# barrel_shift_seq

barrel_shift_seq, metal 1:
Scale bar: 20 um. Supply wires on this layer in grey.
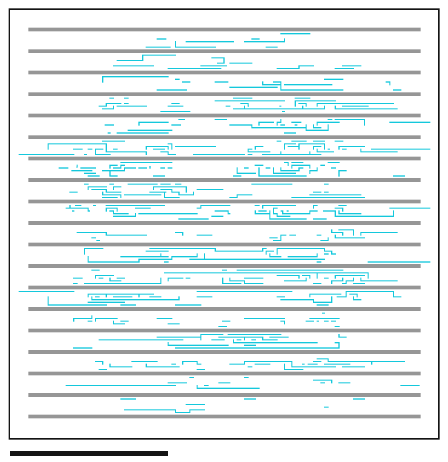
barrel_shift_seq, the metal 2 layer:
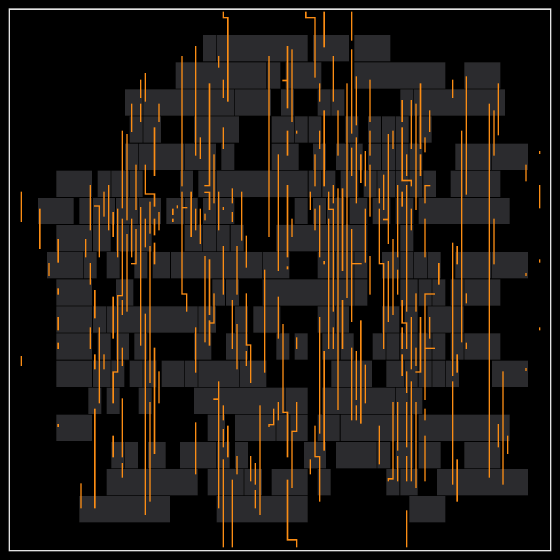
`config.mk`:
```
export PLATFORM = sky130hd
export DESIGN_NAME = barrel_shift_seq
export DESIGN_NICKNAME = d
export VERILOG_FILES = /design/src/rtl/barrel_shift_seq.sv
export SDC_FILE = /design/constraint.sdc
export NUM_CORES = 1
export LEC_CHECK = 0
export ABC_AREA = 1
export ABC_CLOCK_PERIOD_IN_PS = 3000
export CAP_MARGIN = 10
export CORE_MARGIN = 2
export CORE_UTILIZATION = 45
export DETAILED_ROUTE_END_ITERATION = 12
export GPL_TIMING_DRIVEN = 0
export MAX_ROUTING_LAYER = met4
export PLACE_DENSITY = 0.74
export SLEW_MARGIN = 20
export SYNTH_ARGS = -nofsm -noshare
export SYNTH_HDL_FRONTEND = slang
export SYNTH_SLANG_ARGS = --single-unit
```
`constraint.sdc`:
```
create_clock -name clock -period 3 [get_ports clock]
set_input_delay 0.6 -clock clock [delete_from_list [all_inputs] [get_ports clock]]
set_output_delay 0.6 -clock clock [all_outputs]
set_load 0.02 [all_outputs]
```
`src/rtl/barrel_shift_seq.sv`:
```
// Sequenced barrel shifter/rotator with start/busy/done handshake.
// Applies up to STEP positions per clock until the clamped amount is consumed.
// Optional feature macro: BSR_CARRY_EN adds the carry_out port and its register.
module barrel_shift_seq #(
   parameter int unsigned WIDTH = 8,
   parameter int unsigned STEP  = 1,
   parameter int unsigned AMT_W = $clog2(WIDTH) + 1
) (
   input  logic             clock,
   input  logic             reset,
   input  logic             load,
   input  logic [WIDTH-1:0] data_in,
   input  logic             start,
   input  logic [2:0]       mode,
   input  logic [AMT_W-1:0] amount,
   output logic [WIDTH-1:0] data_out,
   output logic             busy,
`ifdef BSR_CARRY_EN
   output logic             done,
   output logic             carry_out
`else
   output logic             done
`endif
);

   typedef enum logic [1:0] {
      IDLE  = 2'd0,
      SHIFT = 2'd1,
      DONE  = 2'd2
   } state_t;

   typedef enum logic [2:0] {
      MODE_ROL = 3'b000,
      MODE_ROR = 3'b001,
      MODE_SLL = 3'b010,
      MODE_SRL = 3'b011,
      MODE_SRA = 3'b100
   } mode_t;

   state_t           state_q;
   state_t           state_d;
   logic [WIDTH-1:0] data_q;
   logic [AMT_W-1:0] remaining_q;
   mode_t            mode_q;
   logic [AMT_W-1:0] amt_clamped;
   logic [AMT_W-1:0] step_k;
   logic [AMT_W-1:0] remaining_next;
   logic [WIDTH-1:0] shifted;
`ifdef BSR_CARRY_EN
   logic             carry_q;
   logic             shift_carry;
`endif

   // Clamp the requested amount and size this cycle's step.
   always_comb begin
      amt_clamped    = (amount > AMT_W'(WIDTH)) ? AMT_W'(WIDTH) : amount;
      step_k         = (remaining_q > AMT_W'(STEP)) ? AMT_W'(STEP) : remaining_q;
      remaining_next = remaining_q - step_k;
   end

   // Apply step_k single-position shifts; reserved modes leave data and carry as is.
   always_comb begin
      shifted = data_q;
`ifdef BSR_CARRY_EN
      shift_carry = carry_q;
`endif
      for (int unsigned i = 0; i < STEP; i++) begin
         if (AMT_W'(i) < step_k) begin
            case (mode_q)
               MODE_ROL, MODE_SLL: begin
`ifdef BSR_CARRY_EN
                  shift_carry = shifted[WIDTH-1];
`endif
                  shifted = {shifted[WIDTH-2:0],
                             (mode_q == MODE_ROL) ? shifted[WIDTH-1] : 1'b0};
               end
               MODE_ROR, MODE_SRL, MODE_SRA: begin
`ifdef BSR_CARRY_EN
                  shift_carry = shifted[0];
`endif
                  case (mode_q)
                     MODE_ROR: shifted = {shifted[0], shifted[WIDTH-1:1]};
                     MODE_SRA: shifted = {shifted[WIDTH-1], shifted[WIDTH-1:1]};
                     default:  shifted = {1'b0, shifted[WIDTH-1:1]};
                  endcase
               end
               default: ;
            endcase
         end
      end
   end

   // Next-state logic for the IDLE -> SHIFT -> DONE -> IDLE sequence.
   always_comb begin
      state_d = state_q;
      case (state_q)
         IDLE: begin
            if (start && !load) begin
               state_d = (amt_clamped == '0) ? DONE : SHIFT;
            end
         end
         SHIFT: begin
            if (remaining_next == '0) begin
               state_d = DONE;
            end
         end
         DONE:    state_d = IDLE;
         default: state_d = IDLE;
      endcase
   end

   // State register; reset aborts any command in flight.
   always_ff @(posedge clock or posedge reset) begin
      if (reset) begin
         state_q <= IDLE;
      end else begin
         state_q <= state_d;
      end
   end

   // Datapath: load/latch in IDLE, shift in SHIFT, hold otherwise.
   always_ff @(posedge clock or posedge reset) begin
      if (reset) begin
         data_q      <= '0;
         remaining_q <= '0;
         mode_q      <= MODE_ROL;
`ifdef BSR_CARRY_EN
         carry_q     <= 1'b0;
`endif
      end else begin
         case (state_q)
            IDLE: begin
               if (load) begin
                  data_q  <= data_in;
`ifdef BSR_CARRY_EN
                  carry_q <= 1'b0;
`endif
               end else if (start) begin
                  mode_q      <= mode_t'(mode);
                  remaining_q <= amt_clamped;
               end
            end
            SHIFT: begin
               data_q      <= shifted;
               remaining_q <= remaining_next;
`ifdef BSR_CARRY_EN
               carry_q     <= shift_carry;
`endif
            end
            default: ;
         endcase
      end
   end

   assign data_out = data_q;
   assign busy     = (state_q == SHIFT);
   assign done     = (state_q == DONE);
`ifdef BSR_CARRY_EN
   assign carry_out = carry_q;
`endif

endmodule

```
==> impl_results.rst <==
Physical design figures
=======================

.. list-table::
   :header-rows: 1

   * - Metric
     - Value
   * - Result of the run
     - finished clean
   * - Area fraction in mux cells
     - 0%
   * - Busiest grt layer
     - met2
   * - Crit path launch
     - state_q[0]
   * - Net count after synthesis
     - between 150 and 200
   * - Diode insertion count for antenna repair
     - 0
   * - Number of H-tree levels
     - 1
   * - Number of rows in the core area
     - 18
   * - Clock network latency to the later pin of the worst-skew pair
     - approximately 290 ps
   * - Reported max-cap violation count
     - 0
   * - Depth of the worst hold-timing path
     - 2
   * - Die H
     - ~54 um
   * - Highest achievable clock rate
     - roughly 420 MHz
   * - Async set-or-reset flop fraction in the synthesized netlist
     - 100%
   * - Worst-path clk slew
     - around 100 ps
   * - Leak pwr
     - just under 0.0008 uW
   * - Total congestion overflow after global routing
     - 0
   * - Relative slew slack
     - a little over half
   * - Final cycle utilization of the critical path
     - about four fifths
   * - Final std cells w/o fill
     - 225
   * - Total routing resource utilization after global routing
     - about a fifth
   * - Area of the core
     - approximately 0.0024 mm2
   * - Drt via density
     - just under 5
   * - Aoi/oai-family share of the synthesized area
     - 6.85%
   * - Actual transition at the worst max-transition pin
     - 677 ps
   * - First-iteration detailed-routing DRC count
     - 9
   * - Number of fill cells
     - approximately 240
   * - Post-DP HPWL
     - about 1.8 mm
   * - Vias in the first global route
     - roughly 1000
   * - Register-to-register setup slack
     - about 1400 ps
   * - End point of the critical path
     - busy
   * - Number of nets still failing antenna checks after routing
     - 0
   * - Post-cts repair resize count
     - 0
   * - Number of logged tool warnings
     - 28
   * - Share of layout cells above drive strength 1
     - between 10% and 20%
   * - Period minus WS final
     - 2400 ps
   * - Count of buffer and inverter cells on the critical path
     - 3
   * - Cell accounting for the most synthesized area
     - sky130_fd_sc_hd__dfrtp_1
## Picture notes: 'metal 1' of barrel_shift_seq
nets with wire on the layer: 179
longest straight run: 25.8 um
wire length on this layer: 1070 um

## Picture notes: 'the metal 2 layer' of barrel_shift_seq
longest straight run: 37.4 um
wire length on this layer: 1150 um
nets with wire on the layer: 167
wire length reported by the detailed router: 2.36 mm
count of vias placed by the detailed router: 1097
met2 routing resource usage after global routing: 33.7%

per-stage QoR:
step                      area, um2  hold slack (ps)  power, uW
final                          1480              521       1660
after global routing           1480              570       1860
after CTS                      1480              525       1680
after detailed placement       1450              500       1550
after global placement         1450              486       1530
after floorplan                1130              526       1240
final cells by class:
| class | count | share of cell area [%] |
|---|---|---|
| plain buffers | 2 | 0.847 |
| clock buffers | 4 | 1.78 |
| inverters | 26 | 6.78 |
| multi-input cells | 118 | 40.3 |
| flip-flops and latches | 17 | 28.8 |
| well taps | 30 | 2.54 |
| repair buffers | 28 | 19.0 |
worst min-delay path, delay by kind of cell, from the launching register on:
kind          cells  cell delay [ps]
simple gates      2              120
flops             1              380
layer usage:
layer,routed length [um],vias up
met5,0,-
met4,15,0
met3,128,2
met2,1150,36
met1,1070,490
li1,-,569
registers in the layout (all words and copies together), names as in the netlist:
signal / flops
remaining_q: 4
mode_q: 3
data_out: 8
state_q: 2
where the power goes:
group / leakage [uW] / internal, uW / switching [uW] / total (uW)
sequential: 0.000212 / 345 / 105 / 450
combinational: 0.000551 / 427 / 659 / 1090
clock: 0.0000150 / 51.6 / 72.3 / 124

# dec3_to_bin_seq

`src/rtl/dec3_to_bin_seq_pkg.sv`:
```
// dec3_to_bin_seq_pkg: shared state encoding and BCD adjust constant
package dec3_to_bin_seq_pkg;
   typedef enum logic [1:0] {S_IDLE = 2'd0, S_SHIFT = 2'd1, S_DONE = 2'd2} state_t;
   localparam logic [3:0] BCD_ADJ = 4'd3;
endpackage

```
`src/rtl/dec3_to_bin_seq_nibble_adj.sv`:
```
// bcd_nibble_adj: reverse double-dabble correction for one BCD nibble
module bcd_nibble_adj
   import dec3_to_bin_seq_pkg::*;
(
   input  logic [3:0] in,
   output logic [3:0] out
);
   assign out = (in >= 4'd8) ? in - BCD_ADJ : in;
endmodule

```
`src/rtl/dec3_to_bin_seq.sv`:
```
// dec3_to_bin_seq: iterative BCD-to-binary converter with valid/ready handshakes
module dec3_to_bin_seq
   import dec3_to_bin_seq_pkg::*;
#(
   parameter int DIGITS = 3,
   parameter int BIN_W  = 10
) (
   input  logic                clk,
   input  logic                rst,
   input  logic                in_valid,
   output logic                in_ready,
   input  logic [4*DIGITS-1:0] bcd_in,
   output logic                out_valid,
   input  logic                out_ready,
   output logic [BIN_W-1:0]    bin_out,
   output logic                err_digit,
   output logic                err_ovf,
   output logic                busy
);
   localparam int BW = 4*DIGITS;
   localparam int W  = BW + BIN_W;
   localparam int CW = $clog2(BIN_W+1);
   state_t        state, state_nx;
   logic [W-1:0]  wr, shifted;
   logic [BW-1:0] adj;
   logic [CW-1:0] cnt;
   logic          bad, err_d;
   assign shifted = wr >> 1;
   for (genvar g = 0; g < DIGITS; g++) begin : g_adj
      bcd_nibble_adj u_adj (.in(shifted[BIN_W+4*g +: 4]), .out(adj[4*g +: 4]));
   end
   always_comb begin
      bad = 1'b0;
      for (int i = 0; i < DIGITS; i++) bad = bad | (bcd_in[4*i +: 4] > 4'd9);
   end
   always_comb begin
      state_nx = state;
      case (state)
         S_IDLE:  if (in_valid) state_nx = bad ? S_DONE : S_SHIFT;
         S_SHIFT: if (cnt == CW'(BIN_W-1)) state_nx = S_DONE;
         S_DONE:  if (out_ready) state_nx = S_IDLE;
         default: state_nx = S_IDLE;
      endcase
   end
   always_ff @(posedge clk) begin
      if (rst) begin
         state <= S_IDLE;
         wr    <= '0;
         cnt   <= '0;
         err_d <= 1'b0;
      end else begin
         state <= state_nx;
         if (state == S_IDLE && in_valid) begin
            wr    <= {bcd_in, BIN_W'(0)};
            cnt   <= '0;
            err_d <= bad;
         end else if (state == S_SHIFT) begin
            wr  <= {adj, shifted[BIN_W-1:0]};
            cnt <= cnt + CW'(1);
         end
      end
   end
   assign in_ready  = state == S_IDLE;
   assign out_valid = state == S_DONE;
   assign busy      = state != S_IDLE;
   assign bin_out   = wr[BIN_W-1:0];
   assign err_digit = err_d;
   // a bad digit leaves the raw BCD in place, so the residual check is suppressed
   assign err_ovf   = out_valid & ~err_d & (|wr[W-1:BIN_W]);
endmodule

```
`config.mk`:
```
export PLATFORM = sky130hd
export DESIGN_NAME = dec3_to_bin_seq
export DESIGN_NICKNAME = d
export VERILOG_FILES = /design/src/rtl/dec3_to_bin_seq_pkg.sv /design/src/rtl/dec3_to_bin_seq_nibble_adj.sv /design/src/rtl/dec3_to_bin_seq.sv
export SDC_FILE = /design/constraint.sdc
export NUM_CORES = 1
export LEC_CHECK = 0
export CORE_AREA = 2 2 71 73
export DETAILED_ROUTE_END_ITERATION = 8
export DIE_AREA = 0 0 73 75
export PLACE_DENSITY = 0.62
export SYNTH_ARGS = -nofsm -noshare
export SYNTH_HDL_FRONTEND = slang
export SYNTH_SLANG_ARGS = --single-unit
```
`constraint.sdc`:
```
create_clock -name clk -period 2.02 [get_ports clk]
set_input_delay 0.303 -clock clk [delete_from_list [all_inputs] [get_ports clk]]
set_output_delay 0.303 -clock clk [all_outputs]
set_load 0.01 [all_outputs]
```
==> impl_results.rst <==
Physical design figures
=======================

.. list-table::
   :header-rows: 1

   * - Metric
     - Value
   * - Final std cells w/o fill
     - between 200 and 300
   * - Clock network share of area
     - roughly 5.2%
   * - Fraction of power consumed by sequential logic
     - between 40 and 50%
   * - Power in sequential cells
     - roughly 630 uW
   * - End point of the critical path
     - in_ready
   * - Multi-input logic portion of the cell area
     - slightly above 40%
   * - Proportion of total power due to net switching
     - 26.9%
   * - Share of layout cells above drive strength 1
     - 11.5%
   * - Highest achievable clock rate
     - 538 MHz
   * - Max-area cell class
     - multi-input combinational cells
   * - Logic power comb
     - 263 uW
   * - Min Hold Slack
     - between 400 and 500 ps
   * - Result of the run
     - finished clean
   * - IO Port Bufs
     - 30
   * - Top delay family on crit path
     - buffers and inverters
   * - Core occupancy in the finished layout
     - slightly above 40%
   * - Number of hold-slack violations in the final timing report
     - 0
   * - Routed wirelength normalized by instance count
     - around 12 um
   * - Sequential element share of the synthesized area
     - 37.4%
   * - Clock Tree Buf Depth
     - 2
   * - Top Consumer
     - registers
   * - Number of H-tree levels
     - 2
   * - Cts-stage hold buffer count
     - 0
   * - 1st-pass router iterations
     - 4
   * - Pre-placement core utilization
     - between 30% and 40%
   * - Reported max-cap violation count
     - 0
   * - Library cell used as clock root buffer
     - sky130_fd_sc_hd__clkbuf_8
   * - IO Pins
     - 31
   * - Synth cell count leaders
     - sky130_fd_sc_hd__dfxtp_1, sky130_fd_sc_hd__nand2_1, sky130_fd_sc_hd__nor2_1, sky130_fd_sc_hd__a21oi_1, sky130_fd_sc_hd__buf_4
   * - Unique cell types
     - 35
   * - Relative contribution of the clock network to total power
     - a little under two fifths
   * - Diode insertion count for antenna repair
     - 0
   * - Post-DP HPWL
     - 2.44 mm
   * - Number of nets still failing antenna checks after routing
     - 0
   * - Drt via density
     - approximately 4.9
   * - Busiest grt layer
     - met2
   * - Number of enable flip-flop cells
     - 0
   * - Die X
     - approximately 73 um
   * - Worst-path clk slew
     - roughly 60 ps
   * - Highest routing layer actually used
     - met4
   * - Dpl cells
     - 264
   * - Clock network latency to the later pin of the worst-skew pair
     - 280 ps
   * - Area of the multi-input gates
     - just under 800 um2
   * - Sort of element at the end of the critical path
     - output pin
layout by cell type (no fill, tap or decap), drive strengths merged, types with 2 or more instances in the layout:
master and count:
a21o 2, a21oi 17, a221oi 2, a222oi 2, a311oi 2, a31oi 2, buf 8, clkbuf 7
clkdlybuf4s50 29, dfxtp 29, ha 6, inv 9, mux2i 2, nand2 29, nand2b 5, nand3 5
nand3b 2, nand4 2, nor2 27, nor2b 4, nor3 5, nor4 3, o21ai 5, o31ai 2
xnor2 3, xor2 4
kinds of logic after synthesis:
family | after synthesis | synth area share [%]
buffers and inverters | 30 | 12.5
AND-OR/OR-AND | 35 | 13.9
AND/OR/NAND/NOR | 84 | 26.1
XOR/XNOR | 7 | 3.95
flip-flops | 29 | 37.4
adder cells (fa/ha/maj) | 6 | 4.84
multiplexers | 2 | 1.29
how the worst min path moves through the flow:
stage	endpoint	startpoint	cells after the start
floorplan	wr[0]	wr[0]	2
global placement	wr[0]	wr[0]	2
detailed placement	wr[0]	wr[0]	2
CTS	wr[0]	wr[0]	2
global route	wr[0]	wr[0]	2
finish	wr[0]	wr[0]	2
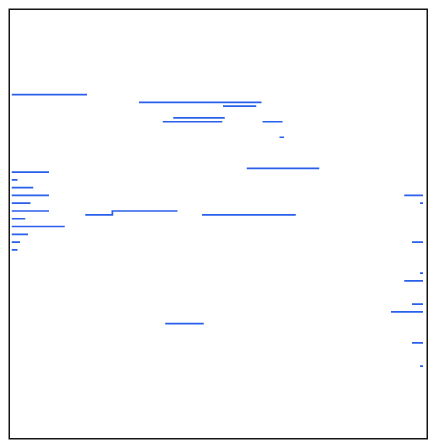
dec3_to_bin_seq: metal 3
longest straight run: 21.2 um
nets with wire on the layer: 27
main direction: horizontal
count of vias placed by the detailed router: 1339
met3 track demand over resource in global routing: 4.55%


# uart_txrx_queue_ctrl

$ cat config.mk
export PLATFORM = sky130hd
export DESIGN_NAME = uart_txrx_queue_ctrl
export DESIGN_NICKNAME = d
export VERILOG_FILES = /design/src/rtl/uart_ctrl_pkg.sv /design/src/rtl/uart_txrx_queue_ctrl_sync_fifo.sv /design/src/rtl/uart_txrx_queue_ctrl.sv
export SDC_FILE = /design/constraint.sdc
export NUM_CORES = 1
export LEC_CHECK = 0
export ABC_AREA = 1
export CAP_MARGIN = 0
export CORE_MARGIN = 10
export CORE_UTILIZATION = 49
export CTS_CLUSTER_DIAMETER = 40
export DETAILED_ROUTE_END_ITERATION = 8
export GPL_TIMING_DRIVEN = 0
export PLACE_DENSITY = 0.75
export SYNTH_ARGS = -nofsm -noshare
export SYNTH_HDL_FRONTEND = slang
export SYNTH_SLANG_ARGS = --single-unit
$ cat constraint.sdc
create_clock -name clk -period 2 [get_ports clk]
set_input_delay 0.6 -clock clk [delete_from_list [all_inputs] [get_ports clk]]
set_output_delay 0.6 -clock clk [all_outputs]
set_load 0.01 [all_outputs]
$ cat src/rtl/uart_ctrl_pkg.sv
// uart_ctrl_pkg: shared types and defaults for the UART queue controller
package uart_ctrl_pkg;
   localparam int DATA_W_DEF = 8;
   typedef enum logic [1:0] {IDLE, START, BUSY} tx_state_t;
endpackage

$ cat src/rtl/uart_txrx_queue_ctrl_sync_fifo.sv
// sync_fifo: first-word fall-through FIFO with wrap-bit pointers
module sync_fifo #(
   parameter int W     = 8,
   parameter int DEPTH = 4
) (
   input  logic                     clk,
   input  logic                     reset,
   input  logic                     push,
   input  logic                     pop,
   input  logic [W-1:0]             din,
   output logic [W-1:0]             dout,
   output logic                     full,
   output logic                     empty,
   output logic [$clog2(DEPTH):0]   level
);
   localparam int AW = $clog2(DEPTH);
   logic [W-1:0] mem [DEPTH];
   logic [AW:0]  wr_ptr, rd_ptr;
   logic         do_push, do_pop;
   assign full    = (wr_ptr[AW] != rd_ptr[AW]) && (wr_ptr[AW-1:0] == rd_ptr[AW-1:0]);
   assign empty   = wr_ptr == rd_ptr;
   assign level   = wr_ptr - rd_ptr;
   assign do_push = push && !full;
   assign do_pop  = pop && !empty;
   // head is masked while empty so the output reads 0 out of reset
   assign dout    = empty ? '0 : mem[rd_ptr[AW-1:0]];
   always_ff @(posedge clk or posedge reset)
      if (reset) begin
         wr_ptr <= '0;
         rd_ptr <= '0;
      end else begin
         if (do_push) wr_ptr <= wr_ptr + 1'b1;
         if (do_pop) rd_ptr <= rd_ptr + 1'b1;
      end
   always_ff @(posedge clk)
      if (do_push) mem[wr_ptr[AW-1:0]] <= din;
endmodule

$ cat src/rtl/uart_txrx_queue_ctrl.sv
// uart_txrx_queue_ctrl: queued glue between user logic and uart_tx/uart_rx cores
module uart_txrx_queue_ctrl
   import uart_ctrl_pkg::*;
#(
   parameter int DATA_W     = DATA_W_DEF,
   parameter int TX_DEPTH   = 4,
   parameter int RX_DEPTH   = 4,
   parameter bit CHG_DETECT = 1'b1
) (
   input  logic                        clk,
   input  logic                        reset,
   input  logic [DATA_W-1:0]           tx_data_in,
   input  logic                        tx_wr,
   input  logic                        tx_done_tick,
   output logic                        tx_start,
   output logic [DATA_W-1:0]           tx_din,
   output logic                        tx_full,
   output logic [$clog2(TX_DEPTH):0]   tx_level,
   output logic                        tx_overflow,
   input  logic                        rx_done_tick,
   input  logic [DATA_W-1:0]           rx_dout,
   input  logic                        rx_rd,
   output logic                        rx_valid,
   output logic [DATA_W-1:0]           rx_data,
   output logic [$clog2(RX_DEPTH):0]   rx_level,
   output logic                        rx_overrun,
   output logic [DATA_W-1:0]           rx_last
);
   tx_state_t         state, state_n;
   logic [DATA_W-1:0] last_q, tx_head;
   logic              enq_req, tx_pop, tx_empty, rx_full, rx_empty;
   assign enq_req  = CHG_DETECT ? (tx_data_in != last_q) : tx_wr;
   assign tx_start = state == START;
   assign rx_valid = !rx_empty;
   sync_fifo #(.W(DATA_W), .DEPTH(TX_DEPTH)) u_tx_fifo (
      .clk(clk), .reset(reset), .push(enq_req), .pop(tx_pop), .din(tx_data_in),
      .dout(tx_head), .full(tx_full), .empty(tx_empty), .level(tx_level)
   );
   sync_fifo #(.W(DATA_W), .DEPTH(RX_DEPTH)) u_rx_fifo (
      .clk(clk), .reset(reset), .push(rx_done_tick), .pop(rx_rd), .din(rx_dout),
      .dout(rx_data), .full(rx_full), .empty(rx_empty), .level(rx_level)
   );
   always_comb begin
      state_n = state;
      tx_pop  = (state == IDLE) && !tx_empty;
      if (tx_pop) state_n = START;
      else if (state == START) state_n = BUSY;
      else if (state == BUSY && tx_done_tick) state_n = IDLE;
   end
   // full is judged before the edge, so a push into a full FIFO drops even with a pop
   always_ff @(posedge clk or posedge reset)
      if (reset) begin
         state       <= IDLE;
         last_q      <= '0;
         tx_din      <= '0;
         tx_overflow <= 1'b0;
         rx_overrun  <= 1'b0;
         rx_last     <= '0;
      end else begin
         state  <= state_n;
         last_q <= tx_data_in;
         if (tx_pop) tx_din <= tx_head;
         if (enq_req && tx_full) tx_overflow <= 1'b1;
         if (rx_done_tick && rx_full) rx_overrun <= 1'b1;
         if (rx_done_tick) rx_last <= rx_dout;
      end
endmodule

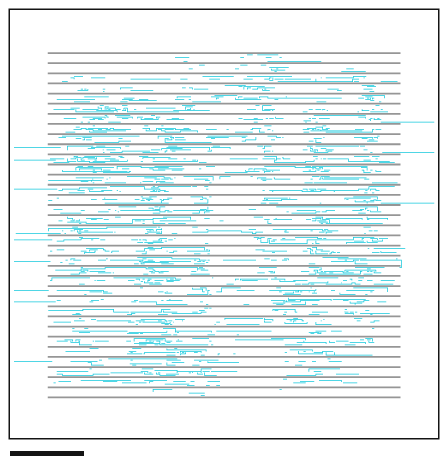
uart_txrx_queue_ctrl: metal 1
Scale bar: 20 um. Supply wires on this layer in grey.
nets with wire on the layer: 462
longest straight run: 27.1 um
wire length on this layer: 3540 um
main direction: horizontal
share of all routed wire: 39%

==> impl_results.rst <==
Physical design figures
=======================

.. list-table::
   :header-rows: 1

   * - Metric
     - Value
   * - Result of the run
     - complete, but fails checks
   * - Failing checks
     - negative setup slack
   * - Worst Path Class, Setup
     - reg2out
   * - Top Consumer
     - combinational cells
   * - Highest achievable clock rate
     - ~440 MHz
   * - Count of clock-net buffers in the final layout
     - 10
   * - Die H
     - roughly 110 um
   * - Final std cells w/o fill
     - 588
   * - Multi-input comb cells
     - about 240
   * - Worst reg2reg path endpoint
     - u_tx_fifo.mem[1][6]
   * - Setup Viol. Count Final
     - 14
   * - Slowest library cell on the worst path
     - sky130_fd_sc_hd__dfrtp_2
   * - Sort of element at the end of the critical path
     - output pin
   * - Leak pwr
     - roughly 0.0024 uW
   * - Flops & latches, synth
     - roughly 100
   * - Synth warn
     - 0
   * - Number of cells on the worst reg-to-reg path
     - 10
   * - 1st-pass router iterations
     - 4
   * - IO Port Bufs
     - between 50 and 60
   * - Proportion of total power due to net switching
     - a little under 40%
   * - IO Pins
     - between 50 and 60
   * - Critical Path Start Type
     - flop
   * - Path category of the worst min-delay check
     - reg2reg
   * - Cts-stage hold buffer count
     - 0
   * - Combinational cell fraction of total power
     - 52.6%
   * - Reported max-cap violation count
     - 0
   * - Number of fill cells
     - approximately 680
   * - Logic power comb
     - around 5000 uW
   * - Top cells by area
     - sky130_fd_sc_hd__edfxtp_1, sky130_fd_sc_hd__dfrtp_1, sky130_fd_sc_hd__nand2_1, sky130_fd_sc_hd__nor2_1, sky130_fd_sc_hd__ha_1
   * - Number of clock sinks seen by CTS
     - around 100
   * - Power per standard cell area
     - 1680 mW/mm2
   * - Worst-path clk slew
     - 90 ps
   * - Largest net degree at the start of global routing
     - 41
   * - Total clock network power
     - around 1200 uW
   * - Setup slack after layout
     - -274 ps
   * - Origin of the critical flop-to-flop path
     - u_tx_fifo.rd_ptr[1]
   * - Max-area cell class
     - registers
   * - Post-Place Setup Slack
     - -818 ps
   * - Antenna violations before repair
     - 0
   * - Number of nets still failing antenna checks after routing
     - 0
   * - Total congestion overflow after global routing
     - 0
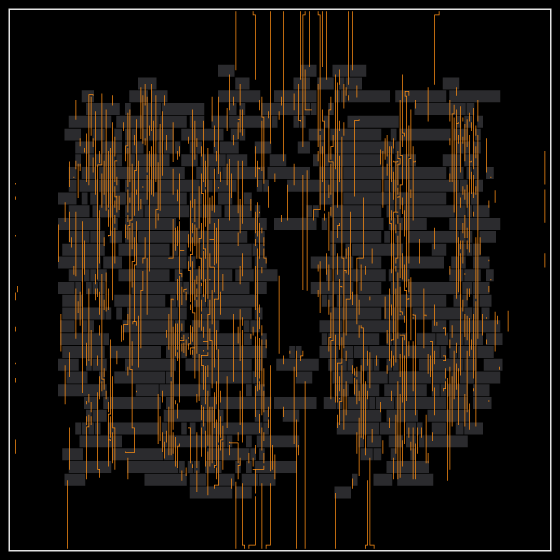
uart_txrx_queue_ctrl: the metal 2 layer
longest straight run: 43.2 um
main direction: vertical
wire length on this layer: 4730 um
met2 routing resource usage after global routing: 25.0%
count of vias placed by the detailed router: 2965
wire length reported by the detailed router: 8.99 mm

sequential cells by signal (all words and copies together) (netlist names):
register and flops:
u_rx_fifo.rd_ptr 3, tx_din 8, state 2, u_rx_fifo.mem 32, last_q 8, u_tx_fifo.wr_ptr 3, tx_overflow 1, u_rx_fifo.wr_ptr 3
rx_last 8, rx_overrun 1, u_tx_fifo.rd_ptr 3, u_tx_fifo.mem 32
timing repair:
item | 4_1_cts | 5_1_grt
setup endpoints to repair | 73 | 56
buffers inserted | 18 | 5
pin swaps | 10 | 7
gates resized | 119 | 32
layer usage:
layer	wire [um]	share of wire, %	vias up	track usage [%]
li1	-	-	1455	-
met1	3540	39	1413	14.8
met2	4730	53	83	25.0
met3	600	6.7	14	4.64
met4	127	1.4	0	4.54
met5	0	0	-	0
worst min-delay path, delay by kind of cell, from the launching register on:
kind,cells,cell delay (ps)
AND/OR/NAND/NOR,2,100
flip-flops,1,350
synthesized netlist by cell type (all sizes together):
library cell / number
inv: 37
a21o: 1
dfrtp: 40
xnor2: 6
o21ai: 35
o21bai: 1
o22ai: 8
nand3: 8
a21oi: 10
nand2: 83
clkinv: 1
fa: 2
ha: 14
buf: 9
edfxtp: 64
nand4: 1
nor2: 62
xor2: 6

# wishbone_arbiter_rr

`config.mk`:
```
export PLATFORM = sky130hd
export DESIGN_NAME = wishbone_arbiter_rr
export DESIGN_NICKNAME = d
export VERILOG_FILES = /design/src/rtl/wishbone_arbiter_rr.sv
export SDC_FILE = /design/constraint.sdc
export NUM_CORES = 1
export LEC_CHECK = 0
export ABC_CLOCK_PERIOD_IN_PS = 4150
export CORE_MARGIN = 4
export CORE_UTILIZATION = 34
export DETAILED_ROUTE_END_ITERATION = 6
export PLACE_DENSITY = 0.91
export SYNTH_ARGS = -nofsm -noshare
export SYNTH_HDL_FRONTEND = slang
export SYNTH_SLANG_ARGS = --single-unit
```
`constraint.sdc`:
```
create_clock -name clk_i -period 4.15 [get_ports clk_i]
set_input_delay 0.83 -clock clk_i [delete_from_list [all_inputs] [get_ports clk_i]]
set_output_delay 0.83 -clock clk_i [all_outputs]
set_load 0.01 [all_outputs]
```
`src/rtl/wishbone_arbiter_rr.sv`:
```
// Round-robin arbiter sharing one Wishbone B4 classic target among NUM_REQ controllers.
// Optional stb-without-ack timeout/abort enabled by defining WB_ARB_TIMEOUT_EN.
module wishbone_arbiter_rr #(
    parameter int NUM_REQ   = 4,
    parameter int DAT_WIDTH = 8,
    parameter int ADR_WIDTH = 8,
    parameter int TIMEOUT   = 16
) (
    input  logic                           clk_i,
    input  logic                           rst_i,
    input  logic [NUM_REQ-1:0]             m_cyc_i,
    input  logic [NUM_REQ-1:0]             m_stb_i,
    input  logic [NUM_REQ-1:0]             m_we_i,
    input  logic [NUM_REQ*ADR_WIDTH-1:0]   m_adr_i,
    input  logic [NUM_REQ*DAT_WIDTH-1:0]   m_dat_i,
    output logic [DAT_WIDTH-1:0]           m_dat_o,
    output logic [NUM_REQ-1:0]             m_ack_o,
    output logic [NUM_REQ-1:0]             m_err_o,
    output logic [NUM_REQ-1:0]             gnt_o,
    output logic                           s_cyc_o,
    output logic                           s_stb_o,
    output logic                           s_we_o,
    output logic [ADR_WIDTH-1:0]           s_adr_o,
    output logic [DAT_WIDTH-1:0]           s_dat_o,
    input  logic [DAT_WIDTH-1:0]           s_dat_i,
    input  logic                           s_ack_i
);

    localparam int IW = (NUM_REQ > 1) ? $clog2(NUM_REQ) : 1;

    if (NUM_REQ < 2 || NUM_REQ > 16 || TIMEOUT < 2) begin : g_bad_cfg
        $error("wishbone_arbiter_rr: unsupported NUM_REQ/TIMEOUT");
    end

    typedef enum logic [1:0] {
        ST_IDLE  = 2'd0,
        ST_BUSY  = 2'd1
`ifdef WB_ARB_TIMEOUT_EN
        , ST_ABORT = 2'd2
`endif
    } state_t;

    state_t             r_state;
    logic [NUM_REQ-1:0] r_gnt;
    logic [IW-1:0]      r_last;

    logic               w_busy;
    logic               w_cyc;
    logic               w_stb;
    logic               w_found;
    logic [IW-1:0]      w_next;
    logic [IW-1:0]      w_cand;
    logic [IW-1:0]      w_sel;

    // Pick the first requester with cyc high, scanning upward from last+1.
    always_comb begin
        w_found = 1'b0;
        w_next  = '0;
        w_cand  = '0;
        for (int i = 1; i <= NUM_REQ; i++) begin
            w_cand = IW'((int'(r_last) + i) % NUM_REQ);
            if (!w_found && m_cyc_i[w_cand]) begin
                w_found = 1'b1;
                w_next  = w_cand;
            end
        end
    end

    assign w_busy  = (r_state == ST_BUSY);
    assign w_sel   = w_busy ? r_last : '0;
    assign w_cyc   = w_busy & m_cyc_i[r_last];
    assign w_stb   = w_cyc & m_stb_i[r_last];

    assign s_cyc_o = w_cyc;
    assign s_stb_o = w_stb;
    assign s_we_o  = w_cyc & m_we_i[r_last];
    assign s_adr_o = m_adr_i[w_sel*ADR_WIDTH +: ADR_WIDTH];
    assign s_dat_o = m_dat_i[w_sel*DAT_WIDTH +: DAT_WIDTH];
    assign m_dat_o = s_dat_i;
    assign gnt_o   = r_gnt;

    // Route the target ack only to the owner, and only for a live strobe.
    always_comb begin
        m_ack_o         = '0;
        m_ack_o[r_last] = s_ack_i & w_stb;
    end

`ifdef WB_ARB_TIMEOUT_EN
    localparam int CW = $clog2(TIMEOUT + 1);

    logic [CW-1:0] r_tmo;
    logic          w_err;

    assign w_err = w_stb & ~s_ack_i & (r_tmo == CW'(TIMEOUT - 1));

    // Error pulse goes to the owner on the last unacked strobe cycle.
    always_comb begin
        m_err_o         = '0;
        m_err_o[r_last] = w_err;
    end

    // Count consecutive strobe cycles that have not been acked.
    always_ff @(posedge clk_i or posedge rst_i) begin
        if (rst_i) begin
            r_tmo <= '0;
        end else if (!w_stb || s_ack_i) begin
            r_tmo <= '0;
        end else begin
            r_tmo <= r_tmo + 1'b1;
        end
    end
`else
    assign m_err_o = '0;
`endif

    // Arbitration FSM: grant in IDLE, hold ownership while the owner's cyc stays high.
    always_ff @(posedge clk_i or posedge rst_i) begin
        if (rst_i) begin
            r_state <= ST_IDLE;
            r_gnt   <= '0;
            r_last  <= IW'(NUM_REQ - 1);
        end else begin
            unique case (r_state)
                ST_IDLE: begin
                    if (w_found) begin
                        r_state <= ST_BUSY;
                        r_gnt   <= {{(NUM_REQ-1){1'b0}}, 1'b1} << w_next;
                        r_last  <= w_next;
                    end
                end
                ST_BUSY: begin
                    if (!m_cyc_i[r_last]) begin
                        r_state <= ST_IDLE;
                        r_gnt   <= '0;
                    end
`ifdef WB_ARB_TIMEOUT_EN
                    else if (w_err) begin
                        r_state <= ST_ABORT;
                    end
`endif
                end
`ifdef WB_ARB_TIMEOUT_EN
                ST_ABORT: begin
                    if (!m_cyc_i[r_last]) begin
                        r_state <= ST_IDLE;
                        r_gnt   <= '0;
                    end
                end
`endif
                default: begin
                    r_state <= ST_IDLE;
                    r_gnt   <= '0;
                end
            endcase
        end
    end

endmodule

```
==> impl_results.rst <==
Physical design figures
=======================

.. list-table::
   :header-rows: 1

   * - Metric
     - Value
   * - Result of the run
     - finished clean
   * - Cts-stage hold buffer count
     - 0
   * - Leading cell type in the layout, fill and taps excluded
     - sky130_fd_sc_hd__clkdlybuf4s50_1
   * - Highest achievable clock rate
     - between 200 and 300 MHz
   * - Relative slew slack
     - a little under three fifths
   * - Routed wirelength normalized by instance count
     - 15.5 um
   * - Number of fill cells
     - 331
   * - Synth warn
     - 0
   * - Highest routing layer actually used
     - met4
   * - 1st-pass router iterations
     - 5
   * - Antenna violations before repair
     - 0
   * - Slowest library cell on the worst path
     - sky130_fd_sc_hd__mux4_2
   * - Data required time of the worst path
     - about 3300 ps
   * - Data arrival, critical path
     - approximately 2800 ps
   * - Met3 track demand over resource in global routing
     - between 3 and 4%
   * - Period minus WS final
     - 3610 ps
   * - Leading cell types in the layout, fill and taps excluded
     - sky130_fd_sc_hd__clkdlybuf4s50_1, sky130_fd_sc_hd__nand2_1, sky130_fd_sc_hd__and2_1, sky130_fd_sc_hd__a211oi_1, sky130_fd_sc_hd__a31oi_1
   * - Die H
     - a little over 70 um
   * - Clock network latency to the later pin of the worst-skew pair
     - ~230 ps
   * - Worst Path Class, Setup
     - in2out
   * - Most frequently used cell type in the post-synthesis netlist
     - sky130_fd_sc_hd__nand2_1
   * - Layout Nets
     - 370
   * - Worst path most repeated cell
     - sky130_fd_sc_hd__clkdlybuf4s50_1
==> cell families after synthesis <==
family	count (synthesis)	share of synthesized area (%)
AND/OR/NAND/NOR	84	32.0
AND-OR/OR-AND	51	28.7
buffers and inverters	33	13.4
multiplexers	7	8.19
flip-flops	7	13.1
adder cells (fa/ha/maj)	4	3.68
other	1	0.276
XOR/XNOR	1	0.645
==> registers in the layout, summed over array words and instances (netlist names) <==
register and cells:
r_state 1, r_last 2, gnt_o 4
==> area by class of cell <==
class	instances	area share, %
well taps	48	2.49
multi-input cells	151	42.0
repair buffers	111	45.5
flip-flops and latches	7	7.38
inverters	5	0.779
clock buffers	4	1.87
==> path summary, 6_finish.rpt <==
kind,start,endpoint,slack (ps),cells past startpoint
max reg2reg,r_last[0],gnt_o[2],1340,7
min reg2reg,gnt_o[1],gnt_o[1],500,1
max,m_cyc_i[3],m_ack_o[1],540,6
max in group asynchronous,rst_i,r_last[0],3060,2
min,gnt_o[1],gnt_o[1],500,1
min in group asynchronous,rst_i,gnt_o[1],830,2
==> power breakdown <==
group	switching (uW)	total, uW	internal (uW)
Sequential	74.9	178	103
Clock	29.8	96.3	66.5
Combinational	553	1170	614
Total	657	1440	784
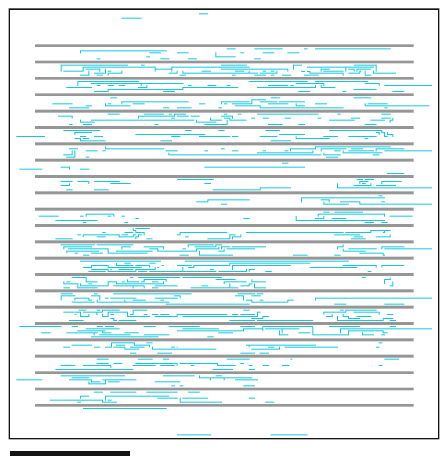
wishbone_arbiter_rr: metal 1
Scale bar: 20 um. Supply wires on this layer in grey.
wire length on this layer: 1980 um
share of all routed wire: 39%
nets with wire on the layer: 301
wire length reported by the detailed router: 5.07 mm
met1 usage in global routing: 22.5%

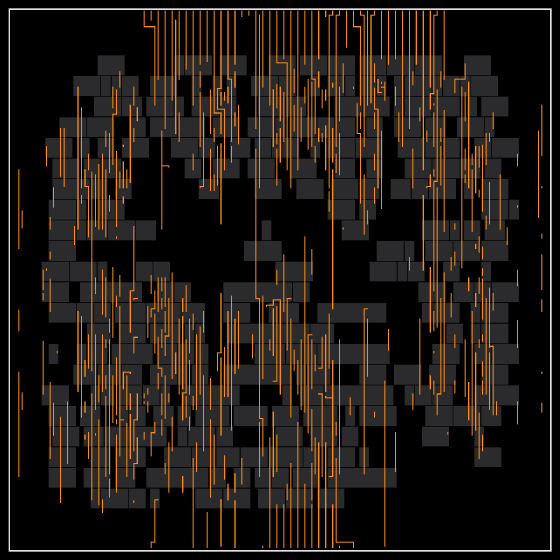
wishbone_arbiter_rr: the metal 2 layer
main direction: vertical
wire length on this layer: 2540 um
nets with wire on the layer: 303
count of vias placed by the detailed router: 1710
met2 routing resource usage after global routing: 35.3%


# core_ctrl_fsm

### config.mk
export PLATFORM = sky130hd
export DESIGN_NAME = core_ctrl_fsm
export DESIGN_NICKNAME = d
export VERILOG_FILES = /design/src/rtl/core_pkg.sv /design/src/rtl/ctrl_perf_counters.sv /design/src/rtl/core_ctrl_fsm.sv
export SDC_FILE = /design/constraint.sdc
export NUM_CORES = 1
export LEC_CHECK = 0
export ABC_CLOCK_PERIOD_IN_PS = 3500
export CAP_MARGIN = 20
export CORE_MARGIN = 1
export CORE_UTILIZATION = 30
export CTS_CLUSTER_DIAMETER = 120
export DETAILED_ROUTE_END_ITERATION = 7
export MAX_ROUTING_LAYER = met4
export PLACE_DENSITY = 0.63
export SLEW_MARGIN = 0
export SYNTH_ARGS = -nofsm -noshare
export SYNTH_HDL_FRONTEND = slang
export SYNTH_SLANG_ARGS = --single-unit
### constraint.sdc
create_clock -name clk -period 3.5 [get_ports clk]
set_input_delay 0.7 -clock clk [delete_from_list [all_inputs] [get_ports clk]]
set_output_delay 0.7 -clock clk [all_outputs]
set_load 0.02 [all_outputs]
### src/rtl/core_pkg.sv
// core_pkg: shared types and constants for the RV32 multi-cycle control path.
// Imported by the control sequencer and shared with the instruction decoder.
package core_pkg;

  typedef enum logic [2:0] {
    FETCH,
    DECODE,
    EXECUTE,
    MEM,
    WB,
    TRAP
  } ctrl_state_t;

  // Decoder alu_op code meaning "illegal/unknown instruction".
  localparam logic [2:0] ALU_OP_INVALID = 3'b111;

  // An instruction is unexecutable if the decoder flags it invalid or asks
  // for a load and a store at the same time.
  function automatic logic decode_is_illegal(
    input logic [2:0] op,
    input logic [2:0] invalid_code,
    input logic       rd,
    input logic       wr
  );
    return (op == invalid_code) || (rd && wr);
  endfunction

endpackage

### src/rtl/ctrl_perf_counters.sv
// ctrl_perf_counters: free-running cycle counter and retired-instruction
// counter for the control sequencer. Both wrap modulo 2^DATA_WIDTH.
module ctrl_perf_counters #(
  parameter int unsigned DATA_WIDTH = 32
) (
  input  logic                  clk,
  input  logic                  rst,
  input  logic                  i_cycle_en,
  input  logic                  i_retire,
  output logic [DATA_WIDTH-1:0] o_cycle_cnt,
  output logic [DATA_WIDTH-1:0] o_instret_cnt
);

  logic [DATA_WIDTH-1:0] r_cycle_cnt;
  logic [DATA_WIDTH-1:0] r_instret_cnt;

  // Count enabled cycles and retire strobes.
  always_ff @(posedge clk or posedge rst) begin
    if (rst) begin
      r_cycle_cnt   <= '0;
      r_instret_cnt <= '0;
    end else begin
      if (i_cycle_en) begin
        r_cycle_cnt <= r_cycle_cnt + DATA_WIDTH'(1);
      end
      if (i_retire) begin
        r_instret_cnt <= r_instret_cnt + DATA_WIDTH'(1);
      end
    end
  end

  assign o_cycle_cnt   = r_cycle_cnt;
  assign o_instret_cnt = r_instret_cnt;

endmodule

### src/rtl/core_ctrl_fsm.sv
// core_ctrl_fsm: multi-cycle control sequencer for the RV32 core.
// Steps each instruction through FETCH, DECODE, EXECUTE, MEM and WB and
// drives the PC/IR/regfile strobes plus the imem/dmem handshakes.
// Optional feature: define CTRL_PERF_EN to add cycle_cnt/instret_cnt.
module core_ctrl_fsm #(
  parameter int unsigned DATA_WIDTH     = 32,
  parameter logic [2:0]  ALU_OP_INVALID = core_pkg::ALU_OP_INVALID
) (
  input  logic                  clk,
  input  logic                  rst,
  input  logic                  run,
  output logic                  imem_req,
  input  logic                  imem_ready,
  output logic                  ir_en,
  input  logic [2:0]            alu_op,
  input  logic                  mem_read,
  input  logic                  mem_write,
  input  logic                  reg_write,
  output logic                  dmem_req,
  output logic                  dmem_we,
  input  logic                  dmem_ready,
  output logic                  rf_we,
  output logic                  pc_en,
  output logic                  illegal
`ifdef CTRL_PERF_EN
  ,
  output logic [DATA_WIDTH-1:0] cycle_cnt,
  output logic [DATA_WIDTH-1:0] instret_cnt
`endif
);

  import core_pkg::*;

  ctrl_state_t r_state;
  ctrl_state_t w_next_state;

  logic [2:0] r_alu_op_q;
  logic       r_mem_read_q;
  logic       r_mem_write_q;
  logic       r_reg_write_q;
  logic       r_fetch_pend;

  logic w_imem_req;
  logic w_ir_en;
  logic w_dmem_req;
  logic w_dmem_we;
  logic w_rf_we;
  logic w_pc_en;
  logic w_decode_trap;

  if (DATA_WIDTH == 0) begin : g_bad_width
    $fatal(1, "core_ctrl_fsm: DATA_WIDTH must be non-zero");
  end

  assign w_decode_trap = decode_is_illegal(alu_op, ALU_OP_INVALID, mem_read, mem_write);

  // State register, decoder-control latches and the outstanding-fetch flag.
  always_ff @(posedge clk or posedge rst) begin
    if (rst) begin
      r_state       <= FETCH;
      r_alu_op_q    <= '0;
      r_mem_read_q  <= 1'b0;
      r_mem_write_q <= 1'b0;
      r_reg_write_q <= 1'b0;
      r_fetch_pend  <= 1'b0;
    end else begin
      r_state <= w_next_state;
      if (r_state == DECODE) begin
        r_alu_op_q    <= alu_op;
        r_mem_read_q  <= mem_read;
        r_mem_write_q <= mem_write;
        r_reg_write_q <= reg_write;
      end
      // A fetch that was issued but not yet answered stays requested even if
      // run drops, so imem never sees a request withdrawn.
      r_fetch_pend <= (r_state == FETCH) && w_imem_req && !imem_ready;
    end
  end

  // Next-state and combinational strobes from state and handshakes.
  always_comb begin
    w_next_state = r_state;
    w_imem_req   = 1'b0;
    w_ir_en      = 1'b0;
    w_dmem_req   = 1'b0;
    w_dmem_we    = 1'b0;
    w_rf_we      = 1'b0;
    w_pc_en      = 1'b0;
    unique case (r_state)
      FETCH: begin
        // rst gating keeps the request low for the whole reset pulse.
        w_imem_req = (run || r_fetch_pend) && !rst;
        if (w_imem_req && imem_ready) begin
          w_ir_en      = 1'b1;
          w_next_state = DECODE;
        end
      end
      DECODE: begin
        w_next_state = w_decode_trap ? TRAP : EXECUTE;
      end
      EXECUTE: begin
        if (r_mem_read_q || r_mem_write_q) begin
          w_next_state = MEM;
        end else if (r_reg_write_q) begin
          w_next_state = WB;
        end else begin
          w_pc_en      = 1'b1;
          w_next_state = FETCH;
        end
      end
      MEM: begin
        w_dmem_req = 1'b1;
        w_dmem_we  = r_mem_write_q;
        if (dmem_ready) begin
          if (r_mem_write_q) begin
            w_pc_en      = 1'b1;
            w_next_state = FETCH;
          end else begin
            w_next_state = WB;
          end
        end
      end
      WB: begin
        w_rf_we      = 1'b1;
        w_pc_en      = 1'b1;
        w_next_state = FETCH;
      end
      TRAP: begin
        w_next_state = TRAP;
      end
      default: begin
        w_next_state = TRAP;
      end
    endcase
  end

  assign imem_req = w_imem_req;
  assign ir_en    = w_ir_en;
  assign dmem_req = w_dmem_req;
  assign dmem_we  = w_dmem_we;
  assign rf_we    = w_rf_we;
  assign pc_en    = w_pc_en;
  // TRAP is absorbing, so the state itself is the sticky flag.
  assign illegal  = (r_state == TRAP);

`ifdef CTRL_PERF_EN
  logic w_cycle_en;
  assign w_cycle_en = (r_state != TRAP);

  ctrl_perf_counters #(
    .DATA_WIDTH(DATA_WIDTH)
  ) u_perf (
    .clk          (clk),
    .rst          (rst),
    .i_cycle_en   (w_cycle_en),
    .i_retire     (w_pc_en),
    .o_cycle_cnt  (cycle_cnt),
    .o_instret_cnt(instret_cnt)
  );
`else
  // No performance counters in this build.
`endif

  a_one_mem_req: assert property (@(posedge clk) disable iff (rst)
    !(w_imem_req && w_dmem_req));

  a_latched_op_legal: assert property (@(posedge clk) disable iff (rst)
    (r_state inside {EXECUTE, MEM, WB}) |-> (r_alu_op_q != ALU_OP_INVALID));

endmodule
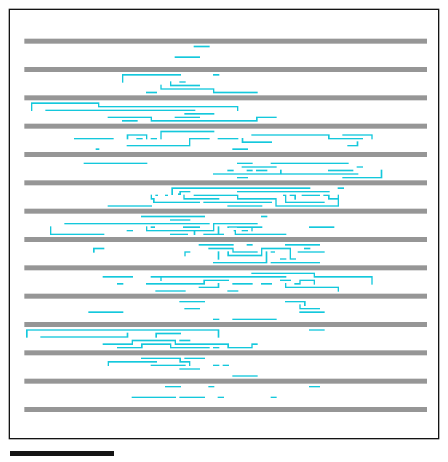
core_ctrl_fsm: metal 1
Scale bar: 10 um. Supply wires on this layer in grey.
wire length on this layer: 498 um
longest straight run: 18.4 um
nets with wire on the layer: 68
met1 usage in global routing: 22.0%
count of vias placed by the detailed router: 397
wire length reported by the detailed router: 953 um

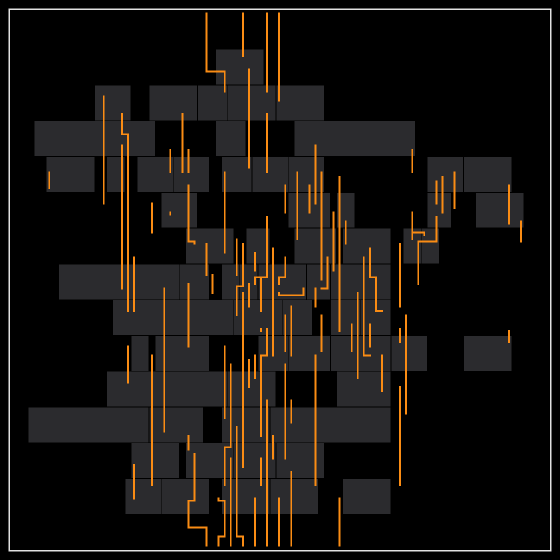
core_ctrl_fsm: the metal 2 layer
longest straight run: 13.4 um
share of all routed wire: 43%
main direction: vertical
met2 routing resource usage after global routing: 19.9%

==> impl_results.rst <==
Physical design figures
=======================

.. list-table::
   :header-rows: 1

   * - Metric
     - Value
   * - Total power
     - 177 uW
   * - Top logic cell family in the synthesized netlist
     - simple AND/OR/NAND/NOR gates
   * - Yosys Instances
     - 45
   * - Adder-Cell Fraction of Synth Area
     - 0%
   * - Synthesized chip area reported by yosys
     - about 460 um2
   * - Post-cts repair resize count
     - 0
   * - Setup Viol. Count Final
     - 0
   * - Relative slew slack
     - between 70% and 80%
   * - Power per standard cell area
     - 270 mW/mm2
   * - Highest achievable clock rate
     - between 300 and 400 MHz
   * - Unrepaired setup endpoints after global routing
     - no
   * - IO Port Bufs
     - 17
   * - Core occupancy in the finished layout
     - 48.1%
   * - First-pass GRT wire length
     - around 1.6 mm
   * - Cell area after layout
     - roughly 660 um2
   * - Buffering overhead
     - ~26%
   * - Cell area after synthesis
     - around 460 um2
   * - Register-to-register setup slack
     - around 2100 ps
   * - Result of the run
     - finished clean
   * - Number of nets still failing antenna checks after routing
     - 0
   * - Routed wirelength normalized by instance count
     - ~12 um
   * - End point of the most critical hold path
     - r_reg_write_q
   * - Buffers inserted during post-CTS setup optimization
     - 0
   * - Area occupied by registers
     - 175 um2
   * - Sequential element share of the synthesized area
     - a little under two fifths
   * - Relative contribution of the clock network to total power
     - 44.1%
   * - Number of sequential cells
     - 7
   * - Area fraction in mux cells
     - approximately 7.4%
   * - Fraction of power consumed by sequential logic
     - between 40 and 50%
   * - Vias in the first global route
     - 350
   * - Number of enable flip-flop cells
     - 0
   * - Total clock network power
     - slightly below 80 uW
   * - Drt via density
     - between 5 and 6
   * - Unique cell types
     - 29
   * - Cell accounting for the most synthesized area
     - sky130_fd_sc_hd__dfrtp_1
   * - Area enclosed by the die boundary
     - between 0.0015 and 0.002 mm2
   * - Depth of the worst hold-timing path
     - 1
   * - Number of logged tool warnings
     - 26
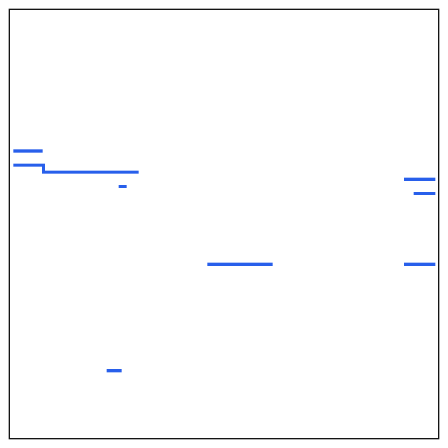
core_ctrl_fsm: metal 3
share of all routed wire: 3.1%
nets with wire on the layer: 7
wire length on this layer: 29.5 um
longest straight run: 9.00 um
main direction: horizontal

[flip-flops by register name, summed over array words and instances (netlist names)]
register and count:
r_fetch_pend 1, r_mem_write_q 1, r_reg_write_q 1, r_state 3
r_mem_read_q 1
[cell families (layout without fill, tap and decap cells)]
kind of cell           Yosys count  after routing
AND/OR/NAND/NOR                 20             20
buffers and inverters            5             24
flip-flops                       7              7
multiplexers                     3              3
AND-OR/OR-AND                   10             10
[routing by layer]
| layer | GRT usage, % | vias up |
|---|---|---|
| met5 | - | - |
| met4 | 10.0 | 0 |
| met3 | 1.63 | 2 |
| met2 | 19.9 | 9 |
| met1 | 22.0 | 180 |
| li1 | - | 206 |
[worst max-delay path, stage by stage]
cell	delay [ps]
sky130_fd_sc_hd__clkdlybuf4s50_1	410
sky130_fd_sc_hd__o21bai_1	160
sky130_fd_sc_hd__nor2b_1	170
sky130_fd_sc_hd__and2_1	140
sky130_fd_sc_hd__clkdlybuf4s50_1	590
[metrics by stage]
stage	hold slack, ps	instances
floorplan	502	45
global placement	525	75
detailed placement	530	75
CTS	543	79
global route	573	79
finish	545	79

# divider_restoring_seq

divider_restoring_seq, metal 1:
Scale bar: 50 um. Supply wires on this layer in grey.
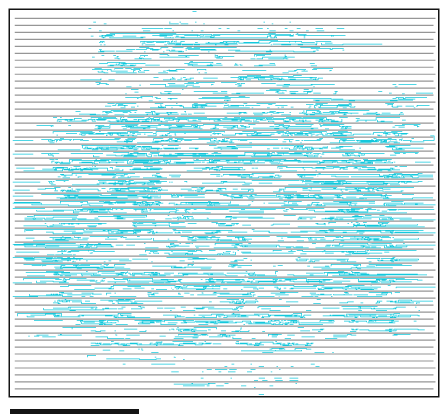
[src/rtl/div_pkg.sv]
// Shared types and constants for the sequential restoring divider family.
package div_pkg;

  localparam int unsigned DIV_WIDTH = 28;
  localparam int unsigned DIV_CNT_W = 5;

  typedef enum logic [1:0] {
    DIV_IDLE = 2'd0,
    DIV_RUN  = 2'd1,
    DIV_DONE = 2'd2
  } div_state_e;

endpackage

[src/rtl/div_step.sv]
// One restoring-division iteration: shift in a dividend bit, compare/subtract.
module div_step
  import div_pkg::*;
#(
  parameter int unsigned WIDTH = DIV_WIDTH
) (
  input  logic [WIDTH-1:0] p_i,
  input  logic             q_bit_i,
  input  logic [WIDTH-1:0] divisor_i,
  output logic [WIDTH-1:0] p_o,
  output logic             q_bit_o
);

  logic [WIDTH:0] t;

  // T is WIDTH+1 bits wide so a carry out of P[W-1] still takes part in the compare.
  always_comb begin
    t       = {p_i, q_bit_i};
    q_bit_o = (t >= {1'b0, divisor_i});
    p_o     = q_bit_o ? WIDTH'(t - {1'b0, divisor_i}) : t[WIDTH-1:0];
  end

endmodule

[src/rtl/divider_restoring_seq.sv]
// Iterative restoring divider, 2*WIDTH / WIDTH, one quotient bit per clock.
// Optional early-exit overflow detection enabled by defining DIV_OVF_DETECT_EN.
module divider_restoring_seq
  import div_pkg::*;
#(
  parameter int unsigned WIDTH = DIV_WIDTH
) (
  input  logic               clk,
  input  logic               rst,
  input  logic               start,
  input  logic [2*WIDTH-1:0] dividend,
  input  logic [WIDTH-1:0]   divisor,
  output logic               busy,
  output logic               done,
  output logic [WIDTH-1:0]   quotient,
  output logic [WIDTH-1:0]   remainder,
  output logic               div0,
  output logic               ovf
);

  localparam int unsigned CNT_W =
    ($clog2(WIDTH) > DIV_CNT_W) ? $clog2(WIDTH) : DIV_CNT_W;

  div_state_e       state_q;
  logic [CNT_W-1:0] cnt_q;
  // P's top bit never feeds T or the remainder, so only its low WIDTH bits are kept.
  logic [WIDTH-1:0] p_q, p_d;
  logic [WIDTH-1:0] q_q, dvs_q;
  logic             qbit_d;
  logic [WIDTH-1:0] quot_q, rem_q;
  logic             busy_q, done_q, div0_q, ovf_q;
  logic             early_ovf;
  logic             last_iter;

`ifdef DIV_OVF_DETECT_EN
  assign early_ovf = (divisor != '0) && (dividend[2*WIDTH-1:WIDTH] >= divisor);
`else
  assign early_ovf = 1'b0;
`endif

  assign last_iter = (cnt_q == CNT_W'(WIDTH - 1));

  div_step #(
    .WIDTH (WIDTH)
  ) u_step (
    .p_i       (p_q),
    .q_bit_i   (q_q[WIDTH-1]),
    .divisor_i (dvs_q),
    .p_o       (p_d),
    .q_bit_o   (qbit_d)
  );

  always_ff @(posedge clk or posedge rst) begin
    if (rst) begin
      state_q <= DIV_IDLE;
      cnt_q   <= '0;
      p_q     <= '0;
      q_q     <= '0;
      dvs_q   <= '0;
      quot_q  <= '0;
      rem_q   <= '0;
      busy_q  <= 1'b0;
      done_q  <= 1'b0;
      div0_q  <= 1'b0;
      ovf_q   <= 1'b0;
    end else begin
      case (state_q)
        DIV_IDLE: begin
          if (start) begin
            dvs_q  <= divisor;
            p_q    <= dividend[2*WIDTH-1:WIDTH];
            q_q    <= dividend[WIDTH-1:0];
            cnt_q  <= '0;
            div0_q <= 1'b0;
            ovf_q  <= 1'b0;
            busy_q <= 1'b1;
            if (divisor == '0) begin
              state_q <= DIV_DONE;
              done_q  <= 1'b1;
              quot_q  <= '1;
              rem_q   <= dividend[WIDTH-1:0];
              div0_q  <= 1'b1;
            end else if (early_ovf) begin
              state_q <= DIV_DONE;
              done_q  <= 1'b1;
              quot_q  <= '1;
              rem_q   <= dividend[WIDTH-1:0];
              ovf_q   <= 1'b1;
            end else begin
              state_q <= DIV_RUN;
            end
          end
        end
        DIV_RUN: begin
          p_q   <= p_d;
          q_q   <= {q_q[WIDTH-2:0], qbit_d};
          cnt_q <= cnt_q + 1'b1;
          if (last_iter) begin
            state_q <= DIV_DONE;
            done_q  <= 1'b1;
            quot_q  <= {q_q[WIDTH-2:0], qbit_d};
            rem_q   <= p_d;
          end
        end
        DIV_DONE: begin
          state_q <= DIV_IDLE;
          done_q  <= 1'b0;
          busy_q  <= 1'b0;
        end
        default: begin
          state_q <= DIV_IDLE;
          done_q  <= 1'b0;
          busy_q  <= 1'b0;
        end
      endcase
    end
  end

  assign busy      = busy_q;
  assign done      = done_q;
  assign quotient  = quot_q;
  assign remainder = rem_q;
  assign div0      = div0_q;
  assign ovf       = ovf_q;

endmodule

[config.mk]
export PLATFORM = sky130hd
export DESIGN_NAME = divider_restoring_seq
export DESIGN_NICKNAME = d
export VERILOG_FILES = /design/src/rtl/div_pkg.sv /design/src/rtl/div_step.sv /design/src/rtl/divider_restoring_seq.sv
export SDC_FILE = /design/constraint.sdc
export NUM_CORES = 1
export LEC_CHECK = 0
export CAP_MARGIN = 25
export CORE_ASPECT_RATIO = 0.9
export CORE_MARGIN = 1.5
export CORE_UTILIZATION = 35
export CTS_BUF_LIST = sky130_fd_sc_hd__clkbuf_4 sky130_fd_sc_hd__clkbuf_8
export CTS_CLUSTER_DIAMETER = 200
export CTS_CLUSTER_SIZE = 8
export DETAILED_ROUTE_END_ITERATION = 8
export SLEW_MARGIN = 10
export SYNTH_ARGS = -nofsm -noshare
export SYNTH_HDL_FRONTEND = slang
export SYNTH_SLANG_ARGS = --single-unit
[constraint.sdc]
create_clock -name clk -period 8.1 [get_ports clk]
set_clock_uncertainty 0.2 [all_clocks]
set_input_delay 2.43 -clock clk [delete_from_list [all_inputs] [get_ports clk]]
set_output_delay 2.43 -clock clk [all_outputs]
set_load 0.005 [all_outputs]
==> impl_results.rst <==
Physical design figures
=======================

.. list-table::
   :header-rows: 1

   * - Metric
     - Value
   * - Met3 track demand over resource in global routing
     - about 3.8%
   * - Post-cts repair resize count
     - 0
   * - Count of vias placed by the detailed router
     - approximately 7400
   * - Failing checks
     - design-rule violations
   * - Power dissipated by switching net loads
     - approximately 2600 uW
   * - Diode insertion count for antenna repair
     - 0
   * - Die H
     - about 150 um
   * - Flops & latches, synth
     - ~150
   * - Result of the run
     - complete, but fails checks
   * - Data required time of the worst path
     - between 8000 and 9000 ps
   * - Count of buffer and inverter cells on the critical path
     - 3
   * - Pre-placement core utilization
     - roughly 36%
   * - Max-area cell class
     - multi-input combinational cells
   * - Cell area after layout
     - approximately 0.010 mm2
   * - Total power
     - between 5000 and 6000 uW
   * - Drc violations
     - 12
## Picture notes: 'metal 1' of divider_restoring_seq
share of all routed wire: 47%
main direction: horizontal
nets with wire on the layer: 1084
wire length on this layer: 11800 um
longest straight run: 42.3 um

synthesized netlist by cell type, types with 5 or more instances:
library cell               instances
sky130_fd_sc_hd__a211oi_2          7
sky130_fd_sc_hd__a21o_1           15
sky130_fd_sc_hd__a21oi_1          53
sky130_fd_sc_hd__a31oi_1          47
sky130_fd_sc_hd__and3_1           16
sky130_fd_sc_hd__buf_2             7
sky130_fd_sc_hd__buf_6             7
sky130_fd_sc_hd__clkbuf_1         43
sky130_fd_sc_hd__dfrtp_1         150
sky130_fd_sc_hd__ha_1             29
sky130_fd_sc_hd__inv_1            35
sky130_fd_sc_hd__mux2i_1          12
sky130_fd_sc_hd__nand2_1         208
sky130_fd_sc_hd__nand3_1          19
sky130_fd_sc_hd__nand4_1           9
sky130_fd_sc_hd__nor2_1           62
sky130_fd_sc_hd__nor3_1           11
sky130_fd_sc_hd__nor4_1            8
sky130_fd_sc_hd__o211ai_1          5
sky130_fd_sc_hd__o21a_1            9
sky130_fd_sc_hd__o21ai_0          92
sky130_fd_sc_hd__o21ai_1          16
sky130_fd_sc_hd__xnor2_1          12
sky130_fd_sc_hd__xor2_1            5

# card_sprite_reader_flat

### src/rtl/card_sprite_reader_pkg.sv
// Shared constants, types and the colour merge rule for the card sprite reader.
package card_sprite_reader_pkg;

  localparam int CARD_W  = 16;
  localparam int CARD_H  = 32;
  localparam int ADDR_W  = 9;
  localparam int COLOR_W = 3;
  localparam int X_W     = 8;
  localparam int Y_W     = 8;
  localparam int COL_W   = $clog2(CARD_W);
  localparam int ROW_W   = $clog2(CARD_H);

  typedef logic [COLOR_W-1:0] color_t;

  localparam color_t TRANSP     = 3'b000;
  localparam color_t BACK_COLOR = 3'b001;

  // One pipeline slot: pixel qualifier, rectangle hit, face-down flag and background.
  typedef struct packed {
    logic   valid;
    logic   hit;
    logic   face_down;
    color_t bg;
  } card_pipe_t;

  // Final colour for a valid pixel: background outside the card, solid back
  // colour when face down, otherwise the RAM image with TRANSP showing background.
  function automatic color_t merge_pixel(input card_pipe_t p, input color_t ram);
    color_t c;
    if (!p.hit)              c = p.bg;
    else if (p.face_down)    c = BACK_COLOR;
    else if (ram == TRANSP)  c = p.bg;
    else                     c = ram;
    return c;
  endfunction

endpackage

### src/rtl/card_sprite_reader_if.sv
// Pixel stream, card placement, card RAM read port and merged pixel output.
interface card_sprite_reader_if;
  import card_sprite_reader_pkg::*;

  logic             frame_start;
  logic             px_valid;
  logic [X_W-1:0]   px_x;
  logic [Y_W-1:0]   px_y;
  color_t           bg_color;
  logic [X_W-1:0]   card_x;
  logic [Y_W-1:0]   card_y;
  logic             card_visible;
  logic             face_down;
  logic             re;
  logic [ADDR_W-1:0] r_addr;
  color_t           ram_data;
  logic             px_out_valid;
  color_t           px_out;

  modport slave (
    input  frame_start, px_valid, px_x, px_y, bg_color,
    input  card_x, card_y, card_visible, face_down, ram_data,
    output re, r_addr, px_out_valid, px_out
  );

  modport master (
    output frame_start, px_valid, px_x, px_y, bg_color,
    output card_x, card_y, card_visible, face_down, ram_data,
    input  re, r_addr, px_out_valid, px_out
  );

endinterface

### src/rtl/card_sprite_reader_hit_addr.sv
// Combinational rectangle test and row-major card RAM address for one card.
module card_sprite_reader_hit_addr
  import card_sprite_reader_pkg::*;
(
  input  logic              px_valid_i,
  input  logic [X_W-1:0]    px_x_i,
  input  logic [Y_W-1:0]    px_y_i,
  input  logic              card_vis_i,
  input  logic [X_W-1:0]    card_x_i,
  input  logic [Y_W-1:0]    card_y_i,
  output logic              hit_o,
  output logic [ADDR_W-1:0] addr_o
);

  // Right/bottom bounds carry one extra bit so a card hanging off the edge clips instead of wrapping.
  logic [X_W:0]     x_end;
  logic [Y_W:0]     y_end;
  logic             in_x;
  logic             in_y;
  logic [COL_W-1:0] col;
  logic [ROW_W-1:0] row;

  assign x_end = {1'b0, card_x_i} + (X_W+1)'(CARD_W);
  assign y_end = {1'b0, card_y_i} + (Y_W+1)'(CARD_H);

  assign in_x = (px_x_i >= card_x_i) && ({1'b0, px_x_i} < x_end);
  assign in_y = (px_y_i >= card_y_i) && ({1'b0, px_y_i} < y_end);

  assign hit_o = px_valid_i & card_vis_i & in_x & in_y;

  // Only the low bits of the offsets matter; inside the card they are the exact column/row.
  assign col = px_x_i[COL_W-1:0] - card_x_i[COL_W-1:0];
  assign row = px_y_i[ROW_W-1:0] - card_y_i[ROW_W-1:0];

  // Card dimensions are powers of two, so row*CARD_W+col is a plain concatenation.
  assign addr_o = {row, col};

endmodule

### src/rtl/card_sprite_reader.sv
// Card sprite read path: frame latch, hit/address stage, RAM access and colour merge.
module card_sprite_reader
  import card_sprite_reader_pkg::*;
(
  input  logic                 clock_i,
  input  logic                 reset_i,
  card_sprite_reader_if.slave  card_if
);

  logic              vis_q;
  logic              fd_q;
  logic [X_W-1:0]    cx_q;
  logic [Y_W-1:0]    cy_q;

  logic              hit;
  logic [ADDR_W-1:0] addr;

  card_pipe_t        s1_d;
  card_pipe_t        s1_q;
  card_pipe_t        s2_q;

  logic              re_q;
  logic [ADDR_W-1:0] raddr_q;

  logic              ov_q;
  color_t            px_d;
  color_t            px_q;

  card_sprite_reader_hit_addr u_hit_addr (
    .px_valid_i (card_if.px_valid),
    .px_x_i     (card_if.px_x),
    .px_y_i     (card_if.px_y),
    .card_vis_i (vis_q),
    .card_x_i   (cx_q),
    .card_y_i   (cy_q),
    .hit_o      (hit),
    .addr_o     (addr)
  );

  // Card placement latched once per frame; a pixel coincident with frame_start still sees the old values.
  always_ff @(posedge clock_i) begin
    if (reset_i) begin
      vis_q <= 1'b0;
      fd_q  <= 1'b0;
      cx_q  <= '0;
      cy_q  <= '0;
    end else if (card_if.frame_start) begin
      vis_q <= card_if.card_visible;
      fd_q  <= card_if.face_down;
      cx_q  <= card_if.card_x;
      cy_q  <= card_if.card_y;
    end
  end

  // Stage 0 slot contents; bubbles carry a zero background so they leave nothing behind.
  always_comb begin
    s1_d           = '0;
    s1_d.valid     = card_if.px_valid;
    s1_d.hit       = hit;
    s1_d.face_down = fd_q;
    s1_d.bg        = card_if.px_valid ? card_if.bg_color : '0;
  end

  // Stage 1: issue the RAM read for image pixels; the address holds between hits.
  always_ff @(posedge clock_i) begin
    if (reset_i) begin
      re_q    <= 1'b0;
      raddr_q <= '0;
      s1_q    <= '0;
    end else begin
      re_q <= hit & ~fd_q;
      if (hit) begin
        raddr_q <= addr;
      end
      s1_q <= s1_d;
    end
  end

  // Stage 2: wait for the RAM word while the slot travels alongside it.
  always_ff @(posedge clock_i) begin
    if (reset_i) begin
      s2_q <= '0;
    end else begin
      s2_q <= s1_q;
    end
  end

  // Merge the returned word with the background; bubbles produce zero.
  always_comb begin
    px_d = '0;
    if (s2_q.valid) begin
      px_d = merge_pixel(s2_q, card_if.ram_data);
    end
  end

  // Stage 3: registered pixel output.
  always_ff @(posedge clock_i) begin
    if (reset_i) begin
      ov_q <= 1'b0;
      px_q <= '0;
    end else begin
      ov_q <= s2_q.valid;
      px_q <= px_d;
    end
  end

  assign card_if.re           = re_q;
  assign card_if.r_addr       = raddr_q;
  assign card_if.px_out_valid = ov_q;
  assign card_if.px_out       = px_q;

endmodule

### src/flat_wrapper.sv
// flat-port wrapper written by rule: the top's interface ports become plain ports
module card_sprite_reader_flat import card_sprite_reader_pkg::*;
  (clock_i, reset_i, card_if_frame_start, card_if_px_valid, card_if_px_x, card_if_px_y, card_if_bg_color, card_if_card_x, card_if_card_y, card_if_card_visible, card_if_face_down, card_if_ram_data, card_if_re, card_if_r_addr, card_if_px_out_valid, card_if_px_out);
  card_sprite_reader_if card_if_i ();
  input  logic clock_i;
  input  logic reset_i;
  input wire logic [$bits(card_if_i.frame_start)-1:0] card_if_frame_start;
  input wire logic [$bits(card_if_i.px_valid)-1:0] card_if_px_valid;
  input wire logic [$bits(card_if_i.px_x)-1:0] card_if_px_x;
  input wire logic [$bits(card_if_i.px_y)-1:0] card_if_px_y;
  input wire logic [$bits(card_if_i.bg_color)-1:0] card_if_bg_color;
  input wire logic [$bits(card_if_i.card_x)-1:0] card_if_card_x;
  input wire logic [$bits(card_if_i.card_y)-1:0] card_if_card_y;
  input wire logic [$bits(card_if_i.card_visible)-1:0] card_if_card_visible;
  input wire logic [$bits(card_if_i.face_down)-1:0] card_if_face_down;
  input wire logic [$bits(card_if_i.ram_data)-1:0] card_if_ram_data;
  output wire logic [$bits(card_if_i.re)-1:0] card_if_re;
  output wire logic [$bits(card_if_i.r_addr)-1:0] card_if_r_addr;
  output wire logic [$bits(card_if_i.px_out_valid)-1:0] card_if_px_out_valid;
  output wire logic [$bits(card_if_i.px_out)-1:0] card_if_px_out;
  assign card_if_i.frame_start = card_if_frame_start;
  assign card_if_i.px_valid = card_if_px_valid;
  assign card_if_i.px_x = card_if_px_x;
  assign card_if_i.px_y = card_if_px_y;
  assign card_if_i.bg_color = card_if_bg_color;
  assign card_if_i.card_x = card_if_card_x;
  assign card_if_i.card_y = card_if_card_y;
  assign card_if_i.card_visible = card_if_card_visible;
  assign card_if_i.face_down = card_if_face_down;
  assign card_if_i.ram_data = card_if_ram_data;
  assign card_if_re = card_if_i.re;
  assign card_if_r_addr = card_if_i.r_addr;
  assign card_if_px_out_valid = card_if_i.px_out_valid;
  assign card_if_px_out = card_if_i.px_out;
  card_sprite_reader u_core (.clock_i(clock_i), .reset_i(reset_i), .card_if(card_if_i));
endmodule
### config.mk
export PLATFORM = sky130hd
export DESIGN_NAME = card_sprite_reader_flat
export DESIGN_NICKNAME = d
export VERILOG_FILES = /design/src/rtl/card_sprite_reader_pkg.sv /design/src/rtl/card_sprite_reader_if.sv /design/src/rtl/card_sprite_reader_hit_addr.sv /design/src/rtl/card_sprite_reader.sv /design/src/flat_wrapper.sv
export SDC_FILE = /design/constraint.sdc
export NUM_CORES = 1
export LEC_CHECK = 0
export CORE_MARGIN = 10
export CORE_UTILIZATION = 33
export CTS_BUF_LIST = sky130_fd_sc_hd__clkbuf_8
export CTS_CLUSTER_DIAMETER = 60
export CTS_CLUSTER_SIZE = 20
export DETAILED_ROUTE_END_ITERATION = 7
export PLACE_DENSITY = 0.55
export SETUP_SLACK_MARGIN = 0.05
export SYNTH_ARGS = -nofsm -noshare
export SYNTH_HDL_FRONTEND = slang
export SYNTH_SLANG_ARGS = --single-unit
### constraint.sdc
create_clock -name clock_i -period 2.9 [get_ports clock_i]
set_input_delay 0.58 -clock clock_i [delete_from_list [all_inputs] [get_ports clock_i]]
set_output_delay 0.58 -clock clock_i [all_outputs]
set_load 0.05 [all_outputs]
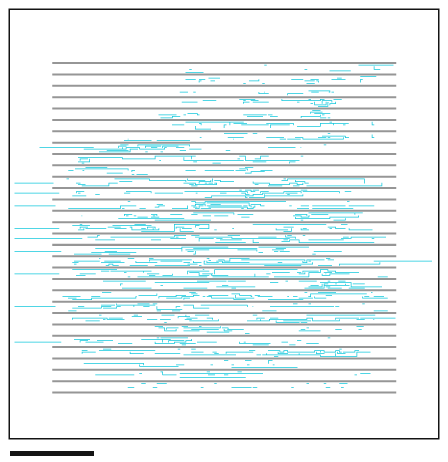
card_sprite_reader_flat: metal 1
Scale bar: 20 um. Supply wires on this layer in grey.
longest straight run: 26.0 um
main direction: horizontal
wire length on this layer: 2550 um
nets with wire on the layer: 357

==> impl_results.rst <==
Physical design figures
=======================

.. list-table::
   :header-rows: 1

   * - Metric
     - Value
   * - Leading cell types in the layout, fill and taps excluded
     - sky130_fd_sc_hd__clkdlybuf4s50_1, sky130_fd_sc_hd__dfxtp_1, sky130_fd_sc_hd__ha_1, sky130_fd_sc_hd__nor2_1, sky130_fd_sc_hd__inv_1
   * - Synth warn
     - 0
   * - Period minus WS final
     - between 2000 and 3000 ps
   * - Count of clock-net buffers in the final layout
     - 5
   * - Critical Path Start Type
     - primary input
   * - Number of clock sinks seen by CTS
     - between 40 and 50
   * - Per-instance average area after synthesis
     - about 9.3 um2
   * - Routability Congestion
     - around 0.8
   * - Diode insertion count for antenna repair
     - 0
   * - Worst-path clk slew
     - about 90 ps
   * - Count of vias placed by the detailed router
     - 1860
   * - Combinational cell fraction of total power
     - 20.2%
   * - Result of the run
     - finished clean
   * - Total clock network power
     - ~490 uW
   * - Cts-stage hold buffer count
     - 0
   * - Proportion of total power due to net switching
     - a little over a quarter
   * - Area of the core
     - about 0.0065 mm2
   * - Reported max-cap violation count
     - 0
   * - Unrepaired setup endpoints after global routing
     - no
   * - Actual transition at the worst max-transition pin
     - 754 ps
   * - Worst reg2reg path endpoint
     - u_core.card_if.r_addr[6]
   * - First-pass GRT wire length
     - between 8 and 9 mm
   * - Cts bufs inserted
     - 5
   * - Setup Viol. Count Final
     - 0
   * - Busiest grt layer
     - met2
   * - Worst Path Class, Setup
     - in2reg
   * - Total congestion overflow after global routing
     - 0
   * - Invs w/o clock
     - 23
   * - Synthesized chip area reported by yosys
     - 0.00224 mm2
   * - Flops & latches, synth
     - between 40 and 50
   * - Worst stage delay on the critical path
     - between 400 and 500 ps
   * - Die X
     - slightly above 100 um
   * - Logic power comb
     - around 290 uW
   * - Total routed wire length on the met1 layer
     - between 2 and 3 mm
   * - Vias in the first global route
     - ~1800
   * - Clock Tree Buf Depth
     - 2
   * - Buffers inserted during post-CTS setup optimization
     - 0
   * - Final Skew
     - a little over 9 ps
   * - Number of H-tree levels
     - 2
   * - Startpoint of the tightest hold check path
     - u_core.s1_q[5]
-- cells by family (layout without fill, tap and decap cells) --
family,count (synthesis),in the layout,share of synthesized area [%]
adder cells (fa/ha/maj),27,27,15.7
XOR/XNOR,6,6,2.34
AND-OR/OR-AND,45,46,12.9
multiplexers,20,20,8.92
flip-flops,44,44,39.2
AND/OR/NAND/NOR,69,69,15.7
buffers and inverters,31,106,5.24
-- how the worst max path moves through the flow --
stage,cells past startpoint,to,slack (ps),from
2_1_floorplan,11,u_core.card_if.r_addr[5],380,card_if_px_x[0]
3_3_place_gp,8,u_core.card_if.r_addr[6],-220,card_if_px_y[1]
3_5_place_dp,8,u_core.card_if.r_addr[6],-280,card_if_px_y[1]
4_1_cts,8,u_core.card_if.r_addr[6],60,card_if_px_y[1]
5_1_grt,10,u_core.card_if.r_addr[6],70,card_if_px_y[0]
6_report,10,u_core.card_if.r_addr[6],180,card_if_px_y[0]
-- metrics by stage --
step / instances / hold slack [ps] / util, %
floorplan: 242 / 414 / -
global placement: 386 / 421 / 46.4
detailed placement: 386 / 424 / 46.4
CTS: 394 / 441 / 48.2
global route: 395 / 462 / 48.8
finish: 395 / 442 / 48.8

# xmit_prio_sched

File: src/rtl/xmit_prio_sched.sv
// Transmit frame scheduler: hi/lo control-block queues, a strict-priority arbiter
// with a starvation guard, per-byte read strobes to the hi/lo data buffers, and
// the inter-frame gap.
module xmit_prio_sched #(
  parameter int CDEPTH     = 4,
  parameter int STARVE_LIM = 4,
  parameter int IFG        = 12,
  parameter int MIN_LEN    = 64,
  parameter int MAX_LEN    = 1518
) (
  input  logic        clk_sys,
  input  logic        reset,
  input  logic [23:0] f_ctrl_in,
  input  logic        f_rec_frame_valid,
  input  logic        f_hi_priority,
  input  logic        tx_ready,
  output logic        rd_hi_en,
  output logic        rd_lo_en,
  output logic        tx_start,
  output logic        tx_last,
  output logic        tx_sel,
  output logic [11:0] tx_meta,
  output logic        tx_busy,
  output logic        m_discard_en
);

  localparam int AW = (CDEPTH > 1) ? $clog2(CDEPTH) : 1;
  localparam int CW = AW + 1;
  localparam int SW = $clog2(STARVE_LIM + 1);
  localparam int GW = (IFG > 1) ? $clog2(IFG + 1) : 1;

  localparam logic [11:0]   LEN_MIN   = 12'(MIN_LEN);
  localparam logic [11:0]   LEN_MAX   = 12'(MAX_LEN);
  localparam logic [CW-1:0] CNT_FULL  = CW'(CDEPTH);
  localparam logic [SW-1:0] STARVE_MX = SW'(STARVE_LIM);
  localparam logic [GW-1:0] GAP_LAST  = GW'(IFG - 1);

  typedef enum logic [1:0] {
    S_IDLE = 2'd0,
    S_LOAD = 2'd1,
    S_SEND = 2'd2,
    S_GAP  = 2'd3
  } state_t;

  state_t r_state;
  state_t w_nstate;

  // Control-block storage; contents need no reset because occupancy gates every read.
  logic [23:0]   r_hi_mem [CDEPTH];
  logic [23:0]   r_lo_mem [CDEPTH];
  logic [AW-1:0] r_hi_wr, r_hi_rd, r_lo_wr, r_lo_rd;
  logic [CW-1:0] r_hi_cnt, r_lo_cnt;

  logic          r_sel;
  logic [11:0]   r_meta;
  logic [11:0]   r_len;
  logic [11:0]   r_bcnt;
  logic          r_first;
  logic [GW-1:0] r_gap;
  logic [SW-1:0] r_starve;
  logic          r_discard;

  logic        w_hi_empty, w_lo_empty, w_hi_full, w_lo_full;
  logic        w_len_ok;
  logic        w_pick, w_pick_hi, w_pop_hi, w_pop_lo;
  logic        w_push_hi, w_push_lo, w_drop;
  logic [23:0] w_head;

  assign w_hi_empty = (r_hi_cnt == '0);
  assign w_lo_empty = (r_lo_cnt == '0);
  assign w_hi_full  = (r_hi_cnt == CNT_FULL);
  assign w_lo_full  = (r_lo_cnt == CNT_FULL);

  assign w_len_ok = (f_ctrl_in[11:0] >= LEN_MIN) && (f_ctrl_in[11:0] <= LEN_MAX);

  // Arbitration happens only in IDLE; hi wins unless lo has waited STARVE_LIM hi frames.
  assign w_pick    = (r_state == S_IDLE) && (!w_hi_empty || !w_lo_empty);
  assign w_pick_hi = !w_hi_empty && (w_lo_empty || (r_starve < STARVE_MX));
  assign w_pop_hi  = w_pick && w_pick_hi;
  assign w_pop_lo  = w_pick && !w_pick_hi;
  assign w_head    = w_pick_hi ? r_hi_mem[r_hi_rd] : r_lo_mem[r_lo_rd];

  // A full queue still accepts when its head is being popped in the same cycle.
  assign w_push_hi = f_rec_frame_valid &&  f_hi_priority && w_len_ok && (!w_hi_full || w_pop_hi);
  assign w_push_lo = f_rec_frame_valid && !f_hi_priority && w_len_ok && (!w_lo_full || w_pop_lo);
  assign w_drop    = f_rec_frame_valid && !(w_push_hi || w_push_lo);

  assign tx_sel       = r_sel;
  assign tx_meta      = r_meta;
  assign tx_busy      = (r_state != S_IDLE);
  assign m_discard_en = r_discard;

  // Write accepted control blocks into their class queue.
  always_ff @(posedge clk_sys) begin
    if (w_push_hi) r_hi_mem[r_hi_wr] <= f_ctrl_in;
    if (w_push_lo) r_lo_mem[r_lo_wr] <= f_ctrl_in;
  end

  // Hi queue pointers and occupancy.
  always_ff @(posedge clk_sys or posedge reset) begin
    if (reset) begin
      r_hi_wr  <= '0;
      r_hi_rd  <= '0;
      r_hi_cnt <= '0;
    end else begin
      if (w_push_hi) r_hi_wr <= r_hi_wr + AW'(1);
      if (w_pop_hi)  r_hi_rd <= r_hi_rd + AW'(1);
      if (w_push_hi && !w_pop_hi)      r_hi_cnt <= r_hi_cnt + CW'(1);
      else if (!w_push_hi && w_pop_hi) r_hi_cnt <= r_hi_cnt - CW'(1);
    end
  end

  // Lo queue pointers and occupancy.
  always_ff @(posedge clk_sys or posedge reset) begin
    if (reset) begin
      r_lo_wr  <= '0;
      r_lo_rd  <= '0;
      r_lo_cnt <= '0;
    end else begin
      if (w_push_lo) r_lo_wr <= r_lo_wr + AW'(1);
      if (w_pop_lo)  r_lo_rd <= r_lo_rd + AW'(1);
      if (w_push_lo && !w_pop_lo)      r_lo_cnt <= r_lo_cnt + CW'(1);
      else if (!w_push_lo && w_pop_lo) r_lo_cnt <= r_lo_cnt - CW'(1);
    end
  end

  // Discard pulse is reported the cycle after the rejected strobe.
  always_ff @(posedge clk_sys or posedge reset) begin
    if (reset) r_discard <= 1'b0;
    else       r_discard <= w_drop;
  end

  // State register.
  always_ff @(posedge clk_sys or posedge reset) begin
    if (reset) r_state <= S_IDLE;
    else       r_state <= w_nstate;
  end

  // Next-state and per-byte strobe generation.
  always_comb begin
    w_nstate = r_state;
    rd_hi_en = 1'b0;
    rd_lo_en = 1'b0;
    tx_start = 1'b0;
    tx_last  = 1'b0;
    case (r_state)
      S_IDLE: begin
        if (w_pick) w_nstate = S_LOAD;
      end
      S_LOAD: begin
        w_nstate = S_SEND;
      end
      S_SEND: begin
        if (tx_ready) begin
          rd_hi_en = r_sel;
          rd_lo_en = !r_sel;
          tx_start = r_first;
          if (r_bcnt == 12'd1) begin
            tx_last  = 1'b1;
            w_nstate = S_GAP;
          end
        end
      end
      S_GAP: begin
        if (r_gap == GAP_LAST) w_nstate = S_IDLE;
      end
      default: w_nstate = S_IDLE;
    endcase
  end

  // Frame context latched at pick, byte countdown in SEND, gap count in GAP.
  always_ff @(posedge clk_sys or posedge reset) begin
    if (reset) begin
      r_sel    <= 1'b0;
      r_meta   <= '0;
      r_len    <= '0;
      r_bcnt   <= '0;
      r_first  <= 1'b0;
      r_gap    <= '0;
      r_starve <= '0;
    end else begin
      if (w_pick) begin
        r_sel  <= w_pick_hi;
        r_meta <= w_head[23:12];
        r_len  <= w_head[11:0];
        if (w_pick_hi && !w_lo_empty) begin
          if (r_starve != STARVE_MX) r_starve <= r_starve + SW'(1);
        end else begin
          r_starve <= '0;
        end
      end
      if (r_state == S_LOAD) begin
        r_bcnt  <= r_len;
        r_first <= 1'b1;
      end
      if ((r_state == S_SEND) && tx_ready) begin
        r_bcnt  <= r_bcnt - 12'd1;
        r_first <= 1'b0;
      end
      if (r_state == S_GAP) r_gap <= r_gap + GW'(1);
      else                  r_gap <= '0;
    end
  end

endmodule

File: config.mk
export PLATFORM = sky130hd
export DESIGN_NAME = xmit_prio_sched
export DESIGN_NICKNAME = d
export VERILOG_FILES = /design/src/rtl/xmit_prio_sched.sv
export SDC_FILE = /design/constraint.sdc
export NUM_CORES = 1
export LEC_CHECK = 0
export ABC_AREA = 1
export CAP_MARGIN = 20
export CORE_MARGIN = 2
export CORE_UTILIZATION = 30
export CTS_BUF_LIST = sky130_fd_sc_hd__clkbuf_8
export CTS_CLUSTER_SIZE = 25
export DETAILED_ROUTE_END_ITERATION = 8
export GPL_TIMING_DRIVEN = 0
export PLACE_DENSITY_LB_ADDON = 0.2
export SETUP_SLACK_MARGIN = 0.3
export SKIP_CTS_REPAIR_TIMING = 1
export SKIP_LAST_GASP = 1
export SLEW_MARGIN = 20
export SYNTH_ARGS = -nofsm -noshare
export SYNTH_HDL_FRONTEND = slang
export SYNTH_SLANG_ARGS = --single-unit
export TNS_END_PERCENT = 100
File: constraint.sdc
create_clock -name clk_sys -period 3.3 [get_ports clk_sys]
set_clock_uncertainty 0.15 [all_clocks]
set_input_delay 0.495 -clock clk_sys [delete_from_list [all_inputs] [get_ports clk_sys]]
set_output_delay 0.495 -clock clk_sys [all_outputs]
set_load 0.1 [all_outputs]
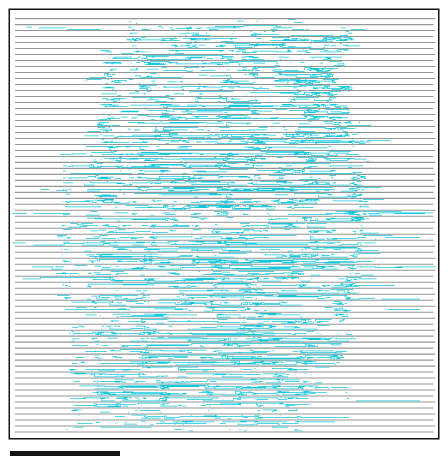
xmit_prio_sched: metal 1
Scale bar: 50 um. Supply wires on this layer in grey.
share of all routed wire: 45%
main direction: horizontal
nets with wire on the layer: 984
count of vias placed by the detailed router: 7016
met1 usage in global routing: 20.5%

==> impl_results.rst <==
Physical design figures
=======================

.. list-table::
   :header-rows: 1

   * - Metric
     - Value
   * - Vias in the first global route
     - roughly 7000
   * - Synth warn
     - 0
   * - Die H
     - ~190 um
   * - Antenna violations before repair
     - 0
   * - Total congestion overflow after global routing
     - 0
   * - Data required time of the worst path
     - ~2700 ps
   * - Synthesized chip area reported by yosys
     - roughly 0.011 mm2
   * - Clock network latency to the later pin of the worst-skew pair
     - approximately 570 ps
   * - Top cells by area
     - sky130_fd_sc_hd__edfxtp_1, sky130_fd_sc_hd__dfrtp_1, sky130_fd_sc_hd__nor2_1, sky130_fd_sc_hd__o21ai_0, sky130_fd_sc_hd__nand2_1
   * - Aggregate negative setup slack
     - 0 ps
   * - Area of the core
     - between 0.03 and 0.04 mm2
   * - Result of the run
     - finished clean
   * - Diode insertion count for antenna repair
     - 0
   * - Worst Path Class, Setup
     - reg2out
   * - Cell accounting for the most synthesized area
     - sky130_fd_sc_hd__edfxtp_1
   * - Post-DP HPWL
     - approximately 19 mm
   * - Number of hold-slack violations in the final timing report
     - 0
   * - Proportion of total power due to net switching
     - between 40% and 50%
   * - Number of H-tree levels
     - 2
   * - 1st-pass router iterations
     - 5
   * - Number of rows in the core area
     - between 60 and 70
   * - Drt via density
     - around 4.7
sequential cells by signal, indices dropped and copies added (netlist names), 3 cells and up:
signal    count
r_lo_mem     96
r_len        12
r_hi_mem     96
r_hi_cnt      3
r_starve      3
r_lo_cnt      3
tx_meta      12
r_gap         4
r_bcnt       12
per-stage QoR:
step                      instance area (um2)  util (%)  instances  total power [uW]  worst slack (ps)
after global placement                  11900      33.4       1403              9060             -1490
final                                   13000      36.5       1501             11700               297
after detailed placement                12200      34.2       1417              9170              -171
after global routing                    13000      36.5       1501             12500               107
after floorplan                         10900         -        895              7590               317
after CTS                               13000      36.5       1501             11900              -524
per-layer routing:
metal / global-route usage, % / routed length (um) / vias up
met5: 0 / 0 / -
li1: - / - / 3378
met4: 3.59 / 405 / 0
met1: 20.5 / 12800 / 3437
met2: 25.0 / 13700 / 167
met3: 2.71 / 1390 / 34
worst max path at each step:
stage | start | end | cells after the start
6_report | r_state[0] | tx_start | 6
5_1_grt | r_state[0] | tx_start | 6
4_1_cts | r_state[0] | tx_start | 6
3_5_place_dp | tx_ready | tx_start | 5
3_3_place_gp | f_ctrl_in[11] | r_lo_mem[0][14] | 8
2_1_floorplan | tx_sel | rd_hi_en | 2

# note_scheduler

note_scheduler, metal 1:
Scale bar: 20 um. Supply wires on this layer in grey.
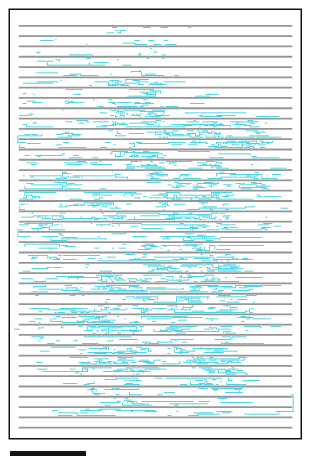
note_scheduler, the metal 2 layer:
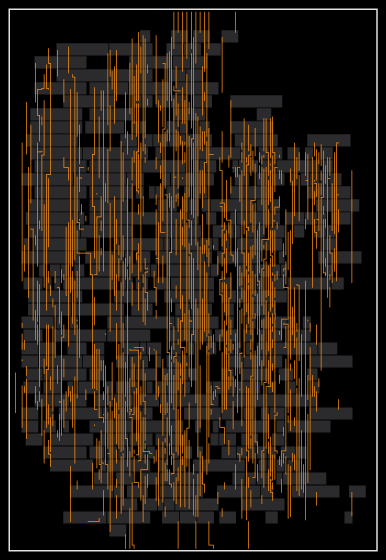
note_scheduler, metal 3:
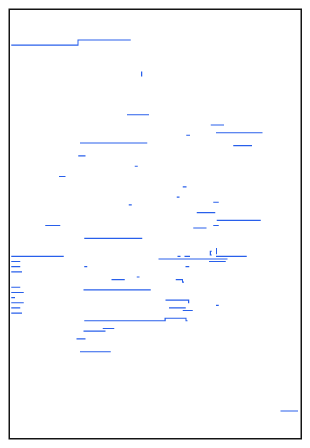
**src/rtl/note_pkg.sv**
```systemverilog
// note_pkg: shared types and constants for the note scheduler.
//   state_t    - scheduler FSM states (IDLE/PLAY/LIVE/GAP)
//   note_t     - 3-bit note code, 0 = rest/silence
//   ASCII_*    - serial command bytes ('0', '1', '7', ESC)
//   NOTE_REST  - code used for a rest and for silence
//   is_note_byte / byte_to_note - serial byte decode helpers
package note_pkg;

  typedef enum logic [1:0] {
    IDLE = 2'd0,
    PLAY = 2'd1,
    LIVE = 2'd2,
    GAP  = 2'd3
  } state_t;

  typedef logic [2:0] note_t;

  localparam logic [7:0] ASCII_REST    = 8'h30;  // '0'
  localparam logic [7:0] ASCII_NOTE_LO = 8'h31;  // '1'
  localparam logic [7:0] ASCII_NOTE_HI = 8'h37;  // '7'
  localparam logic [7:0] ASCII_FLUSH   = 8'h1B;  // ESC

  localparam note_t NOTE_REST = 3'd0;

  // '0'..'7' are queueable entries; everything else except ESC is ignored.
  function automatic logic is_note_byte(input logic [7:0] b);
    return (b == ASCII_REST) || ((b >= ASCII_NOTE_LO) && (b <= ASCII_NOTE_HI));
  endfunction

  // 0x30..0x37 carry the note code directly in their low three bits.
  function automatic note_t byte_to_note(input logic [7:0] b);
    return b[2:0];
  endfunction

endpackage

```
**src/rtl/note_fifo.sv**
```systemverilog
// note_fifo: synchronous FIFO of note codes with flush.
// Ports:
//   clk, rst_n   - clock, asynchronous active-low reset
//   push, din    - write request and data
//   pop, dout    - read request; dout shows the head entry (valid when !empty)
//   flush        - empties the FIFO; wins over push and pop in the same cycle
//   count        - registered number of entries
//   full         - registered, high when count == DEPTH
//   empty        - count == 0
//   overflow     - sticky, set when a push is dropped because the FIFO is full
// Handshake: push is accepted when not full, or when full and a pop is
// accepted in the same cycle; pop is accepted only when not empty.
module note_fifo
  import note_pkg::*;
#(
  parameter int DEPTH = 8
) (
  input  logic       clk,
  input  logic       rst_n,
  input  logic       push,
  input  logic       pop,
  input  logic       flush,
  input  note_t      din,
  output note_t      dout,
  output logic [4:0] count,
  output logic       full,
  output logic       empty,
  output logic       overflow
);

  localparam int AW = (DEPTH > 1) ? $clog2(DEPTH) : 1;

  note_t           mem [DEPTH];
  logic [AW-1:0]   wr_ptr;
  logic [AW-1:0]   rd_ptr;
  logic            do_push;
  logic            do_pop;
  logic [4:0]      count_next;

  assign empty   = (count == 5'd0);
  assign do_pop  = pop && !empty && !flush;
  assign do_push = push && !flush && (!full || do_pop);
  assign dout    = mem[rd_ptr];

  always_comb begin
    count_next = count;
    if (flush) begin
      count_next = 5'd0;
    end else if (do_push && !do_pop) begin
      count_next = count + 5'd1;
    end else if (!do_push && do_pop) begin
      count_next = count - 5'd1;
    end
  end

  always_ff @(posedge clk or negedge rst_n) begin
    if (!rst_n) begin
      wr_ptr   <= '0;
      rd_ptr   <= '0;
      count    <= 5'd0;
      full     <= 1'b0;
      overflow <= 1'b0;
    end else begin
      count <= count_next;
      full  <= (count_next == 5'(DEPTH));
      if (flush) begin
        wr_ptr <= '0;
        rd_ptr <= '0;
      end else begin
        if (do_push) wr_ptr <= wr_ptr + AW'(1);
        if (do_pop)  rd_ptr <= rd_ptr + AW'(1);
      end
      // Dropped push: full with no simultaneous pop and no flush.
      if (push && !flush && full && !do_pop) overflow <= 1'b1;
    end
  end

  // Storage needs no reset; entries are only read after being written.
  always_ff @(posedge clk) begin
    if (do_push) mem[wr_ptr] <= din;
  end

endmodule

```
**src/rtl/note_scheduler.sv**
```systemverilog
// note_scheduler: queues notes received as ASCII bytes and plays them for a
// fixed duration each, letting a live button note preempt playback.
// Optional feature macro: NOTE_SCHED_GAP_EN adds a silent GAP state of
// GAP_TICKS cycles between queued notes.
// Ports:
//   clk, rst_n            - clock, asynchronous active-low reset
//   rx_valid, rx_data     - one-cycle strobe with a received serial byte
//   btn_valid, btn_note   - live note request (level) and its code
//   note_out              - code to the tone generator, 0 = silence
//   note_active           - note sounding or a rest being timed
//   note_done             - one-cycle pulse when a queued entry completes
//   fifo_count, fifo_full - queue occupancy (registered)
//   overflow              - sticky, a note byte was dropped while full
//   fsm_state             - current scheduler state, for observation
module note_scheduler
  import note_pkg::*;
#(
  parameter int DEPTH      = 8,
  parameter int NOTE_TICKS = 12500000,
  parameter int GAP_TICKS  = 1250000
) (
  input  logic       clk,
  input  logic       rst_n,
  input  logic       rx_valid,
  input  logic [7:0] rx_data,
  input  logic       btn_valid,
  input  logic [2:0] btn_note,
  output logic [2:0] note_out,
  output logic       note_active,
  output logic       note_done,
  output logic [4:0] fifo_count,
  output logic       fifo_full,
  output logic       overflow,
  output state_t     fsm_state
);

  if (DEPTH < 2 || DEPTH > 16 || (DEPTH & (DEPTH - 1)) != 0) begin : g_bad_depth
    $error("note_scheduler: DEPTH must be a power of two in 2..16");
  end
  if (NOTE_TICKS < 1 || GAP_TICKS < 2) begin : g_bad_ticks
    $error("note_scheduler: NOTE_TICKS must be >= 1 and GAP_TICKS >= 2");
  end

  localparam logic [23:0] NOTE_LOAD = 24'(NOTE_TICKS - 1);
`ifdef NOTE_SCHED_GAP_EN
  // The IDLE turnaround cycle after GAP is also silent, so GAP itself
  // lasts one cycle less than the total silence.
  localparam logic [23:0] GAP_LOAD = 24'(GAP_TICKS - 2);
`endif

  // ---------------- byte decode (one cycle of latency) ----------------
  logic  push_q;
  logic  flush_q;
  note_t push_code_q;

  always_ff @(posedge clk or negedge rst_n) begin
    if (!rst_n) begin
      push_q      <= 1'b0;
      flush_q     <= 1'b0;
      push_code_q <= NOTE_REST;
    end else begin
      push_q  <= rx_valid && is_note_byte(rx_data);
      flush_q <= rx_valid && (rx_data == ASCII_FLUSH);
      if (rx_valid) push_code_q <= byte_to_note(rx_data);
    end
  end

  // ---------------- queue ----------------
  note_t fifo_head;
  logic  fifo_empty;
  logic  pop;

  note_fifo #(.DEPTH(DEPTH)) u_fifo (
    .clk      (clk),
    .rst_n    (rst_n),
    .push     (push_q),
    .pop      (pop),
    .flush    (flush_q),
    .din      (push_code_q),
    .dout     (fifo_head),
    .count    (fifo_count),
    .full     (fifo_full),
    .empty    (fifo_empty),
    .overflow (overflow)
  );

  // ---------------- scheduler FSM ----------------
  state_t      state, state_n;
  logic [23:0] timer, timer_n;
  note_t       cur_code, code_n;   // queued note being played or frozen
  logic        preempt, preempt_n; // a PLAY is frozen behind LIVE
  note_t       note_n;
  logic        active_n;
  logic        done_n;

  assign fsm_state = state;

  always_ff @(posedge clk or negedge rst_n) begin
    if (!rst_n) begin
      state       <= IDLE;
      timer       <= 24'd0;
      cur_code    <= NOTE_REST;
      preempt     <= 1'b0;
      note_out    <= NOTE_REST;
      note_active <= 1'b0;
      note_done   <= 1'b0;
    end else begin
      state       <= state_n;
      timer       <= timer_n;
      cur_code    <= code_n;
      preempt     <= preempt_n;
      note_out    <= note_n;
      note_active <= active_n;
      note_done   <= done_n;
    end
  end

  // note_out is held by default: after a note ends it stays on for the
  // single IDLE cycle, so back-to-back notes have no audible gap.
  always_comb begin
    state_n   = state;
    timer_n   = timer;
    code_n    = cur_code;
    preempt_n = preempt;
    note_n    = note_out;
    done_n    = 1'b0;
    pop       = 1'b0;

    if (flush_q) begin
      state_n   = IDLE;
      timer_n   = 24'd0;
      preempt_n = 1'b0;
      note_n    = NOTE_REST;
    end else begin
      case (state)
        IDLE: begin
          if (btn_valid) begin
            state_n = LIVE;
            note_n  = btn_note;
          end else if (!fifo_empty) begin
            pop     = 1'b1;
            code_n  = fifo_head;
            timer_n = NOTE_LOAD;
            state_n = PLAY;
            note_n  = fifo_head;
          end else begin
            note_n = NOTE_REST;
          end
        end

        PLAY: begin
          if (timer == 24'd0) begin
            done_n = 1'b1;
            if (btn_valid) begin
              state_n = LIVE;
              note_n  = btn_note;
            end else begin
`ifdef NOTE_SCHED_GAP_EN
              state_n = GAP;
              timer_n = GAP_LOAD;
              note_n  = NOTE_REST;
`else
              state_n = IDLE;
`endif
            end
          end else begin
            // The preempting cycle still counts as a played tick.
            timer_n = timer - 24'd1;
            if (btn_valid) begin
              state_n   = LIVE;
              preempt_n = 1'b1;
              note_n    = btn_note;
            end
          end
        end

        LIVE: begin
          if (btn_valid) begin
            note_n = btn_note;
          end else if (preempt) begin
            state_n   = PLAY;
            preempt_n = 1'b0;
            note_n    = cur_code;
          end else begin
            state_n = IDLE;
            note_n  = NOTE_REST;
          end
        end

`ifdef NOTE_SCHED_GAP_EN
        GAP: begin
          note_n = NOTE_REST;
          if (btn_valid) begin
            state_n = LIVE;
            note_n  = btn_note;
          end else if (timer == 24'd0) begin
            state_n = IDLE;
          end else begin
            timer_n = timer - 24'd1;
          end
        end
`endif

        default: begin
          state_n = IDLE;
          note_n  = NOTE_REST;
        end
      endcase
    end

    active_n = (state_n == PLAY) || (note_n != NOTE_REST);
  end

endmodule

```
**config.mk**
```make
export PLATFORM = sky130hd
export DESIGN_NAME = note_scheduler
export DESIGN_NICKNAME = d
export VERILOG_FILES = /design/src/rtl/note_pkg.sv /design/src/rtl/note_fifo.sv /design/src/rtl/note_scheduler.sv
export SDC_FILE = /design/constraint.sdc
export NUM_CORES = 1
export LEC_CHECK = 0
export CAP_MARGIN = 40
export CORE_ASPECT_RATIO = 1.5
export CORE_MARGIN = 2
export CORE_UTILIZATION = 51
export DETAILED_ROUTE_END_ITERATION = 8
export GPL_TIMING_DRIVEN = 0
export PLACE_DENSITY = 0.78
export SYNTH_ARGS = -nofsm -noshare
export SYNTH_HDL_FRONTEND = slang
export SYNTH_SLANG_ARGS = --single-unit
```
**constraint.sdc**
```tcl
create_clock -name clk -period 3.05 [get_ports clk]
set_clock_uncertainty 0.15 [all_clocks]
set_input_delay 0.305 -clock clk [delete_from_list [all_inputs] [get_ports clk]]
set_output_delay 0.305 -clock clk [all_outputs]
set_load 0.02 [all_outputs]
```
==> impl_results.rst <==
Physical design figures
=======================

.. list-table::
   :header-rows: 1

   * - Metric
     - Value
   * - Core occupancy in the finished layout
     - 62.4%
   * - Routed wirelength normalized by instance count
     - ~18 um
   * - Library cell used as clock root buffer
     - sky130_fd_sc_hd__clkbuf_16
   * - Area share of the largest cell type after synthesis
     - approximately a third
   * - Number of logged tool warnings
     - 29
   * - Number of enable flip-flop cells
     - 24
   * - Synthesized chip area reported by yosys
     - ~0.0040 mm2
   * - Cts-stage hold buffer count
     - 1
   * - First-iteration detailed-routing DRC count
     - 182
   * - Die X
     - ~77 um
   * - Drt via density
     - 6.08
   * - Post-Place Setup Slack
     - -101 ps
   * - First-pass GRT wire length
     - between 15 and 20 mm
   * - Path category of the worst min-delay check
     - in2async
   * - Cell accounting for the most synthesized area
     - sky130_fd_sc_hd__dfrtp_1
   * - Async set-or-reset flop fraction in the synthesized netlist
     - between 60% and 70%
   * - Total routing resource utilization after global routing
     - between 20% and 30%
   * - Dpl cells
     - approximately 500
   * - Data arrival, critical path
     - 2620 ps
   * - Buffers inserted during post-CTS setup optimization
     - 0
   * - Worst-path clk slew
     - about 60 ps
   * - Clock network latency to the later pin of the worst-skew pair
     - ~330 ps
   * - Most frequently used cell type in the post-synthesis netlist
     - sky130_fd_sc_hd__dfrtp_1
   * - Routability Congestion
     - approximately 0.83
   * - Vias in the first global route
     - approximately 3300
   * - Unrepaired setup endpoints after global routing
     - no
   * - End point of the critical path
     - u_fifo.mem[1][2]
   * - Worst reg2reg path endpoint
     - u_fifo.mem[1][2]
   * - Relative slew slack
     - about three fifths
   * - Antenna violations before repair
     - 0
   * - Flops & latches, synth
     - just under 80
   * - Result of the run
     - finished clean
   * - Per-instance average area after synthesis
     - around 11 um2
   * - Number of clock sinks seen by CTS
     - around 77
   * - Highest routing layer actually used
     - met4
   * - Post-DP HPWL
     - a little under 7 mm
   * - Power per standard cell area
     - 728 mW/mm2
   * - Drc violations
     - 0
   * - Highest achievable clock rate
     - 357 MHz
   * - Number of cells on the worst reg-to-reg path
     - 7
   * - Data required time of the worst path
     - approximately 2900 ps
   * - Leak pwr
     - 0.00175 uW
   * - Unique cell types
     - a little under 70
About 'metal 1' of note_scheduler:
nets with wire on the layer: 395
longest straight run: 19.8 um
main direction: horizontal
wire length on this layer: 3260 um
share of all routed wire: 36%
count of vias placed by the detailed router: 3121
wire length reported by the detailed router: 9.14 mm
met1 usage in global routing: 23.5%

About 'the metal 2 layer' of note_scheduler:
longest straight run: 50.0 um
wire length on this layer: 5380 um
nets with wire on the layer: 378

About 'metal 3' of note_scheduler:
share of all routed wire: 3.0%
main direction: horizontal
nets with wire on the layer: 39
met3 track demand over resource in global routing: 4.63%

-- critical path: stages (launching register included) --
cell and delay (ps):
sky130_fd_sc_hd__dfrtp_1 470, sky130_fd_sc_hd__inv_1 120, sky130_fd_sc_hd__ha_1 220, sky130_fd_sc_hd__nor4b_2 180, sky130_fd_sc_hd__nor2_1 130, sky130_fd_sc_hd__o21ai_1 130
sky130_fd_sc_hd__or3b_2 560, sky130_fd_sc_hd__nor3_1 470
-- power breakdown --
part           switching (uW)  total, uW  internal (uW)
sequential                145       1350           1210
combinational             562       1040            476
clock                     442       1090            646
-- logic make-up after synthesis --
group	after synthesis	synth area share, %
simple gates	147	22.3
compound gates	84	14.8
flops	77	50.7
buf+inv	32	3.69
mux	14	5.45
fa+ha+maj	7	2.17
xor+xnor	4	0.868
-- final cells by class --
type,instances,area [um2]
plain buffers,21,108
clock buffers,9,225
clock inverters,7,81.3
fillers,629,2880
inverters,11,41.3
multi-input cells,256,1840
flip-flops and latches,77,2050
well taps,102,128
repair buffers,30,305

# mem_port_arbiter

mem_port_arbiter, metal 3:
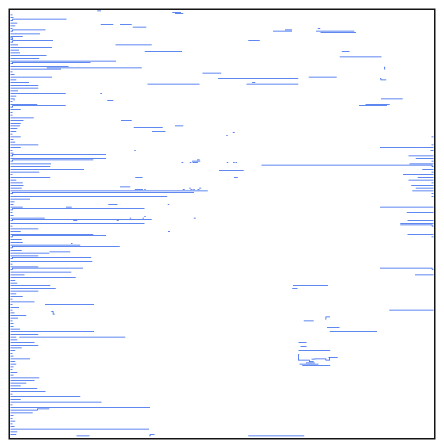
mem_port_arbiter, the metal 2 layer:
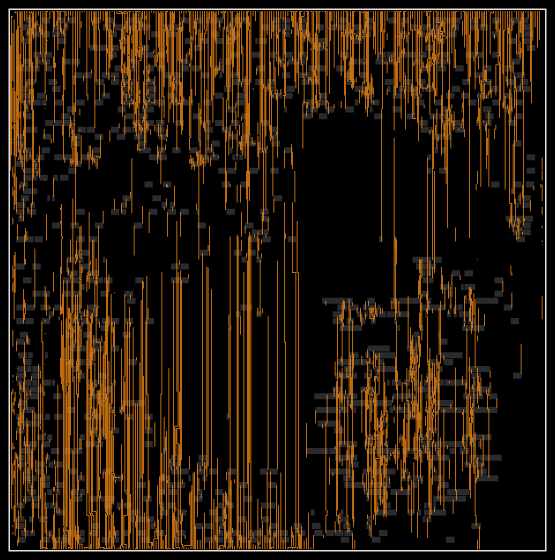
==> src/rtl/mem_port_arbiter_pkg.sv <==
// Shared types for the processor memory-port arbiter: bus commands, tag owners, grants.
package mem_port_arbiter_pkg;

    localparam int unsigned MEM_TAG_W = 4;

    typedef enum logic [1:0] {
        BUS_NONE  = 2'h0,
        BUS_LOAD  = 2'h1,
        BUS_STORE = 2'h2
    } bus_command_e;

    typedef enum logic {
        OWN_IF = 1'b0,
        OWN_LD = 1'b1
    } owner_e;

    typedef enum logic [1:0] {
        GNT_NONE = 2'h0,
        GNT_ST   = 2'h1,
        GNT_LD   = 2'h2,
        GNT_IF   = 2'h3
    } grant_e;

endpackage

==> src/rtl/mem_port_arbiter_owner_table.sv <==
// Per-tag owner record: which requester issued each outstanding load tag.
module mem_tag_owner_table
    import mem_port_arbiter_pkg::*;
#(
    parameter int unsigned TAG_W = MEM_TAG_W
) (
    input  logic             clock,
    input  logic             reset,
    input  logic             alloc_en,
    input  logic [TAG_W-1:0] alloc_tag,
    input  owner_e           alloc_owner,
    input  logic [TAG_W-1:0] ret_tag,
    output logic             ret_hit,
    output owner_e           ret_owner
);

    localparam int unsigned N_TAGS = 2 ** TAG_W;

    logic [N_TAGS-1:0] own_v;
    logic [N_TAGS-1:0] own_is_ld;

    assign ret_hit   = (ret_tag != '0) && own_v[ret_tag];
    assign ret_owner = own_is_ld[ret_tag] ? OWN_LD : OWN_IF;

    // Allocation is written after the clear so a tag returned and reissued
    // in the same cycle ends valid with its new owner.
    always_ff @(posedge clock or negedge reset) begin
        if (!reset) begin
            own_v     <= '0;
            own_is_ld <= '0;
        end else begin
            if (ret_hit)
                own_v[ret_tag] <= 1'b0;
            if (alloc_en) begin
                own_v[alloc_tag]     <= 1'b1;
                own_is_ld[alloc_tag] <= (alloc_owner == OWN_LD);
            end
        end
    end

endmodule

==> src/rtl/mem_port_arbiter.sv <==
// Per-cycle arbitration of the memory port among stores, load buffer and fetch,
// with fetch starvation protection and tag-based return routing.
module mem_port_arbiter
    import mem_port_arbiter_pkg::*;
#(
    parameter int unsigned ADDR_W       = 64,
    parameter int unsigned DATA_W       = 64,
    parameter int unsigned TAG_W        = MEM_TAG_W,
    parameter int unsigned STARVE_LIMIT = 4,
    parameter int unsigned MAX_LD_OUT   = 8
) (
    input  logic              clock,
    input  logic              reset,
    input  logic              st_req,
    input  logic [ADDR_W-1:0] st_addr,
    input  logic [DATA_W-1:0] st_data,
    input  logic              ld_req,
    input  logic [ADDR_W-1:0] ld_addr,
    input  logic              if_req,
    input  logic [ADDR_W-1:0] if_addr,
    input  logic [TAG_W-1:0]  mem2proc_response,
    input  logic [TAG_W-1:0]  mem2proc_tag,
    input  logic [DATA_W-1:0] mem2proc_data,
    output logic [1:0]        proc2mem_command,
    output logic [ADDR_W-1:0] proc2mem_addr,
    output logic [DATA_W-1:0] proc2mem_data,
    output logic              st_done,
    output logic              ld_accept,
    output logic              if_accept,
    output logic              ld_rdata_valid,
    output logic              if_rdata_valid,
    output logic [DATA_W-1:0] rdata,
    output logic [TAG_W-1:0]  ld_tag_out,
    output logic              if_blocked
);

    localparam int unsigned SW = $clog2(STARVE_LIMIT + 1);
    localparam int unsigned LW = $clog2(MAX_LD_OUT + 1);
    localparam logic [SW-1:0] STARVE_MAX = SW'(STARVE_LIMIT);
    localparam logic [LW-1:0] LD_MAX     = LW'(MAX_LD_OUT);

    logic [SW-1:0] starve_cnt;
    logic [LW-1:0] ld_out;
    grant_e        grant;
    bus_command_e  cmd;
    logic          accepted;
    logic          ret_hit;
    owner_e        ret_owner;

    always_comb begin
        grant = GNT_NONE;
        if (if_req && starve_cnt == STARVE_MAX)
            grant = GNT_IF;
        else if (st_req)
            grant = GNT_ST;
        else if (ld_req && ld_out < LD_MAX)
            grant = GNT_LD;
        else if (if_req)
            grant = GNT_IF;
    end

    assign accepted = (mem2proc_response != '0);

    always_comb begin
        cmd           = BUS_NONE;
        proc2mem_addr = '0;
        proc2mem_data = '0;
        if (reset) begin
            unique case (grant)
                GNT_ST: begin
                    cmd           = BUS_STORE;
                    proc2mem_addr = st_addr;
                    proc2mem_data = st_data;
                end
                GNT_LD: begin
                    cmd           = BUS_LOAD;
                    proc2mem_addr = ld_addr;
                end
                GNT_IF: begin
                    cmd           = BUS_LOAD;
                    proc2mem_addr = if_addr;
                end
                default: ;
            endcase
        end
    end

    assign proc2mem_command = cmd;

    assign st_done   = reset && accepted && (grant == GNT_ST);
    assign ld_accept = reset && accepted && (grant == GNT_LD);
    assign if_accept = reset && accepted && (grant == GNT_IF);
    assign if_blocked = reset && if_req && !if_accept;

    mem_tag_owner_table #(
        .TAG_W (TAG_W)
    ) u_owner_table (
        .clock       (clock),
        .reset       (reset),
        .alloc_en    (ld_accept || if_accept),
        .alloc_tag   (mem2proc_response),
        .alloc_owner (ld_accept ? OWN_LD : OWN_IF),
        .ret_tag     (mem2proc_tag),
        .ret_hit     (ret_hit),
        .ret_owner   (ret_owner)
    );

    assign ld_rdata_valid = reset && ret_hit && (ret_owner == OWN_LD);
    assign if_rdata_valid = reset && ret_hit && (ret_owner == OWN_IF);
    assign rdata          = reset ? mem2proc_data : '0;

    // A new load accept takes the tag output over a same-cycle load return.
    assign ld_tag_out = ld_accept      ? mem2proc_response :
                        ld_rdata_valid ? mem2proc_tag      : '0;

    always_ff @(posedge clock or negedge reset) begin
        if (!reset) begin
            starve_cnt <= '0;
            ld_out     <= '0;
        end else begin
            unique case ({ld_accept, ld_rdata_valid})
                2'b10:   ld_out <= ld_out + 1'b1;
                2'b01:   ld_out <= ld_out - 1'b1;
                default: ;
            endcase
            if (!if_req || if_accept)
                starve_cnt <= '0;
            else if (starve_cnt != STARVE_MAX)
                starve_cnt <= starve_cnt + 1'b1;
        end
    end

endmodule

==> config.mk <==
export PLATFORM = sky130hd
export DESIGN_NAME = mem_port_arbiter
export DESIGN_NICKNAME = d
export VERILOG_FILES = /design/src/rtl/mem_port_arbiter_pkg.sv /design/src/rtl/mem_port_arbiter_owner_table.sv /design/src/rtl/mem_port_arbiter.sv
export SDC_FILE = /design/constraint.sdc
export NUM_CORES = 1
export LEC_CHECK = 0
export CAP_MARGIN = 40
export CORE_AREA = 2 2 211 213
export CTS_CLUSTER_DIAMETER = 60
export DETAILED_ROUTE_END_ITERATION = 8
export DIE_AREA = 0 0 213 215
export GPL_TIMING_DRIVEN = 0
export PLACE_DENSITY_LB_ADDON = 0.15
export SLEW_MARGIN = 20
export SYNTH_ARGS = -nofsm -noshare
export SYNTH_HDL_FRONTEND = slang
export SYNTH_SLANG_ARGS = --single-unit
==> constraint.sdc <==
create_clock -name clock -period 5.4 [get_ports clock]
set_input_delay 0.54 -clock clock [delete_from_list [all_inputs] [get_ports clock]]
set_output_delay 0.54 -clock clock [all_outputs]
set_load 0.005 [all_outputs]
==> impl_results.rst <==
Physical design figures
=======================

.. list-table::
   :header-rows: 1

   * - Metric
     - Value
   * - Result of the run
     - finished clean
   * - Routed wirelength normalized by instance count
     - about 25 um
   * - Unrepaired setup endpoints after global routing
     - no
   * - Total clock network power
     - 281 uW
   * - Final cycle utilization of the critical path
     - 75.7%
   * - Most frequently used cell type in the post-synthesis netlist
     - sky130_fd_sc_hd__nor2_1
   * - Core occupancy in the finished layout
     - between 20% and 30%
   * - Post-DP HPWL
     - about 36 mm
   * - Power in sequential cells
     - ~360 uW
   * - Combinational cell fraction of total power
     - approximately 58%
   * - Post-Place Setup Slack
     - between 1000 and 1500 ps
   * - Power dissipated by switching net loads
     - 501 uW
   * - CTS tree
     - done
   * - Top logic cell family in the synthesized netlist
     - simple AND/OR/NAND/NOR gates
   * - Worst Path Class, Setup
     - in2out
   * - Worst-path clk slew
     - 50 ps
   * - Largest fanout on the critical path
     - 10
   * - XORs/XNORs by Area
     - under 10%
   * - Number of sequential cells
     - 38
   * - Sort of element at the end of the critical path
     - output pin
   * - Number of fill cells
     - slightly below 5000
   * - Final Skew
     - about 3.7 ps
   * - Layout overhead on the synthesized area
     - 151%
   * - Die H
     - 215 um
   * - Drc violations
     - 0
   * - First-pass GRT wire length
     - ~56 mm
   * - Drt via density
     - ~4
   * - Worst reg2reg path endpoint
     - ld_out[2]
   * - Area fraction in mux cells
     - 8.40%
   * - Total routing resource utilization after global routing
     - 17.4%
   * - Aggregate negative setup slack
     - 0 ps
   * - Invs w/o clock
     - 9
   * - Number of signal-net buffers in the layout
     - just under 600
   * - Buffers inserted during post-CTS setup optimization
     - 0
   * - Number of logged tool warnings
     - 28
   * - Clock Tree Buf Depth
     - 2
   * - Per-instance average area after synthesis
     - a little under 8 um2
   * - Async set-or-reset flop fraction in the synthesized netlist
     - 100%
Notes on 'metal 3' of mem_port_arbiter above:
wire length on this layer: 3380 um
nets with wire on the layer: 249
count of vias placed by the detailed router: 6658
wire length reported by the detailed router: 41.2 mm
met3 track demand over resource in global routing: 5.07%

Notes on 'the metal 2 layer' of mem_port_arbiter above:
nets with wire on the layer: 1250
longest straight run: 125 um
share of all routed wire: 53%
wire length on this layer: 22.0 mm
main direction: vertical

[registers in the layout, summed over array words and instances, names as in the netlist]
signal	count
starve_cnt	3
ld_out	4
u_owner_table.own_is_ld	16
u_owner_table.own_v	15
[how the worst min path moves through the flow]
stage | from | slack (ps) | to
after floorplan | reset | 240 | ld_out[0]
after global placement | u_owner_table.own_is_ld[0] | 440 | u_owner_table.own_is_ld[0]
after detailed placement | u_owner_table.own_is_ld[0] | 450 | u_owner_table.own_is_ld[0]
after CTS | reset | 240 | u_owner_table.own_is_ld[14]
after global routing | reset | 260 | u_owner_table.own_is_ld[13]
final | reset | 230 | u_owner_table.own_is_ld[13]
[worst max-delay path: stages]
cell and delay (ps):
sky130_fd_sc_hd__clkdlybuf4s50_1 550, sky130_fd_sc_hd__and3_4 260, sky130_fd_sc_hd__nor2b_1 210, sky130_fd_sc_hd__clkbuf_1 620
sky130_fd_sc_hd__clkbuf_1 450, sky130_fd_sc_hd__and3_1 310, sky130_fd_sc_hd__clkdlybuf4s50_1 590
[layer usage]
layer	track usage [%]	vias up	share of wire, %
met3	5.07	46	8.2
met4	1.66	2	1.3
met2	33.4	324	53
li1	-	3059	-
met1	19.4	3227	37
met5	0	-	0.022

# regfile_write_sched_flat

<file path="config.mk">
export PLATFORM = sky130hd
export DESIGN_NAME = regfile_write_sched_flat
export DESIGN_NICKNAME = d
export VERILOG_FILES = /design/src/rtl/regfile_write_sched_pkg.sv /design/src/rtl/regfile_write_sched_if.sv /design/src/rtl/regfile_write_sched_rr_arb2.sv /design/src/rtl/regfile_write_sched.sv /design/src/flat_wrapper.sv
export SDC_FILE = /design/constraint.sdc
export NUM_CORES = 1
export LEC_CHECK = 0
export CORE_MARGIN = 2
export CORE_UTILIZATION = 25
export CTS_CLUSTER_DIAMETER = 120
export DETAILED_ROUTE_END_ITERATION = 8
export HOLD_SLACK_MARGIN = 0.1
export MAX_ROUTING_LAYER = met4
export SETUP_SLACK_MARGIN = 0.15
export SYNTH_ARGS = -nofsm -noshare
export SYNTH_HDL_FRONTEND = slang
export SYNTH_SLANG_ARGS = --single-unit
</file>
<file path="constraint.sdc">
create_clock -name CLK -period 2.3 [get_ports CLK]
set_input_delay 0.46 -clock CLK [delete_from_list [all_inputs] [get_ports CLK]]
set_output_delay 0.46 -clock CLK [all_outputs]
set_load 0.02 [all_outputs]
</file>
<file path="src/rtl/regfile_write_sched_pkg.sv">
// Shared types for the register-file write scheduler: FSM states, requester IDs, default widths.
// The hazard/forwarding unit reuses the requester IDs.
package regfile_write_sched_pkg;

  localparam int unsigned WL_DATA = 32;
  localparam int unsigned WL_ADDR = 5;

  typedef enum logic {
    ST_RUN   = 1'b0,
    ST_CLEAR = 1'b1
  } state_e;

  typedef enum logic {
    REQ_A = 1'b0,
    REQ_B = 1'b1
  } req_id_e;

  // Requester that should win the next contention, given the last winner.
  function automatic req_id_e other_req(input req_id_e id);
    return (id == REQ_A) ? REQ_B : REQ_A;
  endfunction

endpackage

</file>
<file path="src/rtl/regfile_write_sched_if.sv">
// Writeback requester handshakes, clear control and register-file write port of the scheduler.
interface regfile_write_sched_if #(
  parameter int unsigned WL_data = regfile_write_sched_pkg::WL_DATA,
  parameter int unsigned WL_addr = regfile_write_sched_pkg::WL_ADDR
);

  logic               a_valid;
  logic [WL_addr-1:0] a_addr;
  logic [WL_data-1:0] a_data;
  logic               a_ready;

  logic               b_valid;
  logic [WL_addr-1:0] b_addr;
  logic [WL_data-1:0] b_data;
  logic               b_ready;

  logic               clr_req;
  logic               clr_busy;

  logic               rf_wr_en;
  logic [WL_addr-1:0] rf_wr_addr;
  logic [WL_data-1:0] rf_wr_data;

  // Requesters and clear source side
  modport master (
    output a_valid, a_addr, a_data, b_valid, b_addr, b_data, clr_req,
    input  a_ready, b_ready, clr_busy, rf_wr_en, rf_wr_addr, rf_wr_data
  );

  // Scheduler side
  modport slave (
    input  a_valid, a_addr, a_data, b_valid, b_addr, b_data, clr_req,
    output a_ready, b_ready, clr_busy, rf_wr_en, rf_wr_addr, rf_wr_data
  );

endinterface

</file>
<file path="src/rtl/regfile_write_sched_rr_arb2.sv">
// Two-way round-robin arbiter: on contention the requester that did not win last time is granted.
module rr_arb2
  import regfile_write_sched_pkg::*;
(
  input  logic [1:0] req,
  input  req_id_e    last,
  output logic [1:0] gnt
);

  // gnt[0] = A, gnt[1] = B; a lone request is granted directly
  always_comb begin
    gnt = 2'b00;
    if (req == 2'b11) begin
      gnt = (other_req(last) == REQ_A) ? 2'b01 : 2'b10;
    end else begin
      gnt = req;
    end
  end

endmodule

</file>
<file path="src/rtl/regfile_write_sched.sv">
// Shares the register file write port between writeback requesters A and B and runs the
// full-register-file clear sequence through the same port.
module regfile_write_sched
  import regfile_write_sched_pkg::*;
#(
  parameter int unsigned WL_data = WL_DATA,
  parameter int unsigned WL_addr = WL_ADDR
) (
  input  logic                  CLK,
  input  logic                  RST_N,
  regfile_write_sched_if.slave  bus
);

  state_e             state_q,      state_d;
  logic [WL_addr-1:0] clr_cnt_q,    clr_cnt_d;
  req_id_e            last_grant_q, last_grant_d;
  logic               rf_wr_en_q,   rf_wr_en_d;
  logic [WL_addr-1:0] rf_wr_addr_q, rf_wr_addr_d;
  logic [WL_data-1:0] rf_wr_data_q, rf_wr_data_d;

  logic [1:0]         gnt;
  logic               a_ready_c;
  logic               b_ready_c;

  rr_arb2 u_arb (
    .req  ({bus.b_valid, bus.a_valid}),
    .last (last_grant_q),
    .gnt  (gnt)
  );

  // Next-state, handshake and write-port logic
  always_comb begin
    state_d      = state_q;
    clr_cnt_d    = clr_cnt_q;
    last_grant_d = last_grant_q;
    rf_wr_en_d   = 1'b0;
    rf_wr_addr_d = rf_wr_addr_q;
    rf_wr_data_d = rf_wr_data_q;
    a_ready_c    = 1'b0;
    b_ready_c    = 1'b0;

    unique case (state_q)
      ST_RUN: begin
        if (bus.clr_req) begin
          state_d   = ST_CLEAR;
          clr_cnt_d = '0;
        end else begin
          a_ready_c = gnt[0] & RST_N;
          b_ready_c = gnt[1] & RST_N;
          // $0 is hardwired: accept the transfer but never drive the write
          if (a_ready_c) begin
            last_grant_d = REQ_A;
            if (bus.a_addr != '0) begin
              rf_wr_en_d   = 1'b1;
              rf_wr_addr_d = bus.a_addr;
              rf_wr_data_d = bus.a_data;
            end
          end else if (b_ready_c) begin
            last_grant_d = REQ_B;
            if (bus.b_addr != '0) begin
              rf_wr_en_d   = 1'b1;
              rf_wr_addr_d = bus.b_addr;
              rf_wr_data_d = bus.b_data;
            end
          end
        end
      end

      ST_CLEAR: begin
        rf_wr_en_d   = 1'b1;
        rf_wr_addr_d = clr_cnt_q;
        rf_wr_data_d = '0;
        clr_cnt_d    = clr_cnt_q + WL_addr'(1);
        if (clr_cnt_q == {WL_addr{1'b1}}) begin
          state_d = ST_RUN;
        end
      end

      default: begin
        state_d = ST_RUN;
      end
    endcase
  end

  always_ff @(posedge CLK or negedge RST_N) begin
    if (!RST_N) begin
      state_q      <= ST_RUN;
      clr_cnt_q    <= '0;
      last_grant_q <= REQ_B;
      rf_wr_en_q   <= 1'b0;
      rf_wr_addr_q <= '0;
      rf_wr_data_q <= '0;
    end else begin
      state_q      <= state_d;
      clr_cnt_q    <= clr_cnt_d;
      last_grant_q <= last_grant_d;
      rf_wr_en_q   <= rf_wr_en_d;
      rf_wr_addr_q <= rf_wr_addr_d;
      rf_wr_data_q <= rf_wr_data_d;
    end
  end

  assign bus.a_ready    = a_ready_c;
  assign bus.b_ready    = b_ready_c;
  assign bus.clr_busy   = (state_q == ST_CLEAR);
  assign bus.rf_wr_en   = rf_wr_en_q;
  assign bus.rf_wr_addr = rf_wr_addr_q;
  assign bus.rf_wr_data = rf_wr_data_q;

endmodule

</file>
<file path="src/flat_wrapper.sv">
// flat-port wrapper written by rule: the top's interface ports become plain ports
module regfile_write_sched_flat import regfile_write_sched_pkg::*;
#(
  parameter int unsigned WL_data = WL_DATA,
  parameter int unsigned WL_addr = WL_ADDR
)
  (CLK, RST_N, bus_a_valid, bus_a_addr, bus_a_data, bus_b_valid, bus_b_addr, bus_b_data, bus_clr_req, bus_a_ready, bus_b_ready, bus_clr_busy, bus_rf_wr_en, bus_rf_wr_addr, bus_rf_wr_data);
  regfile_write_sched_if #(.WL_data(WL_data), .WL_addr(WL_addr)) bus_i ();
  input  logic CLK;
  input  logic RST_N;
  input wire logic [$bits(bus_i.a_valid)-1:0] bus_a_valid;
  input wire logic [$bits(bus_i.a_addr)-1:0] bus_a_addr;
  input wire logic [$bits(bus_i.a_data)-1:0] bus_a_data;
  input wire logic [$bits(bus_i.b_valid)-1:0] bus_b_valid;
  input wire logic [$bits(bus_i.b_addr)-1:0] bus_b_addr;
  input wire logic [$bits(bus_i.b_data)-1:0] bus_b_data;
  input wire logic [$bits(bus_i.clr_req)-1:0] bus_clr_req;
  output wire logic [$bits(bus_i.a_ready)-1:0] bus_a_ready;
  output wire logic [$bits(bus_i.b_ready)-1:0] bus_b_ready;
  output wire logic [$bits(bus_i.clr_busy)-1:0] bus_clr_busy;
  output wire logic [$bits(bus_i.rf_wr_en)-1:0] bus_rf_wr_en;
  output wire logic [$bits(bus_i.rf_wr_addr)-1:0] bus_rf_wr_addr;
  output wire logic [$bits(bus_i.rf_wr_data)-1:0] bus_rf_wr_data;
  assign bus_i.a_valid = bus_a_valid;
  assign bus_i.a_addr = bus_a_addr;
  assign bus_i.a_data = bus_a_data;
  assign bus_i.b_valid = bus_b_valid;
  assign bus_i.b_addr = bus_b_addr;
  assign bus_i.b_data = bus_b_data;
  assign bus_i.clr_req = bus_clr_req;
  assign bus_a_ready = bus_i.a_ready;
  assign bus_b_ready = bus_i.b_ready;
  assign bus_clr_busy = bus_i.clr_busy;
  assign bus_rf_wr_en = bus_i.rf_wr_en;
  assign bus_rf_wr_addr = bus_i.rf_wr_addr;
  assign bus_rf_wr_data = bus_i.rf_wr_data;
  regfile_write_sched #(.WL_data(WL_data), .WL_addr(WL_addr)) u_core (.CLK(CLK), .RST_N(RST_N), .bus(bus_i));
endmodule
</file>
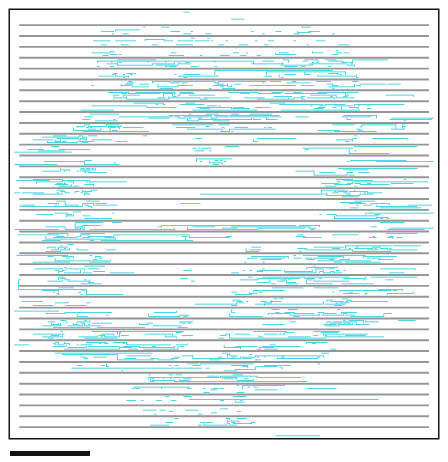
regfile_write_sched_flat: metal 1
Scale bar: 20 um. Supply wires on this layer in grey.
main direction: horizontal
nets with wire on the layer: 391
share of all routed wire: 45%
longest straight run: 47.4 um
wire length on this layer: 3940 um

==> impl_results.rst <==
Physical design figures
=======================

.. list-table::
   :header-rows: 1

   * - Metric
     - Value
   * - Result of the run
     - finished clean
   * - Total power
     - 2540 uW
   * - Slowest library cell on the worst path
     - sky130_fd_sc_hd__or4_4
   * - Flops & latches, synth
     - 45
   * - Sequential element share of the synthesized area
     - roughly 42%
   * - Number of clock sinks seen by CTS
     - about 45
   * - Post-DP HPWL
     - between 6 and 7 mm
   * - Async set-or-reset flop fraction in the synthesized netlist
     - 100%
   * - Instance count of the mapped netlist
     - between 200 and 300
   * - Met3 track demand over resource in global routing
     - under 10%
   * - Share of layout cells above drive strength 1
     - between 20% and 30%
   * - Library cell used as clock root buffer
     - sky130_fd_sc_hd__clkbuf_8
   * - Drc violations
     - 0
   * - Sort of element at the end of the critical path
     - flop
   * - Number of cells on the worst reg-to-reg path
     - 6
   * - Aoi/oai-family share of the synthesized area
     - about a third
   * - Critical Path Start Type
     - primary input
   * - Number of H-tree levels
     - 2
   * - CTS tree
     - done
   * - Area of the core
     - between 0.01 and 0.015 mm2
   * - Clock Tree Buf Depth
     - 2
   * - Most used flip-flop cell after synthesis
     - sky130_fd_sc_hd__dfrtp_1
   * - Power per standard cell area
     - between 600 and 700 mW/mm2
   * - Relative slew slack
     - 54.7%
   * - Min Hold Slack
     - approximately 150 ps
   * - Per-instance average area after synthesis
     - 10.0 um2
   * - Cell accounting for the most synthesized area
     - sky130_fd_sc_hd__dfrtp_1
   * - Origin of the critical flop-to-flop path
     - u_core.last_grant_q
   * - Highest routing layer actually used
     - met4
   * - Data required time of the worst path
     - ~2500 ps
   * - Worst-path clk slew
     - 80 ps
   * - Synth cell count leaders
     - sky130_fd_sc_hd__nand2_1, sky130_fd_sc_hd__dfrtp_1, sky130_fd_sc_hd__nand3_1, sky130_fd_sc_hd__a31oi_1, sky130_fd_sc_hd__a311oi_2
   * - Number of cells on the critical path
     - 6
   * - Area share of the largest cell type after synthesis
     - 41.4%
   * - Leak pwr
     - 0.00161 uW
   * - Worst Path Class, Setup
     - in2reg
   * - Simple Share, Synth
     - between 10% and 20%
   * - Data arrival, critical path
     - around 2300 ps
   * - Busiest grt layer
     - met2
   * - Number of logged tool warnings
     - 28
   * - Dpl cells
     - approximately 520
   * - Number of enable flip-flop cells
     - 0
   * - Die H
     - 107 um
   * - Routability Congestion
     - roughly 0.75
   * - First-pass GRT wire length
     - about 14 mm
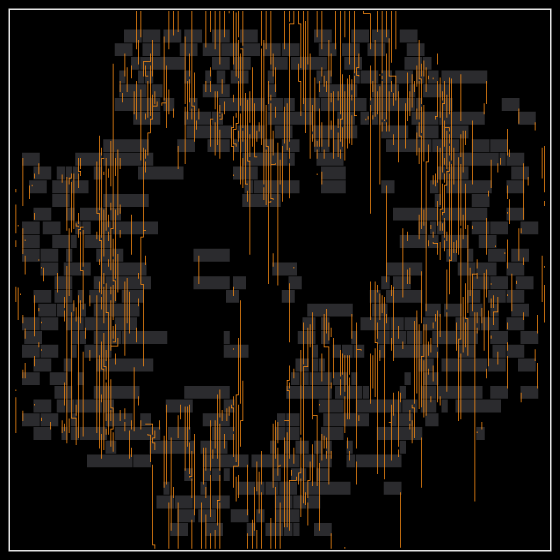
regfile_write_sched_flat: the metal 2 layer
longest straight run: 37.4 um
share of all routed wire: 49%
main direction: vertical
wire length on this layer: 4260 um
wire length reported by the detailed router: 8.76 mm
met2 routing resource usage after global routing: 25.4%
count of vias placed by the detailed router: 2721

sequential cells by signal (all words and copies together), names as in the netlist:
| name | cells |
|---|---|
| u_core.clr_cnt_q | 5 |
| u_core.bus.rf_wr_data | 32 |
| u_core.bus.rf_wr_addr | 5 |
| u_core.bus.clr_busy | 1 |
| u_core.bus.rf_wr_en | 1 |
| u_core.last_grant_q | 1 |
cell type report:
cell class                      count  area, um2
Timing Repair Buffer              145       1420
Inverter                            3       11.3
Sequential cell                    45       1130
Multi-Input combinational cell    187       1410
Tap cell                          136        170
Fill cell                        1017       6100
Clock buffer                        8       90.1
per-stage QoR:
stage	TNS, ps	instance area, um2	utilization (%)
floorplan	0	2660	-
global placement	-5270	4100	39.7
detailed placement	-7030	4100	39.7
CTS	0	4190	40.5
global route	0	4230	41.0
finish	0	4230	41.0
power breakdown:
part	internal (uW)	total, uW	switching [uW]
clock	246	514	269
combinational	462	1000	542
sequential	927	1030	99.7
total	1630	2540	910
repair_timing:
action	CTS	global route
resized	2	14
setup buffers	0	0
setup endpoints to repair	24	39

# conv2d_feature_fetch

conv2d_feature_fetch, signal wires on met4:
Supply wires on this layer in grey.
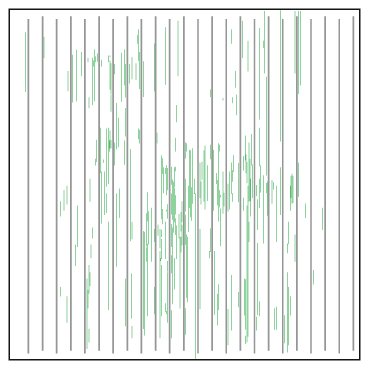
conv2d_feature_fetch, routing congestion map:
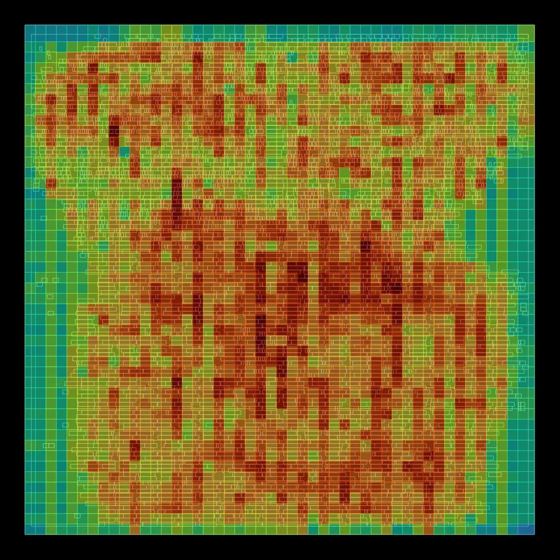
conv2d_feature_fetch, the metal 2 layer:
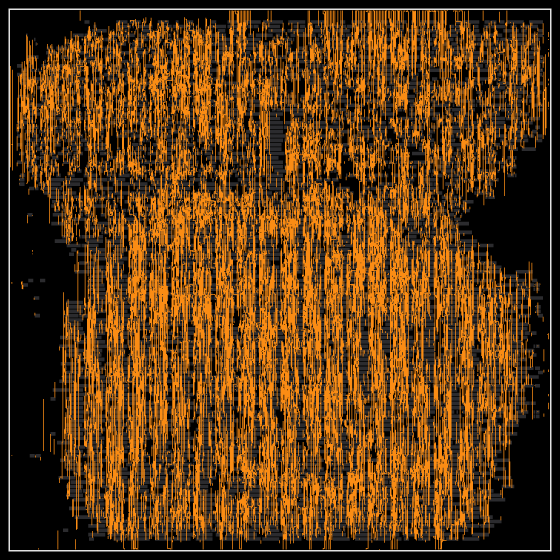
### src/rtl/conv2d_fetch_pkg.sv
// Shared types and helpers for the conv2d feature fetch mover: issue FSM encoding,
// AXI encodings and the burst-length rule (MAX_BURST cap, row remainder, 4KB boundary).
package conv2d_fetch_pkg;

    typedef enum logic [1:0] {
        ST_IDLE  = 2'd0,
        ST_ISSUE = 2'd1,
        ST_DRAIN = 2'd2
    } fetch_state_e;

    localparam logic [1:0]  BURST_INCR  = 2'b01;
    localparam logic [1:0]  RESP_OKAY   = 2'b00;
    localparam logic [12:0] BOUNDARY_4K = 13'd4096;

    // Beats in the next burst: the smallest of the cap, the elements left in the row
    // and the beats that fit before the next 4KB page boundary.
    function automatic logic [15:0] calc_burst_len(
        input logic [11:0] addr_lo,
        input logic [15:0] remaining,
        input logic [15:0] max_burst,
        input logic [2:0]  size_log2
    );
        logic [12:0] to_bound;
        logic [15:0] beats_to_bound;
        logic [15:0] len;
        to_bound       = BOUNDARY_4K - {1'b0, addr_lo};
        beats_to_bound = {3'd0, to_bound >> size_log2};
        len            = max_burst;
        if (remaining < len) begin
            len = remaining;
        end
        if (beats_to_bound < len) begin
            len = beats_to_bound;
        end
        return len;
    endfunction

endpackage

### src/rtl/conv2d_fetch_fifo.sv
// First-word-fall-through element buffer with occupancy count; data shows on rd_data
// in the cycle valid is high, and rd_en pops it.
module conv2d_fetch_fifo
    import conv2d_fetch_pkg::*;
#(
    parameter  int DATA_W = 32,
    parameter  int DEPTH  = 32,
    localparam int AW     = $clog2(DEPTH),
    localparam int CW     = AW + 1
) (
    input  logic              clk,
    input  logic              rst_n,
    input  logic              wr_en,
    input  logic [DATA_W-1:0] wr_data,
    input  logic              rd_en,
    output logic [DATA_W-1:0] rd_data,
    output logic              valid,
    output logic [CW-1:0]     count
);

    logic [DATA_W-1:0] mem_q [DEPTH];
    logic [AW-1:0]     wr_ptr_q, wr_ptr_d;
    logic [AW-1:0]     rd_ptr_q, rd_ptr_d;
    logic [CW-1:0]     count_q, count_d;
    logic              pop;

    assign valid   = (count_q != '0);
    assign pop     = rd_en && valid;
    assign rd_data = mem_q[rd_ptr_q];
    assign count   = count_q;

    always_comb begin
        wr_ptr_d = wr_ptr_q;
        rd_ptr_d = rd_ptr_q;
        count_d  = count_q;
        if (wr_en) begin
            wr_ptr_d = wr_ptr_q + AW'(1);
        end
        if (pop) begin
            rd_ptr_d = rd_ptr_q + AW'(1);
        end
        case ({wr_en, pop})
            2'b10:   count_d = count_q + CW'(1);
            2'b01:   count_d = count_q - CW'(1);
            default: count_d = count_q;
        endcase
    end

    always_ff @(posedge clk or negedge rst_n) begin
        if (!rst_n) begin
            wr_ptr_q <= '0;
            rd_ptr_q <= '0;
            count_q  <= '0;
        end else begin
            wr_ptr_q <= wr_ptr_d;
            rd_ptr_q <= rd_ptr_d;
            count_q  <= count_d;
        end
    end

    always_ff @(posedge clk) begin
        if (wr_en) begin
            mem_q[wr_ptr_q] <= wr_data;
        end
    end

endmodule

### src/rtl/conv2d_feature_fetch.sv
// AXI4 read master that streams a 2D feature map row by row as a valid/ready element stream.
// Define CONV_FETCH_PERF_EN to add the perf_stall AR-stall cycle counter output.
module conv2d_feature_fetch
    import conv2d_fetch_pkg::*;
#(
    parameter int AXI_WIDTH_ID = 4,
    parameter int AXI_WIDTH_AD = 32,
    parameter int AXI_WIDTH_DA = 32,
    parameter int MAX_BURST    = 16,
    parameter int FIFO_DEPTH   = 32
) (
    input  logic                    ACLK,
    input  logic                    ARESETn,
    input  logic                    go,
    input  logic [AXI_WIDTH_AD-1:0] cfg_base,
    input  logic [15:0]             cfg_width,
    input  logic [15:0]             cfg_height,
    input  logic [AXI_WIDTH_AD-1:0] cfg_pitch,
    output logic                    busy,
    output logic                    done,
    output logic                    error,
    output logic [AXI_WIDTH_ID-1:0] M_ARID,
    output logic [AXI_WIDTH_AD-1:0] M_ARADDR,
    output logic [7:0]              M_ARLEN,
    output logic [2:0]              M_ARSIZE,
    output logic [1:0]              M_ARBURST,
    output logic                    M_ARVALID,
    input  logic                    M_ARREADY,
    input  logic [AXI_WIDTH_ID-1:0] M_RID,
    input  logic [AXI_WIDTH_DA-1:0] M_RDATA,
    input  logic [1:0]              M_RRESP,
    input  logic                    M_RLAST,
    input  logic                    M_RVALID,
    output logic                    M_RREADY,
    output logic [AXI_WIDTH_DA-1:0] out_data,
    output logic                    out_valid,
    input  logic                    out_ready,
    output logic                    out_last
`ifdef CONV_FETCH_PERF_EN
    ,
    output logic [31:0]             perf_stall
`endif
);

    localparam int               SIZE_LOG2 = $clog2(AXI_WIDTH_DA / 8);
    localparam int               CNT_W     = $clog2(FIFO_DEPTH) + 1;
    localparam logic [CNT_W-1:0] DEPTH_C   = CNT_W'(FIFO_DEPTH);
    localparam logic [CNT_W-1:0] ONE_C     = CNT_W'(1);

    fetch_state_e            state_q, state_d;
    logic [15:0]             row_q, row_d;
    logic [15:0]             col_q, col_d;
    logic [CNT_W-1:0]        outstanding_q, outstanding_d;
    logic                    arvalid_q, arvalid_d;
    logic [AXI_WIDTH_AD-1:0] araddr_q, araddr_d;
    logic [7:0]              arlen_q, arlen_d;
    logic                    error_q, error_d;
    logic                    done_q, done_d;
    logic [31:0]             delivered_q, delivered_d;

    // Frame configuration and row accumulator; only meaningful once a frame starts.
    logic [15:0]             width_q, width_d;
    logic [15:0]             height_q, height_d;
    logic [AXI_WIDTH_AD-1:0] pitch_q, pitch_d;
    logic [31:0]             total_q, total_d;
    logic [AXI_WIDTH_AD-1:0] row_addr_q, row_addr_d;

    logic [AXI_WIDTH_AD-1:0] cur_addr;
    logic [15:0]             burst_len;
    logic [CNT_W-1:0]        fifo_count;
    logic [CNT_W-1:0]        credit;
    logic                    can_issue;
    logic [8:0]              ar_beats;
    logic [15:0]             col_next;
    logic                    ar_hs;
    logic                    r_beat;
    logic                    pop;
    logic                    fifo_valid;
    logic [AXI_WIDTH_DA-1:0] fifo_data;
    logic                    unused_r_sideband;

    assign unused_r_sideband = ^{M_RID, M_RLAST};

    assign cur_addr  = row_addr_q + (AXI_WIDTH_AD'(col_q) << SIZE_LOG2);
    assign burst_len = calc_burst_len(cur_addr[11:0], width_q - col_q,
                                      16'(MAX_BURST), 3'(SIZE_LOG2));
    // Beats already promised to the buffer count against it so R never needs back-pressure.
    assign credit    = DEPTH_C - fifo_count - outstanding_q;
    assign can_issue = (16'(credit) >= burst_len);
    assign ar_beats  = {1'b0, arlen_q} + 9'd1;
    assign col_next  = col_q + 16'(ar_beats);
    assign ar_hs     = arvalid_q && M_ARREADY;
    // Stray beats from before a reset are dropped: nothing is outstanding in IDLE.
    assign r_beat    = M_RVALID && (state_q != ST_IDLE) && (outstanding_q != '0);
    assign pop       = fifo_valid && out_ready;

    always_comb begin
        state_d       = state_q;
        row_d         = row_q;
        col_d         = col_q;
        arvalid_d     = arvalid_q;
        araddr_d      = araddr_q;
        arlen_d       = arlen_q;
        error_d       = error_q;
        done_d        = 1'b0;
        delivered_d   = delivered_q;
        width_d       = width_q;
        height_d      = height_q;
        pitch_d       = pitch_q;
        total_d       = total_q;
        row_addr_d    = row_addr_q;
        outstanding_d = outstanding_q
                      + (ar_hs ? CNT_W'(ar_beats) : '0)
                      - (r_beat ? ONE_C : '0);

        if (pop) begin
            delivered_d = delivered_q + 32'd1;
        end
        if (r_beat && (M_RRESP != RESP_OKAY)) begin
            error_d = 1'b1;
        end

        case (state_q)
            ST_IDLE: begin
                if (go) begin
                    error_d     = 1'b0;
                    delivered_d = '0;
                    if ((cfg_width == '0) || (cfg_height == '0)) begin
                        done_d = 1'b1;
                    end else begin
                        width_d    = cfg_width;
                        height_d   = cfg_height;
                        pitch_d    = cfg_pitch;
                        total_d    = 32'(cfg_width) * 32'(cfg_height);
                        row_addr_d = cfg_base;
                        row_d      = '0;
                        col_d      = '0;
                        state_d    = ST_ISSUE;
                    end
                end
            end
            ST_ISSUE: begin
                if (!arvalid_q) begin
                    if (can_issue) begin
                        arvalid_d = 1'b1;
                        araddr_d  = cur_addr;
                        arlen_d   = 8'(burst_len - 16'd1);
                    end
                end else if (M_ARREADY) begin
                    arvalid_d = 1'b0;
                    if (col_next == width_q) begin
                        col_d      = '0;
                        row_d      = row_q + 16'd1;
                        row_addr_d = row_addr_q + pitch_q;
                        if (row_q == (height_q - 16'd1)) begin
                            state_d = ST_DRAIN;
                        end
                    end else begin
                        col_d = col_next;
                    end
                end
            end
            ST_DRAIN: begin
                if ((outstanding_q == '0) && (fifo_count == '0)) begin
                    done_d  = 1'b1;
                    state_d = ST_IDLE;
                end
            end
            default: state_d = ST_IDLE;
        endcase
    end

    always_ff @(posedge ACLK or negedge ARESETn) begin
        if (!ARESETn) begin
            state_q       <= ST_IDLE;
            row_q         <= '0;
            col_q         <= '0;
            outstanding_q <= '0;
            arvalid_q     <= 1'b0;
            araddr_q      <= '0;
            arlen_q       <= '0;
            error_q       <= 1'b0;
            done_q        <= 1'b0;
            delivered_q   <= '0;
        end else begin
            state_q       <= state_d;
            row_q         <= row_d;
            col_q         <= col_d;
            outstanding_q <= outstanding_d;
            arvalid_q     <= arvalid_d;
            araddr_q      <= araddr_d;
            arlen_q       <= arlen_d;
            error_q       <= error_d;
            done_q        <= done_d;
            delivered_q   <= delivered_d;
        end
    end

    always_ff @(posedge ACLK) begin
        width_q    <= width_d;
        height_q   <= height_d;
        pitch_q    <= pitch_d;
        total_q    <= total_d;
        row_addr_q <= row_addr_d;
    end

    conv2d_fetch_fifo #(
        .DATA_W (AXI_WIDTH_DA),
        .DEPTH  (FIFO_DEPTH)
    ) u_fifo (
        .clk     (ACLK),
        .rst_n   (ARESETn),
        .wr_en   (r_beat),
        .wr_data (M_RDATA),
        .rd_en   (out_ready),
        .rd_data (fifo_data),
        .valid   (fifo_valid),
        .count   (fifo_count)
    );

`ifdef CONV_FETCH_PERF_EN
    logic [31:0] perf_q, perf_d;
    logic        ar_stalled;

    assign ar_stalled = (state_q == ST_ISSUE)
                     && ((arvalid_q && !M_ARREADY) || (!arvalid_q && !can_issue));

    always_comb begin
        perf_d = perf_q;
        if ((state_q == ST_IDLE) && go) begin
            perf_d = '0;
        end else if (ar_stalled && (perf_q != '1)) begin
            perf_d = perf_q + 32'd1;
        end
    end

    always_ff @(posedge ACLK or negedge ARESETn) begin
        if (!ARESETn) begin
            perf_q <= '0;
        end else begin
            perf_q <= perf_d;
        end
    end

    assign perf_stall = perf_q;
`endif

    assign busy      = (state_q != ST_IDLE);
    assign done      = done_q;
    assign error     = error_q;
    assign M_ARID    = '0;
    assign M_ARADDR  = araddr_q;
    assign M_ARLEN   = arlen_q;
    assign M_ARSIZE  = 3'(SIZE_LOG2);
    assign M_ARBURST = BURST_INCR;
    assign M_ARVALID = arvalid_q;
    assign M_RREADY  = 1'b1;
    assign out_data  = fifo_data;
    assign out_valid = fifo_valid;
    assign out_last  = fifo_valid && (delivered_q == (total_q - 32'd1));

endmodule

### config.mk
export PLATFORM = sky130hd
export DESIGN_NAME = conv2d_feature_fetch
export DESIGN_NICKNAME = d
export VERILOG_FILES = /design/src/rtl/conv2d_fetch_pkg.sv /design/src/rtl/conv2d_fetch_fifo.sv /design/src/rtl/conv2d_feature_fetch.sv
export SDC_FILE = /design/constraint.sdc
export NUM_CORES = 2
export LEC_CHECK = 0
export CAP_MARGIN = 10
export CORE_MARGIN = 4
export CORE_UTILIZATION = 60
export CTS_CLUSTER_SIZE = 25
export DETAILED_ROUTE_END_ITERATION = 16
export GPL_ROUTABILITY_DRIVEN = 1
export GPL_TIMING_DRIVEN = 0
export PLACE_DENSITY = 0.78
export SLEW_MARGIN = 5
export SYNTH_ARGS = -nofsm -noshare
export SYNTH_HDL_FRONTEND = slang
export SYNTH_SLANG_ARGS = --single-unit
### constraint.sdc
create_clock -name ACLK -period 13 [get_ports ACLK]
set_input_delay 2.6 -clock ACLK [delete_from_list [all_inputs] [get_ports ACLK]]
set_output_delay 2.6 -clock ACLK [all_outputs]
set_load 0.05 [all_outputs]
==> impl_results.rst <==
Physical design figures
=======================

.. list-table::
   :header-rows: 1

   * - Metric
     - Value
   * - Register-to-register setup slack
     - approximately 5600 ps
   * - Fraction of power consumed by sequential logic
     - between 20% and 30%
   * - Relative slew slack
     - between 10% and 20%
   * - Synth cell count leaders
     - sky130_fd_sc_hd__edfxtp_1, sky130_fd_sc_hd__nand2_1, sky130_fd_sc_hd__mux4_2, sky130_fd_sc_hd__inv_1, sky130_fd_sc_hd__ha_1
   * - Drc violations
     - 0
   * - Period minus WS final
     - roughly 9800 ps
   * - Detail Route met3 WL
     - 19.9 mm
   * - Result of the run
     - finished clean
   * - Drt via density
     - between 6 and 7
   * - Instance count of the mapped netlist
     - approximately 4200
   * - Number of logged tool warnings
     - 35
   * - Cell area after layout
     - around 0.074 mm2
   * - Sequential element share of the synthesized area
     - between 50% and 60%
   * - Power in sequential cells
     - ~5200 uW
   * - Async set-or-reset flop fraction in the synthesized netlist
     - between 10% and 20%
   * - Post-DP HPWL
     - roughly 110 mm
   * - Area of the core
     - 0.106 mm2
   * - Most used flip-flop cell after synthesis
     - sky130_fd_sc_hd__edfxtp_1
   * - Leading cell type in the layout, fill and taps excluded
     - sky130_fd_sc_hd__edfxtp_1
   * - Simple Share, Synth
     - between 7 and 8%
   * - Flops & latches, synth
     - ~1300
   * - Number of enable flip-flop cells
     - roughly 1200
## Picture notes: 'signal wires on met4' of conv2d_feature_fetch
share of all routed wire: 4.2%
longest straight run: 158 um
main direction: vertical
nets with wire on the layer: 188
wire length on this layer: 7590 um
wire length reported by the detailed router: 179 mm
count of vias placed by the detailed router: 40200

## Picture notes: 'routing congestion map' of conv2d_feature_fetch
met2 routing resource usage after global routing: 51.2%
met3 track demand over resource in global routing: 7.16%
busiest grt layer: met2
met1 usage in global routing: 43.5%
total routing resource utilization after global routing: 32.0%

## Picture notes: 'the metal 2 layer' of conv2d_feature_fetch
wire length on this layer: 86.4 mm
longest straight run: 101 um
share of all routed wire: 48%
main direction: vertical

-- worst max-delay path: stages --
cell and delay (ps):
sky130_fd_sc_hd__clkdlybuf4s50_1 910, sky130_fd_sc_hd__clkbuf_1 650, sky130_fd_sc_hd__nand2_1 170, sky130_fd_sc_hd__fa_1 560
sky130_fd_sc_hd__inv_1 50, sky130_fd_sc_hd__fa_1 470, sky130_fd_sc_hd__inv_1 50, sky130_fd_sc_hd__fa_1 500
sky130_fd_sc_hd__fa_1 560, sky130_fd_sc_hd__inv_1 50, sky130_fd_sc_hd__fa_1 470, sky130_fd_sc_hd__inv_1 50
sky130_fd_sc_hd__fa_1 470, sky130_fd_sc_hd__inv_1 40, sky130_fd_sc_hd__ha_1 340, sky130_fd_sc_hd__a21oi_1 300
sky130_fd_sc_hd__nand2_1 120, sky130_fd_sc_hd__a21oi_1 160, sky130_fd_sc_hd__nor3_1 110, sky130_fd_sc_hd__a21oi_1 370
sky130_fd_sc_hd__o211ai_1 190, sky130_fd_sc_hd__a31oi_1 310, sky130_fd_sc_hd__o21ai_0 200, sky130_fd_sc_hd__a2111oi_0 460
sky130_fd_sc_hd__nor3_1 110

# iter_mult_unit

--- config.mk ---
export PLATFORM = sky130hd
export DESIGN_NAME = iter_mult_unit
export DESIGN_NICKNAME = d
export VERILOG_FILES = /design/src/rtl/mult_pkg.sv /design/src/rtl/mult_step.sv /design/src/rtl/iter_mult_unit.sv
export SDC_FILE = /design/constraint.sdc
export NUM_CORES = 1
export LEC_CHECK = 0
export CAP_MARGIN = 25
export CORE_MARGIN = 3
export CORE_UTILIZATION = 55
export CTS_CLUSTER_DIAMETER = 30
export DETAILED_ROUTE_END_ITERATION = 8
export HOLD_SLACK_MARGIN = 0.03
export PLACE_DENSITY_LB_ADDON = 0.15
export SYNTH_ARGS = -nofsm -noshare
export SYNTH_HDL_FRONTEND = slang
export SYNTH_HIERARCHICAL = 1
export SYNTH_SLANG_ARGS = --single-unit
export TNS_END_PERCENT = 10
--- constraint.sdc ---
create_clock -name clk -period 3.8 [get_ports clk]
set_clock_uncertainty 0.05 [all_clocks]
set_input_delay 0.38 -clock clk [delete_from_list [all_inputs] [get_ports clk]]
set_output_delay 0.38 -clock clk [all_outputs]
set_load 0.01 [all_outputs]
--- src/rtl/mult_pkg.sv ---
// rtl/mult_pkg.sv - shared types and helpers for the iterative multiplier
package mult_pkg;

    typedef enum logic [1:0] {
        IDLE = 2'd0,
        RUN  = 2'd1,
        FIX  = 2'd2,
        DONE = 2'd3
    } mult_state_t;

    // Widest operand container; operands are sign/zero-extended into it so one
    // helper serves every WIDTH up to 64.
    localparam int MAX_W = 128;

    // Number of RUN cycles needed to retire the whole multiplier.
    function automatic int steps_of(input int width, input int bpc);
        return width / bpc;
    endfunction

    // Step counter width able to hold 0..STEPS.
    function automatic int cnt_w_of(input int width, input int bpc);
        return $clog2((width / bpc) + 1);
    endfunction

    // Magnitude of an extended operand; the most negative W-bit value maps to
    // 2^(W-1), which still fits in W unsigned bits.
    function automatic logic [MAX_W-1:0] abs_of(input logic [MAX_W-1:0] value,
                                                input logic             is_signed);
        if (is_signed && value[MAX_W-1]) begin
            return (~value) + MAX_W'(1);
        end
        return value;
    endfunction

endpackage

--- src/rtl/mult_step.sv ---
// rtl/mult_step.sv - combinational partial-product adder retiring BITS_PER_CYCLE multiplier bits
module mult_step
    import mult_pkg::*;
#(
    parameter int WIDTH          = 32,
    parameter int BITS_PER_CYCLE = 1
) (
    input  logic [2*WIDTH-1:0]        i_acc,
    input  logic [2*WIDTH-1:0]        i_mcand,
    input  logic [BITS_PER_CYCLE-1:0] i_mplier_slice,
    output logic [2*WIDTH-1:0]        o_acc_next
);

    // Add the multiplicand shifted by each set bit position of the slice.
    always_comb begin
        o_acc_next = i_acc;
        for (int j = 0; j < BITS_PER_CYCLE; j++) begin
            if (i_mplier_slice[j]) begin
                o_acc_next = o_acc_next + (i_mcand << j);
            end
        end
    end

endmodule

--- src/rtl/iter_mult_unit.sv ---
// rtl/iter_mult_unit.sv - iterative signed/unsigned multiplier with valid/ready handshakes and flush (option: MULT_EARLY_OUT_EN)
module iter_mult_unit
    import mult_pkg::*;
#(
    parameter int WIDTH          = 32,
    parameter int BITS_PER_CYCLE = 1
) (
    input  logic                 clk,
    input  logic                 rst_n,
    input  logic                 flush,
    input  logic                 req_valid,
    output logic                 req_ready,
    input  logic                 is_unsign,
    input  logic [WIDTH-1:0]     a,
    input  logic [WIDTH-1:0]     b,
    output logic                 resp_valid,
    input  logic                 resp_ready,
    output logic [2*WIDTH-1:0]   result,
    output logic                 busy
);

    localparam int STEPS = steps_of(WIDTH, BITS_PER_CYCLE);
    localparam int CNT_W = cnt_w_of(WIDTH, BITS_PER_CYCLE);
    localparam int PW    = 2 * WIDTH;

    mult_state_t          r_state;
    mult_state_t          w_state_next;
    logic                 r_sign;
    logic [PW-1:0]        r_mcand;
    logic [WIDTH-1:0]     r_mplier;
    logic [PW-1:0]        r_acc;
    logic [CNT_W-1:0]     r_cnt;
    logic [PW-1:0]        r_result;

    logic [MAX_W-1:0]     w_a_ext;
    logic [MAX_W-1:0]     w_b_ext;
    logic [MAX_W-1:0]     w_abs_a;
    logic [MAX_W-1:0]     w_abs_b;
    logic                 w_unused_hi;
    logic [PW-1:0]        w_acc_next;
    logic                 w_accept;
    logic                 w_last_step;
    logic                 w_early;

    assign w_a_ext = {{(MAX_W-WIDTH){a[WIDTH-1] & ~is_unsign}}, a};
    assign w_b_ext = {{(MAX_W-WIDTH){b[WIDTH-1] & ~is_unsign}}, b};
    assign w_abs_a = abs_of(w_a_ext, ~is_unsign);
    assign w_abs_b = abs_of(w_b_ext, ~is_unsign);
    // Upper bits of the magnitudes are always zero for legal widths.
    assign w_unused_hi = ^{w_abs_a[MAX_W-1:WIDTH], w_abs_b[MAX_W-1:WIDTH]};

    assign req_ready   = (r_state == IDLE) & ~flush;
    assign resp_valid  = (r_state == DONE);
    assign busy        = (r_state != IDLE);
    assign result      = r_result;
    assign w_accept    = req_valid & req_ready;
    assign w_last_step = (r_cnt == CNT_W'(STEPS - 1));

`ifdef MULT_EARLY_OUT_EN
    // Nothing left to add once the remaining multiplier bits are all zero.
    assign w_early = (r_mplier == '0);
`else
    assign w_early = 1'b0;
`endif

    mult_step #(
        .WIDTH          (WIDTH),
        .BITS_PER_CYCLE (BITS_PER_CYCLE)
    ) u_step (
        .i_acc          (r_acc),
        .i_mcand        (r_mcand),
        .i_mplier_slice (r_mplier[BITS_PER_CYCLE-1:0]),
        .o_acc_next     (w_acc_next)
    );

    // State register.
    always_ff @(posedge clk or negedge rst_n) begin
        if (!rst_n) begin
            r_state <= IDLE;
        end else begin
            r_state <= w_state_next;
        end
    end

    // Next-state logic; flush overrides every transition.
    always_comb begin
        w_state_next = r_state;
        if (flush) begin
            w_state_next = IDLE;
        end else begin
            case (r_state)
                IDLE: if (w_accept) w_state_next = RUN;
                RUN:  if (w_early || w_last_step) w_state_next = FIX;
                FIX:  w_state_next = DONE;
                DONE: if (resp_ready) w_state_next = IDLE;
                default: w_state_next = IDLE;
            endcase
        end
    end

    // Datapath: latch magnitudes on accept, shift-add in RUN, apply sign in FIX.
    always_ff @(posedge clk or negedge rst_n) begin
        if (!rst_n) begin
            r_sign   <= 1'b0;
            r_mcand  <= '0;
            r_mplier <= '0;
            r_acc    <= '0;
            r_cnt    <= '0;
            r_result <= '0;
        end else if (!flush) begin
            case (r_state)
                IDLE: begin
                    if (req_valid) begin
                        r_sign   <= ~is_unsign & (a[WIDTH-1] ^ b[WIDTH-1]);
                        r_mcand  <= {{WIDTH{1'b0}}, w_abs_a[WIDTH-1:0]};
                        r_mplier <= w_abs_b[WIDTH-1:0];
                        r_acc    <= '0;
                        r_cnt    <= '0;
                    end
                end
                RUN: begin
                    if (!w_early) begin
                        r_acc    <= w_acc_next;
                        r_mcand  <= r_mcand << BITS_PER_CYCLE;
                        r_mplier <= r_mplier >> BITS_PER_CYCLE;
                        r_cnt    <= r_cnt + CNT_W'(1);
                    end
                end
                FIX: begin
                    r_result <= r_sign ? (~r_acc + PW'(1)) : r_acc;
                end
                default: begin
                end
            endcase
        end
    end

endmodule

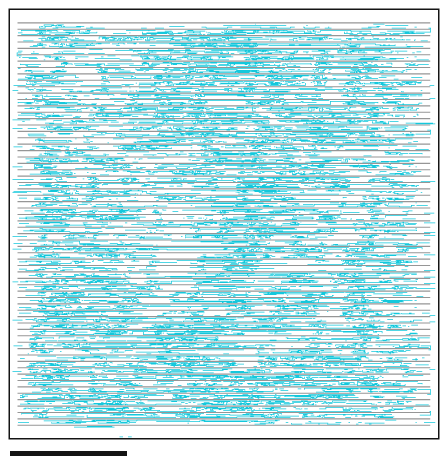
iter_mult_unit: metal 1
Scale bar: 50 um. Supply wires on this layer in grey.
share of all routed wire: 48%
main direction: horizontal
count of vias placed by the detailed router: 16100
wire length reported by the detailed router: 49.2 mm
met1 usage in global routing: 45.6%

## power by group
part,switching [uW],internal (uW)
clock,1450,2880
combinational,5100,3110
sequential,769,3230
## flip-flops by register name, summed over array words and instances, names as in the netlist
register,cells
r_acc,64
r_cnt,6
r_mcand,64
r_mplier,32
r_sign,1
r_state,2
result,64
## worst max-delay path, delay by kind of cell, from the launching register on
kind | cells | cell delay [ps]
adders and majority gates | 1 | 440
xor gates and xnor gates | 1 | 150
DFF | 1 | 460
AOI/OAI and AO/OA | 6 | 1350
and+or+nand+nor | 3 | 600
muxes | 1 | 270
## stage by stage
step	util, %	cells	hold WS, ps	worst slack [ps]	power, uW
floorplan	-	2095	34.4	965	9610
finish	68.1	2617	402	363	16500
detailed placement	62.3	2520	416	468	12100
global route	68.1	2617	448	193	17600
global placement	62.3	2520	411	358	11900
CTS	68.1	2616	428	435	16500
## what timing repair did
| item | in CTS | in global routing |
|---|---|---|
| endpoints found under the hold margin | 92 | 0 |
| hold buffers | 1 | 0 |
| endpoints found under the setup margin | 0 | 0 |
==> impl_results.rst <==
Physical design figures
=======================

.. list-table::
   :header-rows: 1

   * - Metric
     - Value
   * - Result of the run
     - finished clean
   * - First-pass GRT wire length
     - between 80 and 90 mm
   * - Post-cts repair resize count
     - 0
   * - Post-DP HPWL
     - between 30 and 40 mm
   * - Power per standard cell area
     - ~800 mW/mm2
   * - Busiest grt layer
     - met1
   * - Pre-placement core utilization
     - roughly 57%
   * - Top cells by area
     - sky130_fd_sc_hd__dfrtp_1, sky130_fd_sc_hd__nand2_1, sky130_fd_sc_hd__xor2_1, sky130_fd_sc_hd__ha_1, sky130_fd_sc_hd__o21ai_0
   * - Largest net degree at the start of global routing
     - between 150 and 200
   * - Aggregate negative setup slack
     - 0 ps
   * - IO Port Bufs
     - about 140
   * - Number of signal-net buffers in the layout
     - between 150 and 200
   * - Area occupied by registers
     - approximately 0.0058 mm2
   * - Area enclosed by the die boundary
     - about 0.033 mm2
   * - Clock network share of area
     - 8.41%
   * - Met3 track demand over resource in global routing
     - 5.78%
   * - Total routing resource utilization after global routing
     - slightly below 30%
   * - Share of layout cells above drive strength 1
     - 10.8%
   * - Sequential element share of the synthesized area
     - ~34%
   * - Drc violations
     - 0
   * - End point of the critical path
     - r_acc[40]
   * - Buffers inserted during post-CTS setup optimization
     - 0
   * - Library cell used as clock root buffer
     - sky130_fd_sc_hd__clkbuf_16
   * - Adder-Cell Fraction of Synth Area
     - ~5.4%
   * - Total routed wire length on the met1 layer
     - ~24 mm
   * - Crit path launch
     - r_acc[21]
   * - Number of sequential cells
     - approximately 230
   * - Cell area after layout
     - 0.0205 mm2
   * - Most frequently used cell type in the post-synthesis netlist
     - sky130_fd_sc_hd__nand2_1
   * - Top logic cell family in the synthesized netlist
     - simple AND/OR/NAND/NOR gates
   * - Number of cells on the worst reg-to-reg path
     - 12
   * - Leading cell types in the layout, fill and taps excluded
     - sky130_fd_sc_hd__nand2_1, sky130_fd_sc_hd__dfrtp_1, sky130_fd_sc_hd__o21ai_0, sky130_fd_sc_hd__a21oi_1, sky130_fd_sc_hd__clkdlybuf4s50_1
   * - Actual transition at the worst max-transition pin
     - around 970 ps
   * - Highest achievable clock rate
     - between 200 and 300 MHz
   * - Number of rows in the core area
     - between 60 and 70
   * - Aoi/oai-family share of the synthesized area
     - between 20% and 30%
   * - Number of logged tool warnings
     - 34
   * - Synth warn
     - 6
   * - Max-slew violation count
     - 0
   * - Drt via density
     - 6.17

# alu_arbiter

alu_arbiter, metal 1:
Scale bar: 50 um. Supply wires on this layer in grey.
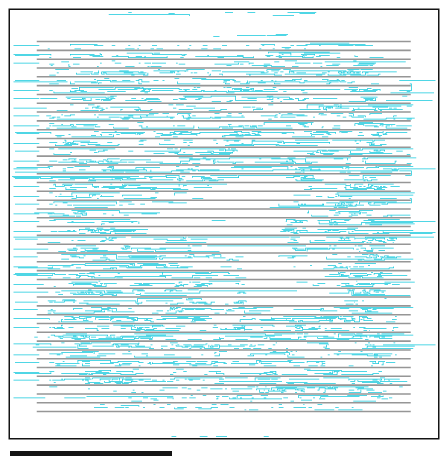
alu_arbiter, the metal 2 layer:
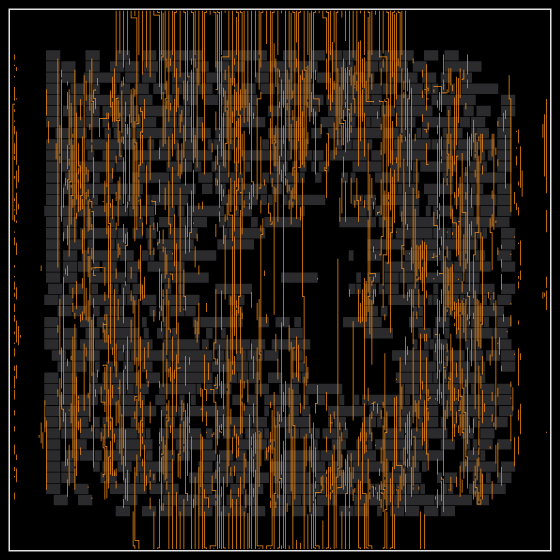
File: src/rtl/alu_arbiter.sv
// ============================================================================
// Module   : alu_arbiter
// Brief    : Two-port round-robin arbiter/sequencer sharing one 32-bit ALU.
// Revision : 1.0
// ============================================================================
`default_nettype none

module alu_arbiter #(
    parameter int WIDTH = 32
) (
    input  logic             clk,
    input  logic             rst,
    input  logic             req0,
    input  logic             req1,
    input  logic [3:0]       op0,
    input  logic [3:0]       op1,
    input  logic [WIDTH-1:0] a0,
    input  logic [WIDTH-1:0] b0,
    input  logic [WIDTH-1:0] a1,
    input  logic [WIDTH-1:0] b1,
    output logic             gnt0,
    output logic             gnt1,
    output logic             done0,
    output logic             done1,
    output logic [WIDTH-1:0] res,
    output logic             zf,
    output logic             err,
    output logic [WIDTH-1:0] alu_a,
    output logic [WIDTH-1:0] alu_b,
    output logic [3:0]       alu_sel,
    input  logic [WIDTH-1:0] alu_res,
    input  logic             alu_zf
);

    localparam logic [3:0] SEL_IDLE = 4'b1111;
    localparam logic [3:0] OP_DIV   = 4'b0011;
    localparam logic [3:0] OP_MOD   = 4'b1000;
    localparam logic [3:0] OP_BAD   = 4'b1010;

    typedef enum logic [1:0] {
        IDLE = 2'd0,
        EXEC = 2'd1,
        RESP = 2'd2
    } state_t;

    state_t           state;
    state_t           next_state;
    logic             own;
    logic             last;
    logic             win;
    logic             take;
    logic             trap;
    logic [3:0]       op_l;
    logic [WIDTH-1:0] a_l;
    logic [WIDTH-1:0] b_l;

    always_ff @(posedge clk or posedge rst) begin
        if (rst) begin
            state <= IDLE;
        end else begin
            state <= next_state;
        end
    end

    always_comb begin
        next_state = state;
        take       = 1'b0;
        gnt0       = 1'b0;
        gnt1       = 1'b0;
        done0      = 1'b0;
        done1      = 1'b0;
        alu_a      = '0;
        alu_b      = '0;
        alu_sel    = SEL_IDLE;

        // On a tie the port that did not win last time gets the grant.
        if (req0 && req1) begin
            win = ~last;
        end else begin
            win = req1;
        end

        trap = (op_l == OP_BAD) ||
               (((op_l == OP_DIV) || (op_l == OP_MOD)) && (b_l == '0));

        case (state)
            IDLE, RESP: begin
                if (req0 || req1) begin
                    take       = 1'b1;
                    next_state = EXEC;
                end else begin
                    next_state = IDLE;
                end
                if (state == RESP) begin
                    done0 = ~own;
                    done1 = own;
                end
            end
            EXEC: begin
                next_state = RESP;
                gnt0       = ~own;
                gnt1       = own;
                if (!trap) begin
                    alu_a   = a_l;
                    alu_b   = b_l;
                    alu_sel = op_l;
                end
            end
            default: next_state = IDLE;
        endcase
    end

    always_ff @(posedge clk or posedge rst) begin
        if (rst) begin
            own  <= 1'b0;
            last <= 1'b1;
            op_l <= '0;
            a_l  <= '0;
            b_l  <= '0;
            res  <= '0;
            zf   <= 1'b0;
            err  <= 1'b0;
        end else begin
            if (take) begin
                own  <= win;
                last <= win;
                if (win) begin
                    op_l <= op1;
                    a_l  <= a1;
                    b_l  <= b1;
                end else begin
                    op_l <= op0;
                    a_l  <= a0;
                    b_l  <= b0;
                end
            end
            if (state == EXEC) begin
                if (trap) begin
                    res <= '0;
                    zf  <= 1'b0;
                    err <= 1'b1;
                end else begin
                    res <= alu_res;
                    zf  <= alu_zf;
                    err <= 1'b0;
                end
            end
        end
    end

endmodule

`default_nettype wire

File: config.mk
export PLATFORM = sky130hd
export DESIGN_NAME = alu_arbiter
export DESIGN_NICKNAME = d
export VERILOG_FILES = /design/src/rtl/alu_arbiter.sv
export SDC_FILE = /design/constraint.sdc
export NUM_CORES = 1
export LEC_CHECK = 0
export ABC_CLOCK_PERIOD_IN_PS = 4090
export CORE_MARGIN = 8
export CORE_UTILIZATION = 41
export DETAILED_ROUTE_END_ITERATION = 7
export GPL_TIMING_DRIVEN = 0
export PLACE_DENSITY = 0.82
export SYNTH_ARGS = -nofsm -noshare
export SYNTH_HDL_FRONTEND = slang
export SYNTH_SLANG_ARGS = --single-unit
export TNS_END_PERCENT = 1
File: constraint.sdc
create_clock -name clk -period 4.09 [get_ports clk]
set_input_delay 1.0225 -clock clk [delete_from_list [all_inputs] [get_ports clk]]
set_output_delay 1.0225 -clock clk [all_outputs]
set_load 0.005 [all_outputs]
==> impl_results.rst <==
Physical design figures
=======================

.. list-table::
   :header-rows: 1

   * - Metric
     - Value
   * - Final cycle utilization of the critical path
     - 95.1%
   * - Adder-Cell Fraction of Synth Area
     - 0%
   * - Sequential element share of the synthesized area
     - a little under half
   * - IO Port Bufs
     - 278
   * - Pre-placement core utilization
     - a little over two fifths
   * - Instance count of the mapped netlist
     - approximately 600
   * - Net count after synthesis
     - 768
   * - Period minus WS final
     - 3890 ps
   * - Met2 routing resource usage after global routing
     - between 30% and 40%
   * - Startpoint of the tightest hold check path
     - a_l[24]
   * - Relative slew slack
     - between 50% and 60%
   * - Most used flip-flop cell after synthesis
     - sky130_fd_sc_hd__dfrtp_1
   * - Synth warn
     - 0
   * - Crit path launch
     - state[1]
   * - Routed wirelength normalized by instance count
     - 18.6 um
   * - Top flop regs
     - a_l: 32 flops, b_l: 32 flops, res: 32 flops
   * - Worst reg2reg path endpoint
     - b_l[16]
   * - Routability Congestion
     - about 0.8
   * - Depth of the worst hold-timing path
     - 2
   * - Synthesized chip area reported by yosys
     - 0.00553 mm2
   * - Combinational cell fraction of total power
     - between 30 and 40%
   * - Area enclosed by the die boundary
     - between 0.015 and 0.02 mm2
   * - Worst path most repeated cell
     - sky130_fd_sc_hd__buf_2
   * - Result of the run
     - finished clean
   * - Number of rows in the core area
     - 42
   * - Final std cells w/o fill
     - approximately 1100
   * - Number of H-tree levels
     - 3
   * - Cell accounting for the most synthesized area
     - sky130_fd_sc_hd__dfrtp_1
   * - Placement-stage cell area
     - between 0.008 and 0.009 mm2
   * - Data arrival, critical path
     - roughly 2900 ps
   * - Largest net degree at the start of global routing
     - about 59
   * - Leak pwr
     - just under 0.004 uW
   * - Setup Viol. Count Final
     - 0
   * - Worst Path Class, Setup
     - reg2out
   * - Total routing resource utilization after global routing
     - between 20% and 30%
   * - Relative contribution of the clock network to total power
     - 23.1%
   * - Dpl cells
     - 1050
   * - Post-cts repair resize count
     - 1
   * - First-pass GRT wire length
     - roughly 31 mm
   * - Register-to-register setup slack
     - 1940 ps
   * - Number of enable flip-flop cells
     - 0
   * - Per-instance average area after synthesis
     - roughly 9.3 um2
   * - Layout overhead on the synthesized area
     - 61.3%
   * - Number of cells on the critical path
     - 9
   * - First-iteration detailed-routing DRC count
     - about 240
About 'metal 1' of alu_arbiter:
main direction: horizontal
longest straight run: 40.5 um
wire length on this layer: 7930 um
nets with wire on the layer: 972
share of all routed wire: 40%

About 'the metal 2 layer' of alu_arbiter:
main direction: vertical
share of all routed wire: 51%
nets with wire on the layer: 882
wire length on this layer: 10100 um
longest straight run: 58.1 um

power by group through the flow:
stage                     Sequential, uW  Combinational, uW  Clock (uW)
after floorplan                     1480                638           0
after CTS                           1490               1580         933
after global routing                1530               1710         973
after global placement              1500               1540           0
after detailed placement            1510               1570           0
final                               1490               1570         920
final cells by class:
class	instances	area, um2
Tap cell	176	220
Timing Repair Buffer	281	2840
Inverter	38	145
Multi-Input combinational cell	401	2520
Sequential cell	106	2650
Buffer	50	221
Clock inverter	1	30.0
Clock buffer	15	288
Fill cell	1092	4270
worst min-delay path, cell delays in order, from the launching register on:
cell,delay [ps]
sky130_fd_sc_hd__dfrtp_1,340
sky130_fd_sc_hd__nand2_1,40
sky130_fd_sc_hd__o21ai_0,60
cell usage in the layout (no fill, tap or decap), drive strengths merged, types with 2 or more instances in the layout:
cell type / synthesis / routed
nand2: 137 / 137
o221ai: 34 / 34
nor4: 8 / 8
o21ai: 71 / 71
nand4: 2 / 2
nand2b: 3 / 3
inv: 38 / 38
a21o: 2 / 2
a21oi: 2 / 2
clkbuf: 25 / 40
nor2: 2 / 2
dfrtp: 105 / 105
a21boi: 64 / 64
clkdlybuf4s50: 0 / 278
buf: 25 / 28
a211o: 2 / 2
mux2i: 68 / 68

# multimode_flipflop_bank

`src/rtl/multimode_flipflop_bank.sv`:
```
// Bank of WIDTH flip-flops with a shared run-time mode (SR, JK, D, T).
// It also records SR forbidden inputs in sticky per-channel flags and a saturating event counter.
module multimode_flipflop_bank #(
  parameter int unsigned            WIDTH   = 4,
  parameter int unsigned            CNT_W   = 8,
  parameter logic [WIDTH-1:0]       RST_VAL = {WIDTH{1'b0}}
) (
  input  logic             clk,
  input  logic             rst,
  input  logic             en,
  input  logic [1:0]       mode,
  input  logic [WIDTH-1:0] a,
  input  logic [WIDTH-1:0] b,
  input  logic             err_clr,
  output logic [WIDTH-1:0] q,
  output logic [WIDTH-1:0] qb,
  output logic [WIDTH-1:0] inv_flag,
  output logic [CNT_W-1:0] inv_cnt
);

  localparam logic [1:0] MODE_SR = 2'b00;
  localparam logic [1:0] MODE_JK = 2'b01;
  localparam logic [1:0] MODE_D  = 2'b10;
  localparam logic [1:0] MODE_T  = 2'b11;

  localparam logic [CNT_W-1:0] CNT_MAX = {CNT_W{1'b1}};

  logic [WIDTH-1:0] q_next;
  logic [WIDTH-1:0] inv_set;
  logic [WIDTH-1:0] flag_next;
  logic [CNT_W-1:0] cnt_next;

  always_comb begin
    q_next  = q;
    inv_set = '0;
    if (en) begin
      unique case (mode)
        MODE_SR: begin
          // S=R=1 holds the bit and is reported as forbidden.
          q_next  = (a & ~b) | (q & ~(a ^ b));
          inv_set = a & b;
        end
        MODE_JK: q_next = (a & ~q) | (~b & q);
        MODE_D:  q_next = a;
        MODE_T:  q_next = q ^ a;
        default: q_next = q;
      endcase
    end
  end

  // A same-edge set overrides err_clr on that channel.
  always_comb begin
    flag_next = (inv_flag & ~{WIDTH{err_clr}}) | inv_set;
    cnt_next  = inv_cnt;
    if ((|inv_set) && (inv_cnt != CNT_MAX)) begin
      cnt_next = inv_cnt + 1'b1;
    end
  end

  always_ff @(posedge clk) begin
    if (rst) begin
      q        <= RST_VAL;
      inv_flag <= '0;
      inv_cnt  <= '0;
    end else begin
      q        <= q_next;
      inv_flag <= flag_next;
      inv_cnt  <= cnt_next;
    end
  end

  assign qb = ~q;

endmodule

```
`config.mk`:
```
export PLATFORM = sky130hd
export DESIGN_NAME = multimode_flipflop_bank
export DESIGN_NICKNAME = d
export VERILOG_FILES = /design/src/rtl/multimode_flipflop_bank.sv
export SDC_FILE = /design/constraint.sdc
export NUM_CORES = 1
export LEC_CHECK = 0
export CORE_MARGIN = 2
export CORE_UTILIZATION = 45
export CTS_CLUSTER_DIAMETER = 60
export CTS_CLUSTER_SIZE = 24
export DETAILED_ROUTE_END_ITERATION = 10
export PLACE_DENSITY_LB_ADDON = 0.15
export REMOVE_ABC_BUFFERS = 1
export SETUP_SLACK_MARGIN = 0.02
export SYNTH_ARGS = -nofsm -noshare
export SYNTH_HDL_FRONTEND = slang
export SYNTH_SLANG_ARGS = --single-unit
```
`constraint.sdc`:
```
create_clock -name clk -period 2.3 [get_ports clk]
set_clock_uncertainty 0.2 [all_clocks]
set_input_delay 0.345 -clock clk [delete_from_list [all_inputs] [get_ports clk]]
set_output_delay 0.345 -clock clk [all_outputs]
set_load 0.02 [all_outputs]
```
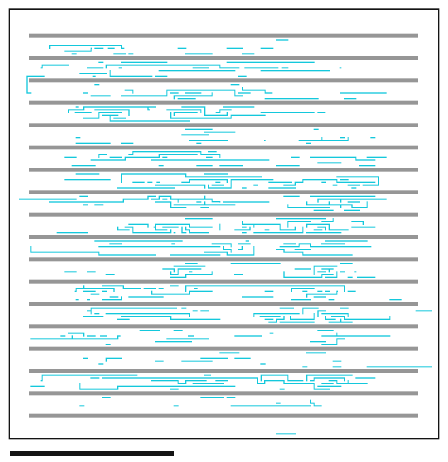
multimode_flipflop_bank: metal 1
Scale bar: 20 um. Supply wires on this layer in grey.
main direction: horizontal
nets with wire on the layer: 160
longest straight run: 19.3 um
count of vias placed by the detailed router: 1033
met1 usage in global routing: 24.0%
wire length reported by the detailed router: 2.47 mm

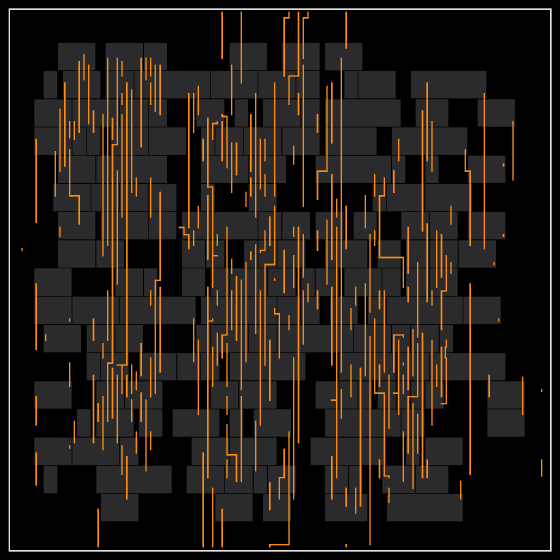
multimode_flipflop_bank: the metal 2 layer
longest straight run: 30.3 um
nets with wire on the layer: 162
main direction: vertical
wire length on this layer: 1210 um
share of all routed wire: 49%
met2 routing resource usage after global routing: 35.2%

==> impl_results.rst <==
Physical design figures
=======================

.. list-table::
   :header-rows: 1

   * - Metric
     - Value
   * - Number of enable flip-flop cells
     - 0
   * - Routed wirelength normalized by instance count
     - 12.7 um
   * - Actual transition at the worst max-transition pin
     - around 440 ps
   * - Most frequently used cell type in the post-synthesis netlist
     - sky130_fd_sc_hd__dfxtp_1
   * - Total congestion overflow after global routing
     - 0
   * - Period minus WS final
     - 2200 ps
   * - Number of fill cells
     - ~170
   * - Yosys Instances
     - about 120
   * - Largest fanout on the critical path
     - 3
   * - Result of the run
     - finished clean
   * - Total routing resource utilization after global routing
     - between 20% and 30%
   * - Layout Nets
     - about 190
   * - Buffers inserted during post-CTS setup optimization
     - 0
   * - Worst stage delay on the critical path
     - between 500 and 600 ps
   * - End point of the most critical hold path
     - inv_cnt[7]
   * - Worst-path clk slew
     - roughly 100 ps
   * - Routability Congestion
     - about 0.69
   * - Origin of the critical flop-to-flop path
     - inv_cnt[0]
   * - Synth cell count leaders
     - sky130_fd_sc_hd__dfxtp_1, sky130_fd_sc_hd__inv_1, sky130_fd_sc_hd__a21oi_1
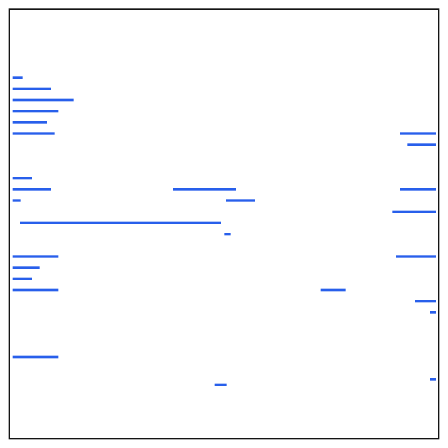
multimode_flipflop_bank: metal 3
longest straight run: 24.1 um
wire length on this layer: 117 um
nets with wire on the layer: 25

[final cells by class]
cell class	instances	area, um2	area share [%]
clock buffer	4	36.3	2.37
inverter	11	41.3	2.69
timing repair buffer	47	435	28.4
sequential	16	320	20.9
multi-input combinational	88	664	43.3
tap	28	35.0	2.29
[cell families after synthesis]
group           synth area share [%]
simple gates                    23.0
fa+ha+maj                       10.8
flops                           30.8
xor+xnor                       0.841
buf+inv                         5.41
compound gates                  18.4
mux                             10.8
[cells in the final DEF, fill, tap and decap left out, drive strengths merged, types with 9 or more instances in the layout]
| cell | Yosys | final |
|---|---|---|
| a21oi | 10 | 10 |
| buf | 1 | 14 |
| clkdlybuf4s50 | 0 | 33 |
| dfxtp | 16 | 16 |
| ha | 9 | 9 |
| inv | 11 | 11 |
| mux2i | 9 | 9 |
| nor2 | 9 | 9 |
[state kept, by name (all words and copies together) (netlist names)]
| name | flops |
|---|---|
| q | 4 |
| inv_cnt | 8 |
| inv_flag | 4 |
[power groups by stage]
stage	Combinational [uW]	Clock [uW]	Sequential, uW
4_1_cts	167	199	297
6_report	166	192	297
2_1_floorplan	59.7	0	311
5_1_grt	180	208	299
3_5_place_dp	166	0	303
3_3_place_gp	161	0	302

# fv_bank_router_flat

fv_bank_router_flat, metal 1:
Scale bar: 20 um. Supply wires on this layer in grey.
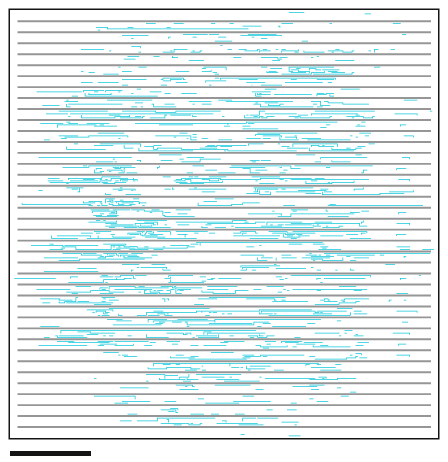
==> config.mk <==
export PLATFORM = sky130hd
export DESIGN_NAME = fv_bank_router_flat
export DESIGN_NICKNAME = d
export VERILOG_FILES = /design/src/rtl/fv_bank_router_if.sv /design/src/rtl/fv_bank_router.sv /design/src/flat_wrapper.sv
export SDC_FILE = /design/constraint.sdc
export NUM_CORES = 1
export LEC_CHECK = 0
export CAP_MARGIN = 20
export CORE_MARGIN = 1.5
export CORE_UTILIZATION = 45
export CTS_BUF_LIST = sky130_fd_sc_hd__clkbuf_2
export DETAILED_ROUTE_END_ITERATION = 10
export PLACE_DENSITY = 0.68
export SYNTH_ARGS = -nofsm -noshare
export SYNTH_HDL_FRONTEND = slang
export SYNTH_SLANG_ARGS = --single-unit
==> constraint.sdc <==
create_clock -name clk -period 7.9 [get_ports clk]
set_clock_uncertainty 0.05 [all_clocks]
set_input_delay 1.58 -clock clk [delete_from_list [all_inputs] [get_ports clk]]
set_output_delay 1.58 -clock clk [all_outputs]
set_load 0.02 [all_outputs]
==> src/rtl/fv_bank_router_if.sv <==
// Bundle of the FIFO-side and bank-side signals of the FV bank router.
// The master modport is the router; the slave modport is its surroundings
// (request FIFO plus the per-bank FV controllers).
interface fv_bank_router_if #(
  parameter int NUM_BANKS = 4,
  parameter int ADDR_W    = 10,
  parameter int TAG_W     = 4
);
  localparam int BANK_SEL_W = $clog2(NUM_BANKS);
  localparam int LOC_W      = ADDR_W - BANK_SEL_W;

  logic                       fifo_empty;
  logic                       fifo_rinc;
  logic                       fifo_valid;
  logic [ADDR_W-1:0]          fifo_addr;
  logic [TAG_W-1:0]           fifo_pe_tag;
  logic [NUM_BANKS-1:0]       bank_busy;
  logic [NUM_BANKS-1:0]       bank_valid;
  logic [NUM_BANKS*LOC_W-1:0] bank_addr;
  logic [NUM_BANKS*TAG_W-1:0] bank_pe_tag;
  logic                       router_idle;

  modport master (
    input  fifo_empty, fifo_valid, fifo_addr, fifo_pe_tag, bank_busy,
    output fifo_rinc, bank_valid, bank_addr, bank_pe_tag, router_idle
  );

  modport slave (
    output fifo_empty, fifo_valid, fifo_addr, fifo_pe_tag, bank_busy,
    input  fifo_rinc, bank_valid, bank_addr, bank_pe_tag, router_idle
  );
endinterface

==> src/rtl/fv_bank_router.sv <==
// FV bank router: pulls read requests from the FV request FIFO one at a
// time, routes each to a per-bank holding slot, and lets every slot issue
// to its bank independently. A request whose slot is still occupied waits
// in a single hold register, which stalls further FIFO reads until the
// slot frees; requests to other banks already in their slots keep issuing.
module fv_bank_router #(
  parameter int NUM_BANKS  = 4,
  parameter int BANK_SEL_W = $clog2(NUM_BANKS),
  parameter int ADDR_W     = 10,
  parameter int TAG_W      = 4
) (
  input  logic              clk,
  input  logic              reset,
  fv_bank_router_if.master  bus
);
  localparam int LOC_W = ADDR_W - BANK_SEL_W;

  typedef enum logic [1:0] {IDLE, WAIT, HOLD} state_t;

  state_t                      state_q, state_d;
  logic                        rinc_q, rinc_d;

  logic [NUM_BANKS-1:0]        slotValid_q;
  logic [LOC_W-1:0]            slotAddr_q [NUM_BANKS];
  logic [TAG_W-1:0]            slotTag_q  [NUM_BANKS];

  logic [BANK_SEL_W-1:0]       holdBank_q;
  logic [LOC_W-1:0]            holdAddr_q;
  logic [TAG_W-1:0]            holdTag_q;

  logic [NUM_BANKS-1:0]        bankValid_q;
  logic [NUM_BANKS*LOC_W-1:0]  bankAddr_q;
  logic [NUM_BANKS*TAG_W-1:0]  bankTag_q;

  logic [BANK_SEL_W-1:0]       reqBank;
  logic [LOC_W-1:0]            reqAddr;
  logic [NUM_BANKS-1:0]        issue;
  logic [NUM_BANKS-1:0]        slotFree;
  logic                        fifoAccept;
  logic                        fifoHold;
  logic                        holdRelease;

  logic                        slotWe;
  logic [BANK_SEL_W-1:0]       wrBank;
  logic [LOC_W-1:0]            wrAddr;
  logic [TAG_W-1:0]            wrTag;
  logic                        holdLoad;
  logic                        routerIdle;

  // A slot counts as free if empty or issuing at this edge, so it can be
  // refilled at the same edge it drains.
  assign reqBank     = bus.fifo_addr[ADDR_W-1 -: BANK_SEL_W];
  assign reqAddr     = bus.fifo_addr[LOC_W-1:0];
  assign issue       = slotValid_q & ~bus.bank_busy;
  assign slotFree    = ~slotValid_q | issue;
  assign fifoAccept  = (state_q == WAIT) && bus.fifo_valid && slotFree[reqBank];
  assign fifoHold    = (state_q == WAIT) && bus.fifo_valid && !slotFree[reqBank];
  assign holdRelease = (state_q == HOLD) && slotFree[holdBank_q];

  // State register.
  always_ff @(posedge clk or posedge reset) begin
    if (reset) state_q <= IDLE;
    else       state_q <= state_d;
  end

  // Next-state logic: read, wait for data, or park on an occupied slot.
  always_comb begin
    state_d = state_q;
    unique case (state_q)
      IDLE: if (!bus.fifo_empty) state_d = WAIT;
      WAIT: begin
        if (fifoHold)        state_d = HOLD;
        else if (fifoAccept) state_d = bus.fifo_empty ? IDLE : WAIT;
      end
      HOLD: if (holdRelease) state_d = bus.fifo_empty ? IDLE : WAIT;
      default: state_d = IDLE;
    endcase
  end

  // Output/control logic: next FIFO read, slot write source, hold capture.
  always_comb begin
    rinc_d     = 1'b0;
    slotWe     = 1'b0;
    wrBank     = reqBank;
    wrAddr     = reqAddr;
    wrTag      = bus.fifo_pe_tag;
    holdLoad   = 1'b0;
    routerIdle = 1'b0;
    unique case (state_q)
      IDLE: begin
        rinc_d     = !bus.fifo_empty;
        routerIdle = ~|slotValid_q;
      end
      WAIT: begin
        if (fifoAccept) begin
          slotWe = 1'b1;
          rinc_d = !bus.fifo_empty;
        end
        holdLoad = fifoHold;
      end
      HOLD: begin
        wrBank = holdBank_q;
        wrAddr = holdAddr_q;
        wrTag  = holdTag_q;
        if (holdRelease) begin
          slotWe = 1'b1;
          rinc_d = !bus.fifo_empty;
        end
      end
      default: ;
    endcase
  end

  // FIFO read strobe and hold register.
  always_ff @(posedge clk or posedge reset) begin
    if (reset) begin
      rinc_q     <= 1'b0;
      holdBank_q <= '0;
      holdAddr_q <= '0;
      holdTag_q  <= '0;
    end else begin
      rinc_q <= rinc_d;
      if (holdLoad) begin
        holdBank_q <= reqBank;
        holdAddr_q <= reqAddr;
        holdTag_q  <= bus.fifo_pe_tag;
      end
    end
  end

  // Per-bank holding slots: a write wins over the issue-clear of the same edge.
  always_ff @(posedge clk or posedge reset) begin
    if (reset) begin
      slotValid_q <= '0;
      for (int b = 0; b < NUM_BANKS; b++) begin
        slotAddr_q[b] <= '0;
        slotTag_q[b]  <= '0;
      end
    end else begin
      for (int b = 0; b < NUM_BANKS; b++) begin
        if (slotWe && (wrBank == BANK_SEL_W'(b))) begin
          slotValid_q[b] <= 1'b1;
          slotAddr_q[b]  <= wrAddr;
          slotTag_q[b]   <= wrTag;
        end else if (issue[b]) begin
          slotValid_q[b] <= 1'b0;
        end
      end
    end
  end

  // Registered bank issue strobes; idle banks present zero address and tag.
  always_ff @(posedge clk or posedge reset) begin
    if (reset) begin
      bankValid_q <= '0;
      bankAddr_q  <= '0;
      bankTag_q   <= '0;
    end else begin
      bankValid_q <= issue;
      for (int b = 0; b < NUM_BANKS; b++) begin
        bankAddr_q[b*LOC_W +: LOC_W] <= issue[b] ? slotAddr_q[b] : '0;
        bankTag_q[b*TAG_W +: TAG_W]  <= issue[b] ? slotTag_q[b]  : '0;
      end
    end
  end

  assign bus.fifo_rinc   = rinc_q;
  assign bus.bank_valid  = bankValid_q;
  assign bus.bank_addr   = bankAddr_q;
  assign bus.bank_pe_tag = bankTag_q;
  assign bus.router_idle = routerIdle;
endmodule

==> src/flat_wrapper.sv <==
// flat-port wrapper written by rule: the top's interface ports become plain ports
module fv_bank_router_flat 
#(
  parameter int NUM_BANKS  = 4,
  parameter int BANK_SEL_W = $clog2(NUM_BANKS),
  parameter int ADDR_W     = 10,
  parameter int TAG_W      = 4
)
  (clk, reset, bus_fifo_empty, bus_fifo_valid, bus_fifo_addr, bus_fifo_pe_tag, bus_bank_busy, bus_fifo_rinc, bus_bank_valid, bus_bank_addr, bus_bank_pe_tag, bus_router_idle);
  fv_bank_router_if #(.NUM_BANKS(NUM_BANKS), .ADDR_W(ADDR_W), .TAG_W(TAG_W)) bus_i ();
  input  logic clk;
  input  logic reset;
  input wire logic [$bits(bus_i.fifo_empty)-1:0] bus_fifo_empty;
  input wire logic [$bits(bus_i.fifo_valid)-1:0] bus_fifo_valid;
  input wire logic [$bits(bus_i.fifo_addr)-1:0] bus_fifo_addr;
  input wire logic [$bits(bus_i.fifo_pe_tag)-1:0] bus_fifo_pe_tag;
  input wire logic [$bits(bus_i.bank_busy)-1:0] bus_bank_busy;
  output wire logic [$bits(bus_i.fifo_rinc)-1:0] bus_fifo_rinc;
  output wire logic [$bits(bus_i.bank_valid)-1:0] bus_bank_valid;
  output wire logic [$bits(bus_i.bank_addr)-1:0] bus_bank_addr;
  output wire logic [$bits(bus_i.bank_pe_tag)-1:0] bus_bank_pe_tag;
  output wire logic [$bits(bus_i.router_idle)-1:0] bus_router_idle;
  assign bus_i.fifo_empty = bus_fifo_empty;
  assign bus_i.fifo_valid = bus_fifo_valid;
  assign bus_i.fifo_addr = bus_fifo_addr;
  assign bus_i.fifo_pe_tag = bus_fifo_pe_tag;
  assign bus_i.bank_busy = bus_bank_busy;
  assign bus_fifo_rinc = bus_i.fifo_rinc;
  assign bus_bank_valid = bus_i.bank_valid;
  assign bus_bank_addr = bus_i.bank_addr;
  assign bus_bank_pe_tag = bus_i.bank_pe_tag;
  assign bus_router_idle = bus_i.router_idle;
  fv_bank_router #(.NUM_BANKS(NUM_BANKS), .BANK_SEL_W(BANK_SEL_W), .ADDR_W(ADDR_W), .TAG_W(TAG_W)) u_core (.clk(clk), .reset(reset), .bus(bus_i));
endmodule
==> impl_results.rst <==
Physical design figures
=======================

.. list-table::
   :header-rows: 1

   * - Metric
     - Value
   * - Leading cell types in the layout, fill and taps excluded
     - sky130_fd_sc_hd__dfrtp_1, sky130_fd_sc_hd__clkdlybuf4s50_1, sky130_fd_sc_hd__and2_1, sky130_fd_sc_hd__mux2_2, sky130_fd_sc_hd__mux2_4
   * - Count of vias placed by the detailed router
     - 2675
   * - Met2 layer wire length in the routed design
     - 4.35 mm
   * - Number of enable flip-flop cells
     - 0
   * - Number of cells on the worst reg-to-reg path
     - 7
   * - Unique cell types
     - 31
   * - Period minus WS final
     - around 3900 ps
   * - Sort of element at the end of the critical path
     - output pin
   * - Power per standard cell area
     - between 200 and 300 mW/mm2
   * - Number of cells on the critical path
     - 4
   * - Async set-or-reset flop fraction in the synthesized netlist
     - 100%
   * - Drt via density
     - 4.94
   * - Origin of the critical flop-to-flop path
     - u_core.state_q[0]
   * - Cell accounting for the most synthesized area
     - sky130_fd_sc_hd__dfrtp_1
   * - First-pass GRT wire length
     - between 10 and 15 mm
   * - Slowest library cell on the worst path
     - sky130_fd_sc_hd__clkdlybuf4s50_1
   * - Count of clock-net buffers in the final layout
     - 20
   * - Met2 routing resource usage after global routing
     - between 20% and 30%
   * - Cts-stage hold buffer count
     - 0
   * - Pre-placement core utilization
     - 46.4%
   * - Antenna violations before repair
     - 0
   * - Worst reg2reg path endpoint
     - u_core.slotAddr_q[30]
   * - Multi-input logic portion of the cell area
     - between 20 and 30%
   * - Area fraction in mux cells
     - between 20% and 30%
   * - Net count after synthesis
     - around 330
   * - Total power
     - approximately 1700 uW
   * - Synth cell count leaders
     - sky130_fd_sc_hd__dfrtp_1, sky130_fd_sc_hd__and2_1, sky130_fd_sc_hd__mux2_2, sky130_fd_sc_hd__mux2_4, sky130_fd_sc_hd__nand2_1
   * - Aoi/oai-family share of the synthesized area
     - under 10%
   * - Number of hold-slack violations in the final timing report
     - 0
   * - Drc violations
     - 0
   * - Instance count of the mapped netlist
     - slightly above 300
   * - Data arrival, critical path
     - about 2200 ps
   * - Register-to-register setup slack
     - roughly 4900 ps
   * - Invs w/o clock
     - 5
   * - Result of the run
     - finished clean
   * - Number of H-tree levels
     - 4
   * - Simple Share, Synth
     - around a tenth
Notes on 'metal 1' of fv_bank_router_flat above:
longest straight run: 48.3 um
share of all routed wire: 45%
main direction: horizontal
nets with wire on the layer: 362
wire length on this layer: 4020 um

## per-stage QoR
step,cell area (um2),instances,hold slack [ps],util (%),setup slack [ps]
3_3_place_gp,5640,508,414,54.7,3800
4_1_cts,5920,540,452,57.3,3990
5_1_grt,5970,542,466,57.8,3910
2_1_floorplan,4790,307,399,-,3060
3_5_place_dp,5640,508,418,54.7,3740
6_report,5970,542,447,57.8,4040
## how the worst min path moves through the flow
| stage | cells past startpoint | start | end | slack (ps) |
|---|---|---|---|---|
| global route | 1 | u_core.slotAddr_q[4] | u_core.bus.bank_addr[28] | 470 |
| detailed placement | 1 | u_core.slotAddr_q[28] | u_core.bus.bank_addr[4] | 420 |
| floorplan | 1 | u_core.slotAddr_q[23] | u_core.bus.bank_addr[15] | 400 |
| finish | 1 | u_core.slotAddr_q[27] | u_core.bus.bank_addr[3] | 450 |
| global placement | 1 | u_core.slotAddr_q[28] | u_core.bus.bank_addr[4] | 410 |
| CTS | 1 | u_core.slotAddr_q[27] | u_core.bus.bank_addr[3] | 450 |
## where the power goes
part	total, uW	internal [uW]	switching, uW
logic	422	267	155
registers	893	797	95.3
clock network	432	211	221
total	1750	1270	471

# pgm_rd

## src/rtl/pgm_rd.sv

```systemverilog
// Scheduled packet reader: up to four RAM-resident streams, each replayed at its own
// start time and interval, one packet at a time, onto the downstream word bus.

module pgm_rd_entry (
  input  logic        clk,
  input  logic        rst_n,
  input  logic        clr,
  input  logic        wr,
  input  logic        adv,
  input  logic [63:0] wr_start,
  input  logic [63:0] wr_rate,
  input  logic [9:0]  wr_base,
  input  logic [63:0] global_time,
  output logic        due,
  output logic [9:0]  base
);
  logic        valid;
  logic [63:0] next_time;
  logic [63:0] rate;

  // A table write lands after any schedule advance so a rewrite always wins.
  always_ff @(posedge clk or negedge rst_n) begin
    if (!rst_n) begin
      valid     <= 1'b0;
      next_time <= '0;
      rate      <= '0;
      base      <= '0;
    end else begin
      if (clr) valid <= 1'b0;
      if (adv) next_time <= next_time + rate;
      if (wr) begin
        valid     <= 1'b1;
        next_time <= wr_start;
        rate      <= wr_rate;
        base      <= wr_base;
      end
    end
  end

  assign due = valid && (global_time >= next_time);
endmodule

module pgm_rd #(
  parameter PLATFORM = "xilinx"
) (
  input  logic         clk,
  input  logic         rst_n,
  input  logic         pgm_config_reset,
  input  logic         sent_ready,
  input  logic [63:0]  global_time,
  input  logic         table_entry_flag,
  input  logic [137:0] table_entry_data,
  output logic         out_pgm_rd_raddr_wr,
  output logic [9:0]   out_pgm_rd_raddr,
  input  logic [133:0] in_pgm_rd_data,
  input  logic         in_pgm_data_ready,
  output logic [133:0] out_pgm_data,
  output logic         out_pgm_data_wr,
  output logic [31:0]  out_sent_pkt_cnt
);
  localparam logic [1:0] IDLE  = 2'd0;
  localparam logic [1:0] ARB   = 2'd1;
  localparam logic [1:0] READ  = 2'd2;
  localparam logic [1:0] DRAIN = 2'd3;

  logic [1:0]       state;
  logic [6:0]       cnt;
  logic             rd_vld;
  logic             abort;
  logic             wr_pend;
  logic [63:0]      wr_start;
  logic [63:0]      wr_rate;
  logic [2:0]       wr_hi;
  logic [3:0]       due;
  logic [3:0]       adv;
  logic [3:0]       ent_wr;
  logic [3:0][9:0]  ent_base;
  logic [1:0]       sel_idx;
  logic             go;
  logic             arb_fire;
  logic             tail_now;
  logic             unused_ok;

  assign unused_ok = &{1'b0, table_entry_data[6:0], (PLATFORM == "xilinx")};

  assign go       = !pgm_config_reset && sent_ready;
  assign arb_fire = (state == ARB) && go && in_pgm_data_ready && (|due);
  assign tail_now = rd_vld && (in_pgm_rd_data[133:132] == 2'b10);

  always_comb begin
    sel_idx = '0;
    for (int i = 3; i >= 0; i--)
      if (due[i]) sel_idx = 2'(i);
  end

  generate
    for (genvar i = 0; i < 4; i++) begin : g_ent
      assign ent_wr[i] = wr_pend && (wr_hi[1:0] == 2'(i));
      assign adv[i]    = arb_fire && (sel_idx == 2'(i));
      pgm_rd_entry u_ent (
        .clk         (clk),
        .rst_n       (rst_n),
        .clr         (pgm_config_reset),
        .wr          (ent_wr[i]),
        .adv         (adv[i]),
        .wr_start    (wr_start),
        .wr_rate     (wr_rate),
        .wr_base     ({wr_hi, 7'd0}),
        .global_time (global_time),
        .due         (due[i]),
        .base        (ent_base[i])
      );
    end
  endgenerate

  always_ff @(posedge clk or negedge rst_n) begin
    if (!rst_n) begin
      state               <= IDLE;
      cnt                 <= '0;
      rd_vld              <= 1'b0;
      abort               <= 1'b0;
      wr_pend             <= 1'b0;
      wr_start            <= '0;
      wr_rate             <= '0;
      wr_hi               <= '0;
      out_pgm_rd_raddr_wr <= 1'b0;
      out_pgm_rd_raddr    <= '0;
      out_pgm_data        <= '0;
      out_pgm_data_wr     <= 1'b0;
      out_sent_pkt_cnt    <= '0;
    end else begin
      wr_pend <= table_entry_flag && !table_entry_data[9];
      if (table_entry_flag) begin
        wr_start <= table_entry_data[137:74];
        wr_rate  <= table_entry_data[73:10];
        wr_hi    <= table_entry_data[9:7];
      end
      // The read issued alongside a returned tail is the overfetch; never mark it valid.
      rd_vld          <= out_pgm_rd_raddr_wr && !tail_now;
      out_pgm_data_wr <= rd_vld;
      out_pgm_data    <= rd_vld ? in_pgm_rd_data : '0;
      if (pgm_config_reset && (state == READ || state == DRAIN)) abort <= 1'b1;
      if (pgm_config_reset) out_sent_pkt_cnt <= '0;

      case (state)
        IDLE: if (go) state <= ARB;
        ARB: begin
          if (!go) state <= IDLE;
          else if (arb_fire) begin
            state               <= READ;
            out_pgm_rd_raddr_wr <= 1'b1;
            out_pgm_rd_raddr    <= ent_base[sel_idx];
            cnt                 <= '0;
          end
        end
        READ: begin
          if (tail_now || cnt == 7'd127) begin
            out_pgm_rd_raddr_wr <= 1'b0;
            state               <= DRAIN;
          end else begin
            out_pgm_rd_raddr <= out_pgm_rd_raddr + 10'd1;
            cnt              <= cnt + 7'd1;
          end
        end
        default: begin
          if (!rd_vld) begin
            abort <= 1'b0;
            if (abort || pgm_config_reset) state <= IDLE;
            else begin
              out_sent_pkt_cnt <= out_sent_pkt_cnt + 32'd1;
              state            <= ARB;
            end
          end
        end
      endcase
    end
  end
endmodule

```

## config.mk

```make
export PLATFORM = sky130hd
export DESIGN_NAME = pgm_rd
export DESIGN_NICKNAME = d
export VERILOG_FILES = /design/src/rtl/pgm_rd.sv
export SDC_FILE = /design/constraint.sdc
export NUM_CORES = 2
export LEC_CHECK = 0
export CORE_MARGIN = 5
export CORE_UTILIZATION = 50
export DETAILED_ROUTE_END_ITERATION = 10
export MAX_ROUTING_LAYER = met4
export PLACE_DENSITY = 0.81
export SKIP_LAST_GASP = 1
export SLEW_MARGIN = 20
export SYNTH_ARGS = -nofsm -noshare
export SYNTH_HDL_FRONTEND = slang
export SYNTH_SLANG_ARGS = --single-unit
export TNS_END_PERCENT = 100
```

## constraint.sdc

```tcl
create_clock -name clk -period 4.35 [get_ports clk]
set_input_delay 1.0875 -clock clk [delete_from_list [all_inputs] [get_ports clk]]
set_output_delay 1.0875 -clock clk [all_outputs]
set_load 0.02 [all_outputs]
```

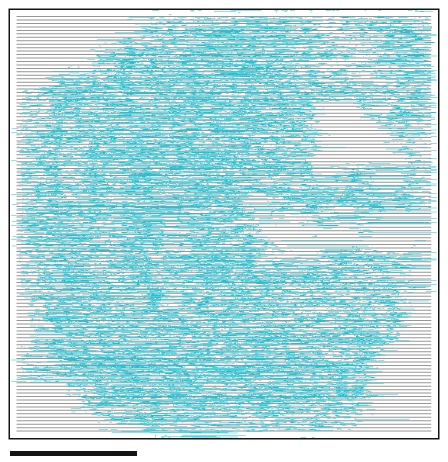
pgm_rd: metal 1
Scale bar: 100 um. Supply wires on this layer in grey.
longest straight run: 111 um
nets with wire on the layer: 7328
share of all routed wire: 41%
met1 usage in global routing: 44.9%
wire length reported by the detailed router: 189 mm
count of vias placed by the detailed router: 50100

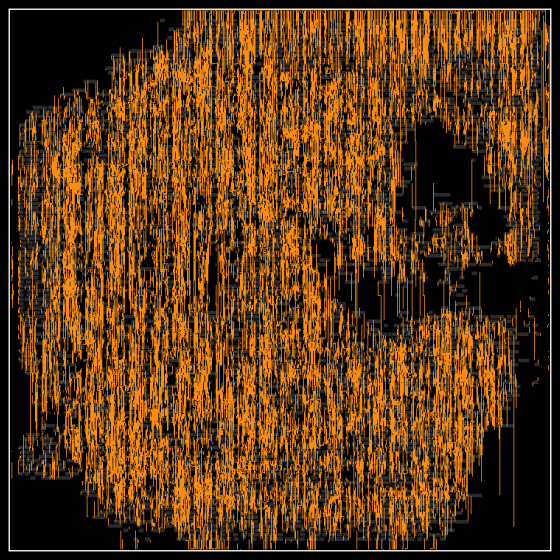
pgm_rd: the metal 2 layer
longest straight run: 120 um
share of all routed wire: 44%
nets with wire on the layer: 6480
main direction: vertical

==> impl_results.rst <==
Physical design figures
=======================

.. list-table::
   :header-rows: 1

   * - Metric
     - Value
   * - Result of the run
     - finished clean
   * - Leak pwr
     - around 0.032 uW
   * - Area share of the largest cell type after synthesis
     - between 30% and 40%
   * - Number of nets still failing antenna checks after routing
     - 0
   * - Most used flip-flop cell after synthesis
     - sky130_fd_sc_hd__dfrtp_1
   * - End point of the critical path
     - g_ent[2].u_ent.next_time[47]
   * - Largest net degree at the start of global routing
     - between 100 and 150
   * - Highest routing layer actually used
     - met4
   * - Number of fill cells
     - 8850
   * - Cell accounting for the most synthesized area
     - sky130_fd_sc_hd__dfrtp_1
   * - Internal portion of total power
     - 23900 uW
   * - Placement-stage cell area
     - around 0.062 mm2
   * - Worst reg2reg path endpoint
     - g_ent[2].u_ent.next_time[47]
   * - Die H
     - roughly 340 um
   * - Number of rows in the core area
     - about 120
   * - Setup Viol. Count Final
     - 0
   * - Highest achievable clock rate
     - between 200 and 250 MHz
   * - Leading cell types in the layout, fill and taps excluded
     - sky130_fd_sc_hd__nand2_1, sky130_fd_sc_hd__dfrtp_1, sky130_fd_sc_hd__a21oi_1, sky130_fd_sc_hd__ha_1, sky130_fd_sc_hd__clkdlybuf4s50_1
   * - Area of the multi-input gates
     - 0.0302 mm2
   * - Top cells by area
     - sky130_fd_sc_hd__dfrtp_1, sky130_fd_sc_hd__ha_1, sky130_fd_sc_hd__nand2_1, sky130_fd_sc_hd__a21oi_1, sky130_fd_sc_hd__nor2_1
   * - Antenna violations before repair
     - 11
   * - Instance count of the mapped netlist
     - 6242
   * - Async set-or-reset flop fraction in the synthesized netlist
     - 100%
   * - Fraction of area in registers
     - between 30% and 40%
   * - IO Pins
     - approximately 520
   * - Leading cell type in the layout, fill and taps excluded
     - sky130_fd_sc_hd__nand2_1
   * - Routability Congestion
     - 1.03
   * - Cell area after synthesis
     - between 0.05 and 0.06 mm2
   * - Clock network share of area
     - approximately 5.2%
   * - Area enclosed by the die boundary
     - about 0.11 mm2
   * - Diode insertion count for antenna repair
     - 11
   * - Top Consumer
     - combinational cells
   * - Power in sequential cells
     - 11600 uW
   * - Worst stage delay on the critical path
     - 760 ps
   * - Clock network latency to the later pin of the worst-skew pair
     - slightly above 700 ps
   * - Data arrival, critical path
     - between 4000 and 5000 ps
   * - Met3 track demand over resource in global routing
     - roughly 6%
   * - Origin of the critical flop-to-flop path
     - g_ent[2].u_ent.rate[3]
   * - Drc violations
     - 0
   * - Aoi/oai-family share of the synthesized area
     - roughly 18%
   * - Most frequently used cell type in the post-synthesis netlist
     - sky130_fd_sc_hd__nand2_1
   * - Total routing resource utilization after global routing
     - about 33%
   * - Final Skew
     - roughly 43 ps
   * - Total congestion overflow after global routing
     - 0
   * - Area of the core
     - 0.107 mm2
-- sequential cells by signal (all words and copies together), names as in the netlist, 7 cells and up --
| signal | cells |
|---|---|
| cnt | 7 |
| out_pgm_rd_raddr | 10 |
| g_ent.u_ent.rate | 256 |
| g_ent.u_ent.next_time | 256 |
| g_ent.u_ent.base | 12 |
| wr_rate | 64 |
| out_pgm_data | 134 |
| wr_start | 64 |
| out_sent_pkt_cnt | 32 |
-- critical path, delay by kind of cell, from the launching register on --
| kind | cells | cell delay [ps] |
|---|---|---|
| AND-OR/OR-AND | 9 | 2770 |
| buffers and inverters | 2 | 310 |
| adder cells (fa/ha/maj) | 1 | 300 |
| flip-flops | 1 | 390 |
| AND/OR/NAND/NOR | 3 | 470 |
-- through the flow --
step / setup slack, ps / utilization [%] / std cells / power (uW)
after global placement: -1310 / 58.6 / 8237 / 30900
final: 10.9 / 62.4 / 8439 / 41000
after detailed placement: -1330 / 58.6 / 8237 / 31400
after CTS: -12.9 / 61.9 / 8419 / 40500
after floorplan: 471 / - / 6242 / 24500
after global routing: -128 / 62.4 / 8437 / 43500

# ak4619_tdm_port

ak4619_tdm_port, metal 1:
Scale bar: 100 um. Supply wires on this layer in grey.
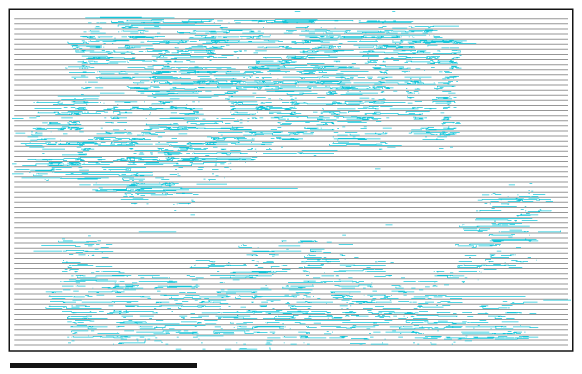
$ cat config.mk
export PLATFORM = sky130hd
export DESIGN_NAME = ak4619_tdm_port
export DESIGN_NICKNAME = d
export VERILOG_FILES = /design/src/rtl/ak4619_tdm_port.sv
export SDC_FILE = /design/constraint.sdc
export NUM_CORES = 1
export LEC_CHECK = 0
export CORE_ASPECT_RATIO = 0.6
export CORE_MARGIN = 2
export CORE_UTILIZATION = 27
export CTS_BUF_LIST = sky130_fd_sc_hd__clkbuf_8
export DETAILED_ROUTE_END_ITERATION = 10
export PLACE_DENSITY = 0.54
export SLEW_MARGIN = 20
export SYNTH_ARGS = -nofsm -noshare
export SYNTH_HDL_FRONTEND = slang
export SYNTH_SLANG_ARGS = --single-unit
$ cat constraint.sdc
create_clock -name clk -period 9 [get_ports clk]
set_input_delay 2.7 -clock clk [delete_from_list [all_inputs] [get_ports clk]]
set_output_delay 2.7 -clock clk [all_outputs]
set_load 0.01 [all_outputs]
$ cat src/rtl/ak4619_tdm_port.sv
// TDM master port for the AK4619 codec: generates BICK/LRCK from clk,
// serialises one DAC frame per LRCK period and collects the ADC frame in parallel.
module ak4619_tdm_port #(
    parameter int W        = 16,
    parameter int N_CH     = 4,
    parameter int SLOT_W   = 32,
    parameter int DIV_LOG2 = 1
) (
    input  logic              clk,
    input  logic              rst,
    output logic              bick,
    output logic              lrck,
    output logic              sdin,
    input  logic              sdout,
    input  logic [N_CH*W-1:0] dac_data,
    input  logic              dac_valid,
    output logic              dac_ready,
    output logic [N_CH*W-1:0] adc_data,
    output logic              adc_valid,
    output logic              frame_strobe,
    output logic              underrun,
    input  logic              underrun_clr
);

    localparam int CW = DIV_LOG2 + 1 + $clog2(SLOT_W) + $clog2(N_CH);
    localparam int FB = N_CH * SLOT_W;
    localparam int DW = N_CH * W;

    logic [CW-1:0] cnt;
    logic [CW-1:0] cnt_nx;
    logic          wrap;
    logic          bick_fall;
    logic          bick_rise;
    logic          hold_full;
    logic          hold_wr;
    logic [DW-1:0] hold_buf;
    logic [DW-1:0] next_frame;
    logic [FB-1:0] next_slots;
    logic [FB-1:0] tx_sr;
    logic [FB-1:0] rx_sr;

    // Places each channel MSB-first at the head of its slot; slot padding is zero.
    function automatic logic [FB-1:0] expand_frame(input logic [DW-1:0] f);
        logic [FB-1:0] s;
        s = '0;
        for (int c = 0; c < N_CH; c++)
            s[(N_CH-c)*SLOT_W-1 -: W] = f[c*W +: W];
        return s;
    endfunction

    function automatic logic [DW-1:0] collect_frame(input logic [FB-1:0] s);
        logic [DW-1:0] f;
        f = '0;
        for (int c = 0; c < N_CH; c++)
            f[c*W +: W] = s[(N_CH-c)*SLOT_W-1 -: W];
        return f;
    endfunction

    assign cnt_nx    = cnt + CW'(1);
    assign wrap      = &cnt;
    assign bick_fall = cnt[DIV_LOG2] & ~cnt_nx[DIV_LOG2];
    assign bick_rise = ~cnt[DIV_LOG2] & cnt_nx[DIV_LOG2];
    assign bick      = cnt[DIV_LOG2];
    assign lrck      = ~cnt[CW-1];
    assign dac_ready = ~hold_full;
    assign hold_wr   = dac_valid & ~hold_full & ~wrap;

    always_comb begin
        next_frame = '0;
        if (hold_full)
            next_frame = hold_buf;
        else if (dac_valid)
            next_frame = dac_data;
        next_slots = expand_frame(next_frame);
    end

    always_ff @(posedge clk or posedge rst) begin
        if (rst) begin
            cnt          <= '0;
            tx_sr        <= '0;
            sdin         <= 1'b0;
            hold_full    <= 1'b0;
            adc_data     <= '0;
            adc_valid    <= 1'b0;
            frame_strobe <= 1'b0;
            underrun     <= 1'b0;
        end else begin
            cnt          <= cnt_nx;
            adc_valid    <= wrap;
            frame_strobe <= wrap;
            if (wrap) begin
                tx_sr     <= next_slots;
                sdin      <= next_slots[FB-1];
                adc_data  <= collect_frame(rx_sr);
                hold_full <= 1'b0;
            end else begin
                if (bick_fall) begin
                    tx_sr <= tx_sr << 1;
                    sdin  <= tx_sr[FB-2];
                end
                if (hold_wr)
                    hold_full <= 1'b1;
            end
            // A fresh underrun outranks a simultaneous clear.
            if (wrap && !hold_full && !dac_valid)
                underrun <= 1'b1;
            else if (underrun_clr)
                underrun <= 1'b0;
        end
    end

    // Hold buffer and ADC shift register are fully rewritten before use.
    always_ff @(posedge clk) begin
        if (hold_wr)
            hold_buf <= dac_data;
        if (bick_rise)
            rx_sr <= {rx_sr[FB-2:0], sdout};
    end

endmodule

==> impl_results.rst <==
Physical design figures
=======================

.. list-table::
   :header-rows: 1

   * - Metric
     - Value
   * - Path category of the worst min-delay check
     - reg2reg
   * - Result of the run
     - finished clean
   * - Post-Place Setup Slack
     - 3920 ps
   * - Area of the multi-input gates
     - around 0.0033 mm2
   * - Crit path launch
     - cnt[1]
   * - Critical Path Start Type
     - flop
   * - Top Consumer
     - registers
   * - Number of logged tool warnings
     - 34
   * - Area occupied by registers
     - 0.0105 mm2
   * - Buffers inserted during post-CTS setup optimization
     - 0
   * - Internal portion of total power
     - between 2000 and 3000 uW
   * - Async set-or-reset flop fraction in the synthesized netlist
     - between 40% and 50%
   * - Final std cells w/o fill
     - around 1800
   * - Power in sequential cells
     - ~1800 uW
   * - Yosys Instances
     - around 900
## Picture notes: 'metal 1' of ak4619_tdm_port
share of all routed wire: 48%
longest straight run: 62.6 um
main direction: horizontal
wire length on this layer: 13300 um

-- routing by layer --
layer	part of all wire, %	vias up	wire (um)
li1	-	3596	-
met1	48	3897	13300
met2	45	120	12600
met3	5.0	45	1390
met4	1.8	0	512
met5	0	-	0
-- state kept, by name (all words and copies together) (netlist names) --
register / cells
rx_sr: 128
tx_sr: 111
sdin: 1
hold_buf: 64
cnt: 9
hold_full: 1
adc_data: 64
frame_strobe: 1
underrun: 1
-- layout make-up --
type | count | area share, %
clock inverter | 41 | 1.22
clock buffer | 66 | 5.27
inverter | 7 | 0.196
multi-input combinational | 440 | 19.1
antenna | 1 | 0.0145
timing repair buffer | 148 | 8.46
sequential | 380 | 60.7
tap | 693 | 5.03
-- logic make-up after synthesis --
kind of cell	share of synthesized area (%)
compound gates	9.01
fa+ha+maj	0.353
xor+xnor	0.371
buf+inv	3.27
mux	8.47
simple gates	4.65
flops	73.9
-- path summary, 6_finish.rpt --
path                           endpoint  slack (ps)  depth (start not counted)
hold / removal                 rx_sr[4]         410                          0
min in group asynchronous  adc_data[38]        2690                          2
setup reg to reg           adc_data[22]        5630                          5
setup / recovery                   bick        4560                          1
max in group asynchronous  adc_data[53]        4830                          3
hold reg to reg                rx_sr[4]         410                          0

# falafel_lsu_arbiter

falafel_lsu_arbiter, metal 1:
Scale bar: 50 um. Supply wires on this layer in grey.
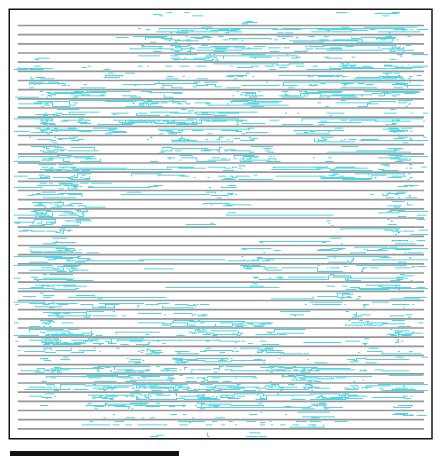
<file path="src/rtl/falafel_pkg.sv">
// Shared falafel types: LSU header structs, LSU op encodings and the
// arbiter state enum used by the core-side LSU arbiter.
package falafel_pkg;

   localparam int ADDR_W = 16;
   localparam int SIZE_W = 16;

   typedef enum logic [2:0] {
      LOAD                    = 3'd0,
      EDIT_SIZE_AND_NEXT_ADDR = 3'd1,
      EDIT_NEXT_ADDR          = 3'd2,
      LOCK                    = 3'd3,
      UNLOCK                  = 3'd4
   } lsu_op_e;

   typedef struct packed {
      logic [SIZE_W-1:0] size;
      logic [ADDR_W-1:0] next_addr;
      logic [ADDR_W-1:0] addr;
   } header_t;

   typedef struct packed {
      logic    val;
      lsu_op_e lsu_op;
      header_t header;
   } header_req_t;

   typedef struct packed {
      logic    val;
      header_t header;
   } header_rsp_t;

   typedef enum logic [1:0] {
      ARB_IDLE     = 2'd0,
      ARB_ISSUE    = 2'd1,
      ARB_WAIT_RSP = 2'd2
   } arb_state_e;

   // Re-locking while owning would spin in the LSU; unlocking with no lock is meaningless.
   function automatic logic lock_proto_err(input lsu_op_e op, input logic held,
                                           input logic owner_match);
      return ((op == LOCK) && held && owner_match) || ((op == UNLOCK) && !held);
   endfunction

endpackage

</file>
<file path="src/rtl/falafel_rr_picker.sv">
// Combinational round-robin picker: first set bit of i_valid searching
// from i_start upward, wrapping modulo N.
module falafel_rr_picker #(
   parameter int N     = 2,
   parameter int IDX_W = 1
) (
   input  logic [N-1:0]     i_valid,
   input  logic [IDX_W-1:0] i_start,
   output logic             o_found,
   output logic [IDX_W-1:0] o_idx
);

   always_comb begin
      logic [IDX_W-1:0] v_idx;
      o_found = 1'b0;
      o_idx   = '0;
      v_idx   = '0;
      // Walk offsets from farthest to nearest so the nearest hit wins.
      for (int k = N - 1; k >= 0; k--) begin
         v_idx = IDX_W'((int'(i_start) + k) % N);
         if (i_valid[v_idx]) begin
            o_found = 1'b1;
            o_idx   = v_idx;
         end
      end
   end

endmodule

</file>
<file path="src/rtl/falafel_lsu_arbiter.sv">
// Lock-aware round-robin arbiter sharing one falafel_lsu core port among
// N_REQ requesters, one transaction in flight at a time.
module falafel_lsu_arbiter
   import falafel_pkg::*;
#(
   parameter int  N_REQ = 2,
   localparam int IDX_W = $clog2(N_REQ > 1 ? N_REQ : 2)
) (
   input  logic              clk_i,
   input  logic              rst_ni,
   input  header_req_t       req_header_i [N_REQ],
   output logic [N_REQ-1:0]  req_rdy_o,
   output header_rsp_t       rsp_header_o [N_REQ],
   input  logic [N_REQ-1:0]  rsp_rdy_i,
   output header_req_t       lsu_req_header_o,
   input  logic              lsu_ready_i,
   input  header_rsp_t       lsu_rsp_header_i,
   output logic              lsu_rsp_rdy_o,
   output logic              lock_held_o,
   output logic [IDX_W-1:0]  lock_owner_o,
   output logic              proto_err_o,
   output arb_state_e        arb_state_o
);

   // Handshakes: a requester holds val and header stable until req_rdy_o;
   // the LSU takes a request on lsu_ready_i in ARB_ISSUE; a response is
   // consumed when lsu_rsp_header_i.val and rsp_rdy_i[gnt] are both high.

   arb_state_e        r_state;
   logic [IDX_W-1:0]  r_rr_ptr;
   logic              r_lock_held;
   logic [IDX_W-1:0]  r_lock_owner;
   header_req_t       r_hold;
   logic [IDX_W-1:0]  r_gnt;

   logic [N_REQ-1:0]  w_eligible;
   logic              w_found;
   logic [IDX_W-1:0]  w_pick;
   logic              w_grant;
   logic              w_done;
   logic [IDX_W-1:0]  w_rr_next;
   header_req_t       w_pick_hdr;

   always_comb begin
      w_eligible = '0;
      for (int i = 0; i < N_REQ; i++) begin
         w_eligible[i] = req_header_i[i].val &&
                         (!r_lock_held || (IDX_W'(i) == r_lock_owner));
      end
   end

   falafel_rr_picker #(
      .N     (N_REQ),
      .IDX_W (IDX_W)
   ) u_picker (
      .i_valid (w_eligible),
      .i_start (r_rr_ptr),
      .o_found (w_found),
      .o_idx   (w_pick)
   );

   always_comb begin
      w_pick_hdr = '0;
      for (int i = 0; i < N_REQ; i++) begin
         if (IDX_W'(i) == w_pick) w_pick_hdr = req_header_i[i];
      end
   end

   // Reset gating keeps the combinational accept strobe quiet while held in reset.
   assign w_grant   = rst_ni && (r_state == ARB_IDLE) && w_found;
   assign w_done    = (r_state == ARB_WAIT_RSP) && lsu_rsp_header_i.val && rsp_rdy_i[r_gnt];
   assign w_rr_next = (r_gnt == IDX_W'(N_REQ - 1)) ? '0 : r_gnt + 1'b1;

   always_ff @(posedge clk_i) begin
      if (!rst_ni) begin
         r_state      <= ARB_IDLE;
         r_rr_ptr     <= '0;
         r_lock_held  <= 1'b0;
         r_lock_owner <= '0;
         r_hold       <= '0;
         r_gnt        <= '0;
      end else begin
         case (r_state)
            ARB_IDLE: begin
               if (w_grant) begin
                  r_hold  <= w_pick_hdr;
                  r_gnt   <= w_pick;
                  r_state <= ARB_ISSUE;
               end
            end
            ARB_ISSUE: begin
               if (lsu_ready_i) r_state <= ARB_WAIT_RSP;
            end
            ARB_WAIT_RSP: begin
               if (w_done) begin
                  // Lock ownership only moves when the LSU confirms the operation.
                  if (r_hold.lsu_op == LOCK) begin
                     r_lock_held  <= 1'b1;
                     r_lock_owner <= r_gnt;
                  end else if ((r_hold.lsu_op == UNLOCK) && r_lock_held &&
                               (r_gnt == r_lock_owner)) begin
                     r_lock_held <= 1'b0;
                  end
                  r_rr_ptr <= w_rr_next;
                  r_state  <= ARB_IDLE;
               end
            end
            default: r_state <= ARB_IDLE;
         endcase
      end
   end

   always_comb begin
      req_rdy_o = '0;
      for (int i = 0; i < N_REQ; i++) begin
         if (w_grant && (IDX_W'(i) == w_pick)) req_rdy_o[i] = 1'b1;
      end
   end

   always_comb begin
      for (int i = 0; i < N_REQ; i++) begin
         rsp_header_o[i] = '0;
         if ((r_state == ARB_WAIT_RSP) && (IDX_W'(i) == r_gnt)) begin
            rsp_header_o[i] = lsu_rsp_header_i;
         end
      end
   end

   always_comb begin
      lsu_req_header_o = '0;
      if (r_state == ARB_ISSUE) begin
         lsu_req_header_o     = r_hold;
         lsu_req_header_o.val = 1'b1;
      end
   end

   assign lsu_rsp_rdy_o = (r_state == ARB_WAIT_RSP) && rsp_rdy_i[r_gnt];
   assign proto_err_o   = w_grant && lock_proto_err(w_pick_hdr.lsu_op, r_lock_held,
                                                    w_pick == r_lock_owner);
   assign lock_held_o   = r_lock_held;
   assign lock_owner_o  = r_lock_owner;
   assign arb_state_o   = r_state;

endmodule

</file>
<file path="config.mk">
export PLATFORM = sky130hd
export DESIGN_NAME = falafel_lsu_arbiter
export DESIGN_NICKNAME = d
export VERILOG_FILES = /design/src/rtl/falafel_pkg.sv /design/src/rtl/falafel_rr_picker.sv /design/src/rtl/falafel_lsu_arbiter.sv
export SDC_FILE = /design/constraint.sdc
export NUM_CORES = 1
export LEC_CHECK = 0
export CORE_AREA = 2 2 123 125
export CTS_BUF_LIST = sky130_fd_sc_hd__clkbuf_16
export CTS_CLUSTER_SIZE = 10
export DETAILED_ROUTE_END_ITERATION = 8
export DIE_AREA = 0 0 125 127
export PLACE_DENSITY = 0.66
export SYNTH_ARGS = -nofsm -noshare
export SYNTH_HDL_FRONTEND = slang
export SYNTH_SLANG_ARGS = --single-unit
export TNS_END_PERCENT = 1
</file>
<file path="constraint.sdc">
create_clock -name clk_i -period 2.3 [get_ports clk_i]
set_input_delay 0.575 -clock clk_i [delete_from_list [all_inputs] [get_ports clk_i]]
set_output_delay 0.575 -clock clk_i [all_outputs]
set_load 0.02 [all_outputs]
</file>
==> impl_results.rst <==
Physical design figures
=======================

.. list-table::
   :header-rows: 1

   * - Metric
     - Value
   * - Result of the run
     - complete, but fails checks
   * - Library cell used as clock root buffer
     - sky130_fd_sc_hd__clkbuf_16
   * - Top logic cell family in the synthesized netlist
     - simple AND/OR/NAND/NOR gates
   * - Unrepaired setup endpoints after global routing
     - yes
   * - Post-Place Setup Slack
     - -766 ps
   * - Setup Viol. Count Final
     - 2
   * - Count of buffer and inverter cells on the critical path
     - 2
   * - Origin of the critical flop-to-flop path
     - arb_state_o[0]
   * - Combinational cell fraction of total power
     - approximately 31%
   * - Worst reg2reg path endpoint
     - r_gnt
   * - Total clock network power
     - 1320 uW
   * - Sequential element share of the synthesized area
     - between 30% and 40%
   * - Area occupied by registers
     - about 0.0011 mm2
   * - Share of layout cells above drive strength 1
     - around a fifth
   * - Number of sequential cells
     - ~57
   * - Top Consumer
     - the clock network
   * - Layout Nets
     - 973
   * - Setup slack after layout
     - -148 ps
   * - Adder-Cell Fraction of Synth Area
     - 0%
   * - Power dissipated by switching net loads
     - between 1000 and 1500 uW
   * - Total power
     - 3570 uW
   * - Period minus WS final
     - ~2400 ps
   * - Cell area after synthesis
     - approximately 0.0036 mm2
   * - Power in sequential cells
     - 1140 uW
   * - IO Port Bufs
     - 315
   * - End point of the most critical hold path
     - r_hold[48]
   * - Relative contribution of the clock network to total power
     - between 30% and 40%
   * - Actual transition at the worst max-transition pin
     - around 610 ps
   * - Max-slew violation count
     - 0
   * - Tap Cells
     - ~180
   * - Number of signal-net buffers in the layout
     - around 350
   * - Data arrival, critical path
     - 1870 ps
   * - Top cells by area
     - sky130_fd_sc_hd__dfxtp_1, sky130_fd_sc_hd__and2_1, sky130_fd_sc_hd__a21oi_1, sky130_fd_sc_hd__and3_1, sky130_fd_sc_hd__o21ai_0
   * - Failing checks
     - negative setup slack
   * - Fraction of area in registers
     - between 15 and 20%
   * - First-pass GRT wire length
     - 25.2 mm
   * - Number of logged tool warnings
     - 29
   * - Post-DP HPWL
     - between 10 and 15 mm
   * - Buffers inserted during post-CTS setup optimization
     - 2
About 'metal 1' of falafel_lsu_arbiter:
share of all routed wire: 39%
wire length on this layer: 6550 um
nets with wire on the layer: 842
main direction: horizontal
count of vias placed by the detailed router: 4836
wire length reported by the detailed router: 16.8 mm
met1 usage in global routing: 22.1%

==> registers in the layout, indices dropped and copies added (netlist names) <==
register      flops
lock_held_o       1
r_rr_ptr          1
r_gnt             1
lock_owner_o      1
arb_state_o       2
r_hold           51
==> cell families (layout without fill, tap and decap cells) <==
kind of cell / after synthesis / in the layout
buffers and inverters: 53 / 368
muxes: 7 / 7
and+or+nand+nor: 230 / 230
xor gates and xnor gates: 1 / 1
AOI/OAI and AO/OA: 157 / 157
DFF: 57 / 57
==> Yosys cell counts (all sizes together), types with 4 or more instances <==
cell type / count
a21oi: 97
and2: 103
and3: 51
buf: 17
clkbuf: 35
dfxtp: 57
mux2i: 6
nand2: 51
nand3: 4
nor2: 6
nor2b: 5
o21ai: 51
==> routing by layer <==
| metal | track usage [%] | routed length, um |
|---|---|---|
| met5 | 0 | 0 |
| met3 | 5.95 | 1290 |
| met2 | 36.2 | 8610 |
| met1 | 22.1 | 6550 |
| met4 | 6.99 | 369 |
==> worst min-delay path, stage by stage, from the launching register on <==
cell	delay (ps)
sky130_fd_sc_hd__dfxtp_1	330
sky130_fd_sc_hd__nand3_1	70
sky130_fd_sc_hd__o21ai_1	60

# mips_mctrl

[config.mk]
export PLATFORM = sky130hd
export DESIGN_NAME = mips_mctrl
export DESIGN_NICKNAME = d
export VERILOG_FILES = /design/src/rtl/mips_mctrl_pkg.sv /design/src/rtl/mips_idec.sv /design/src/rtl/mips_mctrl.sv
export SDC_FILE = /design/constraint.sdc
export NUM_CORES = 1
export LEC_CHECK = 0
export ABC_AREA = 0
export CAP_MARGIN = 10
export CORE_MARGIN = 10
export CORE_UTILIZATION = 35
export CTS_BUF_LIST = sky130_fd_sc_hd__clkbuf_4
export CTS_CLUSTER_DIAMETER = 200
export CTS_CLUSTER_SIZE = 8
export DETAILED_ROUTE_END_ITERATION = 8
export PLACE_DENSITY_LB_ADDON = 0.3
export SETUP_SLACK_MARGIN = 0.4
export SLEW_MARGIN = 20
export SYNTH_ARGS = -nofsm -noshare
export SYNTH_HDL_FRONTEND = slang
export SYNTH_SLANG_ARGS = --single-unit
[constraint.sdc]
create_clock -name clk -period 2.4 [get_ports clk]
set_input_delay 0.36 -clock clk [delete_from_list [all_inputs] [get_ports clk]]
set_output_delay 0.36 -clock clk [all_outputs]
set_load 0.02 [all_outputs]
[src/rtl/mips_mctrl_pkg.sv]
// mips_mctrl_pkg: opcode/funct constants, ALU control codes, controller states and decode classes
package mips_mctrl_pkg;
  localparam logic [5:0] OP_RTYPE  = 6'b000000;
  localparam logic [5:0] OP_REGIMM = 6'b000001;
  localparam logic [5:0] OP_J      = 6'b000010;
  localparam logic [5:0] OP_JAL    = 6'b000011;
  localparam logic [5:0] OP_BEQ    = 6'b000100;
  localparam logic [5:0] OP_ADDI   = 6'b001000;
  localparam logic [5:0] OP_ADDIU  = 6'b001001;
  localparam logic [5:0] OP_ORI    = 6'b001101;
  localparam logic [5:0] OP_LUI    = 6'b001111;
  localparam logic [5:0] OP_LB     = 6'b100000;
  localparam logic [5:0] OP_LW     = 6'b100011;
  localparam logic [5:0] OP_SB     = 6'b101000;
  localparam logic [5:0] OP_SW     = 6'b101011;
  localparam logic [5:0] FN_JR     = 6'b001000;
  localparam logic [5:0] FN_ADDU   = 6'b100001;
  localparam logic [5:0] FN_SUBU   = 6'b100011;
  localparam logic [5:0] FN_SLT    = 6'b101010;
  localparam logic [4:0] RT_BLTZAL = 5'b10000;
  typedef enum logic [2:0] {
    ALU_ADD  = 3'b000,
    ALU_SUBU = 3'b001,
    ALU_OR   = 3'b010,
    ALU_ADDI = 3'b011,
    ALU_SLT  = 3'b100,
    ALU_LUI  = 3'b101
  } alu_ctr_e;
  typedef enum logic [3:0] {
    S_FETCH = 4'd0,
    S_DCD   = 4'd1,
    S_MA    = 4'd2,
    S_MR    = 4'd3,
    S_MWB   = 4'd4,
    S_MW    = 4'd5,
    S_EXE   = 4'd6,
    S_AWB   = 4'd7,
    S_BR    = 4'd8,
    S_JMP   = 4'd9
  } state_e;
  typedef struct packed {
    logic load;
    logic store;
    logic ralu;
    logic ialu;
    logic beq;
    logic bltzal;
    logic jmp;
    logic jal;
    logic jr;
    logic bad;
  } iclass_t;
endpackage

[src/rtl/mips_idec.sv]
// mips_idec: combinational op/funct/rt decode into a one-hot instruction class and the EXE ALU code
module mips_idec
  import mips_mctrl_pkg::*;
(
  input  logic [5:0] op,
  input  logic [5:0] funct,
  input  logic [4:0] rt,
  output iclass_t    cls,
  output alu_ctr_e   alu
);
  logic rtype;
  assign rtype = op == OP_RTYPE;
  always_comb begin
    cls        = '0;
    cls.load   = op == OP_LW || op == OP_LB;
    cls.store  = op == OP_SW || op == OP_SB;
    cls.ralu   = rtype && (funct == FN_ADDU || funct == FN_SUBU || funct == FN_SLT);
    cls.ialu   = op == OP_ORI || op == OP_LUI || op == OP_ADDI || op == OP_ADDIU;
    cls.beq    = op == OP_BEQ;
    cls.bltzal = op == OP_REGIMM && rt == RT_BLTZAL;
    cls.jmp    = op == OP_J;
    cls.jal    = op == OP_JAL;
    cls.jr     = rtype && funct == FN_JR;
    cls.bad    = ~|cls;
    alu = (rtype && funct == FN_SUBU) ? ALU_SUBU :
          (rtype && funct == FN_SLT)  ? ALU_SLT  :
          op == OP_ORI                ? ALU_OR   :
          op == OP_ADDI               ? ALU_ADDI :
          op == OP_LUI                ? ALU_LUI  : ALU_ADD;
  end
endmodule

[src/rtl/mips_mctrl.sv]
// mips_mctrl: multi-cycle MIPS Moore control FSM with registered instruction fields
module mips_mctrl
  import mips_mctrl_pkg::*;
(
  input  logic       clk,
  input  logic       rst_n,
  input  logic [5:0] op,
  input  logic [5:0] funct,
  input  logic [4:0] rt,
  input  logic       zero,
  input  logic       overflow,
  input  logic       bltzal_sel,
  output logic [2:0] ALUCtr,
  output logic       PCWr,
  output logic       IRWr,
  output logic       RegWr,
  output logic       MemWr,
  output logic       ExtOp,
  output logic       MemByte,
  output logic       ALUSrcB,
  output logic [1:0] RegDst,
  output logic [1:0] MemToReg,
  output logic [1:0] PCSrc,
  output logic       illegal
);
  state_e     state, nxt;
  logic [5:0] op_q, funct_q;
  logic [4:0] rt_q;
  iclass_t    cls;
  alu_ctr_e   alu;
  logic       dcd, byte_q, awb;
  logic       pc_wr, ir_wr, reg_wr, mem_wr, ill, ext_op, src_b, mem_byte;
  logic [2:0] alu_ctr;
  logic [1:0] reg_dst, mem_to_reg, pc_src;
  assign dcd    = state == S_DCD;
  assign awb    = state == S_AWB;
  assign byte_q = op_q == OP_LB || op_q == OP_SB;
  mips_idec u_idec (
    .op   (dcd ? op : op_q),
    .funct(dcd ? funct : funct_q),
    .rt   (dcd ? rt : rt_q),
    .cls  (cls),
    .alu  (alu)
  );
  always_ff @(posedge clk) begin
    state <= rst_n ? nxt : S_FETCH;
    if (dcd) begin
      op_q    <= op;
      funct_q <= funct;
      rt_q    <= rt;
    end
  end
  always_comb begin
    nxt        = S_FETCH;
    pc_wr      = 1'b0;
    ir_wr      = 1'b0;
    reg_wr     = 1'b0;
    mem_wr     = 1'b0;
    ill        = 1'b0;
    ext_op     = 1'b0;
    src_b      = 1'b0;
    mem_byte   = 1'b0;
    alu_ctr    = ALU_ADD;
    reg_dst    = 2'b00;
    mem_to_reg = 2'b00;
    pc_src     = 2'b00;
    case (state)
      S_FETCH: begin
        ir_wr = 1'b1;
        pc_wr = 1'b1;
        nxt   = S_DCD;
      end
      S_DCD: begin
        ill = cls.bad;
        nxt = (cls.load || cls.store)          ? S_MA  :
              (cls.ralu || cls.ialu)           ? S_EXE :
              (cls.beq || cls.bltzal)          ? S_BR  :
              (cls.jmp || cls.jal || cls.jr)   ? S_JMP : S_FETCH;
      end
      S_MA: begin
        alu_ctr = ALU_ADD;
        src_b   = 1'b1;
        ext_op  = 1'b1;
        nxt     = cls.load ? S_MR : S_MW;
      end
      S_MR: begin
        mem_byte = byte_q;
        nxt      = S_MWB;
      end
      S_MWB: begin
        reg_wr     = 1'b1;
        mem_to_reg = 2'b01;
        mem_byte   = byte_q;
      end
      S_MW: begin
        mem_wr   = 1'b1;
        mem_byte = byte_q;
      end
      S_EXE, S_AWB: begin
        alu_ctr = alu;
        src_b   = !cls.ralu;
        ext_op  = op_q != OP_ORI;
        reg_wr  = awb && !(op_q == OP_ADDI && overflow);
        reg_dst = (awb && cls.ralu) ? 2'b01 : 2'b00;
        nxt     = awb ? S_FETCH : S_AWB;
      end
      S_BR: begin
        alu_ctr    = ALU_SUBU;
        pc_src     = 2'b01;
        pc_wr      = cls.beq ? zero : bltzal_sel;
        reg_wr     = cls.bltzal;
        reg_dst    = cls.bltzal ? 2'b10 : 2'b00;
        mem_to_reg = cls.bltzal ? 2'b10 : 2'b00;
      end
      S_JMP: begin
        pc_wr      = 1'b1;
        pc_src     = cls.jr ? 2'b11 : 2'b10;
        reg_wr     = cls.jal;
        reg_dst    = cls.jal ? 2'b10 : 2'b00;
        mem_to_reg = cls.jal ? 2'b10 : 2'b00;
      end
      default: nxt = S_FETCH;
    endcase
  end
  assign PCWr     = rst_n & pc_wr;
  assign IRWr     = rst_n & ir_wr;
  assign RegWr    = rst_n & reg_wr;
  assign MemWr    = rst_n & mem_wr;
  assign illegal  = rst_n & ill;
  assign ExtOp    = rst_n & ext_op;
  assign ALUSrcB  = rst_n & src_b;
  assign MemByte  = rst_n & mem_byte;
  assign ALUCtr   = rst_n ? alu_ctr : 3'b000;
  assign RegDst   = rst_n ? reg_dst : 2'b00;
  assign MemToReg = rst_n ? mem_to_reg : 2'b00;
  assign PCSrc    = rst_n ? pc_src : 2'b00;
endmodule

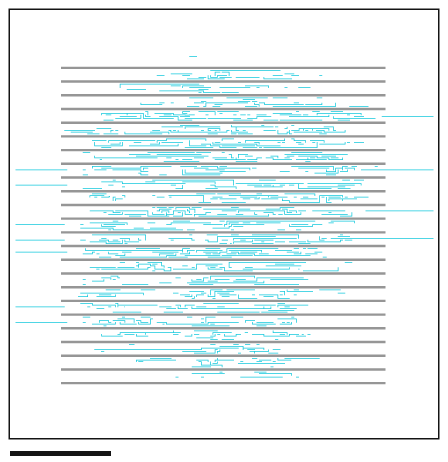
mips_mctrl: metal 1
Scale bar: 20 um. Supply wires on this layer in grey.
wire length on this layer: 2400 um
main direction: horizontal
longest straight run: 21.2 um
share of all routed wire: 40%
count of vias placed by the detailed router: 1974
wire length reported by the detailed router: 5.98 mm

==> impl_results.rst <==
Physical design figures
=======================

.. list-table::
   :header-rows: 1

   * - Metric
     - Value
   * - Async set-or-reset flop fraction in the synthesized netlist
     - 0%
   * - Diode insertion count for antenna repair
     - 0
   * - Data arrival, critical path
     - around 2400 ps
   * - Layout overhead on the synthesized area
     - 86.3%
   * - Failing checks
     - negative setup slack
   * - Leak pwr
     - 0.00119 uW
   * - Path category of the worst min-delay check
     - reg2reg
   * - Post-DP HPWL
     - around 4 mm
   * - Cell accounting for the most synthesized area
     - sky130_fd_sc_hd__dfxtp_1
   * - Most used flip-flop cell after synthesis
     - sky130_fd_sc_hd__dfxtp_1
   * - Result of the run
     - complete, but fails checks
   * - Logic power comb
     - slightly below 900 uW
   * - Internal portion of total power
     - ~950 uW
   * - Per-instance average area after synthesis
     - about 6.9 um2
   * - Instance count of the mapped netlist
     - ~210
   * - Setup slack after layout
     - -378 ps
   * - Cells along the critical path
     - nor4b_4, buf_6, buf_4, mux2i_2, buf_4, a21oi_4, mux2_2, o31a_1, buf_4
   * - Clock network share of area
     - 1.09%
   * - Power per standard cell area
     - 581 mW/mm2
   * - Fraction of area in registers
     - around 16%
   * - Final Skew
     - 5.67 ps
   * - Data required time of the worst path
     - ~2000 ps
   * - Number of clock sinks seen by CTS
     - 21
   * - IO Port Bufs
     - 38
   * - Leading cell type in the layout, fill and taps excluded
     - sky130_fd_sc_hd__buf_4
   * - Placement-stage cell area
     - around 0.0023 mm2
   * - Synthesized chip area reported by yosys
     - between 0.001 and 0.0015 mm2
   * - Area of the multi-input gates
     - 0.00128 mm2
   * - Setup Viol. Count Final
     - 11
-- state kept, by name, summed over array words and instances, names as in the netlist --
name     cells
funct_q      6
op_q         6
rt_q         5
state        4
-- worst paths after layout --
check,startpoint,endpoint,slack (ps),depth (start not counted)
setup reg to reg,state[3],state[3],280,9
hold / removal,rt_q[3],rt_q[3],450,2
hold reg to reg,rt_q[3],rt_q[3],450,2
setup / recovery,state[3],PCWr,-380,9
-- critical path, delay by kind of cell (launching register included) --
| family | cells | cell delay, ps |
|---|---|---|
| compound gates | 2 | 380 |
| buf+inv | 4 | 640 |
| flops | 1 | 390 |
| mux | 2 | 420 |
| simple gates | 1 | 280 |
-- logic make-up after synthesis --
group | share of synthesized area, %
buf+inv | 5.85
flops | 28.5
compound gates | 17.6
simple gates | 42.3
xor+xnor | 0.594
mux | 5.17
-- metal layers --
| layer | up-vias | part of all wire [%] | track usage [%] | wire length [um] |
|---|---|---|---|---|
| met2 | 92 | 51 | 25.5 | 3030 |
| met3 | 13 | 7.5 | 2.77 | 450 |
| met1 | 907 | 40 | 17.5 | 2400 |
| li1 | 962 | - | - | - |
| met5 | - | 0 | 0 | 0 |
| met4 | 0 | 1.7 | 5.24 | 103 |

# mux_4x1_rr

mux_4x1_rr, metal 3:
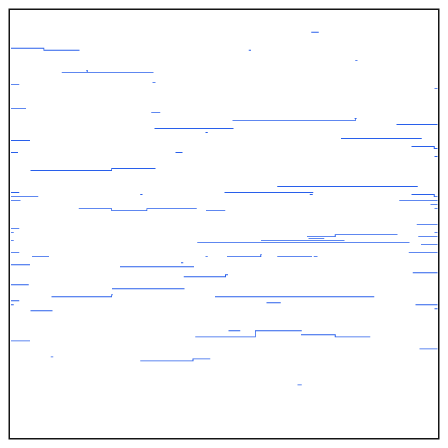
mux_4x1_rr, metal 1:
Scale bar: 50 um. Supply wires on this layer in grey.
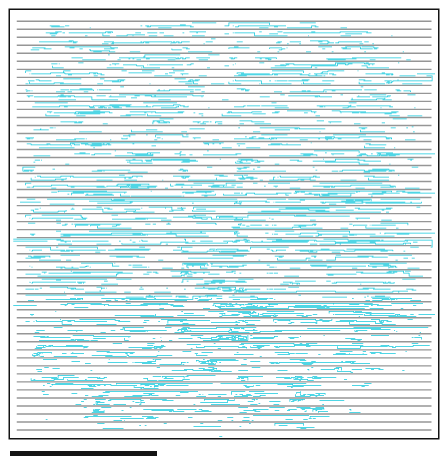
mux_4x1_rr, signal wires on met4:
Supply wires on this layer in grey.
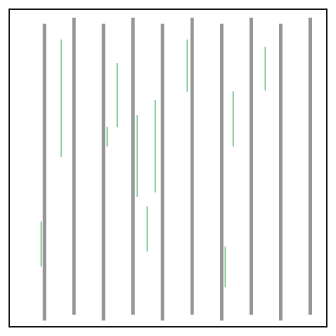
## config.mk

```make
export PLATFORM = sky130hd
export DESIGN_NAME = mux_4x1_rr
export DESIGN_NICKNAME = d
export VERILOG_FILES = /design/src/rtl/mux_4x1_rr.sv
export SDC_FILE = /design/constraint.sdc
export NUM_CORES = 1
export LEC_CHECK = 0
export CORE_MARGIN = 2
export CORE_UTILIZATION = 50
export CTS_CLUSTER_DIAMETER = 200
export DETAILED_ROUTE_END_ITERATION = 6
export GPL_TIMING_DRIVEN = 0
export PLACE_DENSITY_LB_ADDON = 0.08
export SYNTH_ARGS = -nofsm -noshare
export SYNTH_HDL_FRONTEND = slang
export SYNTH_SLANG_ARGS = --single-unit
```

## constraint.sdc

```tcl
create_clock -name clk -period 3.5 [get_ports clk]
set_input_delay 0.525 -clock clk [delete_from_list [all_inputs] [get_ports clk]]
set_output_delay 0.525 -clock clk [all_outputs]
set_load 0.005 [all_outputs]
```

## src/rtl/mux_4x1_rr.sv

```systemverilog
// Four-lane round-robin merging multiplexer: per-lane FIFOs drained by a
// rotating-priority arbiter into a single registered output stream.

module mux_4x1_rr_lane #(
  parameter int DATA_WIDTH = 12,
  parameter int DEPTH      = 4,
  parameter int AF_LEVEL   = 3
) (
  input  logic                  clk,
  input  logic                  reset_L,
  input  logic [DATA_WIDTH-1:0] data_in,
  input  logic                  valid,
  input  logic                  pop,
  output logic [DATA_WIDTH-1:0] head,
  output logic                  empty,
  output logic                  pause,
  output logic                  overflow
);

  localparam int PW = $clog2(DEPTH);
  localparam int CW = PW + 1;

  logic [DATA_WIDTH-1:0] mem [DEPTH];
  logic [PW-1:0]         wr_ptr;
  logic [PW-1:0]         rd_ptr;
  logic [CW-1:0]         count;
  logic [CW-1:0]         count_next;
  logic                  full;
  logic                  push;
  logic                  drop;

  // Full is taken from the registered count, so a pop on this edge never
  // makes room for a write on the same edge.
  always_comb begin
    // NOTE: combinational blocks use blocking assignments and give every
    // output a default first, so no latch can be inferred.
    full       = (count == CW'(DEPTH));
    push       = valid && !full;
    drop       = valid && full;
    count_next = count;
    unique case ({push, pop})
      2'b10:   count_next = count + CW'(1);
      2'b01:   count_next = count - CW'(1);
      default: count_next = count;
    endcase
  end

  assign empty = (count == '0);
  assign head  = mem[rd_ptr];

  // NOTE: sequential state uses non-blocking assignments so every register
  // samples the pre-edge values of its sources.
  always_ff @(posedge clk or negedge reset_L) begin
    if (!reset_L) begin
      wr_ptr   <= '0;
      rd_ptr   <= '0;
      count    <= '0;
      pause    <= 1'b0;
      overflow <= 1'b0;
    end else begin
      if (push) wr_ptr <= wr_ptr + PW'(1);
      if (pop)  rd_ptr <= rd_ptr + PW'(1);
      count    <= count_next;
      pause    <= (count_next >= CW'(AF_LEVEL));
      overflow <= drop;
    end
  end

  // NOTE: the storage array is deliberately not reset; a zero count already
  // marks every entry as stale, and an unreset array maps onto plain RAM.
  always_ff @(posedge clk) begin
    if (push) mem[wr_ptr] <= data_in;
  end

endmodule

module mux_4x1_rr #(
  parameter int DATA_WIDTH = 12,
  parameter int DEPTH      = 4,
  parameter int AF_LEVEL   = 3
) (
  input  logic                  clk,
  input  logic                  reset_L,
  input  logic [DATA_WIDTH-1:0] data_in0,
  input  logic [DATA_WIDTH-1:0] data_in1,
  input  logic [DATA_WIDTH-1:0] data_in2,
  input  logic [DATA_WIDTH-1:0] data_in3,
  input  logic                  valid_0,
  input  logic                  valid_1,
  input  logic                  valid_2,
  input  logic                  valid_3,
  input  logic                  out_ready,
  output logic [DATA_WIDTH-1:0] data_out,
  output logic [1:0]            class_out,  // "class" is a reserved word
  output logic                  valid_out,
  output logic                  pause_0,
  output logic                  pause_1,
  output logic                  pause_2,
  output logic                  pause_3,
  output logic                  overflow_0,
  output logic                  overflow_1,
  output logic                  overflow_2,
  output logic                  overflow_3
);

  logic [DATA_WIDTH-1:0] lane_data [4];
  logic [DATA_WIDTH-1:0] head      [4];
  logic [3:0]            lane_valid;
  logic [3:0]            empty;
  logic [3:0]            pop;
  logic [3:0]            pause;
  logic [3:0]            overflow;
  logic [1:0]            last_grant;
  logic [1:0]            winner;
  logic                  found;
  logic                  stage_free;

  assign lane_data[0] = data_in0;
  assign lane_data[1] = data_in1;
  assign lane_data[2] = data_in2;
  assign lane_data[3] = data_in3;
  assign lane_valid   = {valid_3, valid_2, valid_1, valid_0};

  for (genvar n = 0; n < 4; n++) begin : g_lane
    mux_4x1_rr_lane #(
      .DATA_WIDTH (DATA_WIDTH),
      .DEPTH      (DEPTH),
      .AF_LEVEL   (AF_LEVEL)
    ) u_lane (
      .clk      (clk),
      .reset_L  (reset_L),
      .data_in  (lane_data[n]),
      .valid    (lane_valid[n]),
      .pop      (pop[n]),
      .head     (head[n]),
      .empty    (empty[n]),
      .pause    (pause[n]),
      .overflow (overflow[n])
    );
  end

  assign {pause_3, pause_2, pause_1, pause_0}             = pause;
  assign {overflow_3, overflow_2, overflow_1, overflow_0} = overflow;

  // Scan starts one past the last grant; the 2-bit sum wraps, and the
  // fourth step revisits the last winner itself.
  always_comb begin
    stage_free = !valid_out || out_ready;
    found      = 1'b0;
    winner     = last_grant;
    for (int i = 1; i <= 4; i++) begin
      if (!found && !empty[last_grant + 2'(i)]) begin
        found  = 1'b1;
        winner = last_grant + 2'(i);
      end
    end
    pop = '0;
    if (stage_free && found) pop[winner] = 1'b1;
  end

  always_ff @(posedge clk or negedge reset_L) begin
    if (!reset_L) begin
      data_out   <= '0;
      class_out  <= '0;
      valid_out  <= 1'b0;
      last_grant <= 2'd3;
    end else if (stage_free) begin
      if (found) begin
        data_out   <= head[winner];
        class_out  <= winner;
        valid_out  <= 1'b1;
        last_grant <= winner;
      end else begin
        valid_out  <= 1'b0;
      end
    end
  end

endmodule

```

==> impl_results.rst <==
Physical design figures
=======================

.. list-table::
   :header-rows: 1

   * - Metric
     - Value
   * - Number of logged tool warnings
     - 38
   * - Crit path launch
     - g_lane[2].u_lane.count[0]
   * - Relative contribution of the clock network to total power
     - about a quarter
   * - Result of the run
     - finished clean
   * - Number of nets still failing antenna checks after routing
     - 0
   * - Data required time of the worst path
     - between 3000 and 4000 ps
   * - Instance count of the mapped netlist
     - 520
   * - Highest achievable clock rate
     - between 300 and 400 MHz
   * - Critical Path Start Type
     - flop
   * - Per-instance average area after synthesis
     - about 19 um2
   * - Total clock network power
     - about 2600 uW
   * - Number of clock sinks seen by CTS
     - 245
   * - Buffering overhead
     - a little under 8%
   * - Placement-stage cell area
     - around 0.011 mm2
   * - Clock network latency to the later pin of the worst-skew pair
     - between 500 and 600 ps
   * - Multi-input comb cells
     - around 240
   * - Final std cells w/o fill
     - about 910
   * - Count of clock-net buffers in the final layout
     - 26
   * - Layout Nets
     - 704
   * - Synthesized chip area reported by yosys
     - 0.00998 mm2
   * - Highest routing layer actually used
     - met4
   * - Leading cell type in the layout, fill and taps excluded
     - sky130_fd_sc_hd__edfxtp_1
   * - Antenna violations before repair
     - 0
   * - CTS tree
     - done
   * - Detail Route met3 WL
     - just under 900 um
About 'metal 3' of mux_4x1_rr:
share of all routed wire: 4.6%
main direction: horizontal
wire length on this layer: 894 um

About 'metal 1' of mux_4x1_rr:
share of all routed wire: 42%
wire length on this layer: 8170 um
count of vias placed by the detailed router: 4936
wire length reported by the detailed router: 19.6 mm
met1 usage in global routing: 25.1%

About 'signal wires on met4' of mux_4x1_rr:
longest straight run: 53.7 um
nets with wire on the layer: 5

cells in the mapped netlist, types with 4 or more instances:
library cell               count  share of area, %
sky130_fd_sc_hd__a21boi_1      4              0.30
sky130_fd_sc_hd__a21o_1        4              0.30
sky130_fd_sc_hd__and2_1       17               1.1
sky130_fd_sc_hd__buf_2         4              0.20
sky130_fd_sc_hd__buf_6         4              0.45
sky130_fd_sc_hd__clkbuf_1      9              0.34
sky130_fd_sc_hd__dfrtp_1      51                13
sky130_fd_sc_hd__edfxtp_1    192                58
sky130_fd_sc_hd__fa_1          4              0.80
sky130_fd_sc_hd__ha_1         20               2.5
sky130_fd_sc_hd__inv_1        14              0.53
sky130_fd_sc_hd__mux2_2        4              0.45
sky130_fd_sc_hd__mux2i_1      24               2.4
sky130_fd_sc_hd__mux4_2       48                11
sky130_fd_sc_hd__nand2_1      23              0.87
sky130_fd_sc_hd__nor2_1        9              0.34
sky130_fd_sc_hd__nor3_1        5              0.25
sky130_fd_sc_hd__o21ai_0       4              0.20
sky130_fd_sc_hd__o221ai_1      4              0.35
sky130_fd_sc_hd__o221ai_2      8               1.2
sky130_fd_sc_hd__xnor2_1      16               1.4
sky130_fd_sc_hd__xor2_1        8              0.70

# data_mem_access_unit

data_mem_access_unit, metal 1:
Scale bar: 50 um. Supply wires on this layer in grey.
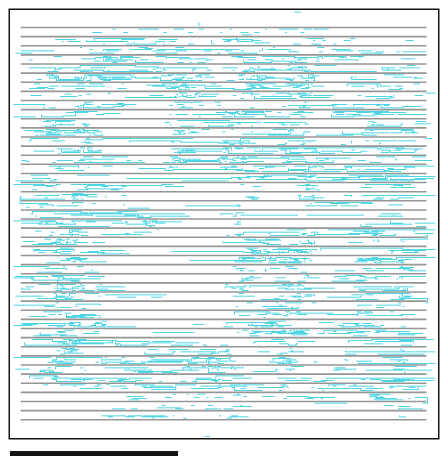
## src/rtl/data_mem_access_unit.sv

```systemverilog
// Data-memory access stage: issues word accesses on a req/gnt/rvalid bus,
// stalls upstream while busy, and emits a registered writeback packet.
module data_mem_access_unit #(
  parameter int unsigned TIMEOUT = 64,
  parameter int unsigned CNT_W   = 7
) (
  input  logic        clk,
  input  logic        rst_n,
  input  logic        valid_in,
  input  logic        branch_tag_in,
  input  logic        branch_ref_global,
  input  logic        mem_w_en,
  input  logic        mem_r_en,
  input  logic        w_en_in,
  input  logic [3:0]  rd_in,
  input  logic [31:0] alu_result,
  input  logic [31:0] store_data,
  output logic        stall_out,
  output logic        bus_req,
  output logic        bus_we,
  output logic [31:0] bus_addr,
  output logic [31:0] bus_wdata,
  input  logic        bus_gnt,
  input  logic        bus_rvalid,
  input  logic [31:0] bus_rdata,
  output logic        wb_valid,
  output logic        wb_en,
  output logic [3:0]  wb_rd,
  output logic [31:0] wb_data,
  output logic        align_err,
  output logic        bus_err
);

  typedef enum logic [1:0] {IDLE, REQ, WAIT, ERR} state_t;

  state_t           state;
  state_t           state_next;
  logic [CNT_W-1:0] cnt;
  logic             we_q;
  logic [3:0]       rd_q;

  logic live;
  logic is_mem;
  logic misaligned;
  logic start;
  logic timeout_hit;
  logic store_done;
  logic load_done;

  // A live instruction is one accepted in IDLE whose branch tag is current.
  assign live        = (state == IDLE) && valid_in && (branch_tag_in == branch_ref_global);
  assign is_mem      = mem_w_en || mem_r_en;
  assign misaligned  = (alu_result[1:0] != 2'b00);
  assign start       = live && is_mem && !misaligned;
  // Hit on the TIMEOUT-th cycle in REQ/WAIT so the request is held at most TIMEOUT cycles.
  assign timeout_hit = (cnt == CNT_W'(TIMEOUT - 1));
  assign store_done  = (state == REQ) && bus_gnt && we_q;
  assign load_done   = (state == WAIT) && bus_rvalid;

  // Bus control and status come straight from the state so reset drops them at once.
  assign stall_out = (state != IDLE);
  assign bus_req   = (state == REQ);
  assign bus_we    = (state == REQ) && we_q;
  assign bus_err   = (state == ERR);

  // State register.
  always_ff @(posedge clk or negedge rst_n) begin
    if (!rst_n) state <= IDLE;
    else        state <= state_next;
  end

  // Next-state logic; completion takes priority over timeout in the same cycle.
  always_comb begin
    state_next = state;
    unique case (state)
      IDLE: if (start) state_next = REQ;
      REQ: begin
        if (bus_gnt)          state_next = we_q ? IDLE : WAIT;
        else if (timeout_hit) state_next = ERR;
      end
      WAIT: begin
        if (bus_rvalid)       state_next = IDLE;
        else if (timeout_hit) state_next = ERR;
      end
      ERR:     state_next = ERR;
      default: state_next = IDLE;
    endcase
  end

  // Timeout counter: cleared when an access starts, counts every REQ/WAIT cycle.
  always_ff @(posedge clk or negedge rst_n) begin
    if (!rst_n)                              cnt <= '0;
    else if (start)                          cnt <= '0;
    else if (state == REQ || state == WAIT)  cnt <= cnt + CNT_W'(1);
  end

  // Access latches and writeback packet; pulses default low every cycle.
  always_ff @(posedge clk or negedge rst_n) begin
    if (!rst_n) begin
      we_q      <= 1'b0;
      rd_q      <= '0;
      bus_addr  <= '0;
      bus_wdata <= '0;
      wb_valid  <= 1'b0;
      wb_en     <= 1'b0;
      wb_rd     <= '0;
      wb_data   <= '0;
      align_err <= 1'b0;
    end else begin
      wb_valid  <= 1'b0;
      wb_en     <= 1'b0;
      align_err <= 1'b0;
      if (live && !is_mem) begin
        wb_valid <= 1'b1;
        wb_en    <= w_en_in;
        wb_rd    <= rd_in;
        wb_data  <= alu_result;
      end
      if (live && is_mem && misaligned) align_err <= 1'b1;
      if (start) begin
        we_q      <= mem_w_en;
        rd_q      <= rd_in;
        bus_addr  <= alu_result;
        bus_wdata <= store_data;
      end
      if (store_done) wb_valid <= 1'b1;
      if (load_done) begin
        wb_valid <= 1'b1;
        wb_en    <= 1'b1;
        wb_rd    <= rd_q;
        wb_data  <= bus_rdata;
      end
    end
  end

endmodule

```

## config.mk

```make
export PLATFORM = sky130hd
export DESIGN_NAME = data_mem_access_unit
export DESIGN_NICKNAME = d
export VERILOG_FILES = /design/src/rtl/data_mem_access_unit.sv
export SDC_FILE = /design/constraint.sdc
export NUM_CORES = 1
export LEC_CHECK = 0
export ABC_CLOCK_PERIOD_IN_PS = 2950
export CORE_MARGIN = 3
export CORE_UTILIZATION = 35
export CTS_BUF_LIST = sky130_fd_sc_hd__clkbuf_2 sky130_fd_sc_hd__clkbuf_4 sky130_fd_sc_hd__clkbuf_8
export CTS_CLUSTER_DIAMETER = 50
export DETAILED_ROUTE_END_ITERATION = 12
export GPL_ROUTABILITY_DRIVEN = 0
export GPL_TIMING_DRIVEN = 0
export HOLD_SLACK_MARGIN = 0.02
export PLACE_DENSITY = 0.68
export SETUP_SLACK_MARGIN = 0.05
export SLEW_MARGIN = 20
export SYNTH_ARGS = -nofsm -noshare
export SYNTH_HDL_FRONTEND = slang
export SYNTH_SLANG_ARGS = --single-unit
export TNS_END_PERCENT = 50
```

## constraint.sdc

```tcl
create_clock -name clk -period 2.95 [get_ports clk]
set_input_delay 0.59 -clock clk [delete_from_list [all_inputs] [get_ports clk]]
set_output_delay 0.59 -clock clk [all_outputs]
set_load 0.05 [all_outputs]
```

==> impl_results.rst <==
Physical design figures
=======================

.. list-table::
   :header-rows: 1

   * - Metric
     - Value
   * - Buffers inserted during post-CTS setup optimization
     - 0
   * - Number of hold-slack violations in the final timing report
     - 0
   * - Power in sequential cells
     - 2820 uW
   * - Result of the run
     - finished clean
   * - Internal portion of total power
     - 5320 uW
   * - Critical Path Start Type
     - flop
   * - Total routing resource utilization after global routing
     - 19.3%
   * - Number of logged tool warnings
     - 31
   * - Most used flip-flop cell after synthesis
     - sky130_fd_sc_hd__dfrtp_1
   * - Met3 track demand over resource in global routing
     - approximately 8%
   * - Number of H-tree levels
     - 4
   * - Count of buffer and inverter cells on the critical path
     - 2
   * - Yosys Instances
     - ~420
   * - Total congestion overflow after global routing
     - 0
   * - Max-slew violation count
     - 0
   * - Met2 routing resource usage after global routing
     - 31.7%
   * - Drt via density
     - a little over 5
   * - Synthesized chip area reported by yosys
     - 0.00518 mm2
   * - Cts bufs inserted
     - 17
   * - Number of enable flip-flop cells
     - 0
   * - Data required time of the worst path
     - 2360 ps
   * - Post-Place Setup Slack
     - 400 ps
   * - Worst-path clk slew
     - ~70 ps
   * - Number of nets still failing antenna checks after routing
     - 0
   * - Final Skew
     - roughly 7.5 ps
   * - Highest routing layer actually used
     - met4
   * - Period minus WS final
     - 2780 ps
   * - Net count after synthesis
     - between 500 and 600
Notes on 'metal 1' of data_mem_access_unit above:
share of all routed wire: 41%
longest straight run: 39.1 um
main direction: horizontal
met1 usage in global routing: 23.1%
count of vias placed by the detailed router: 4374
wire length reported by the detailed router: 15.7 mm

-- metrics by stage --
step,setup TNS (ps),power [uW],instances
after floorplan,0,6510,424
after global placement,-382870,8440,820
after detailed placement,0,8530,821
after CTS,0,10100,853
after global routing,0,10400,853
final,0,9960,853
-- kinds of logic (layout without fill, tap and decap cells) --
group	count (synthesis)	in the layout	share of synthesized area, %
AND/OR/NAND/NOR	103	103	9.77
flip-flops	117	117	56.6
AND-OR/OR-AND	88	88	10.1
XOR/XNOR	6	6	1.16
multiplexers	68	68	17.0
adder cells (fa/ha/maj)	6	6	1.45
buffers and inverters	36	285	3.92
-- worst max path at each step --
stage	from	to	slack, ps	depth (start not counted)
after floorplan	state[1]	bus_we	840	3
after global placement	rst_n	bus_addr[11]	-3280	1
after detailed placement	mem_w_en	wb_data[22]	400	6
after CTS	state[0]	stall_out	110	4
after global routing	state[1]	bus_we	40	4
final	state[1]	bus_we	170	4
-- final cells by class --
class	count	area (um2)
clock inverters	9	101
fillers	1183	6160
multi-input cells	271	2050
well taps	180	225
clock buffers	23	298
flip-flops and latches	117	2930
inverters	4	15.0
plain buffers	32	188
repair buffers	217	2190


==> screenshots <==
Routing congestion map.
Plate I
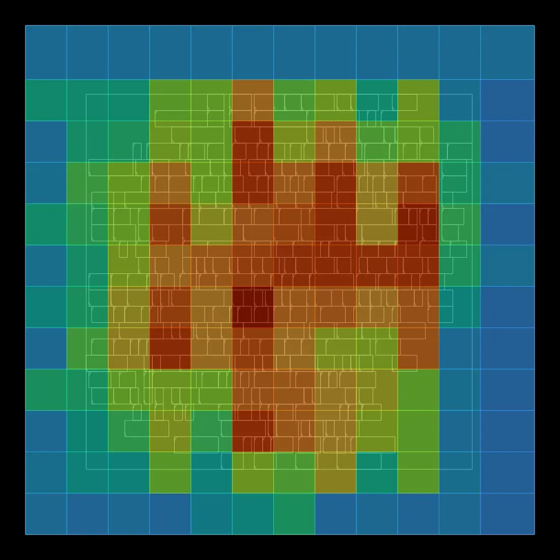
Plate II
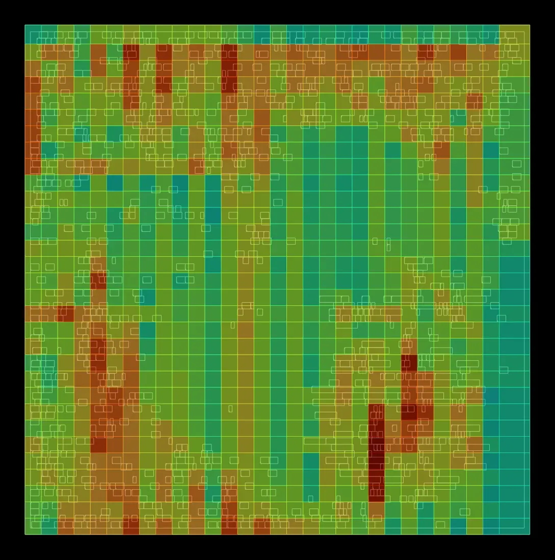
Plate III
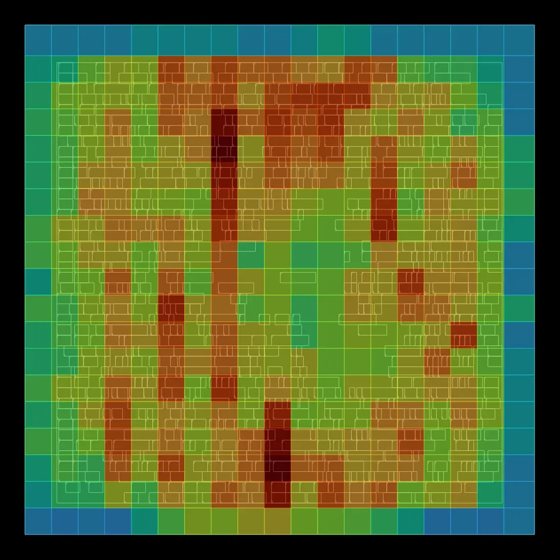
Plate IV
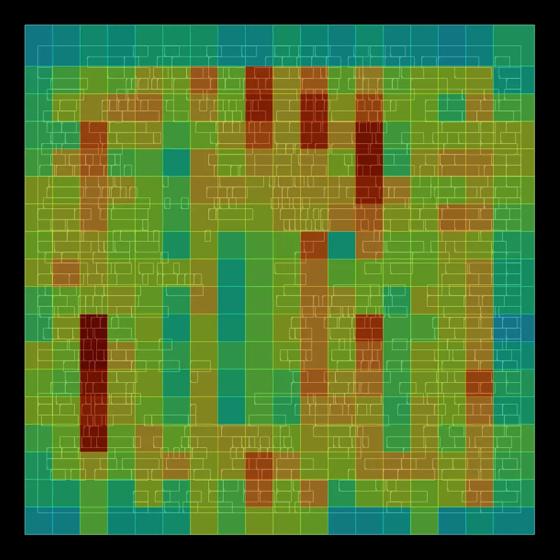
Plate V
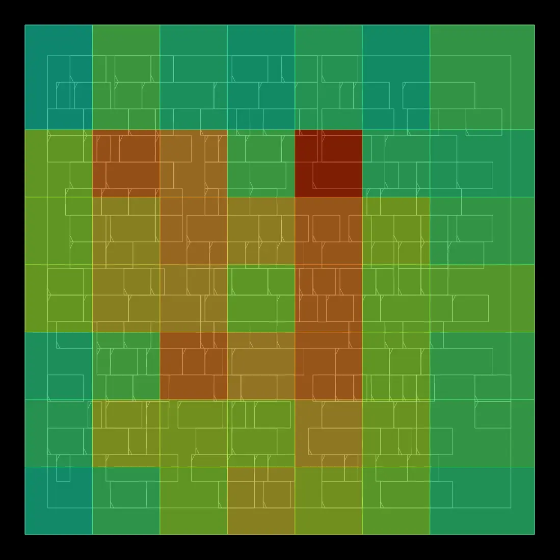
Plate VI
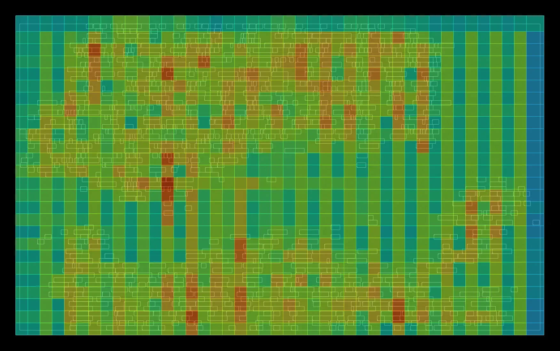
Plate III is alu_arbiter.
Plate V is multimode_flipflop_bank.
Plate VI is ak4619_tdm_port.
Plate IV is data_mem_access_unit.
Plate II is mem_port_arbiter.
Plate I is mips_mctrl.
- lowest track usage: Plate VI
- least wire per cell: Plate V


==> gallery <==
The metal 2 layer.
image #1
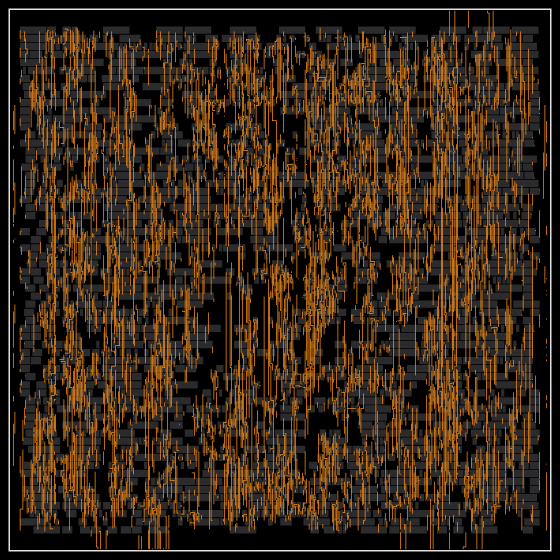
image #2
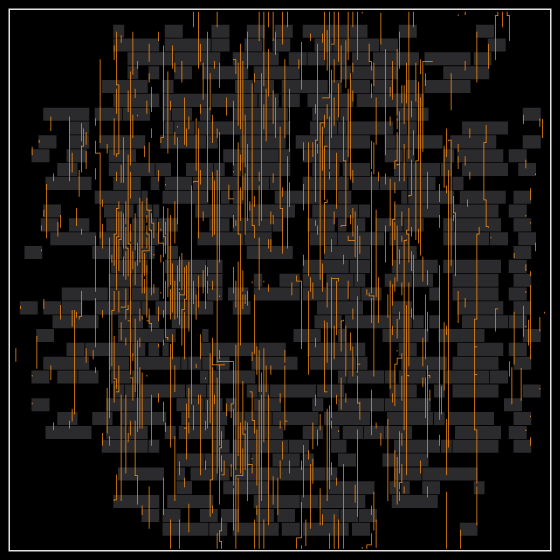
image #3
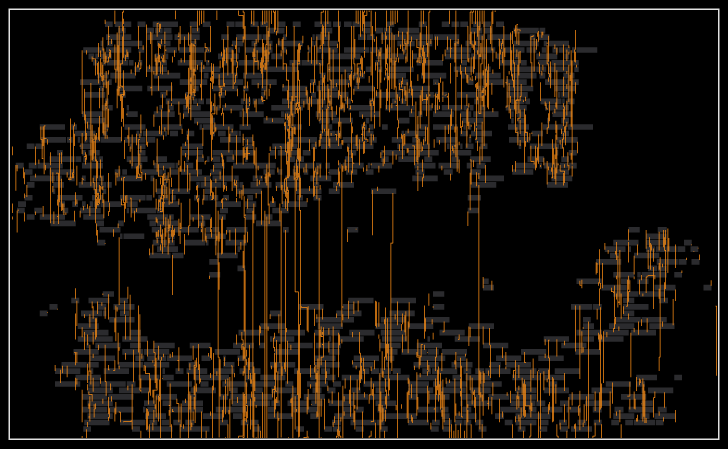
image #4
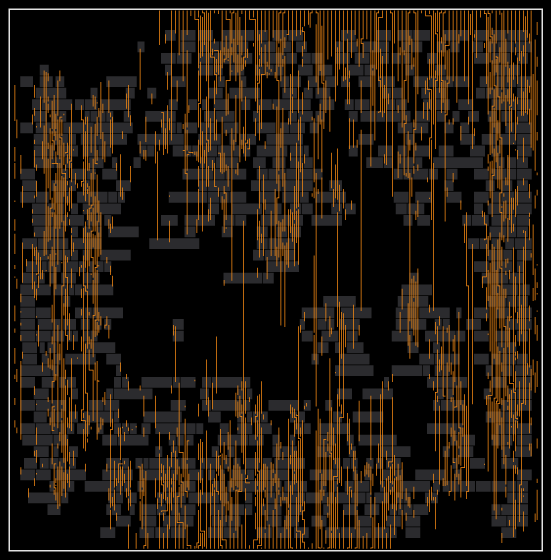
image #5
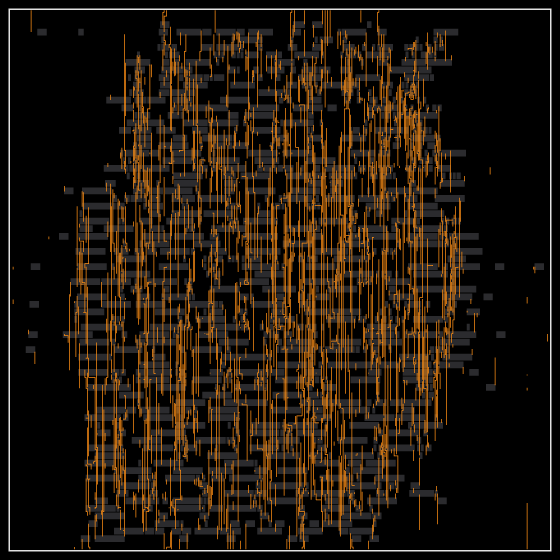
image #6
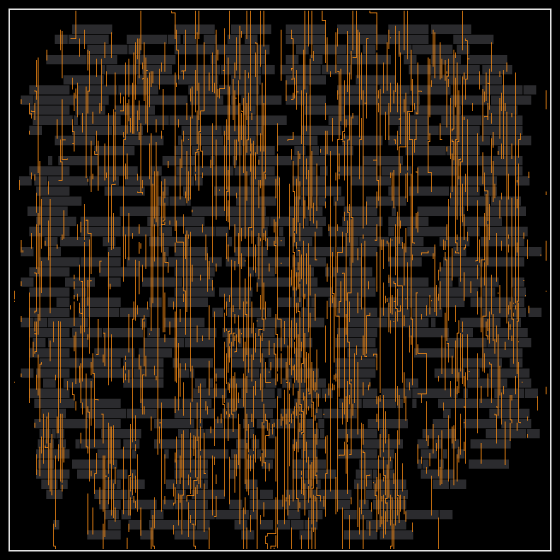
xmit_prio_sched is image #5.
iter_mult_unit is image #1.
mux_4x1_rr is image #6.
ak4619_tdm_port is image #3.
falafel_lsu_arbiter is image #4.
fv_bank_router_flat is image #2.

Power and IR drop assume default switching activity.
